# bcd_conv_sched

===== config.mk =====
export PLATFORM = sky130hd
export DESIGN_NAME = bcd_conv_sched
export DESIGN_NICKNAME = d
export VERILOG_FILES = /design/src/rtl/bcd_conv_sched.sv
export SDC_FILE = /design/constraint.sdc
export NUM_CORES = 1
export LEC_CHECK = 0
export ABC_CLOCK_PERIOD_IN_PS = 2900
export CAP_MARGIN = 20
export CORE_ASPECT_RATIO = 1.25
export CORE_UTILIZATION = 49
export CTS_BUF_LIST = sky130_fd_sc_hd__clkbuf_4 sky130_fd_sc_hd__clkbuf_8
export DETAILED_ROUTE_END_ITERATION = 8
export PLACE_DENSITY_LB_ADDON = 0.12
export SETUP_SLACK_MARGIN = 0.4
export SYNTH_ARGS = -nofsm -noshare
export SYNTH_HDL_FRONTEND = slang
export SYNTH_SLANG_ARGS = --single-unit

===== constraint.sdc =====
create_clock -name clk -period 2.9 [get_ports clk]
set_input_delay 0.29 -clock clk [delete_from_list [all_inputs] [get_ports clk]]
set_output_delay 0.29 -clock clk [all_outputs]
set_load 0.005 [all_outputs]

===== src/rtl/bcd_conv_sched.sv =====
// rtl/bcd_conv_sched.sv - round-robin scheduler sharing one binary-to-BCD converter
// Optional feature macro: BCD_SCHED_CHANGE_DETECT_EN (auto re-convert on operand change)

module bcd_conv_sched #(
   parameter int NREQ     = 3,
   parameter int CONV_LAT = 13
) (
   input  logic              clk,
   input  logic              rst_n,
   input  logic [NREQ-1:0]   req,
   input  logic [6*NREQ-1:0] bin_in,
   output logic              conv_gen,
   output logic [5:0]        conv_bin,
   input  logic [7:0]        conv_bcd,
   output logic [8*NREQ-1:0] bcd_q,
   output logic [NREQ-1:0]   done,
   output logic              busy
);
   localparam int GW = $clog2(NREQ);
   localparam int WW = $clog2(CONV_LAT + 1);

   typedef enum logic {IDLE, WAIT} state_t;

   state_t          state;
   logic [NREQ-1:0] pending;
   logic [GW-1:0]   ptr;
   logic [GW-1:0]   g;
   logic [WW-1:0]   wcnt;

   logic            found;
   logic [GW-1:0]   grant_idx;
   logic [NREQ-1:0] grant_oh;
   logic [NREQ-1:0] set_mask;
   logic [GW-1:0]   ptr_next;

   // First pending requester at or after ptr, wrapping modulo NREQ
   always_comb begin
      found     = 1'b0;
      grant_idx = '0;
      grant_oh  = '0;
      for (int k = 0; k < NREQ; k++) begin
         if (!found && pending[(int'(ptr) + k) % NREQ]) begin
            found     = 1'b1;
            grant_idx = GW'((int'(ptr) + k) % NREQ);
            grant_oh[(int'(ptr) + k) % NREQ] = 1'b1;
         end
      end
   end

   assign ptr_next = (grant_idx == GW'(NREQ - 1)) ? '0 : grant_idx + GW'(1);

`ifdef BCD_SCHED_CHANGE_DETECT_EN
   logic [6*NREQ-1:0] last_bin;

   // An operand that drifted from its last converted value requests itself
   always_comb begin
      set_mask = req;
      for (int i = 0; i < NREQ; i++) begin
         if ((bin_in[6*i +: 6] != last_bin[6*i +: 6]) && !pending[i] &&
             !(busy && (int'(g) == i)))
            set_mask[i] = 1'b1;
      end
   end
`else
   assign set_mask = req;
`endif

   always_ff @(posedge clk or negedge rst_n) begin
      if (!rst_n) begin
         state    <= IDLE;
         pending  <= '0;
         ptr      <= '0;
         g        <= '0;
         wcnt     <= '0;
         conv_gen <= 1'b0;
         conv_bin <= '0;
         bcd_q    <= '0;
         done     <= '0;
         busy     <= 1'b0;
`ifdef BCD_SCHED_CHANGE_DETECT_EN
         last_bin <= '0;
`endif
      end else begin
         done <= '0;
         case (state)
            IDLE: begin
               // A request arriving in the grant cycle survives the clear
               pending <= (pending & ~grant_oh) | set_mask;
               if (found) begin
                  g        <= grant_idx;
                  ptr      <= ptr_next;
                  conv_bin <= bin_in[6*int'(grant_idx) +: 6];
                  conv_gen <= 1'b1;
                  wcnt     <= '0;
                  busy     <= 1'b1;
                  state    <= WAIT;
               end
            end
            WAIT: begin
               pending  <= pending | set_mask;
               conv_gen <= 1'b0;
               if (wcnt == WW'(CONV_LAT)) begin
                  bcd_q[8*int'(g) +: 8] <= conv_bcd;
                  done[g]               <= 1'b1;
                  busy                  <= 1'b0;
                  state                 <= IDLE;
`ifdef BCD_SCHED_CHANGE_DETECT_EN
                  last_bin[6*int'(g) +: 6] <= conv_bin;
`endif
               end else begin
                  wcnt <= wcnt + WW'(1);
               end
            end
            default: state <= IDLE;
         endcase
      end
   end

endmodule


bcd_conv_sched/io_fan.png
(4 px per µm)
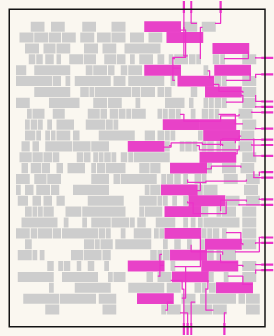
[magenta] bcd_q | direction: output | edge: 17 east, 4 south, 3 north | end cells: 24 | wire: 367 µm
Port Buffer Count: 65
I/O pins: 66

==> reports/metrics.yaml <==
critical_path:
  worstSetupEndpoint: "conv_bin[2]"
  worstSetupStartpoint: "ptr[0]"
  crit_arrival_ns: 2.50
  rr_startpoint: "ptr[0]"
  path_depth: 8
  worst-path-max-fanout: 9
place:
  placed_area_um2: 3020
  dp.cells: 369
final_layout:
  reg_top3: "bcd_q (24), conv_bin (6), wcnt (4)"
  nonClockBufferCount: 68
  layout_top_cells: "64 x nand2_1, 64 x clkdlybuf4s50_1, 47 x dfrtp_1"
  design_area_um2: 3160
  finalNonFillerCells: 379
  buf_share_pct: 21.6
  largest_reg_flops: 24
  finish.utilization_pct: 70.3
  clock_area_share_pct: 3.56
  biggestCellCategory: "sequential cells"
  fill_cells: 359
final_timing:
  fmax_mhz: 424
  relSlewSlack_pct: 44.8
  holdWs_ns: 0.375
  post-route-min-period_ns: 2.36
flow_run:
  openroad.warnings: 33
  max_cap_viol_count: 0
grt:
  grt_use_met2_pct: 39.3
  grt_max_degree: 48
yosys:
  synth_nets: 293
  ys_cells: 252
  synth-edff-count: 0
  top_cells_by_count: "64 x nand2_1, 47 x dfrtp_1, 33 x o21ai_0, 15 x nor2_1"
  ys_sh_aoi_pct: 17.9
  ys_sh_mux_pct: 1.72
  yosysTopAreaCell: "dfrtp_1"
floorplanning:
  tap-cell-count: 58
  row_count: 27
  fp_util_pct: 51.7
detailed_routing:
  wl_met3_um: 185
  drt_drc_violations_left: 0
cts:
  cts_resized: 0
  cts_root_buffer: "clkbuf_8"
  cts_tree: "done"
power:
  pg_clk_w: 0.000485
  pwr-share-seq_pct: 34.3
  seq_power_w: 0.00111
  clkPwrFrac_pct: 15.0
  p_comb_share_pct: 50.6
  pg_comb_w: 0.00163
outcome:
  status: "finished, final reports clean"

# adc_lane_word_aligner

adc_lane_word_aligner/flops_by_reg.png
(4 px per µm)
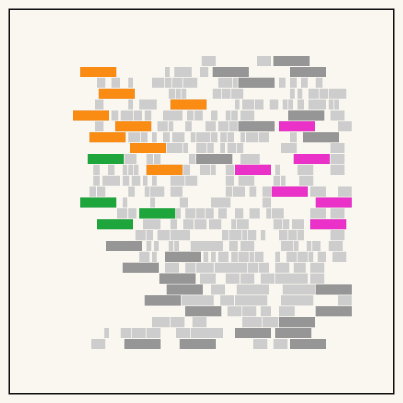
adc_lane_word_aligner/clocks.png
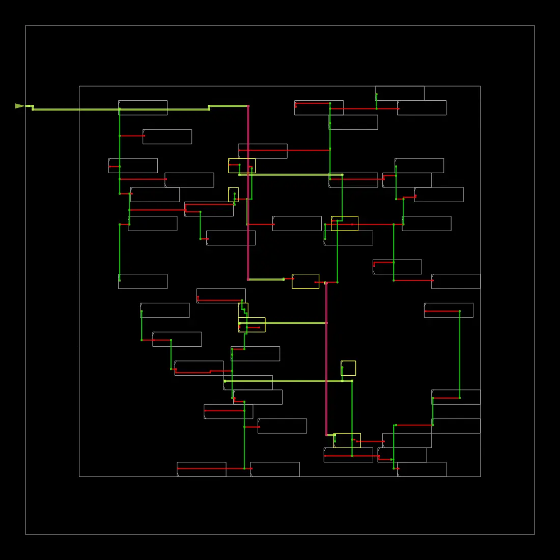
## config.mk

```make
export PLATFORM = sky130hd
export DESIGN_NAME = adc_lane_word_aligner
export DESIGN_NICKNAME = d
export VERILOG_FILES = /design/src/rtl/adc_lane_word_aligner.sv
export SDC_FILE = /design/constraint.sdc
export NUM_CORES = 1
export LEC_CHECK = 0
export CAP_MARGIN = 20
export CORE_MARGIN = 10
export CORE_UTILIZATION = 45
export DETAILED_ROUTE_END_ITERATION = 7
export GPL_TIMING_DRIVEN = 1
export PLACE_DENSITY = 0.67
export SLEW_MARGIN = 40
export SYNTH_ARGS = -nofsm -noshare
export SYNTH_HDL_FRONTEND = slang
export SYNTH_SLANG_ARGS = --single-unit
```

## constraint.sdc

```tcl
create_clock -name clk -period 3.8 [get_ports clk]
set_input_delay 0.38 -clock clk [delete_from_list [all_inputs] [get_ports clk]]
set_output_delay 0.38 -clock clk [all_outputs]
set_load 0.03 [all_outputs]
```

## src/rtl/adc_lane_word_aligner.sv

```systemverilog
// adc_lane_word_aligner: recovers 6-bit word boundaries on one ADC deserializer
// lane. During training it sweeps a bit-slip offset until TRAIN_PATTERN is seen
// LOCK_COUNT times in a row, then streams aligned words with a valid flag.
// Optional feature: define ADC_ALIGN_ERRCNT_EN to add the 16-bit oerrcnt output
// that counts pattern errors seen while locked.
module adc_lane_word_aligner #(
    parameter logic [5:0] TRAIN_PATTERN = 6'b000111,
    parameter int         LOCK_COUNT    = 8,
    parameter int         SETTLE        = 2,
    parameter int         MAX_SWEEPS    = 4
) (
    input  logic        clk,
    input  logic        rst,
    input  logic        en,
    input  logic        relock,
    input  logic        itrain,
    input  logic [5:0]  idat,
    output logic [5:0]  odat,
    output logic        ovalid,
    output logic        olocked,
    output logic        ofail,
`ifdef ADC_ALIGN_ERRCNT_EN
    output logic [15:0] oerrcnt,
`endif
    output logic [2:0]  oslip
);

    localparam logic [7:0] LOCK_LIM   = 8'(LOCK_COUNT);
    localparam logic [3:0] SWEEP_LIM  = 4'(MAX_SWEEPS);
    localparam logic [3:0] SETTLE_LIM = 4'(SETTLE);

    typedef enum logic [2:0] {
        IDLE,
        SEARCH,
        SETTLE_W,
        CHECK,
        LOCKED,
        FAIL
    } state_t;

    state_t      state, state_d;
    logic [5:0]  d_q, d_qq;
    logic [11:0] cat, cat_sh;
    logic [5:0]  aligned;
    logic        is_match;
    logic [2:0]  slip_d;
    logic [7:0]  match_cnt, match_d;
    logic [3:0]  sweep_cnt, sweep_d, sweep_inc;
    logic [2:0]  settle_cnt, settle_d;
    logic        do_slip;
    logic        out_en;

    // Newest word sits in the upper half; the slip offset picks a 6-bit window
    // that borrows the low bits from the previous word.
    assign cat      = {d_q, d_qq};
    assign cat_sh   = cat >> (4'd6 - {1'b0, oslip});
    assign aligned  = cat_sh[5:0];
    assign is_match = (aligned == TRAIN_PATTERN);
    assign out_en   = en && !relock;
    assign sweep_inc = (sweep_cnt == 4'hF) ? sweep_cnt : sweep_cnt + 4'd1;

    // Two-word input history; keeps shifting regardless of FSM state.
    always_ff @(posedge clk or posedge rst) begin
        if (rst) begin
            d_q  <= '0;
            d_qq <= '0;
        end else begin
            d_q  <= idat;
            d_qq <= d_q;
        end
    end

    // FSM state, slip offset and training counters.
    always_ff @(posedge clk or posedge rst) begin
        if (rst) begin
            state      <= IDLE;
            oslip      <= '0;
            match_cnt  <= '0;
            sweep_cnt  <= '0;
            settle_cnt <= '0;
        end else begin
            state      <= state_d;
            oslip      <= slip_d;
            match_cnt  <= match_d;
            sweep_cnt  <= sweep_d;
            settle_cnt <= settle_d;
        end
    end

    // Next-state logic: en=0 beats relock, relock beats normal training flow.
    always_comb begin
        state_d  = state;
        slip_d   = oslip;
        match_d  = match_cnt;
        sweep_d  = sweep_cnt;
        settle_d = settle_cnt;
        do_slip  = 1'b0;

        if (!en) begin
            state_d  = IDLE;
            slip_d   = '0;
            match_d  = '0;
            sweep_d  = '0;
            settle_d = '0;
        end else if (relock) begin
            state_d  = SEARCH;
            slip_d   = '0;
            match_d  = '0;
            sweep_d  = '0;
            settle_d = '0;
        end else begin
            case (state)
                IDLE: state_d = SEARCH;
                SEARCH: begin
                    if (itrain) begin
                        if (is_match) begin
                            match_d = 8'd1;
                            state_d = (LOCK_LIM <= 8'd1) ? LOCKED : CHECK;
                        end else begin
                            do_slip = 1'b1;
                        end
                    end
                end
                SETTLE_W: begin
                    if ({1'b0, settle_cnt} + 4'd1 >= SETTLE_LIM) begin
                        state_d  = SEARCH;
                        settle_d = '0;
                    end else begin
                        settle_d = settle_cnt + 3'd1;
                    end
                end
                CHECK: begin
                    if (!itrain) begin
                        state_d = SEARCH;
                        match_d = '0;
                    end else if (is_match) begin
                        match_d = (match_cnt >= LOCK_LIM) ? match_cnt : match_cnt + 8'd1;
                        if (match_cnt >= LOCK_LIM - 8'd1) begin
                            state_d = LOCKED;
                        end
                    end else begin
                        do_slip = 1'b1;
                    end
                end
                default: state_d = state;
            endcase

            // A failed compare moves to the next offset; a wrap closes a sweep.
            if (do_slip) begin
                match_d  = '0;
                settle_d = '0;
                state_d  = (SETTLE_LIM == 4'd0) ? SEARCH : SETTLE_W;
                if (oslip == 3'd5) begin
                    slip_d  = '0;
                    sweep_d = sweep_inc;
                    if (sweep_inc >= SWEEP_LIM) begin
                        state_d = FAIL;
                    end
                end else begin
                    slip_d = oslip + 3'd1;
                end
            end
        end
    end

    // Registered status flags and aligned data; flags drop as soon as en or relock act.
    always_ff @(posedge clk or posedge rst) begin
        if (rst) begin
            odat    <= '0;
            ovalid  <= 1'b0;
            olocked <= 1'b0;
            ofail   <= 1'b0;
        end else begin
            olocked <= out_en && (state == LOCKED);
            ovalid  <= out_en && (state == LOCKED);
            ofail   <= out_en && (state == FAIL);
            if (out_en && (state == LOCKED)) begin
                odat <= aligned;
            end
        end
    end

`ifdef ADC_ALIGN_ERRCNT_EN
    // Saturating count of training-pattern errors observed while locked.
    always_ff @(posedge clk or posedge rst) begin
        if (rst) begin
            oerrcnt <= '0;
        end else if (relock) begin
            oerrcnt <= '0;
        end else if (en && (state == LOCKED) && itrain && !is_match && (oerrcnt != 16'hFFFF)) begin
            oerrcnt <= oerrcnt + 16'd1;
        end
    end
`endif

endmodule

```

==> reports/metrics.yaml <==
cts:
  cts_resized: 0
  cts_buffers: 5
  path_clk_slew_ns: 0.08
critical_path:
  cpLargestDelayFamily: "AND-OR/OR-AND gates"
  start_kind: "flip-flop"
  cpMaxStageDelayCell: "mux4_2"
  r2r_end: "match_cnt[3]"
  worst-path-max-fanout: 19
  slowest_delay_ns: 0.57
  r2r_slack_ns: 0.33
detailed_routing:
  wl_met2_um: 2640
  drt.antenna.violating_nets: 0
  drt_drc_violations_left: 0
  wl_per_cell_um: 16.2
  routed_wl_um: 5670
  drt-pass1-iter-count: 5
grt:
  grt_use_met2_pct: 20.3
  grt_max_degree: 42
  antenna_found_initial: 0
  grt_pass1_vias: 2020
  grtUsageMet1_pct: 18.3
  grt_pass1_wl_um: 9850
final_timing:
  worst_slack_ns: 0.334
  grt_setup_unrepaired: "no"
  tightest_slew_ns: 0.663
  fin_tns_setup_ns: 0
final_layout:
  area_delta_synth_final_pct: 13.7
  finalNonFillerCells: 350
  clock_buffers: 5
  regMostFlops: "match_cnt"
  layout_top_cells: "41 x dfrtp_1, 22 x clkdlybuf4s50_1, 18 x nor2_1"
yosys:
  netlist-cell-type-count: 57
  fa_ha_area_share_pct: 3.88
  ys_sh_aoi_pct: 15.6
  yosys_most_used_dff: "dfrtp_1"
  async_reset_ff_share_pct: 100
  logic_family: "simple AND/OR/NAND/NOR gates"
  synth-edff-count: 0
  top_area_share_pct: 39.8
outcome:
  status: "finished, final reports clean"
power:
  irDropWorstVdd_mv: 0.151
  p_sw_share_pct: 28.1
  pg_comb_w: 0.000128
worst_hold_path:
  worstHoldStart: "d_q[5]"
## Picture notes: adc_lane_word_aligner/flops_by_reg.png
[orange] match_cnt | placed flops: 8
[magenta] odat | placed flops: 6 | where: east
[green] sweep_cnt | placed flops: 4 | where: west
not colored: 23
Finished Core Util: 53.0%
Seq. pwr: 0.000460 W
flop share of the area: 35.0%
storage element area: 1030 µm²

## Picture notes: adc_lane_word_aligner/clocks.png
Sinks on Clock Net: 41
flop count: 41
Worst-Skew Late Latency: 0.30 ns


# mul_seq_unit

## src/rtl/mul_seq_unit_pkg.sv

```systemverilog
// Shared encodings for the sequential RV32M multiplier.
// Optional early-exit sequencing is enabled by FAST_UNSIGNED_EN.
package mul_pkg;

  localparam int XLEN_DEF  = 32;
  localparam int LAT_FIXED = XLEN_DEF + 4;

  localparam logic [1:0] OP_MUL    = 2'b00;
  localparam logic [1:0] OP_MULH   = 2'b01;
  localparam logic [1:0] OP_MULHSU = 2'b10;
  localparam logic [1:0] OP_MULHU  = 2'b11;

  localparam logic [2:0] IDLE   = 3'd0;
  localparam logic [2:0] ABS_A  = 3'd1;
  localparam logic [2:0] ABS_B  = 3'd2;
  localparam logic [2:0] CALC   = 3'd3;
  localparam logic [2:0] NEG_LO = 3'd4;
  localparam logic [2:0] NEG_HI = 3'd5;
  localparam logic [2:0] DONE   = 3'd6;

endpackage

```

## src/rtl/mul_seq_unit_adder.sv

```systemverilog
// Plain ripple-carry adder, the only arithmetic resource
// of the sequential multiplier.
module ripple_adder #(
  parameter int SIZE = 32
) (
  input  logic [SIZE-1:0] x,
  input  logic [SIZE-1:0] y,
  input  logic            cin,
  output logic [SIZE-1:0] s,
  output logic            cout
);

  logic c;

  always_comb begin
    c = cin;
    s = '0;
    for (int i = 0; i < SIZE; i++) begin
      s[i] = x[i] ^ y[i] ^ c;
      c    = (x[i] & y[i]) | (c & (x[i] ^ y[i]));
    end
    cout = c;
  end

endmodule

```

## src/rtl/mul_seq_unit.sv

```systemverilog
// Shift-add RV32M multiplier built around one ripple adder.
// FAST_UNSIGNED_EN skips sign-fixup states that have no work.
module mul_seq_unit
  import mul_pkg::*;
#(
  parameter int XLEN  = 32,
  parameter int CNT_W = 6
) (
  input  logic            clk,
  input  logic            rst,
  input  logic            in_valid,
  output logic            in_ready,
  input  logic [1:0]      op,
  input  logic [XLEN-1:0] a,
  input  logic [XLEN-1:0] b,
  output logic            out_valid,
  input  logic            out_ready,
  output logic [XLEN-1:0] result
);

`ifdef FAST_UNSIGNED_EN
  localparam bit FAST = 1'b1;
`else
  localparam bit FAST = 1'b0;
`endif

  logic [2:0]      state;
  logic [1:0]      op_r;
  logic [XLEN-1:0] mcand;
  logic [XLEN-1:0] p_hi;
  logic [XLEN-1:0] p_lo;
  logic [CNT_W-1:0] cnt;
  logic            sa;
  logic            sb;
  logic            neg;
  logic            carry;

  logic [XLEN-1:0] ax;
  logic [XLEN-1:0] ay;
  logic            acin;
  logic [XLEN-1:0] sum;
  logic            cout;

  logic sa_in;
  logic sb_in;

  assign sa_in = a[XLEN-1] && (op == OP_MULH || op == OP_MULHSU);
  assign sb_in = b[XLEN-1] && (op == OP_MULH);

  ripple_adder #(
    .SIZE(XLEN)
  ) u_add (
    .x   (ax),
    .y   (ay),
    .cin (acin),
    .s   (sum),
    .cout(cout)
  );

  // Two's-complement steps reuse the adder as ~v + cin.
  always_comb begin
    ax   = '0;
    ay   = '0;
    acin = 1'b0;
    case (state)
      ABS_A: begin
        ax   = ~mcand;
        acin = 1'b1;
      end
      ABS_B: begin
        ax   = ~p_lo;
        acin = 1'b1;
      end
      CALC: begin
        ax = p_hi;
        ay = p_lo[0] ? mcand : '0;
      end
      NEG_LO: begin
        ax   = ~p_lo;
        acin = 1'b1;
      end
      NEG_HI: begin
        ax   = ~p_hi;
        acin = carry;
      end
      default: ;
    endcase
  end

  always_ff @(posedge clk) begin
    if (rst) begin
      state <= IDLE;
      op_r  <= '0;
      mcand <= '0;
      p_hi  <= '0;
      p_lo  <= '0;
      cnt   <= '0;
      sa    <= 1'b0;
      sb    <= 1'b0;
      neg   <= 1'b0;
      carry <= 1'b0;
    end else begin
      case (state)
        IDLE: if (in_valid) begin
          op_r  <= op;
          mcand <= a;
          p_lo  <= b;
          p_hi  <= '0;
          cnt   <= '0;
          sa    <= sa_in;
          sb    <= sb_in;
          neg   <= sa_in ^ sb_in;
          carry <= 1'b0;
          if (!FAST || sa_in)
            state <= ABS_A;
          else if (sb_in)
            state <= ABS_B;
          else
            state <= CALC;
        end
        ABS_A: begin
          if (sa)
            mcand <= sum;
          state <= (FAST && !sb) ? CALC : ABS_B;
        end
        ABS_B: begin
          if (sb)
            p_lo <= sum;
          p_hi  <= '0;
          cnt   <= '0;
          state <= CALC;
        end
        CALC: begin
          {p_hi, p_lo} <= {cout, sum, p_lo[XLEN-1:1]};
          cnt <= cnt + 1'b1;
          if (cnt == CNT_W'(XLEN - 1))
            state <= (FAST && !neg) ? DONE : NEG_LO;
        end
        NEG_LO: begin
          if (neg) begin
            p_lo  <= sum;
            carry <= cout;
          end else begin
            carry <= 1'b0;
          end
          state <= NEG_HI;
        end
        NEG_HI: begin
          if (neg)
            p_hi <= sum;
          state <= DONE;
        end
        DONE: if (out_ready)
          state <= IDLE;
        default: state <= IDLE;
      endcase
    end
  end

  assign in_ready  = (state == IDLE);
  assign out_valid = (state == DONE);
  assign result    = (state != DONE) ? '0 :
                     (op_r == OP_MUL) ? p_lo : p_hi;

endmodule

```

## config.mk

```make
export PLATFORM = sky130hd
export DESIGN_NAME = mul_seq_unit
export DESIGN_NICKNAME = d
export VERILOG_FILES = /design/src/rtl/mul_seq_unit_pkg.sv /design/src/rtl/mul_seq_unit_adder.sv /design/src/rtl/mul_seq_unit.sv
export SDC_FILE = /design/constraint.sdc
export NUM_CORES = 1
export LEC_CHECK = 0
export CAP_MARGIN = 20
export CORE_MARGIN = 10
export CORE_UTILIZATION = 55
export DETAILED_ROUTE_END_ITERATION = 10
export GPL_TIMING_DRIVEN = 0
export PLACE_DENSITY = 0.79
export SYNTH_ARGS = -nofsm -noshare
export SYNTH_HDL_FRONTEND = slang
export SYNTH_SLANG_ARGS = --single-unit
```

## constraint.sdc

```tcl
create_clock -name clk -period 18.9 [get_ports clk]
set_input_delay 3.78 -clock clk [delete_from_list [all_inputs] [get_ports clk]]
set_output_delay 3.78 -clock clk [all_outputs]
set_load 0.005 [all_outputs]
```

mul_seq_unit/flops_by_reg.png
(3 px per µm)
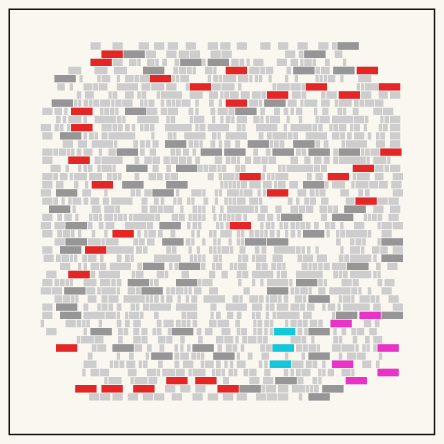
[magenta] cnt | placed flops: 6 | where: south-east
[red] p_lo | placed flops: 32 | where: spread over the die
[cyan] state | placed flops: 3
not colored: 70
flop share of the area: 23.1%
storage element area: 2220 µm²
Seq. pwr: 0.000276 W

mul_seq_unit/clocks.png
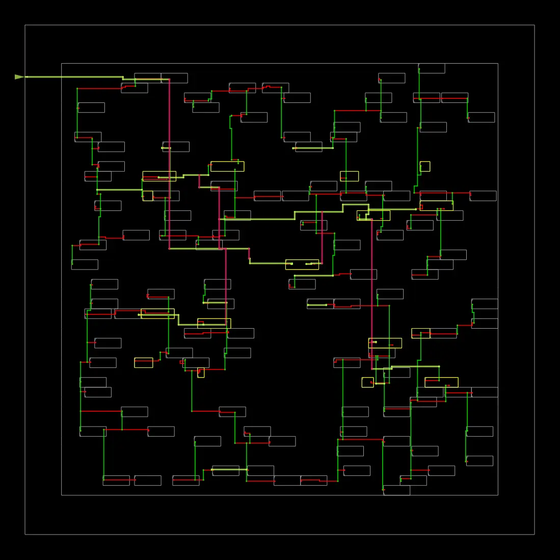
Setup Skew: 0.0108 ns
Num CTS Buffers: 9
flop count: 111
# clk buffers: 12
Worst-Skew Late Latency: 0.37 ns

==> reports/metrics.yaml <==
outcome:
  status: "finished, final reports clean"
critical_path:
  crit_buf_inv: 4
  path_depth: 42
  cpLargestDelayFamily: "adder cells"
  worstSetupStartpoint: "state[2]"
  rr_startpoint: "state[2]"
  crit_required_ns: 19.14
grt:
  grt_busiest_layer: "met2"
  grt_use_met2_pct: 44.1
  grt_util_met3_pct: 8.60
  grt_pass1_vias: 8642
  grt.overflow.total: 0
yosys:
  ys_seq_share_pct: 27.5
  ys_sh_aoi_pct: 36.0
  async_reset_ff_share_pct: 0
  ys_sh_simple_pct: 19.0
  top_area_share_pct: 27.5
  most_common_cell: "nand2_1"
  yosys_most_used_dff: "dfxtp_1"
  area_leaders: "dfxtp_1 27%, a21oi_1 8.5%, fa_1 7.9%"
  synth_nets: 1174
final_layout:
  layout_top_cells: "145 x nand2_1, 137 x a21oi_1, 111 x dfxtp_1"
  inv_count: 38
  clock_area_share_pct: 3.07
  finalNonFillerCells: 1372
  lay_top_count: "nand2_1"
  fill_cells: 1303
place:
  placed_area_um2: 9330
  place_ws_ns: 1.70
power:
  p_sw_share_pct: 39.0
  pg_clk_w: 0.000198
  power.internal_w: 0.000467
  maxPowerGroup: "combinational cells"
  irDropWorstVdd_mv: 0.0554
floorplanning:
  row_count: 44
  die_w_um: 141
detailed_routing:
  met1_length_um: 11900
  wl_met2_um: 13700
  wl_per_cell_um: 22.5
  drtIter0Drc: 1837
  vias: 9337
  wl_met3_um: 4120
final_timing:
  grt_setup_unrepaired: "no"
  setup_viol: 0
  hold_viol_final: 0
  post-route-min-period_ns: 17.34
cts:
  cts_tree: "done"
  path_clk_slew_ns: 0.08
  cts_resized: 0
  htree_levels: 3
worst_hold_path:
  hold_depth: 2
  worstHoldStart: "sb"

# aes_inv_ctrl

aes_inv_ctrl/logic_types.png
(6 px per µm)
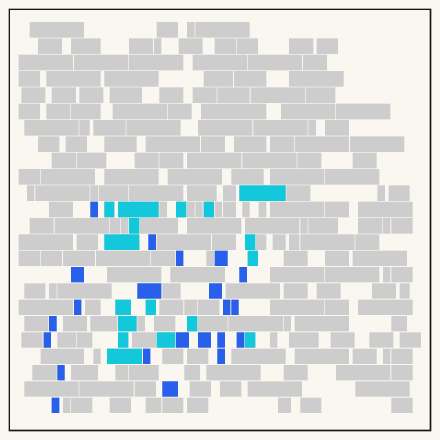
aes_inv_ctrl/clocks.png
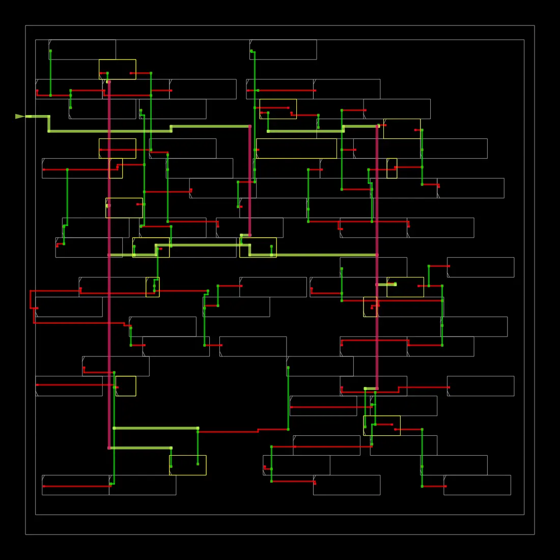
aes_inv_ctrl/cell_density.png
(4 px per µm) The die is cut into 7 by 7 equal tiles; dark purple is low, yellow is high, 0 to 100% covered.
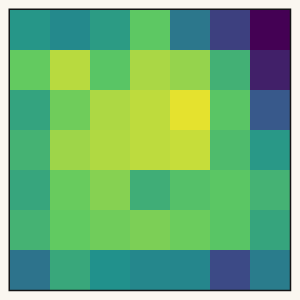
$ cat config.mk
export PLATFORM = sky130hd
export DESIGN_NAME = aes_inv_ctrl
export DESIGN_NICKNAME = d
export VERILOG_FILES = /design/src/rtl/aes_pkg.sv /design/src/rtl/aes_pipe_slot.sv /design/src/rtl/aes_inv_ctrl.sv
export SDC_FILE = /design/constraint.sdc
export NUM_CORES = 1
export LEC_CHECK = 0
export CAP_MARGIN = 30
export CORE_UTILIZATION = 59
export DETAILED_ROUTE_END_ITERATION = 8
export PLACE_DENSITY = 0.9
export SYNTH_ARGS = -nofsm -noshare
export SYNTH_HDL_FRONTEND = slang
export SYNTH_SLANG_ARGS = --single-unit
$ cat constraint.sdc
create_clock -name clk -period 5.2 [get_ports clk]
set_input_delay 1.04 -clock clk [delete_from_list [all_inputs] [get_ports clk]]
set_output_delay 1.04 -clock clk [all_outputs]
set_load 0.02 [all_outputs]
$ cat src/rtl/aes_pkg.sv
// Shared constants and helpers for the AES inverse-cipher flow control.
// Derives the round count from the key length and sizes the occupancy counter.
// Holds no logic; it is imported by the controller and its pipeline slots.
package aes_pkg;

  // Default key length in 32-bit words (AES-128)
  localparam int NK_DEFAULT = 4;

  // Number of rounds for a given key length
  function automatic int nr_of(input int nk);
    return nk + 6;
  endfunction

  // Width of a counter that must hold 0..nr+1 (every stage occupied)
  function automatic int cnt_w_of(input int nr);
    return $clog2(nr + 2);
  endfunction

  // Occupancy counter width for the default configuration
  localparam int CNT_W_DEFAULT = cnt_w_of(nr_of(NK_DEFAULT));

endpackage

$ cat src/rtl/aes_pipe_slot.sv
// One datapath stage of flow state: occupancy bit plus the tag riding with the block.
// Zero-cycle enable decision; occupancy and tag update on the following edge.
// Loads when the upstream stage holds a block and this stage is empty or draining.
module aes_pipe_slot
  import aes_pkg::*;
#(
  parameter int TAG_W = 4
) (
  input  logic             clk,
  input  logic             rst_n,
  input  logic             src,       // upstream stage holds a block (or input offered)
  input  logic             down_adv,  // downstream can take this stage's block now
  input  logic             flush,
  input  logic [TAG_W-1:0] tag_in,
  output logic             en,        // load enable for this datapath stage
  output logic             occ,
  output logic [TAG_W-1:0] tag
);

  // Load when something is upstream and there is (or will be) room here
  always_comb begin
    en = src && (!occ || down_adv);
  end

  // Occupancy: set on load, cleared when the block leaves without a refill, wiped by flush
  always_ff @(posedge clk or negedge rst_n) begin
    if (!rst_n) begin
      occ <= 1'b0;
    end else if (flush) begin
      occ <= 1'b0;
    end else if (en) begin
      occ <= 1'b1;
    end else if (occ && down_adv) begin
      occ <= 1'b0;
    end
  end

  // Tag follows the same enable as the datapath register
  always_ff @(posedge clk or negedge rst_n) begin
    if (!rst_n) begin
      tag <= '0;
    end else if (en) begin
      tag <= tag_in;
    end
  end

endmodule

$ cat src/rtl/aes_inv_ctrl.sv
// Elastic, bubble-collapsing flow controller for the Nr+1 stage AES inverse cipher datapath.
// Latency Nr+1 cycles from accept to out_valid with no stalls; one block per cycle sustained.
// Full backpressure: out_ready low holds stage 0 and lets upstream bubbles close; in_ready drops only when all stages are full.
module aes_inv_ctrl
  import aes_pkg::*;
#(
  parameter int Nk    = NK_DEFAULT,
  parameter int Nr    = nr_of(Nk),
  parameter int TAG_W = 4
) (
  input  logic                      clk,
  input  logic                      rst_n,
  input  logic                      in_valid,
  output logic                      in_ready,
  input  logic [TAG_W-1:0]          in_tag,
  input  logic                      key_ready,
  input  logic                      flush,
  output logic [0:Nr]               stage_en,
  output logic                      out_valid,
  input  logic                      out_ready,
  output logic [TAG_W-1:0]          out_tag,
  output logic                      idle,
  output logic [$clog2(Nr+2)-1:0]   inflight
);

  localparam int CW = cnt_w_of(Nr);

  logic [0:Nr]      occ;
  logic [0:Nr]      src;
  logic [0:Nr]      room;
  logic             in_room;
  logic [TAG_W-1:0] tag     [0:Nr];
  logic [TAG_W-1:0] tag_src [0:Nr];
  logic             accept;
  logic             drain;

  // Downstream advance per stage. The ripple "stage k-1 moves" only matters when stage k is
  // full, so it reduces to: out_ready, or a hole anywhere below. Computing it as a prefix-OR
  // over occupancy keeps the out_ready-to-in_ready path combinational without a self-feeding vector.
  always_comb begin
    logic hole;
    hole    = 1'b0;
    room    = '0;
    for (int k = 0; k <= Nr; k++) begin
      room[k] = out_ready || hole;
      hole    = hole || !occ[k];
    end
    in_room = out_ready || hole;
  end

  // Sources: the top stage is fed from the request port, every other stage from the one above
  always_comb begin
    src     = '0;
    tag_src = '{default: '0};
    for (int k = 0; k < Nr; k++) begin
      src[k]     = occ[k+1];
      tag_src[k] = tag[k+1];
    end
    src[Nr]     = in_valid && key_ready && !flush;
    tag_src[Nr] = in_tag;
  end

  for (genvar k = 0; k <= Nr; k++) begin : g_slot
    aes_pipe_slot #(
      .TAG_W (TAG_W)
    ) u_slot (
      .clk      (clk),
      .rst_n    (rst_n),
      .src      (src[k]),
      .down_adv (room[k]),
      .flush    (flush),
      .tag_in   (tag_src[k]),
      .en       (stage_en[k]),
      .occ      (occ[k]),
      .tag      (tag[k])
    );
  end

  // Port-level status derived from occupancy
  always_comb begin
    in_ready  = key_ready && !flush && in_room;
    out_valid = occ[0];
    out_tag   = tag[0];
    idle      = ~|occ;
    accept    = stage_en[Nr];
    drain     = occ[0] && out_ready;
  end

  // Registered occupancy count, kept alongside occ rather than recounted every cycle
  always_ff @(posedge clk or negedge rst_n) begin
    if (!rst_n) begin
      inflight <= '0;
    end else if (flush) begin
      inflight <= '0;
    end else if (accept && !drain) begin
      inflight <= inflight + CW'(1);
    end else if (drain && !accept) begin
      inflight <= inflight - CW'(1);
    end
  end

  // The top-stage enable is the input handshake
  a_accept_is_handshake : assert property (@(posedge clk) disable iff (!rst_n)
    accept == (in_valid && in_ready));

  // The counter must always agree with the occupancy vector
  a_inflight_matches_occ : assert property (@(posedge clk) disable iff (!rst_n)
    int'(inflight) == $countones(occ));

endmodule

==> reports/metrics.yaml <==
yosys:
  most_common_cell: "dfrtp_1"
  yosys_most_used_dff: "dfrtp_1"
  syn_avg_cell_area_um2: 13.1
  ys_sh_mux_pct: 20.9
  synth_area_um2: 2730
  ys_seq_share_pct: 54.2
  netlist-cell-type-count: 42
  ys_sh_xor_pct: 0.321
  ys_cells: 208
  synth-seq-cells: 59
  top_cells_by_count: "59 x dfrtp_1, 39 x mux2_2, 15 x nor2_1, 13 x inv_1, 11 x buf_4"
power:
  p_sw_share_pct: 23.6
  power.internal_w: 0.000802
  pg_comb_w: 0.000105
  maxPowerGroup: "sequential cells"
  p_comb_share_pct: 10.0
  finalPower_w: 0.00105
  pwr-share-seq_pct: 50.9
outcome:
  status: "finished, final reports clean"
cts:
  cts_buffers: 9
  clk_path_buf_depth: 2
  clkLatencyLatePin_ns: 0.34
  cts_root_buffer: "clkbuf_8"
  path_clk_slew_ns: 0.06
final_layout:
  largest_reg_flops: 44
  sh_seq_area_pct: 46.4
  design_area_um2: 3180
  logic_gates: 119
  fill_cells: 315
  buf_share_pct: 10.1
  regArea_um2: 1480
  regMostFlops: "g_slot.u_slot.tag"
grt:
  grtUsageMet1_pct: 25.2
  grt.overflow.total: 0
  grt_use_met2_pct: 30.9
  antenna_found_initial: 0
  grt_pass1_vias: 1631
critical_path:
  slowest_delay_ns: 0.66
  rr_startpoint: "g_slot[3].u_slot.occ"
  crit_buf_inv: 2
  crit_required_ns: 4.16
  cpMaxStageDelayCell: "clkdlybuf4s50_1"
  worstSetupEndpoint: "stage_en[8]"
  cpLargestDelayFamily: "buffers and inverters"
detailed_routing:
  wl_met2_um: 2080
  drtIter0Drc: 107
  drt-pass1-iter-count: 4
  vias: 1605
  vias_per_cell: 5.50
  wl_met3_um: 170
  drt.antenna.violating_nets: 0
place:
  dp_hpwl_um: 2820
final_timing:
  slew_violations: 0
  relSlewSlack_pct: 52.6
  fin_crit_sh_pct: 77.0
## Picture notes: aes_inv_ctrl/logic_types.png
[blue] NOR gates | cells: 22 | most used: nor2_1
[cyan] inverting AOI/OAI gates | cells: 17 | most used: a21oi_1
Non-Filler Instances: 292
most frequent logic cell in the layout: dfrtp_1

## Picture notes: aes_inv_ctrl/clocks.png
Clk. pwr: 0.000411 W
Sinks on Clock Net: 59

## Picture notes: aes_inv_ctrl/cell_density.png
mean over tiles: 64%
nearly empty tiles: 2.0%
tiles over 75% full: 37%
fullest tile: 96%
emptiest ninth of the die: north-east
FP Core Util: 62.2%
Finished Core Util: 72.6%


# bisipo_ctrl

$ cat src/rtl/bisipo_pkg.sv
// Shared types and constants for the bisipo transfer controller.
package bisipo_pkg;

    localparam int unsigned DEFAULT_WIDTH = 4;

    localparam logic DIR_LEFT  = 1'b1;
    localparam logic DIR_RIGHT = 1'b0;

    typedef enum logic [2:0] {
        IDLE,
        CLEAR,
        SHIFT,
        CAPTURE,
        DONE
    } state_t;

endpackage

$ cat src/rtl/rr_arb2.sv
// Two-requester round-robin arbiter; the pointer favours the requester not served last.
module rr_arb2 (
    input  logic       clk,
    input  logic       reset,
    input  logic [1:0] valid,
    input  logic       advance,
    output logic [1:0] grant,
    output logic       idx
);

    logic prio;

    always_comb begin
        idx = 1'b0;
        if (valid[0] && valid[1]) begin
            idx = prio;
        end else if (valid[1]) begin
            idx = 1'b1;
        end
        grant = {idx, ~idx} & {2{|valid}};
    end

    always_ff @(posedge clk) begin
        if (reset) begin
            prio <= 1'b0;
        end else if (advance) begin
            prio <= ~idx;
        end
    end

endmodule

$ cat src/rtl/bisipo_ctrl.sv
// Arbitrates two word requesters, serialises the granted word into a bisipo
// shift register and reports the captured parallel output with a match flag.
module bisipo_ctrl
    import bisipo_pkg::*;
#(
    parameter int unsigned WIDTH = DEFAULT_WIDTH
) (
    input  logic             clk,
    input  logic             reset,
    input  logic             req0_valid,
    input  logic [WIDTH-1:0] req0_data,
    input  logic             req0_left,
    output logic             req0_ready,
    input  logic             req1_valid,
    input  logic [WIDTH-1:0] req1_data,
    input  logic             req1_left,
    output logic             req1_ready,
    output logic             sr_reset,
    output logic             sr_left,
    output logic             sr_din,
    input  logic [WIDTH-1:0] sr_q,
    output logic             out_valid,
    input  logic             out_ready,
    output logic [WIDTH-1:0] out_data,
    output logic             out_src,
    output logic             out_match
);

    localparam int unsigned CW = $clog2(WIDTH);

    state_t           state;
    state_t           state_nxt;
    logic [CW-1:0]    cnt;
    logic [CW-1:0]    bit_idx;
    logic [WIDTH-1:0] lat_data;
    logic             lat_left;
    logic             lat_src;
    logic [1:0]       grant;
    logic             gidx;
    logic             idle;
    logic             accept;
    logic             last_bit;

    rr_arb2 u_arb (
        .clk     (clk),
        .reset   (reset),
        .valid   ({req1_valid, req0_valid}),
        .advance (accept),
        .grant   (grant),
        .idx     (gidx)
    );

    assign idle       = (state == IDLE) && !reset;
    assign req0_ready = idle && grant[0];
    assign req1_ready = idle && grant[1];
    assign accept     = req0_ready || req1_ready;
    assign last_bit   = (cnt == CW'(WIDTH - 1));
    // Left shifts feed the MSB first, right shifts the LSB first.
    assign bit_idx    = (lat_left == DIR_LEFT) ? (CW'(WIDTH - 1) - cnt) : cnt;

    always_ff @(posedge clk) begin
        if (reset) begin
            state <= IDLE;
        end else begin
            state <= state_nxt;
        end
    end

    always_comb begin
        state_nxt = state;
        sr_reset  = reset;
        sr_left   = 1'b0;
        sr_din    = 1'b0;
        out_valid = 1'b0;
        if (!reset) begin
            unique case (state)
                IDLE: begin
                    if (accept) state_nxt = CLEAR;
                end
                CLEAR: begin
                    sr_reset  = 1'b1;
                    state_nxt = SHIFT;
                end
                SHIFT: begin
                    sr_left = lat_left;
                    sr_din  = lat_data[bit_idx];
                    if (last_bit) state_nxt = CAPTURE;
                end
                CAPTURE: begin
                    state_nxt = DONE;
                end
                DONE: begin
                    out_valid = 1'b1;
                    if (out_ready) state_nxt = IDLE;
                end
                default: begin
                    state_nxt = IDLE;
                end
            endcase
        end
    end

    // Request latch, bit counter and result registers.
    always_ff @(posedge clk) begin
        if (reset) begin
            cnt       <= '0;
            lat_data  <= '0;
            lat_left  <= DIR_RIGHT;
            lat_src   <= 1'b0;
            out_data  <= '0;
            out_src   <= 1'b0;
            out_match <= 1'b0;
        end else begin
            if (accept) begin
                lat_data <= gidx ? req1_data : req0_data;
                lat_left <= gidx ? req1_left : req0_left;
                lat_src  <= gidx;
            end
            if (state == SHIFT) begin
                cnt <= last_bit ? '0 : cnt + CW'(1);
            end
            if (state == CAPTURE) begin
                out_data  <= sr_q;
                out_src   <= lat_src;
                out_match <= (sr_q == lat_data);
            end
        end
    end

endmodule
$ cat config.mk
export PLATFORM = sky130hd
export DESIGN_NAME = bisipo_ctrl
export DESIGN_NICKNAME = d
export VERILOG_FILES = /design/src/rtl/bisipo_pkg.sv /design/src/rtl/rr_arb2.sv /design/src/rtl/bisipo_ctrl.sv
export SDC_FILE = /design/constraint.sdc
export NUM_CORES = 1
export LEC_CHECK = 0
export ABC_AREA = 1
export CAP_MARGIN = 30
export CORE_MARGIN = 1.5
export CORE_UTILIZATION = 25
export DETAILED_ROUTE_END_ITERATION = 16
export HOLD_SLACK_MARGIN = 0.02
export PLACE_DENSITY = 0.49
export SLEW_MARGIN = 5
export SYNTH_ARGS = -nofsm -noshare
export SYNTH_HDL_FRONTEND = slang
export SYNTH_SLANG_ARGS = --single-unit
$ cat constraint.sdc
create_clock -name clk -period 2.5 [get_ports clk]
set_clock_uncertainty 0.15 [all_clocks]
set_input_delay 0.25 -clock clk [delete_from_list [all_inputs] [get_ports clk]]
set_output_delay 0.25 -clock clk [all_outputs]
set_load 0.05 [all_outputs]
bisipo_ctrl/cell_density.png
(4 px per µm) The die is cut into 7 by 7 equal tiles; dark purple is low, yellow is high, 0 to 100% covered.
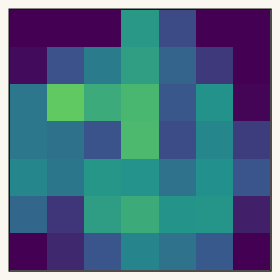
nearly empty tiles: 18%
fullest tile: 75%
tiles over 75% full: 2.0%
emptiest ninth of the die: north-east
mean over tiles: 32%
core box area: 3690 µm²
Finished Core Util: 38.1%
FP Core Util: 26.1%

==> reports/metrics.yaml <==
critical_path:
  start_kind: "input port"
  crit_buf_inv: 3
detailed_routing:
  met1_length_um: 919
yosys:
  synth_area_um2: 962
  yosys_most_used_dff: "dfxtp_1"
  async_reset_ff_share_pct: 0
  yosysTopAreaCell: "dfxtp_1"
  most_common_cell: "nor2_1"
  synth-edff-count: 0
  top_area_share_pct: 37.5
worst_hold_path:
  hold_depth: 2
  hp-class: "flip-flop to flip-flop"
final_layout:
  logic_gates: 98
  layout_top_cells: "26 x nor2_1, 24 x clkdlybuf4s50_1, 20 x nand2_1"
  combGateArea_um2: 515
  clock_area_share_pct: 2.94
  inv_count: 17
  buf_share_pct: 25.6
power:
  p_sw_w: 0.000492
  cellPowerDensity_nw_per_um2: 851
final_timing:
  grt_setup_unrepaired: "no"
  hold_viol_final: 0
  relSlewSlack_pct: 66.4
  tightest_slew_ns: 0.503
  fin_tns_setup_ns: 0
cts:
  cts_root_buffer: "clkbuf_8"
  cts_resized: 0
  cts_tree: "done"
  cts_hold_buf: 0
floorplanning:
  die_y_um: 65.0
flow_run:
  openroad.warnings: 26
grt:
  grt_max_degree: 18
outcome:
  status: "finished, final reports clean"

# dec_onehot2bin

dec_onehot2bin/sizes.png
(10 px per µm)
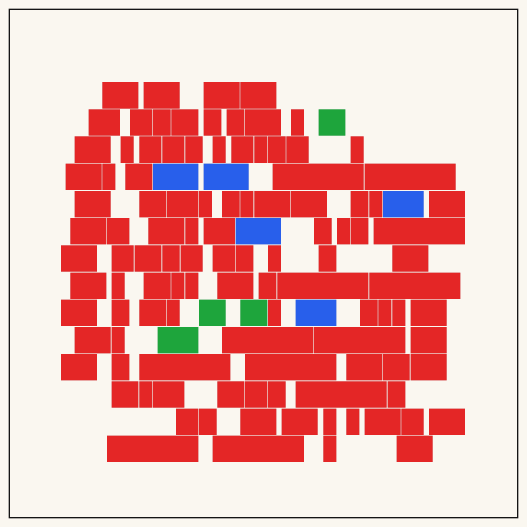
dec_onehot2bin/logic_types.png
(10 px per µm)
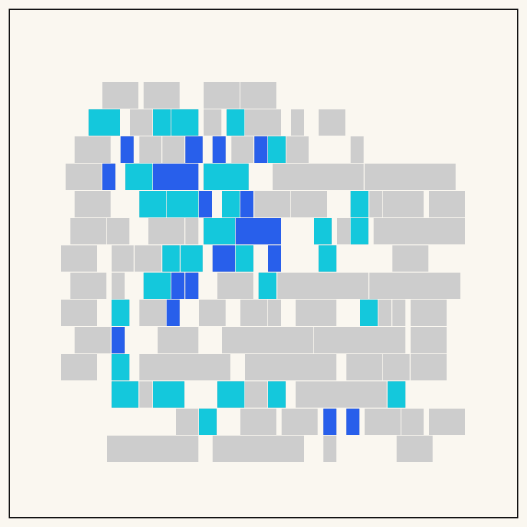
===== src/rtl/dec_onehot2bin.sv =====
// ============================================================================
// Module   : dec_onehot2bin
// Purpose  : One-hot to binary decoder with malformed-word flag, registered
//            valid/ready output and one-entry skid buffer.
//            Optional saturating error counter enabled by ONEHOT_ERRCNT_EN.
// Revision : 1.0 - initial release
// ============================================================================
`default_nettype none

module dec_onehot2bin #(
    parameter int W     = 15,
    parameter int BW    = 4,
    parameter int CNT_W = 8
) (
    input  logic             clk,
    input  logic             rst,
`ifdef ONEHOT_ERRCNT_EN
    input  logic             err_clr,
    output logic [CNT_W-1:0] err_cnt,
`endif
    input  logic             in_valid,
    input  logic [W-1:0]     in,
    output logic             in_ready,
    output logic             out_valid,
    output logic [BW-1:0]    out,
    output logic             out_err,
    input  logic             out_ready
);

    logic [BW-1:0] w_code;
    logic          w_err;
    logic          w_accept;
    logic          w_out_free;

    logic          r_out_valid;
    logic [BW-1:0] r_out;
    logic          r_out_err;
    logic          r_skid_valid;
    logic [BW-1:0] r_skid;
    logic          r_skid_err;

    // Lowest set bit wins; an all-zero word maps to code W.
    always_comb begin
        w_code = BW'(W);
        for (int k = W - 1; k >= 0; k--) begin
            if (in[k]) begin
                w_code = BW'(k);
            end
        end
    end

    assign w_err      = |(in & (in - W'(1)));
    assign w_accept   = in_valid & ~r_skid_valid;
    assign w_out_free = ~r_out_valid | out_ready;

    always_ff @(posedge clk or negedge rst) begin
        if (!rst) begin
            r_out_valid  <= 1'b0;
            r_out        <= '0;
            r_out_err    <= 1'b0;
            r_skid_valid <= 1'b0;
            r_skid       <= '0;
            r_skid_err   <= 1'b0;
        end else if (w_out_free) begin
            // The skid only ever holds data while in_ready is low, so it and a
            // fresh accept can never compete for the output register.
            if (r_skid_valid) begin
                r_out_valid  <= 1'b1;
                r_out        <= r_skid;
                r_out_err    <= r_skid_err;
                r_skid_valid <= 1'b0;
            end else if (w_accept) begin
                r_out_valid <= 1'b1;
                r_out       <= w_code;
                r_out_err   <= w_err;
            end else begin
                r_out_valid <= 1'b0;
            end
        end else if (w_accept) begin
            r_skid_valid <= 1'b1;
            r_skid       <= w_code;
            r_skid_err   <= w_err;
        end
    end

    assign in_ready  = ~r_skid_valid;
    assign out_valid = r_out_valid;
    assign out       = r_out;
    assign out_err   = r_out_err;

`ifdef ONEHOT_ERRCNT_EN
    logic [CNT_W-1:0] r_err_cnt;

    always_ff @(posedge clk or negedge rst) begin
        if (!rst) begin
            r_err_cnt <= '0;
        end else if (err_clr) begin
            r_err_cnt <= '0;
        end else if (w_accept && w_err && (r_err_cnt != {CNT_W{1'b1}})) begin
            r_err_cnt <= r_err_cnt + CNT_W'(1);
        end
    end

    assign err_cnt = r_err_cnt;
`endif

endmodule

`default_nettype wire


===== config.mk =====
export PLATFORM = sky130hd
export DESIGN_NAME = dec_onehot2bin
export DESIGN_NICKNAME = d
export VERILOG_FILES = /design/src/rtl/dec_onehot2bin.sv
export SDC_FILE = /design/constraint.sdc
export NUM_CORES = 1
export LEC_CHECK = 0
export CAP_MARGIN = 25
export CORE_MARGIN = 5
export CORE_UTILIZATION = 47
export DETAILED_ROUTE_END_ITERATION = 7
export HOLD_SLACK_MARGIN = 0.08
export PLACE_DENSITY = 0.82
export SYNTH_ARGS = -nofsm -noshare
export SYNTH_HDL_FRONTEND = slang
export SYNTH_SLANG_ARGS = --single-unit

===== constraint.sdc =====
create_clock -name clk -period 4.1 [get_ports clk]
set_input_delay 0.41 -clock clk [delete_from_list [all_inputs] [get_ports clk]]
set_output_delay 0.41 -clock clk [all_outputs]
set_load 0.02 [all_outputs]

==> reports/metrics.yaml <==
yosys:
  logic_family: "simple AND/OR/NAND/NOR gates"
  synth-edff-count: 0
  synth-seq-cells: 12
floorplanning:
  tap-cell-count: 16
  chipArea_um2: 2570
final_layout:
  numSequentialCells: 12
detailed_routing:
  drt-pass1-iter-count: 4
  met1_length_um: 814
  wl_met2_um: 837
place:
  dp.cells: 131
  port_buffers: 25
critical_path:
  r2r_end: "out[3]"
  crit_arrival_ns: 2.18
  rr_startpoint: "r_skid_valid"
final_timing:
  relSlewSlack_pct: 55.1
  slew_violations: 0
power:
  power.internal_w: 0.000207
  pg_comb_w: 0.0000882
outcome:
  status: "finished, final reports clean"
cts:
  cts_tree: "done"
About dec_onehot2bin/sizes.png:
[red] _0 and _1 cells | cells: 109
[blue] _2 cells | cells: 5
[green] _3 and _4 cells | cells: 4
worst setup margin: 2.07 ns
final instance area: 1070 µm²
number of non-clock buffers: 25
Synth-to-Final Area Change: 37.1%

About dec_onehot2bin/logic_types.png:
[blue] NOR gates | cells: 17 | most used: nor2_1
[cyan] inverting AOI/OAI gates | cells: 29 | most used: a21oi_1
logic share of the area: 43.0%
Non-Filler Instances: 134
most frequent logic cell in the layout: clkdlybuf4s50_1


# micro_sequencer

micro_sequencer/logic_types.png
(6 px per µm)
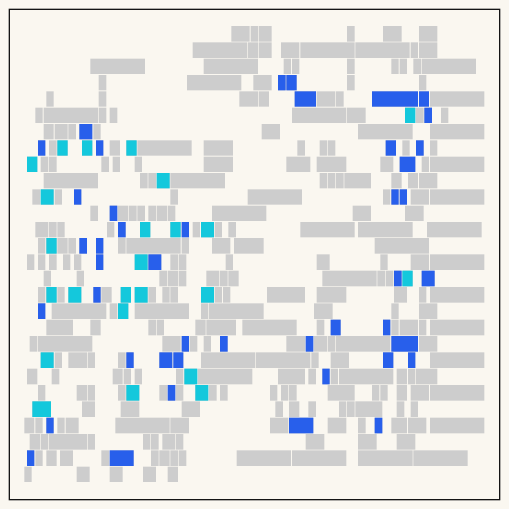
--- src/rtl/micro_sequencer.sv ---
// Control-store address sequencer: picks the next microinstruction address from the MIR
// condition/jump fields, PSR flags and IR, stalls on memory, and halts only at the fetch boundary.
module micro_sequencer #(
  parameter int          DATAWIDTH_JUMPADDRESS = 11,
  parameter int          DATAWIDTH_CONDITION   = 3,
  parameter int          DATAWIDTH_COUNTER     = 16,
  parameter int unsigned FETCH_ADDRESS         = 0
) (
  input  logic                             MICRO_SEQUENCER_CLOCK_50,
  input  logic                             MICRO_SEQUENCER_ResetInLow_In,
  input  logic                             MICRO_SEQUENCER_Run_In,
  input  logic [DATAWIDTH_CONDITION-1:0]   MICRO_SEQUENCER_Condition_InBus,
  input  logic [DATAWIDTH_JUMPADDRESS-1:0] MICRO_SEQUENCER_JumpAddress_InBus,
  input  logic                             MICRO_SEQUENCER_RD_In,
  input  logic                             MICRO_SEQUENCER_WR_In,
  input  logic                             MICRO_SEQUENCER_MemReady_In,
  input  logic [3:0]                       MICRO_SEQUENCER_Flags_InBus,
  input  logic [31:0]                      MICRO_SEQUENCER_IR_InBus,
  output logic [DATAWIDTH_JUMPADDRESS-1:0] MICRO_SEQUENCER_CSAddress_OutBus,
  output logic [1:0]                       MICRO_SEQUENCER_State_OutBus,
  output logic                             MICRO_SEQUENCER_Busy_Out,
  output logic [DATAWIDTH_COUNTER-1:0]     MICRO_SEQUENCER_uCycleCount_OutBus,
  output logic [DATAWIDTH_COUNTER-1:0]     MICRO_SEQUENCER_InstrCount_OutBus
);

  typedef enum logic [1:0] {
    ST_IDLE    = 2'b00,
    ST_RUN     = 2'b01,
    ST_WAITMEM = 2'b10
  } state_t;

  localparam logic [DATAWIDTH_JUMPADDRESS-1:0] FETCH = DATAWIDTH_JUMPADDRESS'(FETCH_ADDRESS);
  localparam logic [DATAWIDTH_COUNTER-1:0]     CNT_MAX = '1;
  localparam logic [DATAWIDTH_CONDITION-1:0]   COND_DECODE = '1;

  state_t                           state_q;
  logic                             busy_q;
  logic [DATAWIDTH_JUMPADDRESS-1:0] addr_q;
  logic [DATAWIDTH_JUMPADDRESS-1:0] next_addr_d;
  logic [DATAWIDTH_COUNTER-1:0]     ucnt_q;
  logic [DATAWIDTH_COUNTER-1:0]     icnt_q;
  logic                             take_jump;
  logic                             is_decode;
  logic                             mem_stall;

  // Only the op, op3 and i fields of the IR steer the sequencer.
  logic unused_ir_bits;
  assign unused_ir_bits = ^{MICRO_SEQUENCER_IR_InBus[29:25], MICRO_SEQUENCER_IR_InBus[18:14],
                            MICRO_SEQUENCER_IR_InBus[12:0]};

  assign is_decode = (MICRO_SEQUENCER_Condition_InBus == COND_DECODE);
  assign mem_stall = (MICRO_SEQUENCER_RD_In | MICRO_SEQUENCER_WR_In) & ~MICRO_SEQUENCER_MemReady_In;

  always_comb begin
    take_jump = 1'b0;
    case (MICRO_SEQUENCER_Condition_InBus)
      3'd1:    take_jump = MICRO_SEQUENCER_Flags_InBus[3];
      3'd2:    take_jump = MICRO_SEQUENCER_Flags_InBus[2];
      3'd3:    take_jump = MICRO_SEQUENCER_Flags_InBus[1];
      3'd4:    take_jump = MICRO_SEQUENCER_Flags_InBus[0];
      3'd5:    take_jump = MICRO_SEQUENCER_IR_InBus[13];
      3'd6:    take_jump = 1'b1;
      default: take_jump = 1'b0;
    endcase

    if (is_decode) begin
      next_addr_d = DATAWIDTH_JUMPADDRESS'({1'b1, MICRO_SEQUENCER_IR_InBus[31:30],
                                            MICRO_SEQUENCER_IR_InBus[24:19], 2'b00});
    end else if (take_jump) begin
      next_addr_d = MICRO_SEQUENCER_JumpAddress_InBus;
    end else begin
      next_addr_d = addr_q + DATAWIDTH_JUMPADDRESS'(1);
    end
  end

  always_ff @(posedge MICRO_SEQUENCER_CLOCK_50 or negedge MICRO_SEQUENCER_ResetInLow_In) begin
    if (!MICRO_SEQUENCER_ResetInLow_In) begin
      state_q <= ST_IDLE;
      busy_q  <= 1'b0;
      addr_q  <= FETCH;
      ucnt_q  <= '0;
      icnt_q  <= '0;
    end else begin
      case (state_q)
        ST_IDLE: begin
          addr_q <= FETCH;
          if (MICRO_SEQUENCER_Run_In) begin
            state_q <= ST_RUN;
            busy_q  <= 1'b1;
          end
        end
        ST_RUN: begin
          if (mem_stall) begin
            state_q <= ST_WAITMEM;
          end else begin
            addr_q <= next_addr_d;
            if (ucnt_q != CNT_MAX) ucnt_q <= ucnt_q + DATAWIDTH_COUNTER'(1);
            if (is_decode && icnt_q != CNT_MAX) icnt_q <= icnt_q + DATAWIDTH_COUNTER'(1);
            // A halt request is honoured only as the sequencer lands on the fetch microinstruction.
            if (!MICRO_SEQUENCER_Run_In && next_addr_d == FETCH) begin
              state_q <= ST_IDLE;
              busy_q  <= 1'b0;
            end
          end
        end
        ST_WAITMEM: begin
          if (MICRO_SEQUENCER_MemReady_In) state_q <= ST_RUN;
        end
        default: begin
          state_q <= ST_IDLE;
          busy_q  <= 1'b0;
          addr_q  <= FETCH;
        end
      endcase
    end
  end

  assign MICRO_SEQUENCER_CSAddress_OutBus   = addr_q;
  assign MICRO_SEQUENCER_State_OutBus       = state_q;
  assign MICRO_SEQUENCER_Busy_Out           = busy_q;
  assign MICRO_SEQUENCER_uCycleCount_OutBus = ucnt_q;
  assign MICRO_SEQUENCER_InstrCount_OutBus  = icnt_q;

endmodule

--- config.mk ---
export PLATFORM = sky130hd
export DESIGN_NAME = micro_sequencer
export DESIGN_NICKNAME = d
export VERILOG_FILES = /design/src/rtl/micro_sequencer.sv
export SDC_FILE = /design/constraint.sdc
export NUM_CORES = 1
export LEC_CHECK = 0
export ABC_AREA = 1
export CAP_MARGIN = 20
export CORE_MARGIN = 2
export CORE_UTILIZATION = 45
export DETAILED_ROUTE_END_ITERATION = 16
export DONT_BUFFER_PORTS = 1
export SYNTH_ARGS = -nofsm -noshare
export SYNTH_HDL_FRONTEND = slang
export SYNTH_SLANG_ARGS = --single-unit
--- constraint.sdc ---
create_clock -name MICRO_SEQUENCER_CLOCK_50 -period 5.2 [get_ports MICRO_SEQUENCER_CLOCK_50]
set_input_delay 1.04 -clock MICRO_SEQUENCER_CLOCK_50 [delete_from_list [all_inputs] [get_ports MICRO_SEQUENCER_CLOCK_50]]
set_output_delay 1.04 -clock MICRO_SEQUENCER_CLOCK_50 [all_outputs]
set_load 0.005 [all_outputs]
==> reports/metrics.yaml <==
outcome:
  status: "finished, final reports clean"
final_layout:
  sh_seq_area_pct: 40.2
  finish.utilization_pct: 48.9
  fin_nets: 400
  biggestCellCategory: "logic gates"
  comb_share_pct: 46.2
  antenna_cells: 0
  numSequentialCells: 46
  layout_top_cells: "82 x nand2_1, 49 x inv_1, 46 x dfrtp_1"
  area_delta_synth_final_pct: 5.98
critical_path:
  crit_arrival_ns: 2.60
  crit_buf_inv: 2
  path_depth: 10
  r2r_slack_ns: 3.00
  worstPathCellList: "nand3_1 -> clkinv_1 -> a21oi_1 -> a21oi_1 -> nor2_1 -> nand3_1 -> nand2_1 -> nand3_1 -> nand2_1 -> inv_1"
  start_kind: "input port"
  rr_startpoint: "MICRO_SEQUENCER_State_OutBus[0]"
  r2r_end: "MICRO_SEQUENCER_uCycleCount_OutBus[15]"
  worstSetupEndpoint: "MICRO_SEQUENCER_Busy_Out"
  worstSetupStartpoint: "MICRO_SEQUENCER_Condition_InBus[0]"
  slowest_delay_ns: 0.43
place:
  port_buffers: 0
  placed_area_um2: 2770
  dp_hpwl_um: 4210
  dp.cells: 409
yosys:
  ys_seq_share_pct: 42.6
  ys_sh_simple_pct: 31.5
  ys_warn_count: 0
  fa_ha_area_share_pct: 1.39
  synth_cells: 338
  most_common_cell: "nand2_1"
  area_leaders: "dfrtp_1 43%, nand2_1 11%, xor2_1 7.5%"
  synth-edff-count: 0
  synth-seq-cells: 46
floorplanning:
  die_w_um: 81.5
  die_y_um: 81.5
  ios: 102
  row_count: 28
detailed_routing:
  vias_per_cell: 5.05
  wl_per_cell_um: 13.7
  met1_length_um: 2490
  top_layer_used: "met4"
  wl_met2_um: 2770
  wl_met3_um: 387
power:
  p_sw_w: 0.000413
  irDropWorstVdd_mv: 0.218
  p_comb_share_pct: 28.0
  leakagePower_nw: 1.48
  pg_clk_w: 0.000225
  clkPwrFrac_pct: 21.1
final_timing:
  setup_viol: 0
  fmax_mhz: 417
  relSlewSlack_pct: 25.1
  tightest_slew_ns: 1.12
  fin_tns_setup_ns: 0
grt:
  grt_busiest_layer: "met2"
  grt_pass1_vias: 2037
  grt_pass1_wl_um: 9250
  grt.overflow.total: 0
  grt_use_met2_pct: 31.2
  grt_max_degree: 47
cts:
  cts_hold_buf: 0
  path_clk_slew_ns: 0.09
  post_cts_buffers: 0
  clkLatencyLatePin_ns: 0.29
worst_hold_path:
  hp-class: "input port to async pin"
## Picture notes: micro_sequencer/logic_types.png
[blue] NOR gates | cells: 44 | most used: nor2_1 | where: spread over the die
[cyan] inverting AOI/OAI gates | cells: 24 | most used: o22ai_1
Non-Filler Instances: 417
most frequent logic cell in the layout: nand2_1


# pc_irq_sequencer

<file path="config.mk">
export PLATFORM = sky130hd
export DESIGN_NAME = pc_irq_sequencer
export DESIGN_NICKNAME = d
export VERILOG_FILES = /design/src/rtl/pc_irq_sequencer.sv
export SDC_FILE = /design/constraint.sdc
export NUM_CORES = 1
export LEC_CHECK = 0
export CORE_MARGIN = 10
export CORE_UTILIZATION = 45
export DETAILED_ROUTE_END_ITERATION = 12
export HOLD_SLACK_MARGIN = 0.12
export PLACE_DENSITY = 0.84
export SYNTH_ARGS = -nofsm -noshare
export SYNTH_HDL_FRONTEND = slang
export SYNTH_SLANG_ARGS = --single-unit
</file>
<file path="constraint.sdc">
create_clock -name clock -period 2.67 [get_ports clock]
set_input_delay 0.801 -clock clock [delete_from_list [all_inputs] [get_ports clock]]
set_output_delay 0.801 -clock clock [all_outputs]
set_load 0.05 [all_outputs]
</file>
<file path="src/rtl/pc_irq_sequencer.sv">
// Program counter and vectored, nestable interrupt sequencer for the jacaranda-8 core family.
// Interrupt entry saves {return pc, flag, level} on a small return stack; ret restores it.
module pc_irq_sequencer #(
    parameter int unsigned     PC_W        = 8,
    parameter int unsigned     NUM_IRQ     = 4,
    parameter int unsigned     STACK_DEPTH = 4,
    parameter logic [PC_W-1:0] RESET_PC    = '0
) (
    input  logic                              clock,
    input  logic                              reset,
    input  logic                              jmp_en,
    input  logic                              je_en,
    input  logic                              ret,
    input  logic                              flag_in,
    input  logic [PC_W-1:0]                   jmp_target,
    input  logic                              global_ie,
    input  logic [NUM_IRQ-1:0]                irq_req,
    input  logic [NUM_IRQ-1:0]                irq_en,
    input  logic [NUM_IRQ*PC_W-1:0]           irq_vec,
    output logic [PC_W-1:0]                   pc,
    output logic                              in_isr,
    output logic [$clog2(NUM_IRQ):0]          active_irq,
    output logic [NUM_IRQ-1:0]                irq_ack,
    output logic                              flag_load,
    output logic                              flag_out,
    output logic [$clog2(STACK_DEPTH+1)-1:0]  depth,
    output logic                              underflow_err
);

    localparam int unsigned IW = (NUM_IRQ > 1) ? $clog2(NUM_IRQ) : 1;
    localparam int unsigned AW = $clog2(NUM_IRQ) + 1;
    localparam int unsigned DW = $clog2(STACK_DEPTH + 1);
    localparam int unsigned SW = (STACK_DEPTH > 1) ? $clog2(STACK_DEPTH) : 1;

    typedef struct packed {
        logic [PC_W-1:0] pc;
        logic            flag;
        logic [AW-1:0]   level;
    } frame_t;

    frame_t            stack_q [STACK_DEPTH];

    logic [PC_W-1:0]   pc_q, pc_d;
    logic              in_isr_q, in_isr_d;
    logic [AW-1:0]     active_q, active_d;
    logic [NUM_IRQ-1:0] ack_q, ack_d;
    logic              flag_load_q, flag_load_d;
    logic              flag_out_q, flag_out_d;
    logic [DW-1:0]     depth_q, depth_d;
    logic              uflow_q, uflow_d;

    logic              cand_valid;
    logic [IW-1:0]     cand_idx;
    logic [PC_W-1:0]   cand_vec;
    logic [PC_W-1:0]   pc_inc;
    logic [PC_W-1:0]   next_seq;
    logic              accept;
    logic              push_en;
    frame_t            push_frame;
    frame_t            top_frame;
    logic [SW-1:0]     push_idx;
    logic [SW-1:0]     top_idx;

    // Highest-priority (lowest index) enabled request and its vector.
    always_comb begin
        cand_valid = 1'b0;
        cand_idx   = '0;
        cand_vec   = '0;
        for (int i = int'(NUM_IRQ) - 1; i >= 0; i--) begin
            if (irq_req[i] && irq_en[i]) begin
                cand_valid = 1'b1;
                cand_idx   = IW'(i);
                cand_vec   = irq_vec[i*PC_W +: PC_W];
            end
        end
    end

    assign pc_inc   = pc_q + PC_W'(1);
    assign next_seq = (jmp_en || (je_en && flag_in)) ? jmp_target : pc_inc;
    assign push_idx = SW'(depth_q);
    assign top_idx  = SW'(depth_q - DW'(1));
    assign top_frame = stack_q[top_idx];

    // A ret in the same cycle always wins; the request is re-evaluated next cycle.
    assign accept = global_ie && cand_valid && (AW'(cand_idx) < active_q)
                    && (depth_q < DW'(STACK_DEPTH)) && !ret;

    always_comb begin
        pc_d        = next_seq;
        active_d    = active_q;
        ack_d       = '0;
        flag_load_d = 1'b0;
        flag_out_d  = flag_out_q;
        depth_d     = depth_q;
        uflow_d     = uflow_q;
        push_en     = 1'b0;
        push_frame  = '{pc: next_seq, flag: flag_in, level: active_q};

        if (accept) begin
            pc_d     = cand_vec;
            active_d = AW'(cand_idx);
            ack_d    = NUM_IRQ'(1) << cand_idx;
            depth_d  = depth_q + DW'(1);
            push_en  = 1'b1;
        end else if (ret) begin
            if (depth_q != '0) begin
                pc_d        = top_frame.pc;
                active_d    = top_frame.level;
                flag_out_d  = top_frame.flag;
                flag_load_d = 1'b1;
                depth_d     = depth_q - DW'(1);
            end else begin
                pc_d    = pc_inc;
                uflow_d = 1'b1;
            end
        end

        in_isr_d = (depth_d != '0);
    end

    always_ff @(posedge clock or posedge reset) begin
        if (reset) begin
            pc_q        <= RESET_PC;
            in_isr_q    <= 1'b0;
            active_q    <= AW'(NUM_IRQ);
            ack_q       <= '0;
            flag_load_q <= 1'b0;
            flag_out_q  <= 1'b0;
            depth_q     <= '0;
            uflow_q     <= 1'b0;
        end else begin
            pc_q        <= pc_d;
            in_isr_q    <= in_isr_d;
            active_q    <= active_d;
            ack_q       <= ack_d;
            flag_load_q <= flag_load_d;
            flag_out_q  <= flag_out_d;
            depth_q     <= depth_d;
            uflow_q     <= uflow_d;
        end
    end

    // Stack contents are meaningless outside depth, so they carry no reset.
    always_ff @(posedge clock) begin
        if (push_en) begin
            stack_q[push_idx] <= push_frame;
        end
    end

    assign pc            = pc_q;
    assign in_isr        = in_isr_q;
    assign active_irq    = active_q;
    assign irq_ack       = ack_q;
    assign flag_load     = flag_load_q;
    assign flag_out      = flag_out_q;
    assign depth         = depth_q;
    assign underflow_err = uflow_q;

endmodule

</file>
==> reports/metrics.yaml <==
critical_path:
  crit_required_ns: 1.87
  worstSetupStartpoint: "active_irq[2]"
  worstSetupEndpoint: "active_irq[2]"
  cpLargestDelayFamily: "buffers and inverters"
final_layout:
  fin_nets: 435
  clock_buffers: 9
  biggestCellCategory: "sequential cells"
  design_area_um2: 4670
  regArea_um2: 1990
  antenna_cells: 0
  largest_reg_flops: 48
  numSequentialCells: 70
floorplanning:
  die_w_um: 107
detailed_routing:
  drtIter0Drc: 137
  wl_met2_um: 4910
  routed_wl_um: 9160
  met1_length_um: 3560
cts:
  cts_tree: "done"
  clkLatencyLatePin_ns: 0.34
  cts_resized: 0
  htree_levels: 3
yosys:
  top_area_share_pct: 42.1
  ys_cells: 269
  synth-edff-count: 48
  most_common_cell: "edfxtp_1"
  synth_area_um2: 3420
  logic_family: "AND-OR/OR-AND gates"
grt:
  grt_busiest_layer: "met2"
  grt_util_met3_pct: 4.37
  grtUsageMet1_pct: 18.2
final_timing:
  holdWs_ns: 0.498
  setup_viol: 0
  tightest_slew_ns: 0.712
place:
  dp_hpwl_um: 6980
  dp.cells: 461
power:
  maxPowerGroup: "combinational cells"
worst_hold_path:
  worstHoldStart: "flag_out"
outcome:
  status: "finished, final reports clean"
pc_irq_sequencer/cell_density.png
(2 px per µm) The die is cut into 11 by 11 equal tiles; dark purple is low, yellow is high, 0 to 100% covered.
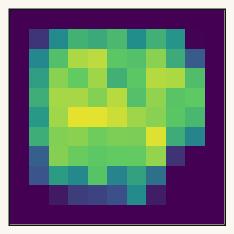
mean over tiles: 40%
nearly empty tiles: 39%
emptiest ninth of the die: south-east
tiles over 75% full: 26%
densest ninth of the die: center
fullest tile: 96%
Finished Core Util: 63.8%
core box area: 7330 µm²


# fifo_mac_consumer

fifo_mac_consumer/clocks.png
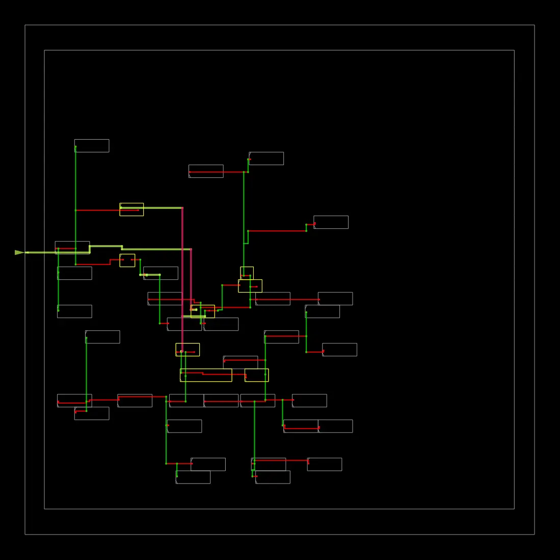
fifo_mac_consumer/io_fan.png
(3 px per µm)
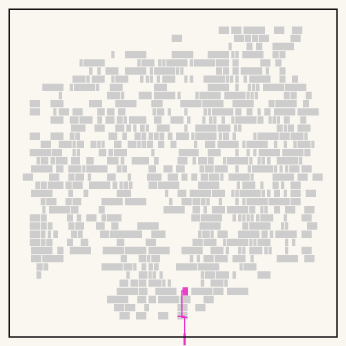
==> config.mk <==
export PLATFORM = sky130hd
export DESIGN_NAME = fifo_mac_consumer
export DESIGN_NICKNAME = d
export VERILOG_FILES = /design/src/rtl/fifo_mac_consumer.sv
export SDC_FILE = /design/constraint.sdc
export NUM_CORES = 1
export LEC_CHECK = 0
export CAP_MARGIN = 20
export CORE_MARGIN = 4
export CORE_UTILIZATION = 40
export CTS_BUF_LIST = sky130_fd_sc_hd__clkbuf_8
export DETAILED_ROUTE_END_ITERATION = 12
export PLACE_DENSITY = 0.67
export SKIP_CTS_REPAIR_TIMING = 1
export SYNTH_ARGS = -nofsm -noshare
export SYNTH_HDL_FRONTEND = slang
export SYNTH_SLANG_ARGS = --single-unit
export TNS_END_PERCENT = 100
==> constraint.sdc <==
create_clock -name clk -period 7.07 [get_ports clk]
set_clock_uncertainty 0.15 [all_clocks]
set_input_delay 1.0605 -clock clk [delete_from_list [all_inputs] [get_ports clk]]
set_output_delay 1.0605 -clock clk [all_outputs]
set_load 0.02 [all_outputs]
==> src/rtl/fifo_mac_consumer.sv <==
// Dot-product engine that pops LENGTH operand pairs from two FIFOs and accumulates a*b.
// Define MAC_SAT_EN to saturate the accumulator instead of wrapping.
module fifo_mac_consumer #(
   parameter int unsigned DATA_WIDTH   = 8,
   parameter int unsigned LENGTH       = 8,
   parameter int unsigned RESULT_WIDTH = 24
) (
   input  logic                    clk,
   input  logic                    rst,
   input  logic                    start,
   input  logic [DATA_WIDTH-1:0]   a_data,
   input  logic                    a_empty,
   output logic                    a_rden,
   input  logic [DATA_WIDTH-1:0]   b_data,
   input  logic                    b_empty,
   output logic                    b_rden,
   output logic [RESULT_WIDTH-1:0] result,
   output logic                    busy,
   output logic                    done
);

   localparam int unsigned CNT_W  = $clog2(LENGTH + 1);
   localparam int unsigned PROD_W = 2 * DATA_WIDTH;
   localparam int unsigned SUM_W  = RESULT_WIDTH + 1;

   typedef enum logic [1:0] {IDLE, RUN, DRAIN, DONE} state_e;

   state_e                  state_q, state_d;
   logic [CNT_W-1:0]        pop_cnt_q, pop_cnt_d;
   logic                    pop_d1_q, pop_d1_d;
   logic [RESULT_WIDTH-1:0] acc_q, acc_d;
   logic                    busy_q, busy_d;
   logic                    done_q, done_d;

   logic                    pop_c;
   logic [PROD_W-1:0]       prod_c;
   logic [SUM_W-1:0]        sum_c;

   // Next-state, pop decision and accumulation
   always_comb begin
      state_d   = state_q;
      pop_cnt_d = pop_cnt_q;
      acc_d     = acc_q;
      pop_c     = 1'b0;
      prod_c    = PROD_W'(a_data) * PROD_W'(b_data);
      sum_c     = SUM_W'(acc_q) + SUM_W'(prod_c);

      // FIFO read data lags the pop by one cycle
      if (pop_d1_q) begin
`ifdef MAC_SAT_EN
         acc_d = sum_c[RESULT_WIDTH] ? {RESULT_WIDTH{1'b1}} : sum_c[RESULT_WIDTH-1:0];
`else
         acc_d = sum_c[RESULT_WIDTH-1:0];
`endif
      end

      case (state_q)
         IDLE: begin
            if (start) begin
               state_d   = RUN;
               pop_cnt_d = '0;
               acc_d     = '0;
            end
         end
         RUN: begin
            pop_c = !a_empty && !b_empty && (pop_cnt_q < CNT_W'(LENGTH));
            if (pop_c) begin
               pop_cnt_d = pop_cnt_q + CNT_W'(1);
               if (pop_cnt_q == CNT_W'(LENGTH - 1)) state_d = DRAIN;
            end
         end
         DRAIN:   state_d = DONE;
         DONE:    state_d = IDLE;
         default: state_d = IDLE;
      endcase

      pop_d1_d = pop_c;
      busy_d   = (state_d != IDLE);
      done_d   = (state_d == DONE);
   end

   always_ff @(posedge clk) begin
      if (rst) begin
         state_q   <= IDLE;
         pop_cnt_q <= '0;
         pop_d1_q  <= 1'b0;
         acc_q     <= '0;
         busy_q    <= 1'b0;
         done_q    <= 1'b0;
      end else begin
         state_q   <= state_d;
         pop_cnt_q <= pop_cnt_d;
         pop_d1_q  <= pop_d1_d;
         acc_q     <= acc_d;
         busy_q    <= busy_d;
         done_q    <= done_d;
      end
   end

   assign a_rden = pop_c;
   assign b_rden = pop_c;
   assign result = acc_q;
   assign busy   = busy_q;
   assign done   = done_q;

endmodule

==> reports/metrics.yaml <==
final_layout:
  combGateArea_um2: 2990
  sh_seq_area_pct: 13.8
  finish.utilization_pct: 48.7
  clock_buffers: 5
  lay_top_count: "inv_1"
  logic_gates: 327
yosys:
  logic_family: "adder cells"
  ys_sh_simple_pct: 19.3
  ys_area_um2: 4060
  yosys_most_used_dff: "dfxtp_1"
final_timing:
  grt_setup_unrepaired: "no"
  tightest_slew_ns: 0.902
  fin_tns_setup_ns: 0
critical_path:
  crit_required_ns: 7.12
power:
  p_comb_share_pct: 61.0
  pwr-share-seq_pct: 20.0
  irDropWorstVdd_mv: 0.0914
detailed_routing:
  vias_per_cell: 5.01
  drtIter0Drc: 165
cts:
  cts_root_buffer: "clkbuf_8"
grt:
  grt_pass1_vias: 3236
  grtUsageMet1_pct: 23.9
worst_hold_path:
  min_to: "pop_cnt_q[3]"
outcome:
  status: "finished, final reports clean"
floorplanning:
  tap-cell-count: 133
flow_run:
  openroad.warnings: 26
About fifo_mac_consumer/clocks.png:
Num CTS Buffers: 5
flop count: 33

About fifo_mac_consumer/io_fan.png:
[magenta] a_empty | direction: input | edge: south | end cells: 1 | wire: 19.7 µm
Port Buffer Count: 48
I/O pins: 49


# gamma_lcg_generator

$ cat src/rtl/gamma_lcg_generator.sv
// gamma_lcg_generator
// Linear-congruential key-stream source for the decoder's modular subtractor.
// Each accepted word advances the state G <- (MULT_A*G + INC_C) mod 2^WIDTH,
// so gamma stays aligned with the ciphertext symbol it is subtracted from.
// Optional build macro GAMMA_PERIOD_CHECK_EN adds a period_wrap pulse that
// fires when the generated sequence returns to the first word after seeding.
module gamma_lcg_generator #(
  parameter int WIDTH  = 8,
  parameter int MULT_A = 5,
  parameter int INC_C  = 3,
  parameter int CNT_W  = 16
) (
  input  logic             clk,
  input  logic             rst_n,
  input  logic             seed_load,
  input  logic [WIDTH-1:0] seed,
  input  logic             gen_clear,
  input  logic             gamma_ready,
  output logic             gamma_valid,
  output logic [WIDTH-1:0] gamma,
  output logic             busy,
  output logic [CNT_W-1:0] word_cnt
`ifdef GAMMA_PERIOD_CHECK_EN
  ,
  output logic             period_wrap
`endif
);

  typedef enum logic {
    IDLE = 1'b0,
    RUN  = 1'b1
  } state_t;

  localparam int PROD_W = WIDTH + 3;

  state_t           state_q;
  logic [WIDTH-1:0] gamma_q;
  logic             vld_q;
  logic             busy_q;
  logic [CNT_W-1:0] cnt_q;

  logic [WIDTH-1:0] gamma_step_d;
  logic [WIDTH-1:0] seed_step_d;
  logic [CNT_W-1:0] cnt_inc_d;
  logic             xfer_d;

`ifdef GAMMA_PERIOD_CHECK_EN
  logic [WIDTH-1:0] ref_q;
  logic             wrap_q;
`endif

  // One LCG step; the product is formed wider than the word and the
  // modulo 2^WIDTH wrap is simply the truncation back to WIDTH bits.
  function automatic logic [WIDTH-1:0] lcg_step(input logic [WIDTH-1:0] g);
    logic [PROD_W-1:0] p;
    p = PROD_W'(MULT_A) * PROD_W'(g) + PROD_W'(INC_C);
    return p[WIDTH-1:0];
  endfunction

  // Accepted-word counter sticks at all-ones instead of wrapping.
  function automatic logic [CNT_W-1:0] cnt_sat_inc(input logic [CNT_W-1:0] c);
    return (c == {CNT_W{1'b1}}) ? c : c + 1'b1;
  endfunction

  // Next-state candidates: advance from the current word or from a new seed.
  always_comb begin
    gamma_step_d = lcg_step(gamma_q);
    seed_step_d  = lcg_step(seed);
    cnt_inc_d    = cnt_sat_inc(cnt_q);
    xfer_d       = (state_q == RUN) && vld_q && gamma_ready;
  end

  // Control FSM with registered outputs; clear beats load, load beats transfer.
  always_ff @(posedge clk or negedge rst_n) begin
    if (!rst_n) begin
      state_q <= IDLE;
      gamma_q <= '0;
      vld_q   <= 1'b0;
      busy_q  <= 1'b0;
      cnt_q   <= '0;
`ifdef GAMMA_PERIOD_CHECK_EN
      ref_q   <= '0;
      wrap_q  <= 1'b0;
`endif
    end else begin
`ifdef GAMMA_PERIOD_CHECK_EN
      wrap_q <= 1'b0;
`endif
      if (gen_clear) begin
        state_q <= IDLE;
        vld_q   <= 1'b0;
        busy_q  <= 1'b0;
      end else if (seed_load) begin
        state_q <= RUN;
        gamma_q <= seed_step_d;
        vld_q   <= 1'b1;
        busy_q  <= 1'b1;
        cnt_q   <= '0;
`ifdef GAMMA_PERIOD_CHECK_EN
        ref_q   <= seed_step_d;
`endif
      end else if (xfer_d) begin
        gamma_q <= gamma_step_d;
        cnt_q   <= cnt_inc_d;
`ifdef GAMMA_PERIOD_CHECK_EN
        wrap_q  <= (gamma_step_d == ref_q);
`endif
      end
    end
  end

  assign gamma_valid = vld_q;
  assign gamma       = gamma_q;
  assign busy        = busy_q;
  assign word_cnt    = cnt_q;
`ifdef GAMMA_PERIOD_CHECK_EN
  assign period_wrap = wrap_q;
`endif

endmodule

$ cat config.mk
export PLATFORM = sky130hd
export DESIGN_NAME = gamma_lcg_generator
export DESIGN_NICKNAME = d
export VERILOG_FILES = /design/src/rtl/gamma_lcg_generator.sv
export SDC_FILE = /design/constraint.sdc
export NUM_CORES = 1
export LEC_CHECK = 0
export ABC_CLOCK_PERIOD_IN_PS = 3100
export CORE_ASPECT_RATIO = 0.7
export CORE_MARGIN = 5
export CORE_UTILIZATION = 44
export DETAILED_ROUTE_END_ITERATION = 16
export PLACE_DENSITY = 0.8
export REMOVE_ABC_BUFFERS = 1
export SLEW_MARGIN = 20
export SYNTH_ARGS = -nofsm -noshare
export SYNTH_HDL_FRONTEND = slang
export SYNTH_SLANG_ARGS = --single-unit
$ cat constraint.sdc
create_clock -name clk -period 3.1 [get_ports clk]
set_input_delay 0.465 -clock clk [delete_from_list [all_inputs] [get_ports clk]]
set_output_delay 0.465 -clock clk [all_outputs]
set_load 0.01 [all_outputs]
gamma_lcg_generator/clocks.png
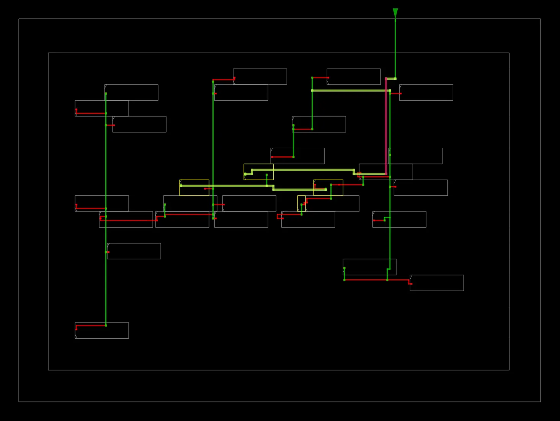
Setup Skew: 0.00585 ns
Num CTS Buffers: 3

==> reports/metrics.yaml <==
critical_path:
  path_class: "input port to flip-flop"
  rr_startpoint: "gamma[2]"
  worstSetupStartpoint: "seed[5]"
  crit_top_cell: "ha_1"
  worstSetupEndpoint: "gamma[6]"
  worst-path-max-fanout: 4
  worstPathCellList: "clkdlybuf4s50_1 -> ha_1 -> ha_1 -> ha_1 -> a21o_1 -> a41oi_1 -> xnor2_1 -> mux2i_1 -> o21ai_0"
  crit_buf_inv: 1
  r2r_cells: 8
  cpLargestDelayFamily: "adder cells"
detailed_routing:
  drt_drc_violations_left: 0
  wl_met2_um: 1970
  drt.antenna.violating_nets: 0
  drt-pass1-iter-count: 4
  vias: 1663
  vias_per_cell: 5.47
  drtIter0Drc: 95
yosys:
  yosysTopAreaCell: "dfrtp_1"
  top_area_share_pct: 32.1
  netlist-cell-type-count: 39
  ys_sh_simple_pct: 17.8
  ys_sh_xor_pct: 8.99
  ys_sh_aoi_pct: 14.5
  logic_family: "adder cells"
  fa_ha_area_share_pct: 20.7
grt:
  grt_use_met2_pct: 24.9
  grt.overflow.total: 0
  grt_pass1_wl_um: 7530
  grt_busiest_layer: "met2"
  grtUsageMet1_pct: 23.5
  grt_util_met3_pct: 3.13
  antenna_found_initial: 0
  grtUsageTotal_pct: 16.1
floorplanning:
  coreArea_um2: 4300
  tap-cell-count: 55
  die_y_um: 65.7
final_layout:
  lay_top_count: "clkdlybuf4s50_1"
  comb_share_pct: 51.9
  sh_seq_area_pct: 25.6
  layout_top_cells: "38 x clkdlybuf4s50_1, 29 x nand2_1, 29 x ha_1"
  inv_count: 5
  fill_cells: 401
  logic_gates: 172
  finish.utilization_pct: 56.9
  regArea_um2: 626
  combGateArea_um2: 1270
  largest_reg_flops: 16
  biggestCellCategory: "logic gates"
  clock_buffers: 4
  drive_above_1_share_pct: 6.43
  finalNonFillerCells: 304
cts:
  cts_resized: 0
worst_hold_path:
  hp-class: "input port to async pin"
power:
  pg_comb_w: 0.000872
  p_sw_w: 0.000602
  p_sw_share_pct: 38.9
final_timing:
  grt_setup_unrepaired: "no"
  holdWs_ns: 0.553
  worst_slack_ns: 0.644
  hold_viol_final: 0
outcome:
  status: "finished, final reports clean"

# multicycle_ctrl_fsm_flat

multicycle_ctrl_fsm_flat/logic_types.png
(6 px per µm)
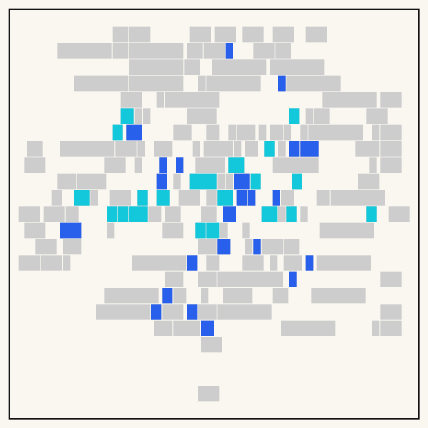
multicycle_ctrl_fsm_flat/flops_by_reg.png
(6 px per µm)
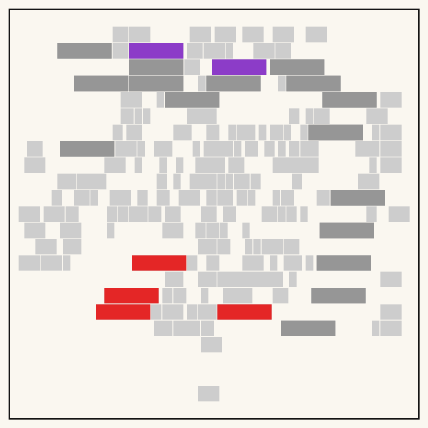
$ cat config.mk
export PLATFORM = sky130hd
export DESIGN_NAME = multicycle_ctrl_fsm_flat
export DESIGN_NICKNAME = d
export VERILOG_FILES = /design/src/rtl/core_ctrl_pkg.sv /design/src/rtl/multicycle_ctrl_fsm_if.sv /design/src/rtl/multicycle_ctrl_fsm_mem_watchdog.sv /design/src/rtl/multicycle_ctrl_fsm.sv /design/src/flat_wrapper.sv
export SDC_FILE = /design/constraint.sdc
export NUM_CORES = 1
export LEC_CHECK = 0
export CORE_UTILIZATION = 30
export CTS_CLUSTER_SIZE = 14
export DETAILED_ROUTE_END_ITERATION = 10
export GPL_ROUTABILITY_DRIVEN = 1
export GPL_TIMING_DRIVEN = 0
export PLACE_DENSITY = 0.68
export SYNTH_ARGS = -nofsm -noshare
export SYNTH_HDL_FRONTEND = slang
export SYNTH_SLANG_ARGS = --single-unit
$ cat constraint.sdc
create_clock -name clk_i -period 5.7 [get_ports clk_i]
set_input_delay 0.855 -clock clk_i [delete_from_list [all_inputs] [get_ports clk_i]]
set_output_delay 0.855 -clock clk_i [all_outputs]
set_load 0.03 [all_outputs]
$ cat src/rtl/core_ctrl_pkg.sv
// Shared controller definitions for the multi-cycle RV32I lab core:
// state encoding, opcode constants, datapath mux/ALU encodings and the per-state control decode.
package core_ctrl_pkg;

  typedef enum logic [3:0] {
    S_IDLE     = 4'd0,
    S_FETCH    = 4'd1,
    S_DECODE   = 4'd2,
    S_EXEC_R   = 4'd3,
    S_EXEC_I   = 4'd4,
    S_WB_ALU   = 4'd5,
    S_MEM_ADDR = 4'd6,
    S_MEM_RD   = 4'd7,
    S_WB_MEM   = 4'd8,
    S_MEM_WR   = 4'd9,
    S_BRANCH   = 4'd10,
    S_JUMP     = 4'd11,
    S_TRAP     = 4'd12
  } state_t;

  localparam logic [6:0] OP_R_TYPE = 7'b0110011;
  localparam logic [6:0] OP_I_ALU  = 7'b0010011;
  localparam logic [6:0] OP_LOAD   = 7'b0000011;
  localparam logic [6:0] OP_STORE  = 7'b0100011;
  localparam logic [6:0] OP_BRANCH = 7'b1100011;
  localparam logic [6:0] OP_JAL    = 7'b1101111;

  localparam logic [1:0] ALU_OP_ADD   = 2'b00;
  localparam logic [1:0] ALU_OP_SUB   = 2'b01;
  localparam logic [1:0] ALU_OP_RFUNC = 2'b10;
  localparam logic [1:0] ALU_OP_IFUNC = 2'b11;

  localparam logic [1:0] SRC_A_PC     = 2'b00;
  localparam logic [1:0] SRC_A_RS1    = 2'b01;
  localparam logic [1:0] SRC_A_OLD_PC = 2'b10;

  localparam logic [1:0] SRC_B_RS2  = 2'b00;
  localparam logic [1:0] SRC_B_FOUR = 2'b01;
  localparam logic [1:0] SRC_B_IMM  = 2'b10;

  typedef struct packed {
    logic       mem_req;
    logic       mem_we;
    logic       iord;
    logic       pc_src;
    logic       pc_jump;
    logic       reg_write;
    logic       mem_to_reg;
    logic [1:0] alu_src_a;
    logic [1:0] alu_src_b;
    logic [1:0] alu_op;
  } ctrl_t;

  // Input-independent control for a state; fetch/branch PC strobes are qualified in the top.
  function automatic ctrl_t ctrl_decode(input state_t s);
    ctrl_t c;
    c = '0;
    case (s)
      S_FETCH: begin
        c.mem_req   = 1'b1;
        c.alu_src_a = SRC_A_PC;
        c.alu_src_b = SRC_B_FOUR;
        c.alu_op    = ALU_OP_ADD;
      end
      S_DECODE: begin
        c.alu_src_a = SRC_A_OLD_PC;
        c.alu_src_b = SRC_B_IMM;
        c.alu_op    = ALU_OP_ADD;
      end
      S_EXEC_R: begin
        c.alu_src_a = SRC_A_RS1;
        c.alu_src_b = SRC_B_RS2;
        c.alu_op    = ALU_OP_RFUNC;
      end
      S_EXEC_I: begin
        c.alu_src_a = SRC_A_RS1;
        c.alu_src_b = SRC_B_IMM;
        c.alu_op    = ALU_OP_IFUNC;
      end
      S_WB_ALU: c.reg_write = 1'b1;
      S_MEM_ADDR: begin
        c.alu_src_a = SRC_A_RS1;
        c.alu_src_b = SRC_B_IMM;
        c.alu_op    = ALU_OP_ADD;
      end
      S_MEM_RD: begin
        c.mem_req = 1'b1;
        c.iord    = 1'b1;
      end
      S_WB_MEM: begin
        c.reg_write  = 1'b1;
        c.mem_to_reg = 1'b1;
      end
      S_MEM_WR: begin
        c.mem_req = 1'b1;
        c.mem_we  = 1'b1;
        c.iord    = 1'b1;
      end
      S_BRANCH: begin
        c.alu_src_a = SRC_A_RS1;
        c.alu_src_b = SRC_B_RS2;
        c.alu_op    = ALU_OP_SUB;
        c.pc_src    = 1'b1;
      end
      S_JUMP: begin
        c.pc_src    = 1'b1;
        c.pc_jump   = 1'b1;
        c.reg_write = 1'b1;
      end
      default: ;
    endcase
    return c;
  endfunction

endpackage

$ cat src/rtl/multicycle_ctrl_fsm_if.sv
// Controller <-> datapath/memory signal bundle; master is the controller, slave the datapath side.
interface multicycle_ctrl_fsm_if #(
  parameter int INSTR_W = 32
);
  logic [INSTR_W-1:0] instr_i;
  logic               alu_zero_i;
  logic               mem_ready_i;
  logic               mem_req_o;
  logic               mem_we_o;
  logic               iord_o;
  logic               ir_write_o;
  logic               pc_write_o;
  logic               pc_src_o;
  logic               reg_write_o;
  logic               mem_to_reg_o;
  logic [1:0]         alu_src_a_o;
  logic [1:0]         alu_src_b_o;
  logic [1:0]         alu_op_o;
  logic               mem_err_o;
  logic [3:0]         state_o;

  modport master (
    input  instr_i, alu_zero_i, mem_ready_i,
    output mem_req_o, mem_we_o, iord_o, ir_write_o, pc_write_o, pc_src_o,
           reg_write_o, mem_to_reg_o, alu_src_a_o, alu_src_b_o, alu_op_o,
           mem_err_o, state_o
  );

  modport slave (
    output instr_i, alu_zero_i, mem_ready_i,
    input  mem_req_o, mem_we_o, iord_o, ir_write_o, pc_write_o, pc_src_o,
           reg_write_o, mem_to_reg_o, alu_src_a_o, alu_src_b_o, alu_op_o,
           mem_err_o, state_o
  );
endinterface

$ cat src/rtl/multicycle_ctrl_fsm_mem_watchdog.sv
// Memory-wait watchdog: counts stalled request cycles, flags expiry and emits a one-cycle error pulse.
module mem_watchdog #(
  parameter int MEM_WAIT_MAX = 8
) (
  input  logic clk,
  input  logic rst,
  input  logic clear,
  input  logic req,
  input  logic ready,
  output logic expire,
  output logic err
);

  localparam int CNT_W = (MEM_WAIT_MAX < 2) ? 1 : $clog2(MEM_WAIT_MAX + 1);
  localparam logic [CNT_W-1:0] LAST = CNT_W'(MEM_WAIT_MAX - 1);

  logic [CNT_W-1:0] cnt;

  // Expiry is the last permitted stall cycle; a ready in that cycle takes precedence.
  assign expire = req && !ready && (cnt == LAST);

  always_ff @(posedge clk or posedge rst) begin
    if (rst) begin
      cnt <= '0;
      err <= 1'b0;
    end else begin
      err <= expire;
      if (clear)
        cnt <= '0;
      else if (req && !ready)
        cnt <= cnt + CNT_W'(1);
    end
  end

endmodule

$ cat src/rtl/multicycle_ctrl_fsm.sv
// Multi-cycle control FSM for the RV32I lab core (FETCH/DECODE/EXEC/MEM/WB sequencing).
// Define ILLEGAL_TRAP_EN to send unsupported opcodes to a sticky TRAP state instead of treating them as NOPs.
module multicycle_ctrl_fsm
  import core_ctrl_pkg::*;
#(
  parameter int INSTR_W      = 32,
  parameter int MEM_WAIT_MAX = 8
) (
  input logic                  clk_i,
  input logic                  rst_i,
  multicycle_ctrl_fsm_if.master bus
);

  state_t             state_q;
  state_t             state_d;
  ctrl_t              ctrl_q;
  logic [INSTR_W-1:0] instr;
  logic [6:0]         opcode;
  logic               expire;
  logic               wd_clear;
  logic               wd_err;

  assign instr  = bus.instr_i;
  assign opcode = instr[6:0];

  always_comb begin
    state_d = state_q;
    case (state_q)
      S_IDLE:   state_d = S_FETCH;
      S_FETCH:  if (bus.mem_ready_i) state_d = S_DECODE;
      S_DECODE: begin
        case (opcode)
          OP_R_TYPE:         state_d = S_EXEC_R;
          OP_I_ALU:          state_d = S_EXEC_I;
          OP_LOAD, OP_STORE: state_d = S_MEM_ADDR;
          OP_BRANCH:         state_d = S_BRANCH;
          OP_JAL:            state_d = S_JUMP;
`ifdef ILLEGAL_TRAP_EN
          default:           state_d = S_TRAP;
`else
          default:           state_d = S_FETCH;
`endif
        endcase
      end
      S_EXEC_R, S_EXEC_I: state_d = S_WB_ALU;
      S_WB_ALU, S_WB_MEM, S_BRANCH, S_JUMP: state_d = S_FETCH;
      S_MEM_ADDR: state_d = opcode[5] ? S_MEM_WR : S_MEM_RD;
      S_MEM_RD: begin
        if (bus.mem_ready_i)
          state_d = S_WB_MEM;
        else if (expire)
          state_d = S_FETCH;
      end
      S_MEM_WR: if (bus.mem_ready_i || expire) state_d = S_FETCH;
      S_TRAP:   state_d = S_TRAP;
      default:  state_d = S_IDLE;
    endcase
  end

  // A fetch timeout re-enters FETCH without a state change, so expiry also restarts the count.
  assign wd_clear = (state_d != state_q) || expire;

  mem_watchdog #(
    .MEM_WAIT_MAX(MEM_WAIT_MAX)
  ) u_watchdog (
    .clk   (clk_i),
    .rst   (rst_i),
    .clear (wd_clear),
    .req   (ctrl_q.mem_req),
    .ready (bus.mem_ready_i),
    .expire(expire),
    .err   (wd_err)
  );

  // Control outputs are registered from the next state so they line up with the state register.
  always_ff @(posedge clk_i or posedge rst_i) begin
    if (rst_i) begin
      state_q <= S_IDLE;
      ctrl_q  <= '0;
    end else begin
      state_q <= state_d;
      ctrl_q  <= ctrl_decode(state_d);
    end
  end

  assign bus.mem_req_o    = ctrl_q.mem_req;
  assign bus.mem_we_o     = ctrl_q.mem_we;
  assign bus.iord_o       = ctrl_q.iord;
  assign bus.pc_src_o     = ctrl_q.pc_src;
  assign bus.reg_write_o  = ctrl_q.reg_write;
  assign bus.mem_to_reg_o = ctrl_q.mem_to_reg;
  assign bus.alu_src_a_o  = ctrl_q.alu_src_a;
  assign bus.alu_src_b_o  = ctrl_q.alu_src_b;
  assign bus.alu_op_o     = ctrl_q.alu_op;
  assign bus.mem_err_o    = wd_err;
  assign bus.state_o      = state_q;
  assign bus.ir_write_o   = (state_q == S_FETCH) && bus.mem_ready_i;
  assign bus.pc_write_o   = ctrl_q.pc_jump
                          || ((state_q == S_FETCH) && bus.mem_ready_i)
                          || ((state_q == S_BRANCH) && bus.alu_zero_i);

endmodule

$ cat src/flat_wrapper.sv
// flat-port wrapper written by rule: the top's interface ports become plain ports
module multicycle_ctrl_fsm_flat import core_ctrl_pkg::*;
#(
  parameter int INSTR_W      = 32,
  parameter int MEM_WAIT_MAX = 8
)
  (clk_i, rst_i, bus_instr_i, bus_alu_zero_i, bus_mem_ready_i, bus_mem_req_o, bus_mem_we_o, bus_iord_o, bus_ir_write_o, bus_pc_write_o, bus_pc_src_o, bus_reg_write_o, bus_mem_to_reg_o, bus_alu_src_a_o, bus_alu_src_b_o, bus_alu_op_o, bus_mem_err_o, bus_state_o);
  multicycle_ctrl_fsm_if #(.INSTR_W(INSTR_W)) bus_i ();
  input logic clk_i;
  input logic rst_i;
  input wire logic [$bits(bus_i.instr_i)-1:0] bus_instr_i;
  input wire logic [$bits(bus_i.alu_zero_i)-1:0] bus_alu_zero_i;
  input wire logic [$bits(bus_i.mem_ready_i)-1:0] bus_mem_ready_i;
  output wire logic [$bits(bus_i.mem_req_o)-1:0] bus_mem_req_o;
  output wire logic [$bits(bus_i.mem_we_o)-1:0] bus_mem_we_o;
  output wire logic [$bits(bus_i.iord_o)-1:0] bus_iord_o;
  output wire logic [$bits(bus_i.ir_write_o)-1:0] bus_ir_write_o;
  output wire logic [$bits(bus_i.pc_write_o)-1:0] bus_pc_write_o;
  output wire logic [$bits(bus_i.pc_src_o)-1:0] bus_pc_src_o;
  output wire logic [$bits(bus_i.reg_write_o)-1:0] bus_reg_write_o;
  output wire logic [$bits(bus_i.mem_to_reg_o)-1:0] bus_mem_to_reg_o;
  output wire logic [$bits(bus_i.alu_src_a_o)-1:0] bus_alu_src_a_o;
  output wire logic [$bits(bus_i.alu_src_b_o)-1:0] bus_alu_src_b_o;
  output wire logic [$bits(bus_i.alu_op_o)-1:0] bus_alu_op_o;
  output wire logic [$bits(bus_i.mem_err_o)-1:0] bus_mem_err_o;
  output wire logic [$bits(bus_i.state_o)-1:0] bus_state_o;
  assign bus_i.instr_i = bus_instr_i;
  assign bus_i.alu_zero_i = bus_alu_zero_i;
  assign bus_i.mem_ready_i = bus_mem_ready_i;
  assign bus_mem_req_o = bus_i.mem_req_o;
  assign bus_mem_we_o = bus_i.mem_we_o;
  assign bus_iord_o = bus_i.iord_o;
  assign bus_ir_write_o = bus_i.ir_write_o;
  assign bus_pc_write_o = bus_i.pc_write_o;
  assign bus_pc_src_o = bus_i.pc_src_o;
  assign bus_reg_write_o = bus_i.reg_write_o;
  assign bus_mem_to_reg_o = bus_i.mem_to_reg_o;
  assign bus_alu_src_a_o = bus_i.alu_src_a_o;
  assign bus_alu_src_b_o = bus_i.alu_src_b_o;
  assign bus_alu_op_o = bus_i.alu_op_o;
  assign bus_mem_err_o = bus_i.mem_err_o;
  assign bus_state_o = bus_i.state_o;
  multicycle_ctrl_fsm #(.INSTR_W(INSTR_W), .MEM_WAIT_MAX(MEM_WAIT_MAX)) u_core (.clk_i(clk_i), .rst_i(rst_i), .bus(bus_i));
endmodule
==> reports/metrics.yaml <==
yosys:
  synth_nets: 178
  ys_sh_xor_pct: 2.68
  ys_area_um2: 1310
  ys_sh_mux_pct: 2.30
  ys_seq_share_pct: 42.1
  most_common_cell: "dfrtp_1"
final_layout:
  nonClockBufferCount: 40
  fin_nets: 211
detailed_routing:
  drt_drc_violations_left: 0
  wl_per_cell_um: 12.8
  met1_length_um: 1310
outcome:
  status: "finished, final reports clean"
critical_path:
  start_kind: "input port"
  worstSetupEndpoint: "bus_pc_write_o"
  crit_buf_inv: 2
power:
  irDropWorstVdd_mv: 0.220
  maxPowerGroup: "combinational cells"
  leakagePower_nw: 0.784
  p_sw_share_pct: 40.7
grt:
  grt_use_met2_pct: 19.5
  grt_max_degree: 23
floorplanning:
  ios: 55
place:
  dp_hpwl_um: 2160
cts:
  cts_sinks: 22
  clkLatencyLatePin_ns: 0.26
## Picture notes: multicycle_ctrl_fsm_flat/logic_types.png
[cyan] inverting AOI/OAI gates | cells: 20 | most used: a21oi_1 | where: center
[blue] NOR gates | cells: 23 | most used: nor2_1
Non-Filler Instances: 223
logic share of the area: 37.4%

## Picture notes: multicycle_ctrl_fsm_flat/flops_by_reg.png
[purple] u_core.bus.alu_src_b_o | placed flops: 2
[red] u_core.u_watchdog.cnt | placed flops: 4
not colored: 16
flop share of the area: 32.0%
Finished Core Util: 42.1%
Seq. pwr: 0.000218 W
storage element area: 551 µm²


# display_readback

**src/rtl/display_readback.sv**
```systemverilog
// display_readback: read-side responder for the display address space.
//   Region 4'h1 (raddr[31:28]) reads framebuffer bytes through the second
//   BRAM read port. Region 4'h2 returns the frame status word
//   {frame_count, 14'b0, in_vblank, vblank_sticky}. All other regions read 0.
// Optional feature macro: READBACK_ERR_EN adds an err flag, valid with r_valid.
//
// Handshake: a request is accepted on a clk edge where r_req=1 and busy=0.
// Exactly one r_valid pulse follows each accepted request. rdata (and err)
// change only on the edge that enters RESP and hold until the next response.
// r_req seen while busy=1 is dropped, not queued.
module display_readback #(
  parameter int unsigned FB_DEPTH     = 307200,
  parameter bit          VSYNC_ACTIVE = 1'b0
) (
  input  logic        clk,
  input  logic        rst,
  input  logic [31:0] raddr,
  input  logic        r_req,
  output logic        busy,
  output logic        r_valid,
  output logic [31:0] rdata,
  output logic        fb_ren,
  output logic [18:0] fb_raddr,
  input  logic [7:0]  fb_rdata,
  input  logic        vsync,
  input  logic        video_on,
`ifdef READBACK_ERR_EN
  output logic        err,
`endif
  output logic [1:0]  state_dbg
);

  typedef enum logic [1:0] {
    IDLE    = 2'd0,
    FB_RD   = 2'd1,
    FB_WAIT = 2'd2,
    RESP    = 2'd3
  } state_t;

  state_t      state;
  state_t      state_next;

  logic        accept;
  logic        in_range;
  logic        fb_hit;
  logic        status_hit;
  logic        vsync_q;
  logic        vsync_edge;
  logic [15:0] frame_count;
  logic        vblank_sticky;
  logic        in_vblank;
  logic [31:0] status_word;
  logic        unused_raddr;

  // Address bits between the region nibble and the byte offset are don't-care.
  assign unused_raddr = ^raddr[27:19];

  assign accept      = (state == IDLE) && r_req;
  assign in_range    = {13'b0, raddr[18:0]} < FB_DEPTH;
  assign fb_hit      = (raddr[31:28] == 4'h1) && in_range;
  assign status_hit  = (raddr[31:28] == 4'h2);
  assign vsync_edge  = (vsync == VSYNC_ACTIVE) && (vsync_q != VSYNC_ACTIVE);
  assign status_word = {frame_count, 14'b0, in_vblank, vblank_sticky};

  // State register.
  always_ff @(posedge clk) begin
    if (!rst) state <= IDLE;
    else      state <= state_next;
  end

  // Next-state: only in-range framebuffer reads take the BRAM path.
  always_comb begin
    state_next = state;
    case (state)
      IDLE:    if (r_req) state_next = fb_hit ? FB_RD : RESP;
      FB_RD:   state_next = FB_WAIT;
      FB_WAIT: state_next = RESP;
      RESP:    state_next = IDLE;
      default: state_next = IDLE;
    endcase
  end

  // Output decode: strobes are pure functions of the current state.
  always_comb begin
    busy      = (state != IDLE);
    r_valid   = (state == RESP);
    fb_ren    = (state == FB_RD);
    state_dbg = state;
  end

  // Response datapath: BRAM address at accept, data on entry to RESP.
  always_ff @(posedge clk) begin
    if (!rst) begin
      rdata    <= 32'h0;
      fb_raddr <= 19'h0;
    end else begin
      if (accept) begin
        if (fb_hit) fb_raddr <= raddr[18:0];
        else        rdata    <= status_hit ? status_word : 32'h0;
      end
      if (state == FB_WAIT) rdata <= {24'b0, fb_rdata};
    end
  end

`ifdef READBACK_ERR_EN
  // Error flag: out-of-range framebuffer and unmapped regions report err=1.
  always_ff @(posedge clk) begin
    if (!rst) begin
      err <= 1'b0;
    end else begin
      if (accept && !fb_hit) err <= !status_hit;
      if (state == FB_WAIT)  err <= 1'b0;
    end
  end
`endif

  // Frame tracking: a vsync-assert edge beats a same-edge status-read clear.
  always_ff @(posedge clk) begin
    if (!rst) begin
      vsync_q       <= !VSYNC_ACTIVE;
      frame_count   <= 16'h0;
      vblank_sticky <= 1'b0;
      in_vblank     <= 1'b0;
    end else begin
      vsync_q <= vsync;
      if (vsync_edge) frame_count <= frame_count + 16'd1;
      if (vsync_edge)                   vblank_sticky <= 1'b1;
      else if (accept && status_hit)    vblank_sticky <= 1'b0;
      if (vsync_edge)    in_vblank <= 1'b1;
      else if (video_on) in_vblank <= 1'b0;
    end
  end

endmodule
```
**config.mk**
```make
export PLATFORM = sky130hd
export DESIGN_NAME = display_readback
export DESIGN_NICKNAME = d
export VERILOG_FILES = /design/src/rtl/display_readback.sv
export SDC_FILE = /design/constraint.sdc
export NUM_CORES = 1
export LEC_CHECK = 0
export CELL_PAD_IN_SITES_DETAIL_PLACEMENT = 2
export CELL_PAD_IN_SITES_GLOBAL_PLACEMENT = 2
export CORE_MARGIN = 8
export CORE_UTILIZATION = 27
export CTS_CLUSTER_SIZE = 30
export DETAILED_ROUTE_END_ITERATION = 16
export PLACE_DENSITY_LB_ADDON = 0.12
export SKIP_CTS_REPAIR_TIMING = 1
export SLEW_MARGIN = 20
export SYNTH_ARGS = -nofsm -noshare
export SYNTH_HDL_FRONTEND = slang
export SYNTH_SLANG_ARGS = --single-unit
export TNS_END_PERCENT = 50
```
**constraint.sdc**
```tcl
create_clock -name clk -period 4.2 [get_ports clk]
set_input_delay 0.84 -clock clk [delete_from_list [all_inputs] [get_ports clk]]
set_output_delay 0.84 -clock clk [all_outputs]
set_load 0.01 [all_outputs]
```
display_readback/logic_types.png
(4 px per µm)
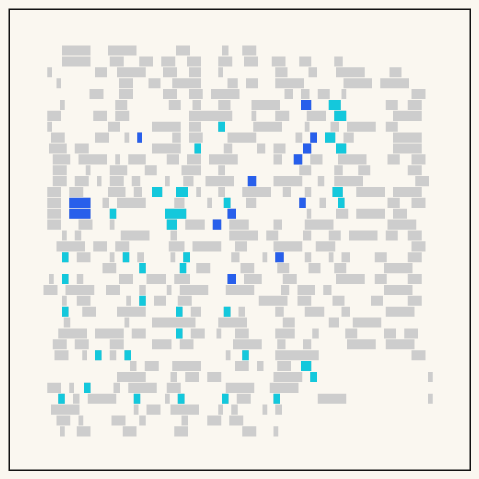
[cyan] inverting AOI/OAI gates | cells: 36 | most used: o21ai_1
[blue] NOR gates | cells: 13 | most used: nor2b_1
logic share of the area: 32.4%
most frequent logic cell in the layout: clkdlybuf4s50_1

display_readback/io_fan.png
(3 px per µm)
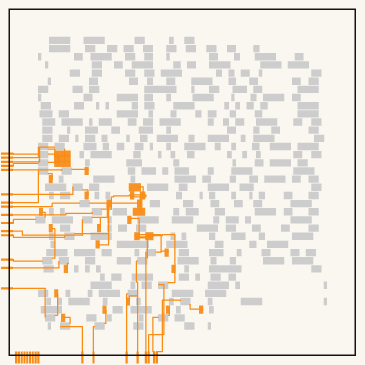
[orange] raddr | direction: input | edge: 17 south, 15 west | end cells: 27 | wire: 711 µm
I/O pins: 101
Port Buffer Count: 83

==> reports/metrics.yaml <==
grt:
  grtUsageTotal_pct: 11.9
  grt_util_met3_pct: 5.78
  grtUsageMet1_pct: 13.0
final_layout:
  layout_top_cells: "82 x clkdlybuf4s50_1, 64 x dfxtp_1, 27 x nand2_1"
  finish.utilization_pct: 39.3
  regMostFlops: "rdata"
  inv_count: 5
  largest_reg_flops: 24
  sh_seq_area_pct: 33.9
  regArea_um2: 1280
  numSequentialCells: 64
  finalNonFillerCells: 491
  reg_top3: "rdata (24), fb_raddr (19), frame_count (16)"
  drive_above_1_share_pct: 8.38
  nonClockBufferCount: 86
yosys:
  async_reset_ff_share_pct: 0
  area_leaders: "dfxtp_1 49%, a22o_1 8.0%, nand3_1 4.7%"
  ys_sh_aoi_pct: 17.7
  top_cells_by_count: "64 x dfxtp_1, 27 x nand2_1, 25 x nand3_1, 24 x a22o_1, 17 x o21ai_1"
  ys_sh_mux_pct: 0.759
  synth_cells: 275
  syn_avg_cell_area_um2: 9.60
  logic_family: "simple AND/OR/NAND/NOR gates"
  top_area_share_pct: 48.6
  ys_sh_simple_pct: 20.4
critical_path:
  path_depth: 4
  path_class: "flip-flop to output pin"
  crit_top_cell: "inv_1"
  crit_required_ns: 3.36
  start_kind: "flip-flop"
  r2r_cells: 6
  rr_startpoint: "state_dbg[1]"
  crit_arrival_ns: 1.69
  crit_buf_inv: 3
  cp-end-kind: "output pin"
flow_run:
  max_cap_viol_count: 0
final_timing:
  post-route-min-period_ns: 2.53
  fin_crit_sh_pct: 60.2
  relSlewSlack_pct: 53.1
  skew_ns: 0.0109
  holdWs_ns: 0.459
floorplanning:
  coreArea_um2: 9640
  tap-cell-count: 133
  fp_util_pct: 27.4
  row_count: 36
power:
  pg_comb_w: 0.000295
  power.internal_w: 0.00118
  seq_power_w: 0.000659
  irDropWorstVdd_mv: 0.202
  p_comb_share_pct: 18.3
  pg_clk_w: 0.000656
  finalPower_w: 0.00161
  p_sw_w: 0.000434
detailed_routing:
  wl_met2_um: 3690
  drt_drc_violations_left: 0
  met1_length_um: 3220
  vias: 2294
  vias_per_cell: 4.67
cts:
  path_clk_slew_ns: 0.08
place:
  dp_hpwl_um: 5630
  gp_congestion: 0.710
worst_hold_path:
  worstHoldStart: "fb_raddr[17]"
  hold_depth: 2
outcome:
  status: "finished, final reports clean"

# ultrasensor_measure_report

ultrasensor_measure_report/io_fan.png
(4 px per µm)
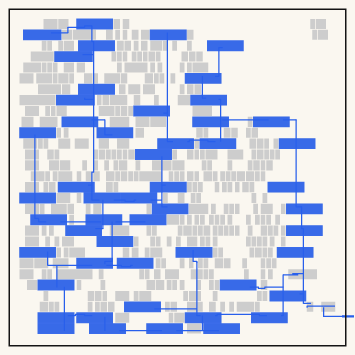
ultrasensor_measure_report/cell_density.png
(3 px per µm) The die is cut into 8 by 8 equal tiles; dark purple is low, yellow is high, 0 to 100% covered.
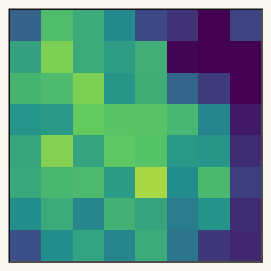
[src/rtl/ultrasensor_pkg.sv]
// ultrasensor_pkg: state encoding, done codes and line-ending characters shared by the measure/report block.
package ultrasensor_pkg;
`ifdef ULTRASENSOR_CRLF_EN
  typedef enum logic [2:0] {IDLE, SETTLE, SAMPLE, SEND, SEND_CR, SEND_LF, DONE} state_t;
`else
  typedef enum logic [2:0] {IDLE, SETTLE, SAMPLE, SEND, DONE} state_t;
`endif
  localparam logic [1:0] DONE_NONE = 2'd0;
  localparam logic [1:0] DONE_NEAR = 2'd1;
  localparam logic [1:0] DONE_CLEAR = 2'd2;
  localparam logic [7:0] ASCII_CR = 8'd13;
  localparam logic [7:0] ASCII_LF = 8'd10;
endpackage

[src/rtl/ultra_settle_timer.sv]
// ultra_settle_timer: counts cycles since restart dropped; expired flags the SETTLE_CYCLES-th cycle.
module ultra_settle_timer #(
  parameter int SETTLE_CYCLES = 7000000
) (
  input  logic clk,
  input  logic reset,
  input  logic restart,
  output logic expired
);
  localparam int CW = $clog2(SETTLE_CYCLES + 1);
  logic [CW-1:0] cnt;
  always_ff @(posedge clk or negedge reset)
    if (!reset) cnt <= '0;
    else cnt <= restart ? '0 : cnt + CW'(1);
  assign expired = !restart && cnt == CW'(SETTLE_CYCLES - 1);
endmodule

[src/rtl/ultrasensor_measure_report.sv]
// ultrasensor_measure_report: take NUM_SAMPLES settled distance samples, keep the minimum, report it as an ASCII digit.
// Build option ULTRASENSOR_CRLF_EN appends CR and LF bytes after the digit.
module ultrasensor_measure_report
  import ultrasensor_pkg::*;
#(
  parameter int DIST_W = 3,
  parameter int NUM_SAMPLES = 4,
  parameter int SETTLE_CYCLES = 7000000,
  parameter int MAX_BIN = 4,
  parameter int ASCII_BASE = 48
) (
  input  logic              clk,
  input  logic              reset,
  input  logic              start,
  input  logic              ack,
  output logic              busy,
  output logic [1:0]        done_code,
  output logic [DIST_W-1:0] result,
  output logic [7:0]        tx_data,
  output logic              tx_valid,
  input  logic              tx_ready,
  output logic              sensor_on,
  input  logic [DIST_W-1:0] distance
);
  localparam logic [DIST_W-1:0] MAX_V = DIST_W'(MAX_BIN);
  localparam logic [DIST_W-1:0] SAT_V = DIST_W'(MAX_BIN + 1);
  localparam bit SAT_OK = MAX_BIN + 1 <= 2 ** DIST_W - 1;
  localparam logic [7:0] LAST_CNT = 8'(NUM_SAMPLES - 1);
  localparam logic [7:0] BASE = 8'(ASCII_BASE);
  state_t state, state_n;
  logic [DIST_W-1:0] min_q, min_n, result_n, smp_min;
  logic [7:0] cnt, cnt_n, tx_data_n;
  logic [1:0] code, code_n, done_code_n;
  logic busy_n, tx_valid_n, sensor_on_n, expired, near;
  ultra_settle_timer #(.SETTLE_CYCLES(SETTLE_CYCLES)) u_timer (
    .clk(clk),
    .reset(reset),
    .restart(state != SETTLE),
    .expired(expired)
  );
  assign smp_min = distance < min_q ? distance : min_q;
  assign near = smp_min != '0 && smp_min <= MAX_V;
  always_comb begin
    state_n = state;
    min_n = min_q;
    cnt_n = cnt;
    code_n = code;
    busy_n = busy;
    done_code_n = done_code;
    result_n = result;
    tx_data_n = tx_data;
    tx_valid_n = tx_valid;
    sensor_on_n = sensor_on;
    case (state)
      IDLE: begin
        min_n = '1;
        cnt_n = '0;
        if (start) begin
          state_n = SETTLE;
          busy_n = 1'b1;
          sensor_on_n = 1'b1;
        end
      end
      SETTLE: if (expired) state_n = SAMPLE;
      SAMPLE: begin
        min_n = smp_min;
        if (cnt == LAST_CNT) begin
          state_n = SEND;
          sensor_on_n = 1'b0;
          tx_valid_n = 1'b1;
          tx_data_n = near ? BASE + 8'(smp_min) : BASE;
          code_n = near ? DONE_NEAR : DONE_CLEAR;
          result_n = SAT_OK && smp_min > SAT_V ? SAT_V : smp_min;
        end else begin
          cnt_n = cnt + 8'd1;
          state_n = SETTLE;
        end
      end
`ifdef ULTRASENSOR_CRLF_EN
      SEND: if (tx_ready) begin
        state_n = SEND_CR;
        tx_data_n = ASCII_CR;
      end
      SEND_CR: if (tx_ready) begin
        state_n = SEND_LF;
        tx_data_n = ASCII_LF;
      end
      SEND_LF: if (tx_ready) begin
        state_n = DONE;
        tx_valid_n = 1'b0;
        done_code_n = code;
      end
`else
      SEND: if (tx_ready) begin
        state_n = DONE;
        tx_valid_n = 1'b0;
        done_code_n = code;
      end
`endif
      DONE: if (ack) begin
        state_n = IDLE;
        busy_n = 1'b0;
        done_code_n = DONE_NONE;
      end
      default: state_n = IDLE;
    endcase
  end
  always_ff @(posedge clk or negedge reset)
    if (!reset) begin
      state <= IDLE;
      min_q <= '1;
      cnt <= '0;
      code <= DONE_NONE;
      busy <= 1'b0;
      done_code <= DONE_NONE;
      result <= '0;
      tx_data <= '0;
      tx_valid <= 1'b0;
      sensor_on <= 1'b0;
    end else begin
      state <= state_n;
      min_q <= min_n;
      cnt <= cnt_n;
      code <= code_n;
      busy <= busy_n;
      done_code <= done_code_n;
      result <= result_n;
      tx_data <= tx_data_n;
      tx_valid <= tx_valid_n;
      sensor_on <= sensor_on_n;
    end
endmodule

[config.mk]
export PLATFORM = sky130hd
export DESIGN_NAME = ultrasensor_measure_report
export DESIGN_NICKNAME = d
export VERILOG_FILES = /design/src/rtl/ultrasensor_pkg.sv /design/src/rtl/ultra_settle_timer.sv /design/src/rtl/ultrasensor_measure_report.sv
export SDC_FILE = /design/constraint.sdc
export NUM_CORES = 1
export LEC_CHECK = 0
export ABC_AREA = 1
export CORE_MARGIN = 2
export CORE_UTILIZATION = 45
export CTS_CLUSTER_SIZE = 12
export DETAILED_ROUTE_END_ITERATION = 8
export GPL_TIMING_DRIVEN = 0
export PLACE_DENSITY = 0.69
export SYNTH_ARGS = -nofsm -noshare
export SYNTH_HDL_FRONTEND = slang
export SYNTH_SLANG_ARGS = --single-unit
[constraint.sdc]
create_clock -name clk -period 2 [get_ports clk]
set_input_delay 0.4 -clock clk [delete_from_list [all_inputs] [get_ports clk]]
set_output_delay 0.4 -clock clk [all_outputs]
set_load 0.02 [all_outputs]
==> reports/metrics.yaml <==
cts:
  cts_sinks: 51
  cts_tree: "done"
  htree_levels: 2
  cts_buffers: 5
grt:
  grt_busiest_layer: "met2"
  grt.overflow.total: 0
  grtUsageMet1_pct: 24.1
  grt_use_met2_pct: 31.1
  grt_pass1_wl_um: 10500
  grt_pass1_vias: 2349
final_layout:
  area_delta_synth_final_pct: 19.3
  drive_above_1_share_pct: 14.5
  antenna_cells: 0
  fin_nets: 428
  reg_top3: "u_timer.cnt (23), cnt (8), tx_data (4)"
  lay_top_count: "nand2_1"
  layout_top_cells: "94 x nand2_1, 65 x nor2_1, 48 x dfrtp_1"
yosys:
  async_reset_ff_share_pct: 100
  ys_sh_mux_pct: 0
  logic_family: "simple AND/OR/NAND/NOR gates"
  area_leaders: "dfrtp_1 42%, nand2_1 13%, nor2_1 8.8%"
  synth_area_um2: 2860
  ys_warn_count: 0
  ys_area_um2: 2860
  syn_avg_cell_area_um2: 7.57
  synth-edff-count: 0
  ys_cells: 378
  synth-seq-cells: 51
critical_path:
  cpLargestDelayFamily: "simple AND/OR/NAND/NOR gates"
  crit_buf_inv: 1
  crit_arrival_ns: 2.17
  cp-end-kind: "flip-flop"
  start_kind: "flip-flop"
  r2r_slack_ns: 0.09
  worst-path-max-fanout: 6
  path_class: "flip-flop to flip-flop"
  cpMaxStageDelayCell: "dfstp_2"
final_timing:
  skew_ns: 0.0130
  grt_setup_unrepaired: "no"
  slew_violations: 0
detailed_routing:
  wl_per_cell_um: 12.4
  drt.antenna.violating_nets: 0
worst_hold_path:
  worstHoldStart: "tx_data[1]"
  min_to: "tx_data[1]"
outcome:
  status: "finished, final reports clean"
power:
  leakagePower_nw: 1.57
flow_run:
  max_cap_viol_count: 0
place:
  dp.cells: 478
## Picture notes: ultrasensor_measure_report/io_fan.png
[blue] reset | direction: input | edge: east | end cells: 51 | wire: 445 µm
Port Buffer Count: 20
I/O pins: 24

## Picture notes: ultrasensor_measure_report/cell_density.png
nearly empty tiles: 7.8%
tiles over 75% full: 7.8%
fullest tile: 87%
Finished Core Util: 54.7%
FP Core Util: 45.8%
core box area: 6240 µm²


# tt_um_sequencer

tt_um_sequencer/flops_by_reg.png
(6 px per µm)
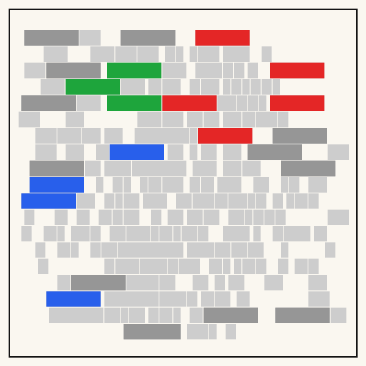
tt_um_sequencer/io_fan.png
(6 px per µm)
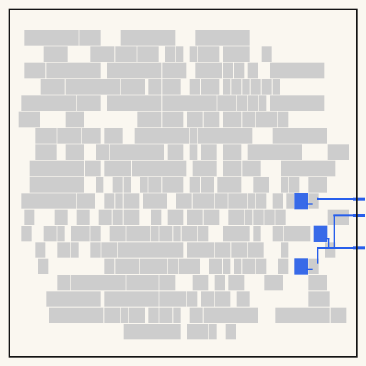
tt_um_sequencer/cell_density.png
(4 px per µm) The die is cut into 12 by 12 equal tiles; dark purple is low, yellow is high, 0 to 100% covered.
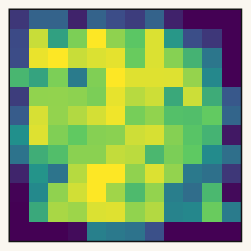
===== config.mk =====
export PLATFORM = sky130hd
export DESIGN_NAME = tt_um_sequencer
export DESIGN_NICKNAME = d
export VERILOG_FILES = /design/src/rtl/tt_um_sequencer.sv
export SDC_FILE = /design/constraint.sdc
export NUM_CORES = 1
export LEC_CHECK = 0
export ABC_AREA = 0
export CAP_MARGIN = 10
export CORE_UTILIZATION = 46
export CTS_CLUSTER_SIZE = 20
export DETAILED_ROUTE_END_ITERATION = 8
export GPL_ROUTABILITY_DRIVEN = 1
export PLACE_DENSITY = 0.83
export SYNTH_ARGS = -nofsm -noshare
export SYNTH_HDL_FRONTEND = slang
export SYNTH_SLANG_ARGS = --single-unit
export TNS_END_PERCENT = 30

===== constraint.sdc =====
create_clock -name clk -period 1.9 [get_ports clk]
set_input_delay 0.475 -clock clk [delete_from_list [all_inputs] [get_ports clk]]
set_output_delay 0.475 -clock clk [all_outputs]
set_load 0.01 [all_outputs]

===== src/rtl/tt_um_sequencer.sv =====
// Job sequencer for a weight-load / MAC / row-drain array: loads 2*(R+1) weight halves,
// clears and steps the MAC through C+1 activation columns, then presents R+1 result rows.
module tt_um_sequencer #(
    parameter int MAX_IN_LEN  = 16,
    parameter int MAX_OUT_LEN = 8,
    localparam int CW = $clog2(MAX_IN_LEN),
    localparam int RW = $clog2(MAX_OUT_LEN),
    localparam int BW = RW + 2
) (
    input  logic             clk,
    input  logic             rst_n,
    input  logic             ena,
    input  logic             ui_start,
    input  logic [RW+CW-1:0] ui_param,
    input  logic             ui_in_valid,
    input  logic             ui_out_ready,
    input  logic             load_done,
    output logic             load_ena,
    output logic             mac_clear,
    output logic             mac_ena,
    output logic [CW-1:0]    col_idx,
    output logic             out_valid,
    output logic [RW-1:0]    out_row,
    output logic             busy,
    output logic             done,
    output logic             err
);

    typedef enum logic [1:0] {IDLE, LOAD, COMPUTE, DRAIN} state_t;

    state_t        state, state_next;
    logic [RW-1:0] r_lat, rc;
    logic [CW-1:0] c_lat, cc;
    logic [BW-1:0] bc;
    logic          first;
    logic          err_q, done_q;
    logic          accept;
    logic          last_row;

    assign accept   = ena & ui_in_valid;
    assign last_row = (state == DRAIN) && ui_out_ready && (rc == r_lat);
    assign busy     = (state != IDLE);
    assign done     = done_q;
    assign err      = err_q;

    always_comb begin
        state_next = state;
        load_ena   = 1'b0;
        mac_clear  = 1'b0;
        mac_ena    = 1'b0;
        col_idx    = '0;
        out_valid  = 1'b0;
        out_row    = '0;
        case (state)
            IDLE: begin
                if (ena && ui_start) state_next = LOAD;
            end
            LOAD: begin
                load_ena = accept;
                if (accept && bc == {1'b0, r_lat, 1'b1}) state_next = COMPUTE;
            end
            COMPUTE: begin
                col_idx = cc;
                // The first COMPUTE cycle only clears the accumulators; no column is consumed.
                if (first) begin
                    mac_clear = ena;
                end else begin
                    mac_ena = accept;
                    if (accept && cc == c_lat) state_next = DRAIN;
                end
            end
            DRAIN: begin
                out_valid = 1'b1;
                out_row   = rc;
                if (ena && last_row) state_next = IDLE;
            end
            default: state_next = IDLE;
        endcase
    end

    always_ff @(posedge clk or negedge rst_n) begin
        if (!rst_n) begin
            state  <= IDLE;
            r_lat  <= '0;
            c_lat  <= '0;
            bc     <= '0;
            cc     <= '0;
            rc     <= '0;
            first  <= 1'b0;
            err_q  <= 1'b0;
            done_q <= 1'b0;
        end else begin
            done_q <= ena && last_row;
            if (ena) begin
                state <= state_next;
                case (state)
                    IDLE: begin
                        if (ui_start) begin
                            r_lat <= ui_param[RW-1:0];
                            c_lat <= ui_param[RW+:CW];
                            bc    <= '0;
                            cc    <= '0;
                            rc    <= '0;
                            first <= 1'b1;
                            err_q <= 1'b0;
                        end
                    end
                    LOAD: begin
                        if (ui_in_valid) begin
                            bc <= bc + 1'b1;
                            // Even beats are row MSBs; load_done must mark exactly the last row's MSB.
                            if (!bc[0] && (load_done != (bc == {1'b0, r_lat, 1'b0}))) err_q <= 1'b1;
                        end
                    end
                    COMPUTE: begin
                        if (first) first <= 1'b0;
                        else if (ui_in_valid && cc != c_lat) cc <= cc + 1'b1;
                    end
                    DRAIN: begin
                        if (ui_out_ready && rc != r_lat) rc <= rc + 1'b1;
                    end
                    default: ;
                endcase
            end
        end
    end

endmodule


==> reports/metrics.yaml <==
outcome:
  status: "complete, but fails checks"
  violations: "design-rule violations, negative setup slack"
final_layout:
  clock_area_share_pct: 2.63
  reg_top3: "bc (5), c_lat (4), cc (4)"
  design_area_um2: 2000
  layout_top_cells: "23 x dfrtp_1, 23 x buf_4, 15 x nand2_1, 15 x o21ai_0, 13 x clkdlybuf4s50_1"
final_timing:
  setup_viol: 1
  worst_slack_ns: -0.0482
  holdWs_ns: 0.488
  skew_ns: 0.00509
  post-route-min-period_ns: 1.95
  grt_setup_unrepaired: "yes"
critical_path:
  crit_arrival_ns: 1.47
  r2r_slack_ns: 0.03
  rr_startpoint: "state[1]"
  worst-path-max-fanout: 3
  cpLargestDelayFamily: "flip-flops"
place:
  gp_congestion: 0.892
yosys:
  ys_sh_aoi_pct: 11.1
  ys_cells: 150
  ys_sh_mux_pct: 8.07
  most_common_cell: "dfrtp_1"
  ys_sh_xor_pct: 7.98
  yosysTopAreaCell: "dfrtp_1"
  yosys_most_used_dff: "dfrtp_1"
  logic_family: "simple AND/OR/NAND/NOR gates"
detailed_routing:
  drt_drc_violations_left: 1
  drt.antenna.violating_nets: 0
  met1_length_um: 1490
  drt-pass1-iter-count: 6
cts:
  cts_resized: 28
  cts_hold_buf: 0
grt:
  grt_pass1_wl_um: 5980
  grt.overflow.total: 0
floorplanning:
  row_count: 19
flow_run:
  max_cap_viol_count: 0
Notes on tt_um_sequencer/flops_by_reg.png above:
[blue] cc | placed flops: 4 | where: west
[green] r_lat | placed flops: 3
[red] bc | placed flops: 5
not colored: 12
Finished Core Util: 70.0%
storage element area: 602 µm²
Seq. pwr: 0.000902 W
flop share of the area: 30.2%

Notes on tt_um_sequencer/io_fan.png above:
[blue] out_row | direction: output | edge: east | end cells: 3 | wire: 27.5 µm
Port Buffer Count: 27
I/O pins: 28

Notes on tt_um_sequencer/cell_density.png above:
mean over tiles: 59%
nearly empty tiles: 10%
fullest tile: 100%
FP Core Util: 50.0%
core box area: 2850 µm²


# wb_pipe_reg

wb_pipe_reg/io_fan.png
(3 px per µm)
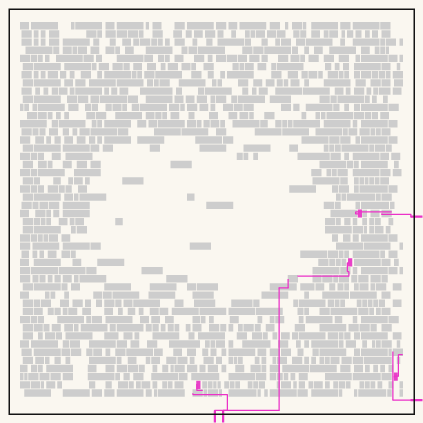
wb_pipe_reg/cell_density.png
(2 px per µm) The die is cut into 13 by 13 equal tiles; dark purple is low, yellow is high, 0 to 100% covered.
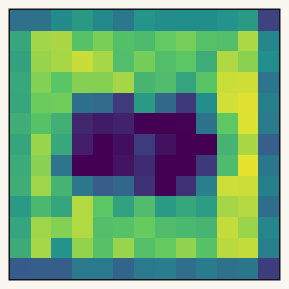
File: src/rtl/y86_pkg.sv
// ---------------------------------------------------------------------------
// y86_pkg
// Shared definitions for the Y86-64 pipelined core: status codes, the
// instruction code for a nop, the "no register" ID and default field widths.
// ---------------------------------------------------------------------------
package y86_pkg;

    localparam int DEF_DATA_W  = 64;
    localparam int DEF_REG_W   = 4;
    localparam int DEF_ICODE_W = 4;
    localparam int DEF_STAT_W  = 3;
    localparam int DEF_CNT_W   = 32;

    // Pipeline status codes carried alongside each instruction.
    typedef enum logic [DEF_STAT_W-1:0] {
        SBUB = 3'd0,
        SAOK = 3'd1,
        SHLT = 3'd2,
        SADR = 3'd3,
        SINS = 3'd4
    } stat_e;

    localparam logic [DEF_ICODE_W-1:0] INOP  = 4'h1;
    localparam logic [DEF_REG_W-1:0]   RNONE = 4'hF;

endpackage : y86_pkg

File: src/rtl/wb_pipe_reg.sv
// ---------------------------------------------------------------------------
// wb_pipe_reg
// Memory -> Writeback pipeline register for the Y86-64 pipelined core.
// Captures the M-stage results once per clock, with stall (hold), bubble
// (load a nop) and a sticky halt latch that freezes the stage once an
// exceptional status (halt, address error, illegal instruction) reaches W.
// Priority on each edge: halted > stall > bubble > load.
//
// Optional build macro WB_RETIRE_CNT_EN:
//   defined   - W_retired counts instructions loaded with status SAOK
//   undefined - no counter is built, W_retired is tied to zero
//
// Ports:
//   clk, rst_n            clock, asynchronous active-low reset
//   W_stall, W_bubble     pipeline control from the hazard unit
//   M_icode, M_valE,
//   M_dstE, M_dstM        instruction fields from the M stage
//   m_stat, m_valM        status and read data from the memory stage
//   W_icode .. W_stat     registered W-stage fields
//   W_halted              sticky, set when an exceptional status enters W
//   W_ctl_err             stall and bubble were both asserted last cycle
//   W_retired             retired-instruction count
// ---------------------------------------------------------------------------
module wb_pipe_reg
    import y86_pkg::*;
#(
    parameter int DATA_W  = DEF_DATA_W,
    parameter int REG_W   = DEF_REG_W,
    parameter int ICODE_W = DEF_ICODE_W,
    parameter int STAT_W  = DEF_STAT_W,
    parameter int CNT_W   = DEF_CNT_W
) (
    input  logic               clk,
    input  logic               rst_n,
    input  logic               W_stall,
    input  logic               W_bubble,
    input  logic [ICODE_W-1:0] M_icode,
    input  logic [DATA_W-1:0]  M_valE,
    input  logic [REG_W-1:0]   M_dstE,
    input  logic [REG_W-1:0]   M_dstM,
    input  logic [STAT_W-1:0]  m_stat,
    input  logic [DATA_W-1:0]  m_valM,
    output logic [ICODE_W-1:0] W_icode,
    output logic [DATA_W-1:0]  W_valE,
    output logic [DATA_W-1:0]  W_valM,
    output logic [REG_W-1:0]   W_dstE,
    output logic [REG_W-1:0]   W_dstM,
    output logic [STAT_W-1:0]  W_stat,
    output logic               W_halted,
    output logic               W_ctl_err,
    output logic [CNT_W-1:0]   W_retired
);

    localparam logic [ICODE_W-1:0] BUB_ICODE = ICODE_W'(INOP);
    localparam logic [REG_W-1:0]   BUB_REG   = {REG_W{1'b1}};
    localparam logic [STAT_W-1:0]  BUB_STAT  = STAT_W'(SBUB);

    logic load_en;
    logic stat_exc;
    logic stat_aok;

    assign load_en  = !W_halted && !W_stall && !W_bubble;
    assign stat_exc = (m_stat == STAT_W'(SHLT)) ||
                      (m_stat == STAT_W'(SADR)) ||
                      (m_stat == STAT_W'(SINS));
    assign stat_aok = (m_stat == STAT_W'(SAOK));

    // Data registers. Halted and stalled cases hold by not assigning.
    always_ff @(posedge clk or negedge rst_n) begin
        if (!rst_n) begin
            W_icode <= BUB_ICODE;
            W_valE  <= '0;
            W_valM  <= '0;
            W_dstE  <= BUB_REG;
            W_dstM  <= BUB_REG;
            W_stat  <= BUB_STAT;
        end else if (!W_halted && !W_stall) begin
            if (W_bubble) begin
                W_icode <= BUB_ICODE;
                W_valE  <= '0;
                W_valM  <= '0;
                W_dstE  <= BUB_REG;
                W_dstM  <= BUB_REG;
                W_stat  <= BUB_STAT;
            end else begin
                W_icode <= M_icode;
                W_valE  <= M_valE;
                W_valM  <= m_valM;
                W_dstE  <= M_dstE;
                W_dstM  <= M_dstM;
                W_stat  <= m_stat;
            end
        end
    end

    // Halt latch only sets on an edge that actually loads the exceptional
    // instruction, so a stalled or bubbled exception never freezes W early.
    always_ff @(posedge clk or negedge rst_n) begin
        if (!rst_n) begin
            W_halted <= 1'b0;
        end else if (load_en && stat_exc) begin
            W_halted <= 1'b1;
        end
    end

    always_ff @(posedge clk or negedge rst_n) begin
        if (!rst_n) begin
            W_ctl_err <= 1'b0;
        end else begin
            W_ctl_err <= W_stall && W_bubble;
        end
    end

`ifdef WB_RETIRE_CNT_EN
    logic [CNT_W-1:0] retired_q;

    // Wraps naturally at 2^CNT_W.
    always_ff @(posedge clk or negedge rst_n) begin
        if (!rst_n) begin
            retired_q <= '0;
        end else if (load_en && stat_aok) begin
            retired_q <= retired_q + CNT_W'(1);
        end
    end

    assign W_retired = retired_q;
`else
    logic unused_aok;
    assign unused_aok = stat_aok;
    assign W_retired  = '0;
`endif

endmodule : wb_pipe_reg

File: config.mk
export PLATFORM = sky130hd
export DESIGN_NAME = wb_pipe_reg
export DESIGN_NICKNAME = d
export VERILOG_FILES = /design/src/rtl/y86_pkg.sv /design/src/rtl/wb_pipe_reg.sv
export SDC_FILE = /design/constraint.sdc
export NUM_CORES = 1
export LEC_CHECK = 0
export CORE_MARGIN = 3
export CORE_UTILIZATION = 41
export DETAILED_ROUTE_END_ITERATION = 10
export HOLD_SLACK_MARGIN = 0.08
export PLACE_DENSITY = 0.9
export SLEW_MARGIN = 20
export SYNTH_ARGS = -nofsm -noshare
export SYNTH_HDL_FRONTEND = slang
export SYNTH_SLANG_ARGS = --single-unit
File: constraint.sdc
create_clock -name clk -period 1.4 [get_ports clk]
set_input_delay 0.28 -clock clk [delete_from_list [all_inputs] [get_ports clk]]
set_output_delay 0.28 -clock clk [all_outputs]
set_load 0.01 [all_outputs]
==> reports/metrics.yaml <==
final_timing:
  tightest_slew_ns: 0.521
  holdWs_ns: 0.333
  post-route-min-period_ns: 1.38
yosys:
  fa_ha_area_share_pct: 0
  netlist-cell-type-count: 17
  syn_avg_cell_area_um2: 10.0
  yosys_most_used_dff: "dfrtp_1"
  ys_cells: 676
final_layout:
  layout_top_cells: "201 x o21ai_0, 143 x clkdlybuf4s50_1, 135 x dfrtp_1"
  clock_buffers: 19
  fin_nets: 1088
  biggestCellCategory: "sequential cells"
  finalNonFillerCells: 1170
detailed_routing:
  routed_wl_um: 20200
  drt-pass1-iter-count: 5
  wl_per_cell_um: 17.3
grt:
  grt_use_met2_pct: 37.0
  grt_max_degree: 89
  grt_util_met3_pct: 8.68
  grt_pass1_wl_um: 31600
critical_path:
  r2r_end: "W_dstE[0]"
  worst-path-max-fanout: 88
power:
  p_comb_share_pct: 33.8
  leakagePower_nw: 4.60
worst_hold_path:
  min_to: "W_valE[18]"
  hp-class: "input port to flip-flop"
outcome:
  status: "finished, final reports clean"
## Picture notes: wb_pipe_reg/io_fan.png
[magenta] M_dstM | direction: input | edge: 2 south, 2 east | end cells: 4 | wire: 171 µm
I/O pins: 324
Port Buffer Count: 291

## Picture notes: wb_pipe_reg/cell_density.png
emptiest ninth of the die: center
mean over tiles: 55%
nearly empty tiles: 6.5%
fullest tile: 96%
FP Core Util: 42.3%
Finished Core Util: 64.0%
core box area: 16000 µm²


# ball_renderer

$ cat src/rtl/ball_renderer.sv
// Ball renderer: latches the ball position once per frame, rasterises an 8x8 round sprite
// against the pixel stream (2-cycle latency) and reports a per-frame ball/paddle hit pulse.
module ball_renderer #(
    parameter logic [2:0] BALL_RGB = 3'b111,
    parameter logic [9:0] X_INIT   = 10'd200,
    parameter logic [9:0] Y_INIT   = 10'd300
) (
    input  logic       clk,
    input  logic       reset,
    input  logic [9:0] ball_x,
    input  logic [9:0] ball_y,
    input  logic       frame_tick,
    input  logic [9:0] pixel_x,
    input  logic [9:0] pixel_y,
    input  logic       video_on,
    input  logic       paddle_on,
    output logic       ball_on,
    output logic [2:0] ball_rgb,
    output logic       hit
);

    typedef enum logic {FrameClean, FrameHit} hit_state_e;

    logic [9:0]  shadow_x_q, shadow_y_q;
    logic [10:0] dx, dy;
    logic        in_box;
    logic        in_box_d1_q;
    logic [2:0]  row_d1_q, col_d1_q;
    logic        paddle_d1_q, paddle_d2_q;
    logic [7:0]  rom_row;
    logic        pix_bit;
    logic        ball_on_q;
    logic [2:0]  ball_rgb_q;
    logic        overlap;
    hit_state_e  state_q, state_d;
    logic        hit_q, hit_d;

    // Position is only sampled on frame_tick so a frame never shows a torn ball.
    always_ff @(posedge clk or posedge reset) begin
        if (reset) begin
            shadow_x_q <= X_INIT;
            shadow_y_q <= Y_INIT;
        end else if (frame_tick) begin
            shadow_x_q <= ball_x;
            shadow_y_q <= ball_y;
        end
    end

    // 11-bit differences plus the >= compares keep the ball from wrapping to column 0.
    assign dx     = {1'b0, pixel_x} - {1'b0, shadow_x_q};
    assign dy     = {1'b0, pixel_y} - {1'b0, shadow_y_q};
    assign in_box = video_on & (pixel_x >= shadow_x_q) & (pixel_y >= shadow_y_q) &
                    (dx < 11'd8) & (dy < 11'd8);

    always_ff @(posedge clk or posedge reset) begin
        if (reset) begin
            in_box_d1_q <= 1'b0;
            row_d1_q    <= 3'd0;
            col_d1_q    <= 3'd0;
            paddle_d1_q <= 1'b0;
        end else begin
            in_box_d1_q <= in_box;
            row_d1_q    <= dy[2:0];
            col_d1_q    <= dx[2:0];
            paddle_d1_q <= paddle_on;
        end
    end

    always_comb begin
        rom_row = 8'b11111111;
        case (row_d1_q)
            3'd0, 3'd7: rom_row = 8'b00111100;
            3'd1, 3'd6: rom_row = 8'b01111110;
            default:    rom_row = 8'b11111111;
        endcase
    end

    assign pix_bit = in_box_d1_q & rom_row[3'd7 - col_d1_q];

    always_ff @(posedge clk or posedge reset) begin
        if (reset) begin
            ball_on_q   <= 1'b0;
            ball_rgb_q  <= 3'b000;
            paddle_d2_q <= 1'b0;
        end else begin
            ball_on_q   <= pix_bit;
            ball_rgb_q  <= pix_bit ? BALL_RGB : 3'b000;
            paddle_d2_q <= paddle_d1_q;
        end
    end

    assign overlap = ball_on_q & paddle_d2_q;

    // Hit FSM: FrameHit remembers an overlap seen earlier in the current frame.
    always_ff @(posedge clk or posedge reset) begin
        if (reset) begin
            state_q <= FrameClean;
            hit_q   <= 1'b0;
        end else begin
            state_q <= state_d;
            hit_q   <= hit_d;
        end
    end

    always_comb begin
        state_d = state_q;
        hit_d   = 1'b0;
        if (frame_tick) begin
            hit_d   = (state_q == FrameHit) | overlap;
            state_d = FrameClean;
        end else if (overlap) begin
            state_d = FrameHit;
        end
    end

    always_comb begin
        ball_on  = ball_on_q;
        ball_rgb = ball_rgb_q;
        hit      = hit_q;
    end

endmodule

$ cat config.mk
export PLATFORM = sky130hd
export DESIGN_NAME = ball_renderer
export DESIGN_NICKNAME = d
export VERILOG_FILES = /design/src/rtl/ball_renderer.sv
export SDC_FILE = /design/constraint.sdc
export NUM_CORES = 1
export LEC_CHECK = 0
export CAP_MARGIN = 20
export CORE_AREA = 8 8 88 66
export CTS_CLUSTER_SIZE = 10
export DETAILED_ROUTE_END_ITERATION = 12
export DIE_AREA = 0 0 96 74
export PLACE_DENSITY_LB_ADDON = 0.3
export SLEW_MARGIN = 30
export SYNTH_ARGS = -nofsm -noshare
export SYNTH_HDL_FRONTEND = slang
export SYNTH_SLANG_ARGS = --single-unit
$ cat constraint.sdc
create_clock -name clk -period 2.7 [get_ports clk]
set_clock_uncertainty 0.2 [all_clocks]
set_input_delay 0.54 -clock clk [delete_from_list [all_inputs] [get_ports clk]]
set_output_delay 0.54 -clock clk [all_outputs]
set_load 0.03 [all_outputs]
ball_renderer/flops_by_reg.png
(4 px per µm)
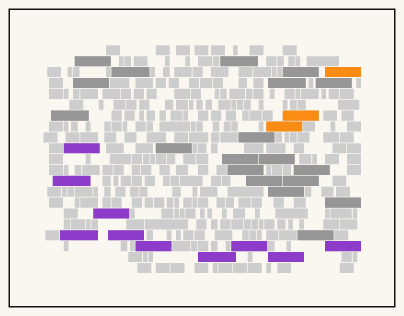
[purple] shadow_x_q | placed flops: 10
[orange] row_d1_q | placed flops: 3
storage element area: 810 µm²
Seq. pwr: 0.000555 W
Finished Core Util: 68.6%
flop share of the area: 26.0%

==> reports/metrics.yaml <==
outcome:
  status: "finished, final reports clean"
final_layout:
  buf_share_pct: 24.9
  numSequentialCells: 32
  biggestCellCategory: "logic gates"
  inv_count: 35
power:
  pwr-share-seq_pct: 35.2
  pg_clk_w: 0.000458
  pg_comb_w: 0.000561
  leakagePower_nw: 1.46
  p_sw_share_pct: 29.5
  clkPwrFrac_pct: 29.1
  cellPowerDensity_nw_per_um2: 505
grt:
  grtUsageMet1_pct: 19.9
  grt_pass1_vias: 1866
  grt.overflow.total: 0
  antenna_found_initial: 0
  grt_max_degree: 33
  grtUsageTotal_pct: 14.7
critical_path:
  r2r_cells: 8
  cpLargestDelayFamily: "AND-OR/OR-AND gates"
  worstPathCellList: "clkdlybuf4s50_1 -> ha_1 -> a21o_1 -> a221o_2 -> o31ai_4 -> mux2i_1 -> nor4_1 -> and4_1"
  cpMaxStageDelayCell: "a221o_2"
  worstSetupEndpoint: "in_box_d1_q"
  start_kind: "input port"
  crit_buf_inv: 1
  crit_arrival_ns: 2.60
  rr_startpoint: "shadow_y_q[3]"
yosys:
  area_leaders: "dfrtp_1 29%, ha_1 12%, dfstp_2 8.6%"
  ys_cells: 241
  synth_nets: 308
  ys_sh_aoi_pct: 19.3
  async_reset_ff_share_pct: 100
  syn_avg_cell_area_um2: 8.88
  netlist-cell-type-count: 43
  ys_sh_xor_pct: 4.50
  top_cells_by_count: "35 x inv_1, 26 x o21ai_0, 25 x dfrtp_1, 21 x nand2_1, 20 x ha_1"
final_timing:
  slew_violations: 0
  fmax_mhz: 380
  worst_slack_ns: 0.0658
  fin_crit_sh_pct: 97.6
  holdWs_ns: 0.150
  setup_viol: 0
  fin_tns_setup_ns: 0
  tightest_slew_ns: 0.419
detailed_routing:
  wl_met2_um: 2170
  top_layer_used: "met4"
  vias: 1925
worst_hold_path:
  worstHoldStart: "paddle_d1_q"
floorplanning:
  row_count: 21
  fp_util_pct: 47.1
place:
  dp_hpwl_um: 4010
cts:
  post_cts_buffers: 0
  cts_root_buffer: "clkbuf_8"
  htree_levels: 2
  clk_path_buf_depth: 2

# pipeline_ctrl

pipeline_ctrl/logic_types.png
(4 px per µm)
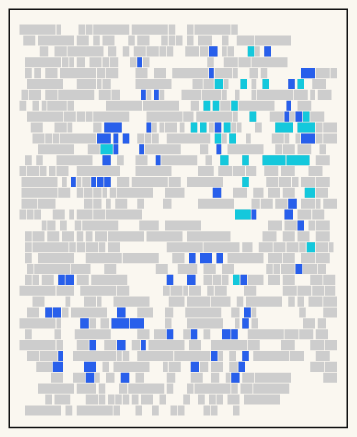
pipeline_ctrl/clocks.png
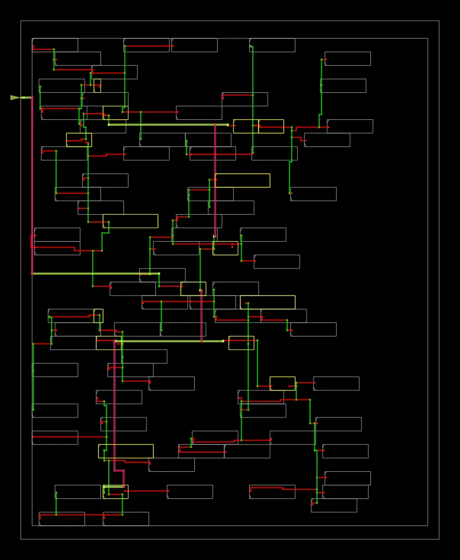
**src/rtl/pipe_pkg.sv**
```systemverilog
// Shared types for the riscv_cpu pipeline controller: FSM states and
// E-stage operand forwarding select encodings.
package pipe_pkg;

    typedef enum logic [1:0] {
        RUN      = 2'd0,
        MEM_WAIT = 2'd1,
        DRAIN    = 2'd2,
        HALTED   = 2'd3
    } ctrl_state_t;

    typedef logic [1:0] fwd_sel_t;

    localparam fwd_sel_t FWD_RF = 2'b00;
    localparam fwd_sel_t FWD_W  = 2'b01;
    localparam fwd_sel_t FWD_M  = 2'b10;

endpackage

```
**src/rtl/fwd_unit.sv**
```systemverilog
// Forwarding compare for one E-stage ALU operand; M has priority over W
// and x0 is never forwarded.
module fwd_unit
    import pipe_pkg::*;
(
    input  logic [4:0] rs_e,
    input  logic [4:0] rd_m,
    input  logic       reg_wr_en_m,
    input  logic [4:0] rd_w,
    input  logic       reg_wr_en_w,
    output fwd_sel_t   sel
);

    always_comb begin
        sel = FWD_RF;
        if (reg_wr_en_m && (rd_m != 5'd0) && (rd_m == rs_e)) begin
            sel = FWD_M;
        end else if (reg_wr_en_w && (rd_w != 5'd0) && (rd_w == rs_e)) begin
            sel = FWD_W;
        end
    end

endmodule

```
**src/rtl/pipeline_ctrl.sv**
```systemverilog
// Hazard and sequencing controller for the 5-stage pipeline: stage enables,
// flushes, forwarding, dmem wait with timeout, halt drain and perf counters.
module pipeline_ctrl
    import pipe_pkg::*;
#(
    parameter int CNT_W       = 32,
    parameter int MEM_TIMEOUT = 16
) (
    input  logic             clk,
    input  logic             rst,
    input  logic [4:0]       rs1_d,
    input  logic [4:0]       rs2_d,
    input  logic             use_rs1_d,
    input  logic             use_rs2_d,
    input  logic [4:0]       rs1_e,
    input  logic [4:0]       rs2_e,
    input  logic [4:0]       rd_e,
    input  logic [4:0]       rd_m,
    input  logic [4:0]       rd_w,
    input  logic             reg_wr_en_e,
    input  logic             reg_wr_en_m,
    input  logic             reg_wr_en_w,
    input  logic             load_e,
    input  logic             branch_taken_e,
    input  logic             halt_d,
    input  logic             halt_w,
    input  logic             dmem_req_m,
    input  logic             dmem_ack,
    output logic             en_pc,
    output logic             en_fd,
    output logic             en_de,
    output logic             en_em,
    output logic             en_mw,
    output logic             flush_fd,
    output logic             flush_de,
    output logic             flush_mw,
    output fwd_sel_t         fwd_a_sel,
    output fwd_sel_t         fwd_b_sel,
    output logic             halted,
    output logic             timeout_err,
    output logic [CNT_W-1:0] stall_cycles,
    output logic [CNT_W-1:0] flush_count
);

    localparam int WAIT_W = $clog2(MEM_TIMEOUT + 1);

    ctrl_state_t       state_q, state_d;
    ctrl_state_t       ret_q, ret_d;
    ctrl_state_t       eff_state;
    logic [WAIT_W-1:0] wait_cnt_q, wait_cnt_d;
    logic              timeout_q, timeout_d;
    logic [CNT_W-1:0]  stall_q, stall_d;
    logic [CNT_W-1:0]  flush_cnt_q, flush_cnt_d;
    logic              flush_inc;
    logic              load_use;
    logic              mem_wait;

    fwd_unit u_fwd_a (
        .rs_e        (rs1_e),
        .rd_m        (rd_m),
        .reg_wr_en_m (reg_wr_en_m),
        .rd_w        (rd_w),
        .reg_wr_en_w (reg_wr_en_w),
        .sel         (fwd_a_sel)
    );

    fwd_unit u_fwd_b (
        .rs_e        (rs2_e),
        .rd_m        (rd_m),
        .reg_wr_en_m (reg_wr_en_m),
        .rd_w        (rd_w),
        .reg_wr_en_w (reg_wr_en_w),
        .sel         (fwd_b_sel)
    );

    // reg_wr_en_e is implied by load_e; it is accepted for interface symmetry.
    assign load_use = load_e && (rd_e != 5'd0) &&
                      ((use_rs1_d && (rd_e == rs1_d)) || (use_rs2_d && (rd_e == rs2_d)));
    assign mem_wait = dmem_req_m && !dmem_ack;

    // While waiting on dmem the release cycle behaves as the state we came from.
    assign eff_state = (state_q == MEM_WAIT) ? ret_q : state_q;

    always_comb begin
        state_d    = state_q;
        ret_d      = ret_q;
        wait_cnt_d = wait_cnt_q;
        timeout_d  = timeout_q;
        flush_inc  = 1'b0;
        en_pc      = 1'b1;
        en_fd      = 1'b1;
        en_de      = 1'b1;
        en_em      = 1'b1;
        en_mw      = 1'b1;
        flush_fd   = 1'b0;
        flush_de   = 1'b0;
        flush_mw   = 1'b0;

        if (state_q == HALTED) begin
            en_pc = 1'b0;
            en_fd = 1'b0;
            en_de = 1'b0;
            en_em = 1'b0;
            en_mw = 1'b0;
        end else if (mem_wait) begin
            en_pc      = 1'b0;
            en_fd      = 1'b0;
            en_de      = 1'b0;
            en_em      = 1'b0;
            flush_mw   = 1'b1;
            wait_cnt_d = wait_cnt_q + WAIT_W'(1);
            if (wait_cnt_q == WAIT_W'(MEM_TIMEOUT - 1)) begin
                timeout_d = 1'b1;
                state_d   = HALTED;
            end else if (state_q != MEM_WAIT) begin
                ret_d   = state_q;
                state_d = MEM_WAIT;
            end
        end else begin
            wait_cnt_d = '0;
            state_d    = eff_state;
            if (branch_taken_e && (eff_state == RUN || eff_state == DRAIN)) begin
                flush_fd  = 1'b1;
                flush_de  = 1'b1;
                flush_inc = 1'b1;
                state_d   = RUN;
            end else if (eff_state == RUN && load_use) begin
                en_pc    = 1'b0;
                en_fd    = 1'b0;
                flush_de = 1'b1;
            end else if (eff_state == RUN && halt_d) begin
                state_d = DRAIN;
            end else if (eff_state == DRAIN) begin
                en_pc    = 1'b0;
                flush_fd = 1'b1;
                if (halt_w) begin
                    state_d = HALTED;
                end
            end
        end
    end

    always_comb begin
        stall_d     = stall_q;
        flush_cnt_d = flush_cnt_q;
        if (!en_pc && (state_q == RUN || state_q == MEM_WAIT) && (stall_q != '1)) begin
            stall_d = stall_q + CNT_W'(1);
        end
        if (flush_inc && (flush_cnt_q != '1)) begin
            flush_cnt_d = flush_cnt_q + CNT_W'(1);
        end
    end

    always_ff @(posedge clk or negedge rst) begin
        if (!rst) begin
            state_q     <= RUN;
            ret_q       <= RUN;
            wait_cnt_q  <= '0;
            timeout_q   <= 1'b0;
            stall_q     <= '0;
            flush_cnt_q <= '0;
        end else begin
            state_q     <= state_d;
            ret_q       <= ret_d;
            wait_cnt_q  <= wait_cnt_d;
            timeout_q   <= timeout_d;
            stall_q     <= stall_d;
            flush_cnt_q <= flush_cnt_d;
        end
    end

    assign halted       = (state_q == HALTED);
    assign timeout_err  = timeout_q;
    assign stall_cycles = stall_q;
    assign flush_count  = flush_cnt_q;

endmodule

```
**config.mk**
```make
export PLATFORM = sky130hd
export DESIGN_NAME = pipeline_ctrl
export DESIGN_NICKNAME = d
export VERILOG_FILES = /design/src/rtl/pipe_pkg.sv /design/src/rtl/fwd_unit.sv /design/src/rtl/pipeline_ctrl.sv
export SDC_FILE = /design/constraint.sdc
export NUM_CORES = 1
export LEC_CHECK = 0
export ABC_CLOCK_PERIOD_IN_PS = 6300
export CAP_MARGIN = 10
export CORE_ASPECT_RATIO = 1.25
export CORE_MARGIN = 2
export CORE_UTILIZATION = 51
export DETAILED_ROUTE_END_ITERATION = 10
export PLACE_DENSITY = 0.84
export SLEW_MARGIN = 40
export SYNTH_ARGS = -nofsm -noshare
export SYNTH_HDL_FRONTEND = slang
export SYNTH_HIERARCHICAL = 1
export SYNTH_SLANG_ARGS = --single-unit
export TNS_END_PERCENT = 100
```
**constraint.sdc**
```tcl
create_clock -name clk -period 6.3 [get_ports clk]
set_input_delay 1.26 -clock clk [delete_from_list [all_inputs] [get_ports clk]]
set_output_delay 1.26 -clock clk [all_outputs]
set_load 0.1 [all_outputs]
```
==> reports/metrics.yaml <==
yosys:
  logic_family: "simple AND/OR/NAND/NOR gates"
  synth_cells: 412
  synth_area_um2: 4100
  fa_ha_area_share_pct: 1.22
  ys_warn_count: 6
cts:
  cts_buffers: 9
  htree_levels: 3
  cts_hold_buf: 0
floorplanning:
  die_w_um: 84.2
  chipArea_um2: 8770
worst_hold_path:
  worstHoldStart: "timeout_err"
detailed_routing:
  met1_length_um: 4260
  drtIter0Drc: 113
final_layout:
  lay_top_count: "buf_2"
critical_path:
  r2r_end: "stall_cycles[1]"
  rr_startpoint: "stall_cycles[0]"
  start_kind: "input port"
  cp-end-kind: "output pin"
power:
  seq_power_w: 0.000582
  finalPower_w: 0.00154
  maxPowerGroup: "sequential cells"
flow_run:
  max_cap_viol_count: 0
grt:
  grtUsageMet1_pct: 28.5
  grt.overflow.total: 0
place:
  dp_hpwl_um: 7400
final_timing:
  fmax_mhz: 219
  worst_slack_ns: 1.73
  fin_tns_setup_ns: 0
outcome:
  status: "finished, final reports clean"
About pipeline_ctrl/logic_types.png:
[blue] NOR gates | cells: 66 | most used: nor3_1 | where: spread over the die
[cyan] inverting AOI/OAI gates | cells: 27 | most used: o21ai_0
logic share of the area: 40.8%
Non-Filler Instances: 638

About pipeline_ctrl/clocks.png:
Clk. pwr: 0.000486 W
flop count: 74
Worst-Skew Late Latency: 0.35 ns
Sinks on Clock Net: 74
Setup Skew: 0.0129 ns


# bitrev_engine

bitrev_engine/clocks.png
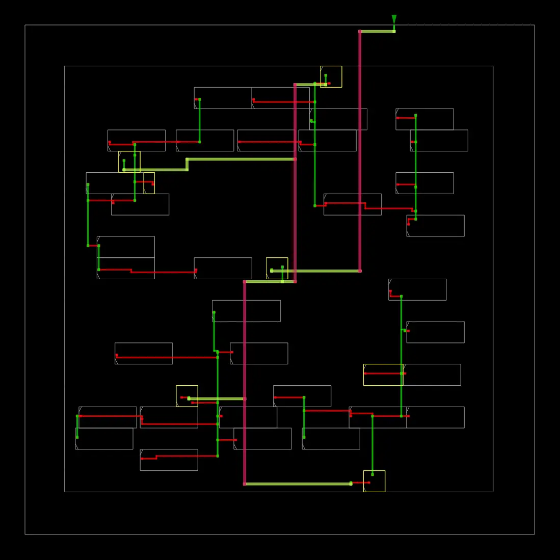
bitrev_engine/cell_density.png
(4 px per µm) The die is cut into 7 by 7 equal tiles; dark purple is low, yellow is high, 0 to 100% covered.
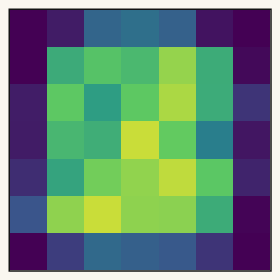
## src/rtl/bitrev_pkg.sv

```systemverilog
// Shared mode codes and FSM encoding for the bit-reversal engine.
package bitrev_pkg;

   localparam logic [1:0] MODE_BIT     = 2'd0;
   localparam logic [1:0] MODE_BYTE    = 2'd1;
   localparam logic [1:0] MODE_BITBYTE = 2'd2;
   localparam logic [1:0] MODE_PASS    = 2'd3;

   typedef enum logic [1:0] {
      IDLE = 2'd0,
      RUN  = 2'd1,
      HOLD = 2'd2
   } state_t;

endpackage

```

## src/rtl/bitrev_index_map.sv

```systemverilog
// Combinational map from result bit position j to its source bit index.
// Byte-based modes fall back to full reversal when WIDTH is not a byte multiple.
module bitrev_index_map
   import bitrev_pkg::*;
#(
   parameter int unsigned WIDTH = 8,
   localparam int unsigned IW = $clog2(WIDTH)
) (
   input  logic [1:0]    mode,
   input  logic [IW-1:0] j,
   output logic [IW-1:0] src_idx
);

   localparam bit BYTE_ALIGNED = (WIDTH % 8) == 0;

   int unsigned w_j;
   int unsigned w_s;

   always_comb begin
      w_j = 32'(j);
      w_s = w_j;
      case (mode)
         MODE_BIT:     w_s = WIDTH - 1 - w_j;
         MODE_BYTE:    w_s = BYTE_ALIGNED ? (WIDTH / 8 - 1 - w_j / 8) * 8 + w_j % 8
                                          : WIDTH - 1 - w_j;
         MODE_BITBYTE: w_s = BYTE_ALIGNED ? 8 * (w_j / 8) + 7 - w_j % 8
                                          : WIDTH - 1 - w_j;
         default:      w_s = w_j;
      endcase
      src_idx = IW'(w_s);
   end

endmodule

```

## src/rtl/bitrev_engine.sv

```systemverilog
// Handshaked streaming bit permuter producing BITS_PER_CYCLE result bits per clock.
// Optional BITREV_PALINDROME_EN adds out_palin (result equals source word).
module bitrev_engine
   import bitrev_pkg::*;
#(
   parameter int unsigned WIDTH          = 8,
   parameter int unsigned BITS_PER_CYCLE = 1
) (
   input  logic             clk,
   input  logic             rst,
   input  logic             in_valid,
   output logic             in_ready,
   input  logic [WIDTH-1:0] in_data,
   input  logic [1:0]       in_mode,
   output logic             out_valid,
   input  logic             out_ready,
   output logic [WIDTH-1:0] out_data,
   output logic             busy
`ifdef BITREV_PALINDROME_EN
   ,
   output logic             out_palin
`endif
);

   localparam int unsigned N  = WIDTH / BITS_PER_CYCLE;
   localparam int unsigned CW = (N > 1) ? $clog2(N) : 1;
   localparam int unsigned IW = $clog2(WIDTH);

   state_t                    r_state;
   logic [WIDTH-1:0]          r_src;
   logic [1:0]                r_mode;
   logic [WIDTH-1:0]          r_result;
   logic [CW-1:0]             r_count;
   logic                      r_in_ready;
   logic                      r_out_valid;
   logic [WIDTH-1:0]          r_out_data;
   logic                      r_busy;
   logic [BITS_PER_CYCLE-1:0] w_slice;
   logic [WIDTH-1:0]          w_next_result;
   logic                      w_last;

   // One index mapper per result bit produced this cycle.
   for (genvar g = 0; g < BITS_PER_CYCLE; g++) begin : g_map
      logic [IW-1:0] w_j;
      logic [IW-1:0] w_src;
      assign w_j = IW'(32'(r_count) * BITS_PER_CYCLE + 32'(g));
      bitrev_index_map #(.WIDTH(WIDTH)) u_map (
         .mode    (r_mode),
         .j       (w_j),
         .src_idx (w_src)
      );
      assign w_slice[g] = r_src[w_src];
   end

   always_comb begin
      w_next_result = r_result;
      w_next_result[32'(r_count) * BITS_PER_CYCLE +: BITS_PER_CYCLE] = w_slice;
   end

   assign w_last = (r_count == CW'(N - 1));

`ifdef BITREV_PALINDROME_EN
   logic r_palin;
   always_ff @(posedge clk) begin
      if (rst) begin
         r_palin <= 1'b0;
      end else if (r_state == RUN && w_last) begin
         r_palin <= (w_next_result == r_src);
      end
   end
   assign out_palin = r_palin;
`endif

   always_ff @(posedge clk) begin
      if (rst) begin
         r_state     <= IDLE;
         r_src       <= '0;
         r_mode      <= MODE_BIT;
         r_result    <= '0;
         r_count     <= '0;
         r_in_ready  <= 1'b1;
         r_out_valid <= 1'b0;
         r_out_data  <= '0;
         r_busy      <= 1'b0;
      end else begin
         case (r_state)
            IDLE: begin
               if (in_valid && r_in_ready) begin
                  r_src      <= in_data;
                  r_mode     <= in_mode;
                  r_result   <= '0;
                  r_count    <= '0;
                  r_in_ready <= 1'b0;
                  r_busy     <= 1'b1;
                  r_state    <= RUN;
               end
            end
            RUN: begin
               r_result <= w_next_result;
               if (w_last) begin
                  r_out_data  <= w_next_result;
                  r_out_valid <= 1'b1;
                  r_state     <= HOLD;
               end else begin
                  r_count <= r_count + CW'(1);
               end
            end
            HOLD: begin
               // Handoff cycle returns to IDLE without accepting.
               if (out_ready) begin
                  r_out_valid <= 1'b0;
                  r_busy      <= 1'b0;
                  r_in_ready  <= 1'b1;
                  r_state     <= IDLE;
               end
            end
            default: r_state <= IDLE;
         endcase
      end
   end

   assign in_ready  = r_in_ready;
   assign out_valid = r_out_valid;
   assign out_data  = r_out_data;
   assign busy      = r_busy;

endmodule

```

## config.mk

```make
export PLATFORM = sky130hd
export DESIGN_NAME = bitrev_engine
export DESIGN_NICKNAME = d
export VERILOG_FILES = /design/src/rtl/bitrev_pkg.sv /design/src/rtl/bitrev_index_map.sv /design/src/rtl/bitrev_engine.sv
export SDC_FILE = /design/constraint.sdc
export NUM_CORES = 1
export LEC_CHECK = 0
export ABC_AREA = 1
export CORE_MARGIN = 5
export CORE_UTILIZATION = 52
export DETAILED_ROUTE_END_ITERATION = 8
export GPL_TIMING_DRIVEN = 0
export PLACE_DENSITY = 0.87
export SLEW_MARGIN = 40
export SYNTH_ARGS = -nofsm -noshare
export SYNTH_HDL_FRONTEND = slang
export SYNTH_SLANG_ARGS = --single-unit
```

## constraint.sdc

```tcl
create_clock -name clk -period 2.1 [get_ports clk]
set_clock_uncertainty 0.1 [all_clocks]
set_input_delay 0.21 -clock clk [delete_from_list [all_inputs] [get_ports clk]]
set_output_delay 0.21 -clock clk [all_outputs]
set_load 0.05 [all_outputs]
```

==> reports/metrics.yaml <==
cts:
  cts_tree: "done"
  post_cts_buffers: 0
  cts_root_buffer: "clkbuf_4"
  cts_hold_buf: 0
  path_clk_slew_ns: 0.09
  cts_resized: 0
power:
  leakagePower_nw: 0.785
  power.internal_w: 0.000910
  maxPowerGroup: "sequential cells"
  seq_power_w: 0.000674
  cellPowerDensity_nw_per_um2: 678
  p_sw_share_pct: 29.6
grt:
  grt_use_met2_pct: 28.4
  grt_util_met3_pct: 5.55
  antenna_found_initial: 0
  grt_busiest_layer: "met2"
floorplanning:
  row_count: 20
  chipArea_um2: 4240
yosys:
  yosys_most_used_dff: "dfxtp_1"
  ys_area_um2: 1580
  synth-seq-cells: 33
  ys_sh_xor_pct: 0.555
  ys_sh_simple_pct: 33.7
  area_leaders: "dfxtp_1 42%, nand2_1 10%, nor2_1 7.4%"
  synth_cells: 224
detailed_routing:
  drt.antenna.violating_nets: 0
  drt-pass1-iter-count: 4
final_timing:
  hold_viol_final: 0
  fmax_mhz: 515
  slew_violations: 0
final_layout:
  logic_gates: 161
  design_area_um2: 1910
  drive_above_1_share_pct: 11.1
  sh_seq_area_pct: 34.9
  numSequentialCells: 33
  combGateArea_um2: 805
place:
  dp.cells: 279
  port_buffers: 22
  placed_area_um2: 1840
worst_hold_path:
  min_to: "r_result[7]"
  hold_depth: 2
critical_path:
  cpMaxStageDelayCell: "dfxtp_4"
  slowest_delay_ns: 0.39
  worstPathCellList: "inv_2 -> ha_1 -> ha_2 -> nor3_1 -> nand3_1 -> inv_1 -> or2_2 -> nand3_1 -> a21oi_1"
outcome:
  status: "finished, final reports clean"
flow_run:
  max_cap_viol_count: 0
About bitrev_engine/clocks.png:
Worst-Skew Late Latency: 0.34 ns
Clk. pwr: 0.000361 W
Num CTS Buffers: 5

About bitrev_engine/cell_density.png:
tiles over 75% full: 22%
nearly empty tiles: 12%
mean over tiles: 44%
densest ninth of the die: center
core box area: 2980 µm²
Finished Core Util: 64.0%
FP Core Util: 53.0%


# mmio_uart_tx

mmio_uart_tx/logic_types.png
(4 px per µm)
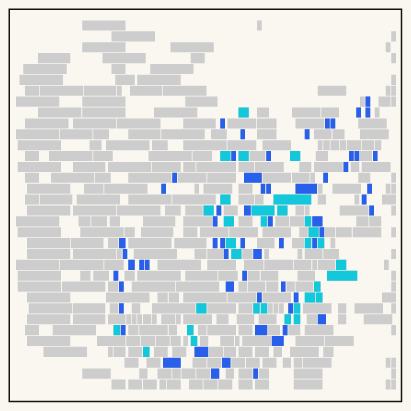
==> config.mk <==
export PLATFORM = sky130hd
export DESIGN_NAME = mmio_uart_tx
export DESIGN_NICKNAME = d
export VERILOG_FILES = /design/src/rtl/mmio_uart_tx.sv
export SDC_FILE = /design/constraint.sdc
export NUM_CORES = 1
export LEC_CHECK = 0
export CAP_MARGIN = 40
export CORE_UTILIZATION = 50
export CTS_CLUSTER_DIAMETER = 40
export DETAILED_ROUTE_END_ITERATION = 10
export PLACE_DENSITY = 0.86
export SLEW_MARGIN = 20
export SYNTH_ARGS = -nofsm -noshare
export SYNTH_HDL_FRONTEND = slang
export SYNTH_SLANG_ARGS = --single-unit
==> constraint.sdc <==
create_clock -name clk -period 4.1 [get_ports clk]
set_input_delay 0.82 -clock clk [delete_from_list [all_inputs] [get_ports clk]]
set_output_delay 0.82 -clock clk [all_outputs]
set_load 0.05 [all_outputs]
==> src/rtl/mmio_uart_tx.sv <==
// mmio_uart_tx: memory-mapped 8N1 UART transmitter on the CPU data bus.
//
// Register map (byte addresses):
//   BASE_ADDR + 0 : TXDATA  (write pushes data_in[7:0] into the TX FIFO, reads 0)
//   BASE_ADDR + 4 : STATUS  (read {count[3:0], ovf, tx_busy, empty, full};
//                            writing 1 to bit 3 clears ovf)
//
// Ports:
//   clk, reset      rising-edge clock, synchronous active-high reset
//   mem_addr        CPU data address; [31:3] decoded, [2] selects the word
//   memwr, memrd    CPU write / read strobes (reads do not depend on memrd)
//   data_in         CPU write data
//   data_out        combinational read data (0 unless STATUS is addressed)
//   sel             combinational address hit, used by the top to mux with RAM
//   tx              registered serial output, idle high
//   tx_busy         registered, high while a frame is in flight

module mmio_uart_tx #(
    parameter logic [31:0] BASE_ADDR  = 32'hFFFF_0000,
    parameter int unsigned CLK_DIV    = 434,
    parameter int unsigned FIFO_DEPTH = 8
) (
    input  logic        clk,
    input  logic        reset,
    input  logic [31:0] mem_addr,
    input  logic        memwr,
    input  logic        memrd,
    input  logic [31:0] data_in,
    output logic [31:0] data_out,
    output logic        sel,
    output logic        tx,
    output logic        tx_busy
);

    localparam int unsigned PTR_W  = (FIFO_DEPTH > 1) ? $clog2(FIFO_DEPTH) : 1;
    localparam int unsigned CNT_W  = PTR_W + 1;
    localparam int unsigned BCNT_W = (CLK_DIV > 1) ? $clog2(CLK_DIV) : 1;

    localparam logic [BCNT_W-1:0] BCNT_LAST = BCNT_W'(CLK_DIV - 1);
    localparam logic [CNT_W-1:0]  DEPTH_CNT = CNT_W'(FIFO_DEPTH);

    typedef enum logic [1:0] {
        S_IDLE  = 2'd0,
        S_START = 2'd1,
        S_DATA  = 2'd2,
        S_STOP  = 2'd3
    } state_e;

    // ------------------------------------------------------------------
    // Address decode
    // ------------------------------------------------------------------
    logic wr_txdata;
    logic wr_status;

    assign sel       = (mem_addr[31:3] == BASE_ADDR[31:3]);
    assign wr_txdata = sel & memwr & ~mem_addr[2];
    assign wr_status = sel & memwr &  mem_addr[2];

    // Bus bits this block deliberately ignores.
    logic unused_bus_bits;
    assign unused_bus_bits = ^{memrd, mem_addr[1:0], data_in[31:8]};

    // ------------------------------------------------------------------
    // State
    // ------------------------------------------------------------------
    logic [7:0]        mem_q [FIFO_DEPTH];
    logic [7:0]        mem_d [FIFO_DEPTH];
    logic [PTR_W-1:0]  wptr_q, wptr_d;
    logic [PTR_W-1:0]  rptr_q, rptr_d;
    logic [CNT_W-1:0]  count_q, count_d;
    logic              ovf_q, ovf_d;

    state_e            state_q, state_d;
    logic [BCNT_W-1:0] bcnt_q, bcnt_d;
    logic [2:0]        bidx_q, bidx_d;
    logic [7:0]        shreg_q, shreg_d;
    logic              tx_q, tx_d;
    logic              busy_q, busy_d;

    logic fifo_full;
    logic fifo_empty;
    logic push;
    logic pop;
    logic bcnt_done;

    // Fullness is taken from the registered count, so a push into a full FIFO
    // is dropped even when the FSM pops in the same cycle.
    assign fifo_full  = (count_q == DEPTH_CNT);
    assign fifo_empty = (count_q == '0);
    assign push       = wr_txdata & ~fifo_full;
    assign bcnt_done  = (bcnt_q == BCNT_LAST);

    // ------------------------------------------------------------------
    // FIFO and overflow flag next-state
    // ------------------------------------------------------------------
    always_comb begin
        mem_d   = mem_q;
        wptr_d  = wptr_q;
        rptr_d  = rptr_q;
        count_d = count_q;
        ovf_d   = ovf_q;

        if (push) begin
            mem_d[wptr_q] = data_in[7:0];
            wptr_d        = wptr_q + PTR_W'(1);
        end

        if (pop) begin
            rptr_d = rptr_q + PTR_W'(1);
        end

        unique case ({push, pop})
            2'b10:   count_d = count_q + CNT_W'(1);
            2'b01:   count_d = count_q - CNT_W'(1);
            default: count_d = count_q;
        endcase

        if (wr_txdata && fifo_full) begin
            ovf_d = 1'b1;
        end else if (wr_status && data_in[3]) begin
            ovf_d = 1'b0;
        end
    end

    // ------------------------------------------------------------------
    // TX FSM next-state and registered line outputs
    // ------------------------------------------------------------------
    always_comb begin
        state_d = state_q;
        bcnt_d  = bcnt_q + BCNT_W'(1);
        bidx_d  = bidx_q;
        shreg_d = shreg_q;
        pop     = 1'b0;
        tx_d    = 1'b1;
        busy_d  = 1'b0;

        unique case (state_q)
            S_IDLE: begin
                bcnt_d = '0;
                if (!fifo_empty) begin
                    pop     = 1'b1;
                    shreg_d = mem_q[rptr_q];
                    state_d = S_START;
                end
            end

            S_START: begin
                if (bcnt_done) begin
                    bcnt_d  = '0;
                    bidx_d  = 3'd0;
                    state_d = S_DATA;
                end
            end

            S_DATA: begin
                if (bcnt_done) begin
                    bcnt_d = '0;
                    if (bidx_q == 3'd7) begin
                        state_d = S_STOP;
                    end else begin
                        bidx_d = bidx_q + 3'd1;
                    end
                end
            end

            S_STOP: begin
                if (bcnt_done) begin
                    bcnt_d = '0;
                    // Chain straight into the next start bit when data waits.
                    if (!fifo_empty) begin
                        pop     = 1'b1;
                        shreg_d = mem_q[rptr_q];
                        state_d = S_START;
                    end else begin
                        state_d = S_IDLE;
                    end
                end
            end

            default: begin
                bcnt_d  = '0;
                state_d = S_IDLE;
            end
        endcase

        // Line level follows the state being entered so tx lines up with it.
        unique case (state_d)
            S_START: tx_d = 1'b0;
            S_DATA:  tx_d = shreg_d[bidx_d];
            default: tx_d = 1'b1;
        endcase
        busy_d = (state_d != S_IDLE);
    end

    // ------------------------------------------------------------------
    // Registers
    // ------------------------------------------------------------------
    always_ff @(posedge clk) begin
        if (reset) begin
            wptr_q  <= '0;
            rptr_q  <= '0;
            count_q <= '0;
            ovf_q   <= 1'b0;
            state_q <= S_IDLE;
            bcnt_q  <= '0;
            bidx_q  <= 3'd0;
            shreg_q <= 8'h00;
            tx_q    <= 1'b1;
            busy_q  <= 1'b0;
        end else begin
            wptr_q  <= wptr_d;
            rptr_q  <= rptr_d;
            count_q <= count_d;
            ovf_q   <= ovf_d;
            state_q <= state_d;
            bcnt_q  <= bcnt_d;
            bidx_q  <= bidx_d;
            shreg_q <= shreg_d;
            tx_q    <= tx_d;
            busy_q  <= busy_d;
        end
    end

    // FIFO storage needs no reset; the pointers define what is valid.
    always_ff @(posedge clk) begin
        mem_q <= mem_d;
    end

    assign tx      = tx_q;
    assign tx_busy = busy_q;

    // ------------------------------------------------------------------
    // Read data
    // ------------------------------------------------------------------
    logic [4:0]  count_ext;
    logic [31:0] status_word;

    // A 16-deep full FIFO wraps to 0 in the 4-bit field; full flags it.
    assign count_ext   = 5'(count_q);
    assign status_word = {24'b0, count_ext[3:0], ovf_q, busy_q, fifo_empty, fifo_full};
    assign data_out    = (sel && mem_addr[2]) ? status_word : 32'h0;

endmodule

==> reports/metrics.yaml <==
power:
  pg_comb_w: 0.000153
  pwr-share-seq_pct: 58.9
  cellPowerDensity_nw_per_um2: 331
outcome:
  violations: "design-rule violations"
  status: "complete, but fails checks"
cts:
  cts_sinks: 99
  clk_path_buf_depth: 2
  post_cts_buffers: 0
  cts_root_buffer: "clkbuf_8"
critical_path:
  path_depth: 13
  cpLargestDelayFamily: "simple AND/OR/NAND/NOR gates"
  cpMaxStageDelayCell: "or3b_2"
  start_kind: "input port"
detailed_routing:
  routed_wl_um: 8830
  drt_drc_violations_left: 20
final_layout:
  regArea_um2: 2620
  clock_buffers: 10
  nonClockBufferCount: 63
  sh_seq_area_pct: 48.0
  fin_nets: 495
yosys:
  ys_seq_share_pct: 57.3
  ys_area_um2: 4580
place:
  place_ws_ns: -0.130
  dp.cells: 508
final_timing:
  relSlewSlack_pct: 49.8
  slew_violations: 0
  hold_viol_final: 0
  tightest_slew_ns: 0.752
worst_hold_path:
  worstHoldStart: "bcnt_q[0]"
## Picture notes: mmio_uart_tx/logic_types.png
[blue] NOR gates | cells: 61 | most used: nor2_1
[cyan] inverting AOI/OAI gates | cells: 32 | most used: a21oi_1
most frequent logic cell in the layout: edfxtp_1
logic share of the area: 32.5%
Non-Filler Instances: 524


# bcd_digit_converter_flat

### src/rtl/bcd_digit_converter_pkg.sv
// Shared types and constants for the binary-to-BCD display converter.
// State encoding, saturation limit and digit count live here.
package bcd_pkg;

   typedef enum logic [1:0] {
      IDLE   = 2'd0,
      SHIFT  = 2'd1,
      COMMIT = 2'd2
   } state_t;

   localparam logic [15:0] MAX_BCD        = 16'd9999;
   localparam int          DIGITS         = 4;
   localparam logic [3:0]  BLANK_CODE_DEF = 4'hF;

endpackage

### src/rtl/bcd_digit_converter_if.sv
// Start/busy/done handshake plus committed digit bus of the converter.
// master drives the request, slave is the converter itself.
interface bcd_digit_converter_if #(
   parameter int BIN_W = 14
);

   logic             start;
   logic [BIN_W-1:0] bin_in;
   logic             busy;
   logic             done;
   logic             ovf;
   logic [3:0]       Dig_1;
   logic [3:0]       Dig_2;
   logic [3:0]       Dig_3;
   logic [3:0]       Dig_4;

   modport master (
      output start, bin_in,
      input  busy, done, ovf,
      input  Dig_1, Dig_2, Dig_3, Dig_4
   );

   modport slave (
      input  start, bin_in,
      output busy, done, ovf,
      output Dig_1, Dig_2, Dig_3, Dig_4
   );

endinterface

### src/rtl/bcd_digit_converter_dd_adjust_nibble.sv
// Double-dabble nibble correction: add 3 when the digit is 5 or more,
// so the following left shift carries correctly into the next digit.
module dd_adjust_nibble (
   input  logic [3:0] nib_i,
   output logic [3:0] nib_o
);

   assign nib_o = (nib_i >= 4'd5) ? nib_i + 4'd3 : nib_i;

endmodule

### src/rtl/bcd_digit_converter.sv
// Iterative double-dabble converter, one shift per clock, feeding the
// four-digit seven-segment driver; digits change only at commit.
module bcd_digit_converter
   import bcd_pkg::*;
#(
   parameter int         BIN_W      = 14,
   parameter bit         BLANK_LZ   = 1'b0,
   parameter logic [3:0] BLANK_CODE = BLANK_CODE_DEF
) (
   input  logic                clk,
   input  logic                reset,
   bcd_digit_converter_if.slave bus
);

   localparam int            CW   = $clog2(BIN_W);
   localparam logic [CW-1:0] LAST = CW'(BIN_W - 1);

   state_t           state_q;
   logic [CW-1:0]    cnt_q;
   logic [BIN_W-1:0] bin_q;
   logic [BIN_W-1:0] bin_d;
   logic [15:0]      bcd_q;
   logic [15:0]      bcd_d;
   logic [15:0]      bcd_adj;
   logic             ovf_pend_q;
   logic             busy_q;
   logic             done_q;
   logic             ovf_q;
   logic [15:0]      dig_q;
   logic [15:0]      dig_d;

   logic [15:0]      in_ext;
   logic [15:0]      in_sat;
   logic             in_big;

   logic             blk4;
   logic             blk3;
   logic             blk2;

   assign in_ext = 16'(bus.bin_in);
   assign in_big = (in_ext > MAX_BCD);
   assign in_sat = in_big ? MAX_BCD : in_ext;

   for (genvar g = 0; g < DIGITS; g++) begin : g_adj
      dd_adjust_nibble u_adj (
         .nib_i (bcd_q[4*g +: 4]),
         .nib_o (bcd_adj[4*g +: 4])
      );
   end

   assign bcd_d = {bcd_adj[14:0], bin_q[BIN_W-1]};
   assign bin_d = {bin_q[BIN_W-2:0], 1'b0};

   // Leading-zero blanking chains from the thousands digit downward.
   always_comb begin
      blk4  = BLANK_LZ && (bcd_q[15:12] == 4'd0);
      blk3  = blk4 && (bcd_q[11:8] == 4'd0);
      blk2  = blk3 && (bcd_q[7:4] == 4'd0);
      dig_d = bcd_q;
      if (blk4) dig_d[15:12] = BLANK_CODE;
      if (blk3) dig_d[11:8]  = BLANK_CODE;
      if (blk2) dig_d[7:4]   = BLANK_CODE;
   end

   // Control FSM with registered handshake and digit outputs.
   always_ff @(posedge clk or negedge reset) begin
      if (!reset) begin
         state_q    <= IDLE;
         cnt_q      <= '0;
         bin_q      <= '0;
         bcd_q      <= '0;
         ovf_pend_q <= 1'b0;
         busy_q     <= 1'b0;
         done_q     <= 1'b0;
         ovf_q      <= 1'b0;
         dig_q      <= '0;
      end else begin
         done_q <= 1'b0;
         unique case (state_q)
            IDLE: begin
               if (bus.start) begin
                  bin_q      <= in_sat[BIN_W-1:0];
                  ovf_pend_q <= in_big;
                  bcd_q      <= '0;
                  cnt_q      <= '0;
                  busy_q     <= 1'b1;
                  state_q    <= SHIFT;
               end
            end
            SHIFT: begin
               bcd_q <= bcd_d;
               bin_q <= bin_d;
               cnt_q <= cnt_q + 1'b1;
               if (cnt_q == LAST) state_q <= COMMIT;
            end
            COMMIT: begin
               dig_q   <= dig_d;
               ovf_q   <= ovf_pend_q;
               done_q  <= 1'b1;
               busy_q  <= 1'b0;
               state_q <= IDLE;
            end
            default: state_q <= IDLE;
         endcase
      end
   end

   assign bus.busy  = busy_q;
   assign bus.done  = done_q;
   assign bus.ovf   = ovf_q;
   assign bus.Dig_1 = dig_q[3:0];
   assign bus.Dig_2 = dig_q[7:4];
   assign bus.Dig_3 = dig_q[11:8];
   assign bus.Dig_4 = dig_q[15:12];

endmodule

### src/flat_wrapper.sv
// flat-port wrapper written by rule: the top's interface ports become plain ports
module bcd_digit_converter_flat import bcd_pkg::*;
#(
   parameter int         BIN_W      = 14,
   parameter bit         BLANK_LZ   = 1'b0,
   parameter logic [3:0] BLANK_CODE = BLANK_CODE_DEF
)
  (clk, reset, bus_start, bus_bin_in, bus_busy, bus_done, bus_ovf, bus_Dig_1, bus_Dig_2, bus_Dig_3, bus_Dig_4);
  bcd_digit_converter_if #(.BIN_W(BIN_W)) bus_i ();
  input  logic clk;
  input  logic reset;
  input wire logic [$bits(bus_i.start)-1:0] bus_start;
  input wire logic [$bits(bus_i.bin_in)-1:0] bus_bin_in;
  output wire logic [$bits(bus_i.busy)-1:0] bus_busy;
  output wire logic [$bits(bus_i.done)-1:0] bus_done;
  output wire logic [$bits(bus_i.ovf)-1:0] bus_ovf;
  output wire logic [$bits(bus_i.Dig_1)-1:0] bus_Dig_1;
  output wire logic [$bits(bus_i.Dig_2)-1:0] bus_Dig_2;
  output wire logic [$bits(bus_i.Dig_3)-1:0] bus_Dig_3;
  output wire logic [$bits(bus_i.Dig_4)-1:0] bus_Dig_4;
  assign bus_i.start = bus_start;
  assign bus_i.bin_in = bus_bin_in;
  assign bus_busy = bus_i.busy;
  assign bus_done = bus_i.done;
  assign bus_ovf = bus_i.ovf;
  assign bus_Dig_1 = bus_i.Dig_1;
  assign bus_Dig_2 = bus_i.Dig_2;
  assign bus_Dig_3 = bus_i.Dig_3;
  assign bus_Dig_4 = bus_i.Dig_4;
  bcd_digit_converter #(.BIN_W(BIN_W), .BLANK_LZ(BLANK_LZ), .BLANK_CODE(BLANK_CODE)) u_core (.clk(clk), .reset(reset), .bus(bus_i));
endmodule
### config.mk
export PLATFORM = sky130hd
export DESIGN_NAME = bcd_digit_converter_flat
export DESIGN_NICKNAME = d
export VERILOG_FILES = /design/src/rtl/bcd_digit_converter_pkg.sv /design/src/rtl/bcd_digit_converter_if.sv /design/src/rtl/bcd_digit_converter_dd_adjust_nibble.sv /design/src/rtl/bcd_digit_converter.sv /design/src/flat_wrapper.sv
export SDC_FILE = /design/constraint.sdc
export NUM_CORES = 1
export LEC_CHECK = 0
export CORE_ASPECT_RATIO = 0.6
export CORE_MARGIN = 2
export CORE_UTILIZATION = 30
export CTS_BUF_LIST = sky130_fd_sc_hd__clkbuf_4 sky130_fd_sc_hd__clkbuf_8
export DETAILED_ROUTE_END_ITERATION = 8
export GPL_TIMING_DRIVEN = 0
export PLACE_DENSITY = 0.58
export SLEW_MARGIN = 40
export SYNTH_ARGS = -nofsm -noshare
export SYNTH_HDL_FRONTEND = slang
export SYNTH_HIERARCHICAL = 1
export SYNTH_SLANG_ARGS = --single-unit
### constraint.sdc
create_clock -name clk -period 1.9 [get_ports clk]
set_input_delay 0.38 -clock clk [delete_from_list [all_inputs] [get_ports clk]]
set_output_delay 0.38 -clock clk [all_outputs]
set_load 0.05 [all_outputs]
bcd_digit_converter_flat/io_fan.png
(4 px per µm)
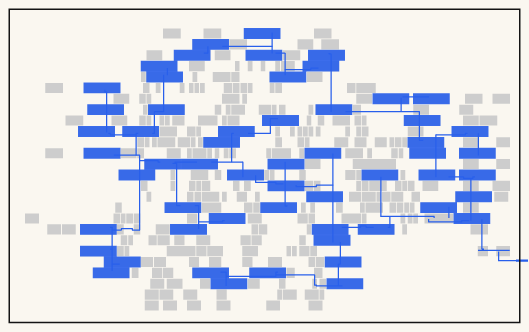
[blue] reset | direction: input | edge: east | end cells: 56 | wire: 460 µm
I/O pins: 36
Port Buffer Count: 35

bcd_digit_converter_flat/clocks.png
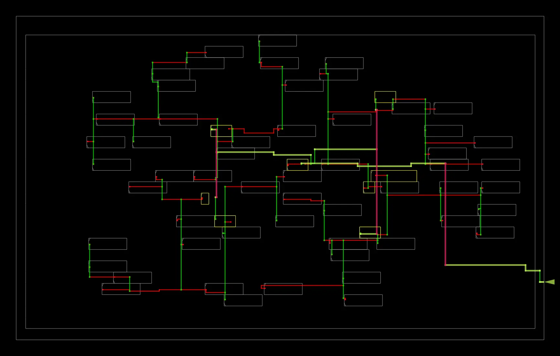
Worst-Skew Late Latency: 0.32 ns
Setup Skew: 0.00831 ns

==> reports/metrics.yaml <==
floorplanning:
  tap-cell-count: 112
  die_y_um: 78.0
  fp_util_pct: 31.5
  coreArea_um2: 8690
  chipArea_um2: 9920
final_timing:
  worst_slack_ns: 0.0478
  slew_violations: 0
  grt_setup_unrepaired: "no"
  tightest_slew_ns: 0.715
  fmax_mhz: 540
final_layout:
  buf_share_pct: 14.1
  fin_nets: 340
  numSequentialCells: 56
  combGateArea_um2: 1220
  clock_area_share_pct: 3.28
  regArea_um2: 1400
  drive_above_1_share_pct: 13.7
  antenna_cells: 0
  biggestCellCategory: "sequential cells"
  clock_buffers: 5
  inv_count: 13
  reg_top3: "u_core/bcd_q (16), u_core/dig_q (16), u_core/bin_q (14)"
detailed_routing:
  wl_met3_um: 207
  wl_per_cell_um: 13.6
  drtIter0Drc: 146
  drt-pass1-iter-count: 4
  vias_per_cell: 4.74
  vias: 2020
  wl_met2_um: 2360
grt:
  grt.overflow.total: 0
  antenna_found_initial: 0
  grtUsageMet1_pct: 18.4
  grt_pass1_vias: 1966
  grtUsageTotal_pct: 12.6
  grt_busiest_layer: "met1"
  grt_max_degree: 38
power:
  p_sw_share_pct: 43.9
  leakagePower_nw: 1.73
  pg_comb_w: 0.00291
  pwr-share-seq_pct: 36.7
  pg_clk_w: 0.000803
  irDropWorstVdd_mv: 0.449
  clkPwrFrac_pct: 13.7
  maxPowerGroup: "combinational cells"
  finalPower_w: 0.00586
  p_sw_w: 0.00257
flow_run:
  max_cap_viol_count: 0
  openroad.warnings: 31
place:
  gp_congestion: 0.720
  placed_area_um2: 3240
critical_path:
  worstSetupEndpoint: "bus_Dig_2[1]"
  worstPathCellList: "clkdlybuf4s50_1"
  crit_required_ns: 1.52
  start_kind: "flip-flop"
  path_depth: 1
  crit_buf_inv: 1
  worstSetupStartpoint: "u_core/dig_q[5]"
  r2r_end: "u_core/dig_q[9]"
  crit_arrival_ns: 1.47
cts:
  cts_resized: 0
  clk_path_buf_depth: 2
yosys:
  synth_cells: 269
  ys_warn_count: 6
  synth_nets: 296
worst_hold_path:
  hp-class: "input port to async pin"
outcome:
  status: "finished, final reports clean"

# selector_n1_rr

selector_n1_rr/logic_types.png
(4 px per µm)
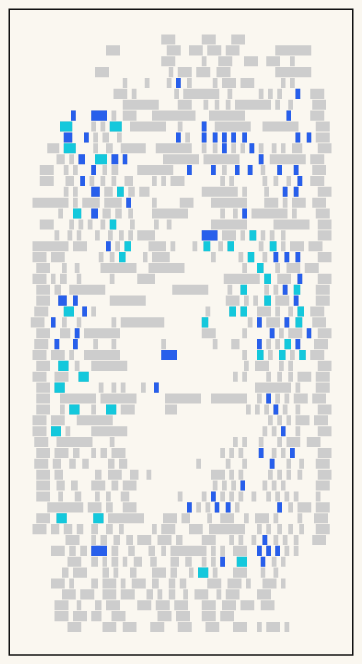
selector_n1_rr/io_fan.png
(3 px per µm)
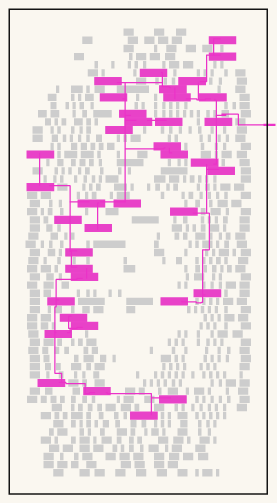
selector_n1_rr/cell_density.png
(2 px per µm) The die is cut into 9 by 16 equal tiles; dark purple is low, yellow is high, 0 to 100% covered.
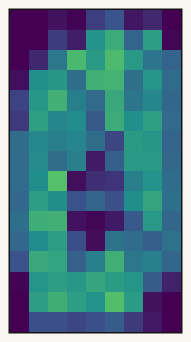
--- src/rtl/selector_n1_rr.sv ---
// selector_n1_rr: registered N:1 word selector with valid/ready
// channels, direct-select or round-robin grant, output backpressure.
module selector_n1_rr #(
  parameter int WIDTH = 32,
  parameter int NCH   = 4,
  parameter int SEL_W = 2
) (
  input  logic                 iClk,
  input  logic                 iRst_n,
  input  logic [NCH*WIDTH-1:0] iC,
  input  logic [NCH-1:0]       iValid,
  output logic [NCH-1:0]       oReady,
  input  logic                 iMode,
  input  logic [SEL_W-1:0]     iSel,
  output logic [WIDTH-1:0]     oZ,
  output logic                 oValid,
  output logic [SEL_W-1:0]     oCh,
  input  logic                 iReady,
  output logic                 oSelErr
);

  logic             load;
  logic             hit;
  logic             selOk;
  logic [SEL_W-1:0] gIdx;
  logic [SEL_W-1:0] ptr;
  logic [SEL_W-1:0] ptrNext;
  logic [WIDTH-1:0] gData;

  assign load = ~oValid | iReady;

  // direct select names an existing channel
  always_comb begin
    selOk = 1'b0;
    for (int k = 0; k < NCH; k++) begin
      if (iSel == SEL_W'(k)) selOk = 1'b1;
    end
  end

  // pick the granted channel for this cycle
  always_comb begin
    int c;
    hit  = 1'b0;
    gIdx = '0;
    c    = 0;
    if (load) begin
      if (!iMode) begin
        for (int k = 0; k < NCH; k++) begin
          if (iSel == SEL_W'(k) && iValid[k]) begin
            hit  = 1'b1;
            gIdx = SEL_W'(k);
          end
        end
      end else begin
        for (int i = 0; i < NCH; i++) begin
          c = int'(ptr) + i;
          if (c >= NCH) c = c - NCH;
          for (int k = 0; k < NCH; k++) begin
            if (!hit && c == k && iValid[k]) begin
              hit  = 1'b1;
              gIdx = SEL_W'(k);
            end
          end
        end
      end
    end
  end

  // one-hot ready and data mux from the grant
  always_comb begin
    oReady = '0;
    gData  = '0;
    for (int k = 0; k < NCH; k++) begin
      if (hit && gIdx == SEL_W'(k)) begin
        oReady[k] = 1'b1;
        gData     = iC[k*WIDTH +: WIDTH];
      end
    end
  end

  // pointer advances past the winner on round-robin transfers only
  always_comb begin
    ptrNext = ptr;
    if (hit && iMode) begin
      if (gIdx == SEL_W'(NCH - 1)) ptrNext = '0;
      else                         ptrNext = gIdx + SEL_W'(1);
    end
  end

  // output register, pointer and select-error flag
  always_ff @(posedge iClk or negedge iRst_n) begin
    if (!iRst_n) begin
      oZ      <= '0;
      oValid  <= 1'b0;
      oCh     <= '0;
      oSelErr <= 1'b0;
      ptr     <= '0;
    end else begin
      oSelErr <= ~iMode & ~selOk & load;
      ptr     <= ptrNext;
      if (load) begin
        if (hit) begin
          oZ     <= gData;
          oCh    <= gIdx;
          oValid <= 1'b1;
        end else begin
          oValid <= 1'b0;
        end
      end
    end
  end

endmodule

--- config.mk ---
export PLATFORM = sky130hd
export DESIGN_NAME = selector_n1_rr
export DESIGN_NICKNAME = d
export VERILOG_FILES = /design/src/rtl/selector_n1_rr.sv
export SDC_FILE = /design/constraint.sdc
export NUM_CORES = 1
export LEC_CHECK = 0
export ABC_AREA = 1
export CAP_MARGIN = 20
export CELL_PAD_IN_SITES_DETAIL_PLACEMENT = 1
export CELL_PAD_IN_SITES_GLOBAL_PLACEMENT = 1
export CORE_ASPECT_RATIO = 2
export CORE_MARGIN = 5
export CORE_UTILIZATION = 27
export DETAILED_ROUTE_END_ITERATION = 8
export PLACE_DENSITY = 0.95
export SETUP_SLACK_MARGIN = 0.2
export SLEW_MARGIN = 40
export SYNTH_ARGS = -nofsm -noshare
export SYNTH_HDL_FRONTEND = slang
export SYNTH_SLANG_ARGS = --single-unit
--- constraint.sdc ---
create_clock -name iClk -period 12.6 [get_ports iClk]
set_input_delay 3.78 -clock iClk [delete_from_list [all_inputs] [get_ports iClk]]
set_output_delay 3.78 -clock iClk [all_outputs]
set_load 0.01 [all_outputs]
==> reports/metrics.yaml <==
outcome:
  status: "finished, final reports clean"
final_timing:
  post-route-min-period_ns: 11.71
  grt_setup_unrepaired: "no"
  tightest_slew_ns: 0.769
  fmax_mhz: 85.4
  worst_slack_ns: 0.888
  setup_viol: 0
final_layout:
  largest_reg_flops: 32
  area_delta_synth_final_pct: 63.9
  antenna_cells: 0
  logic_gates: 396
  regArea_um2: 951
  design_area_um2: 5050
detailed_routing:
  routed_wl_um: 14400
  wl_met3_um: 693
yosys:
  most_common_cell: "nand2_1"
  synth-seq-cells: 38
  ys_seq_share_pct: 30.9
  ys_sh_aoi_pct: 7.76
power:
  cellPowerDensity_nw_per_um2: 173
  power.internal_w: 0.000513
  seq_power_w: 0.000215
  maxPowerGroup: "combinational cells"
critical_path:
  crit_top_cell: "nand2_1"
  r2r_slack_ns: 8.01
  crit_required_ns: 8.82
  cpMaxStageDelayCell: "ha_1"
  cpLargestDelayFamily: "simple AND/OR/NAND/NOR gates"
  start_kind: "input port"
  cp-end-kind: "output pin"
  r2r_cells: 24
flow_run:
  openroad.warnings: 29
cts:
  htree_levels: 2
  cts_resized: 0
floorplanning:
  die_w_um: 85.5
grt:
  grt_pass1_wl_um: 22000
  grt.overflow.total: 0
  grtUsageMet1_pct: 20.9
place:
  dp.cells: 795
  placed_area_um2: 4860
About selector_n1_rr/logic_types.png:
[blue] NOR gates | cells: 79 | most used: nor2_1
[cyan] inverting AOI/OAI gates | cells: 39 | most used: a21oi_1
logic share of the area: 35.4%
most frequent logic cell in the layout: nand2_1
Non-Filler Instances: 803

About selector_n1_rr/io_fan.png:
[magenta] iRst_n | direction: input | edge: east | end cells: 38 | wire: 428 µm
Port Buffer Count: 177
I/O pins: 178

About selector_n1_rr/cell_density.png:
emptiest ninth of the die: north-west
fullest tile: 71%
mean over tiles: 35%
nearly empty tiles: 9.7%
FP Core Util: 27.3%
Finished Core Util: 44.7%
core box area: 11300 µm²



==> screenshots <==
Port wiring.
shot_01.png
(4 px per µm)
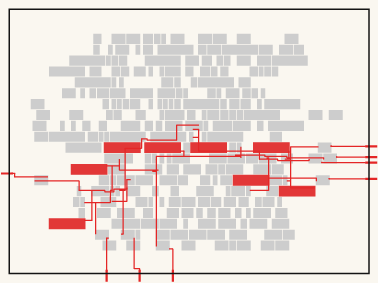
shot_02.png
(8 px per µm)
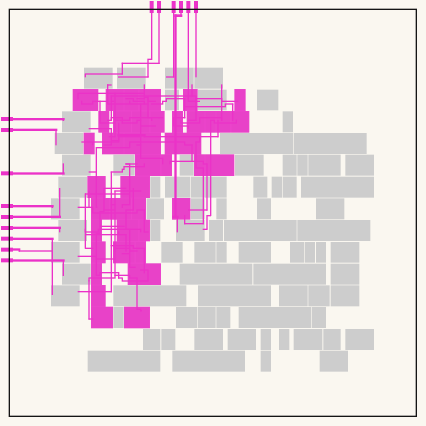
shot_03.png
(4 px per µm)
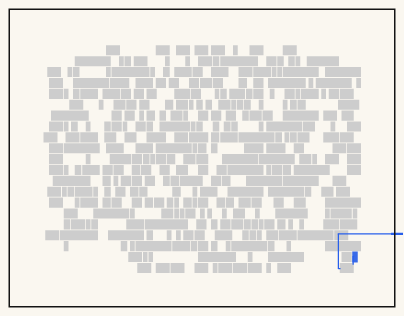
shot_04.png
(4 px per µm)
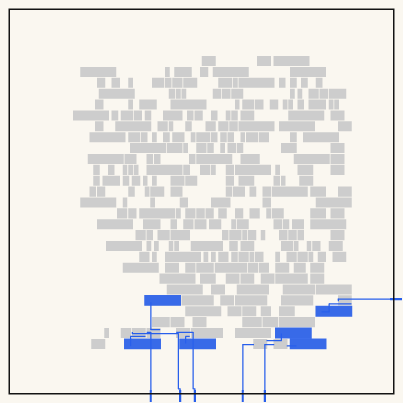
shot_05.png
(3 px per µm)
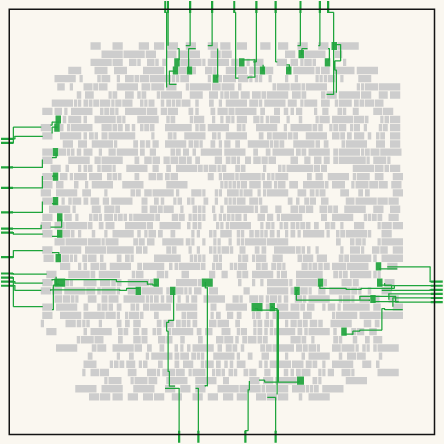
shot_06.png
(4 px per µm)
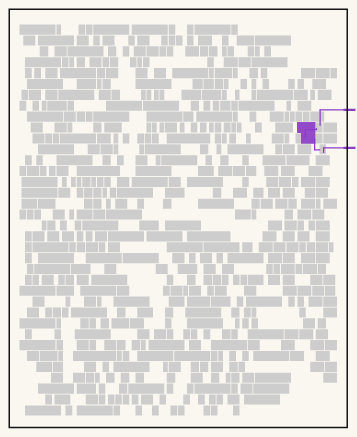
The one with the fewest cells is shot_02.png.
The one with the largest die is shot_05.png.
- shot_05.png = mul_seq_unit
- shot_04.png = adc_lane_word_aligner
- shot_06.png = pipeline_ctrl
- shot_03.png = ball_renderer
- shot_02.png = dec_onehot2bin
- shot_01.png = gamma_lcg_generator

Key to shot_04.png:
[blue] idat | direction: input | edge: 5 south, 1 east | end cells: 6 | wire: 139 µm


## Gallery

Port wiring.
(a)
(6 px per µm)
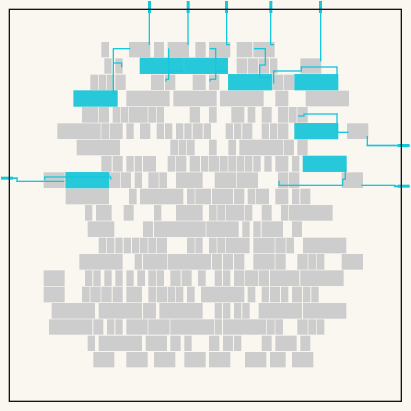
(b)
(6 px per µm)
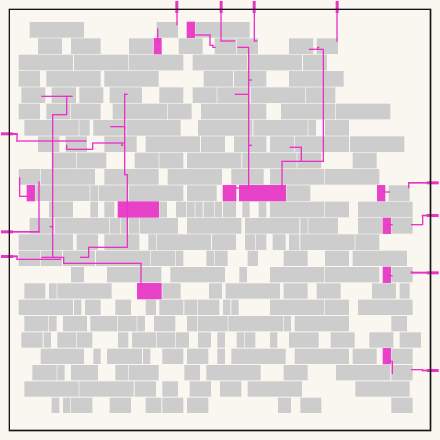
(c)
(6 px per µm)
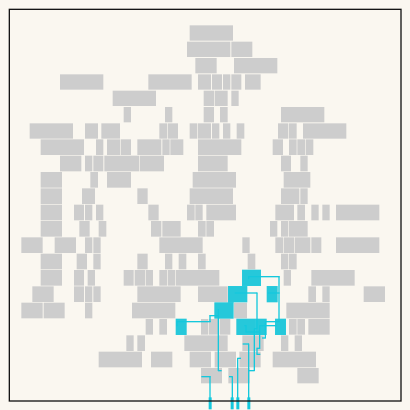
(d)
(4 px per µm)
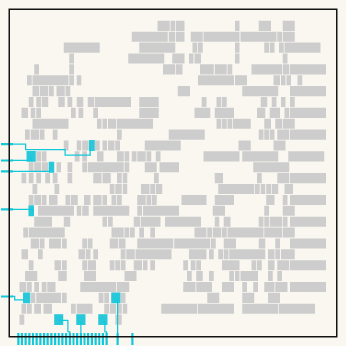
(e)
(4 px per µm)
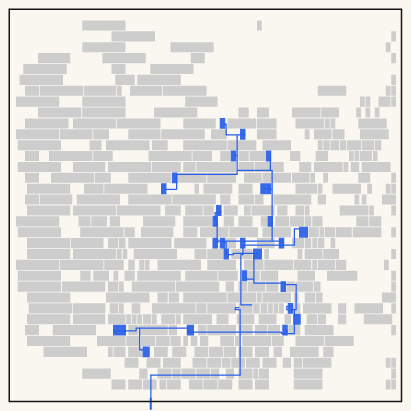
(f)
(6 px per µm)
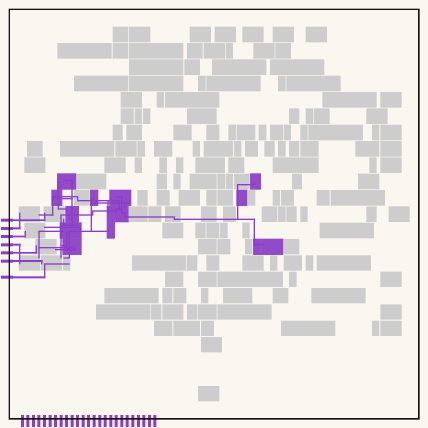
aes_inv_ctrl -> (b)
mmio_uart_tx -> (e)
bisipo_ctrl -> (c)
bitrev_engine -> (a)
micro_sequencer -> (d)
multicycle_ctrl_fsm_flat -> (f)
- most cells: (e)
- largest die: (e)

Key to (a):
[cyan] out_data | direction: output | edge: 5 north, 2 east, 1 west | end cells: 8 | wire: 146 µm

Power figures rest on the tool's default switching activity, not on a simulated workload.
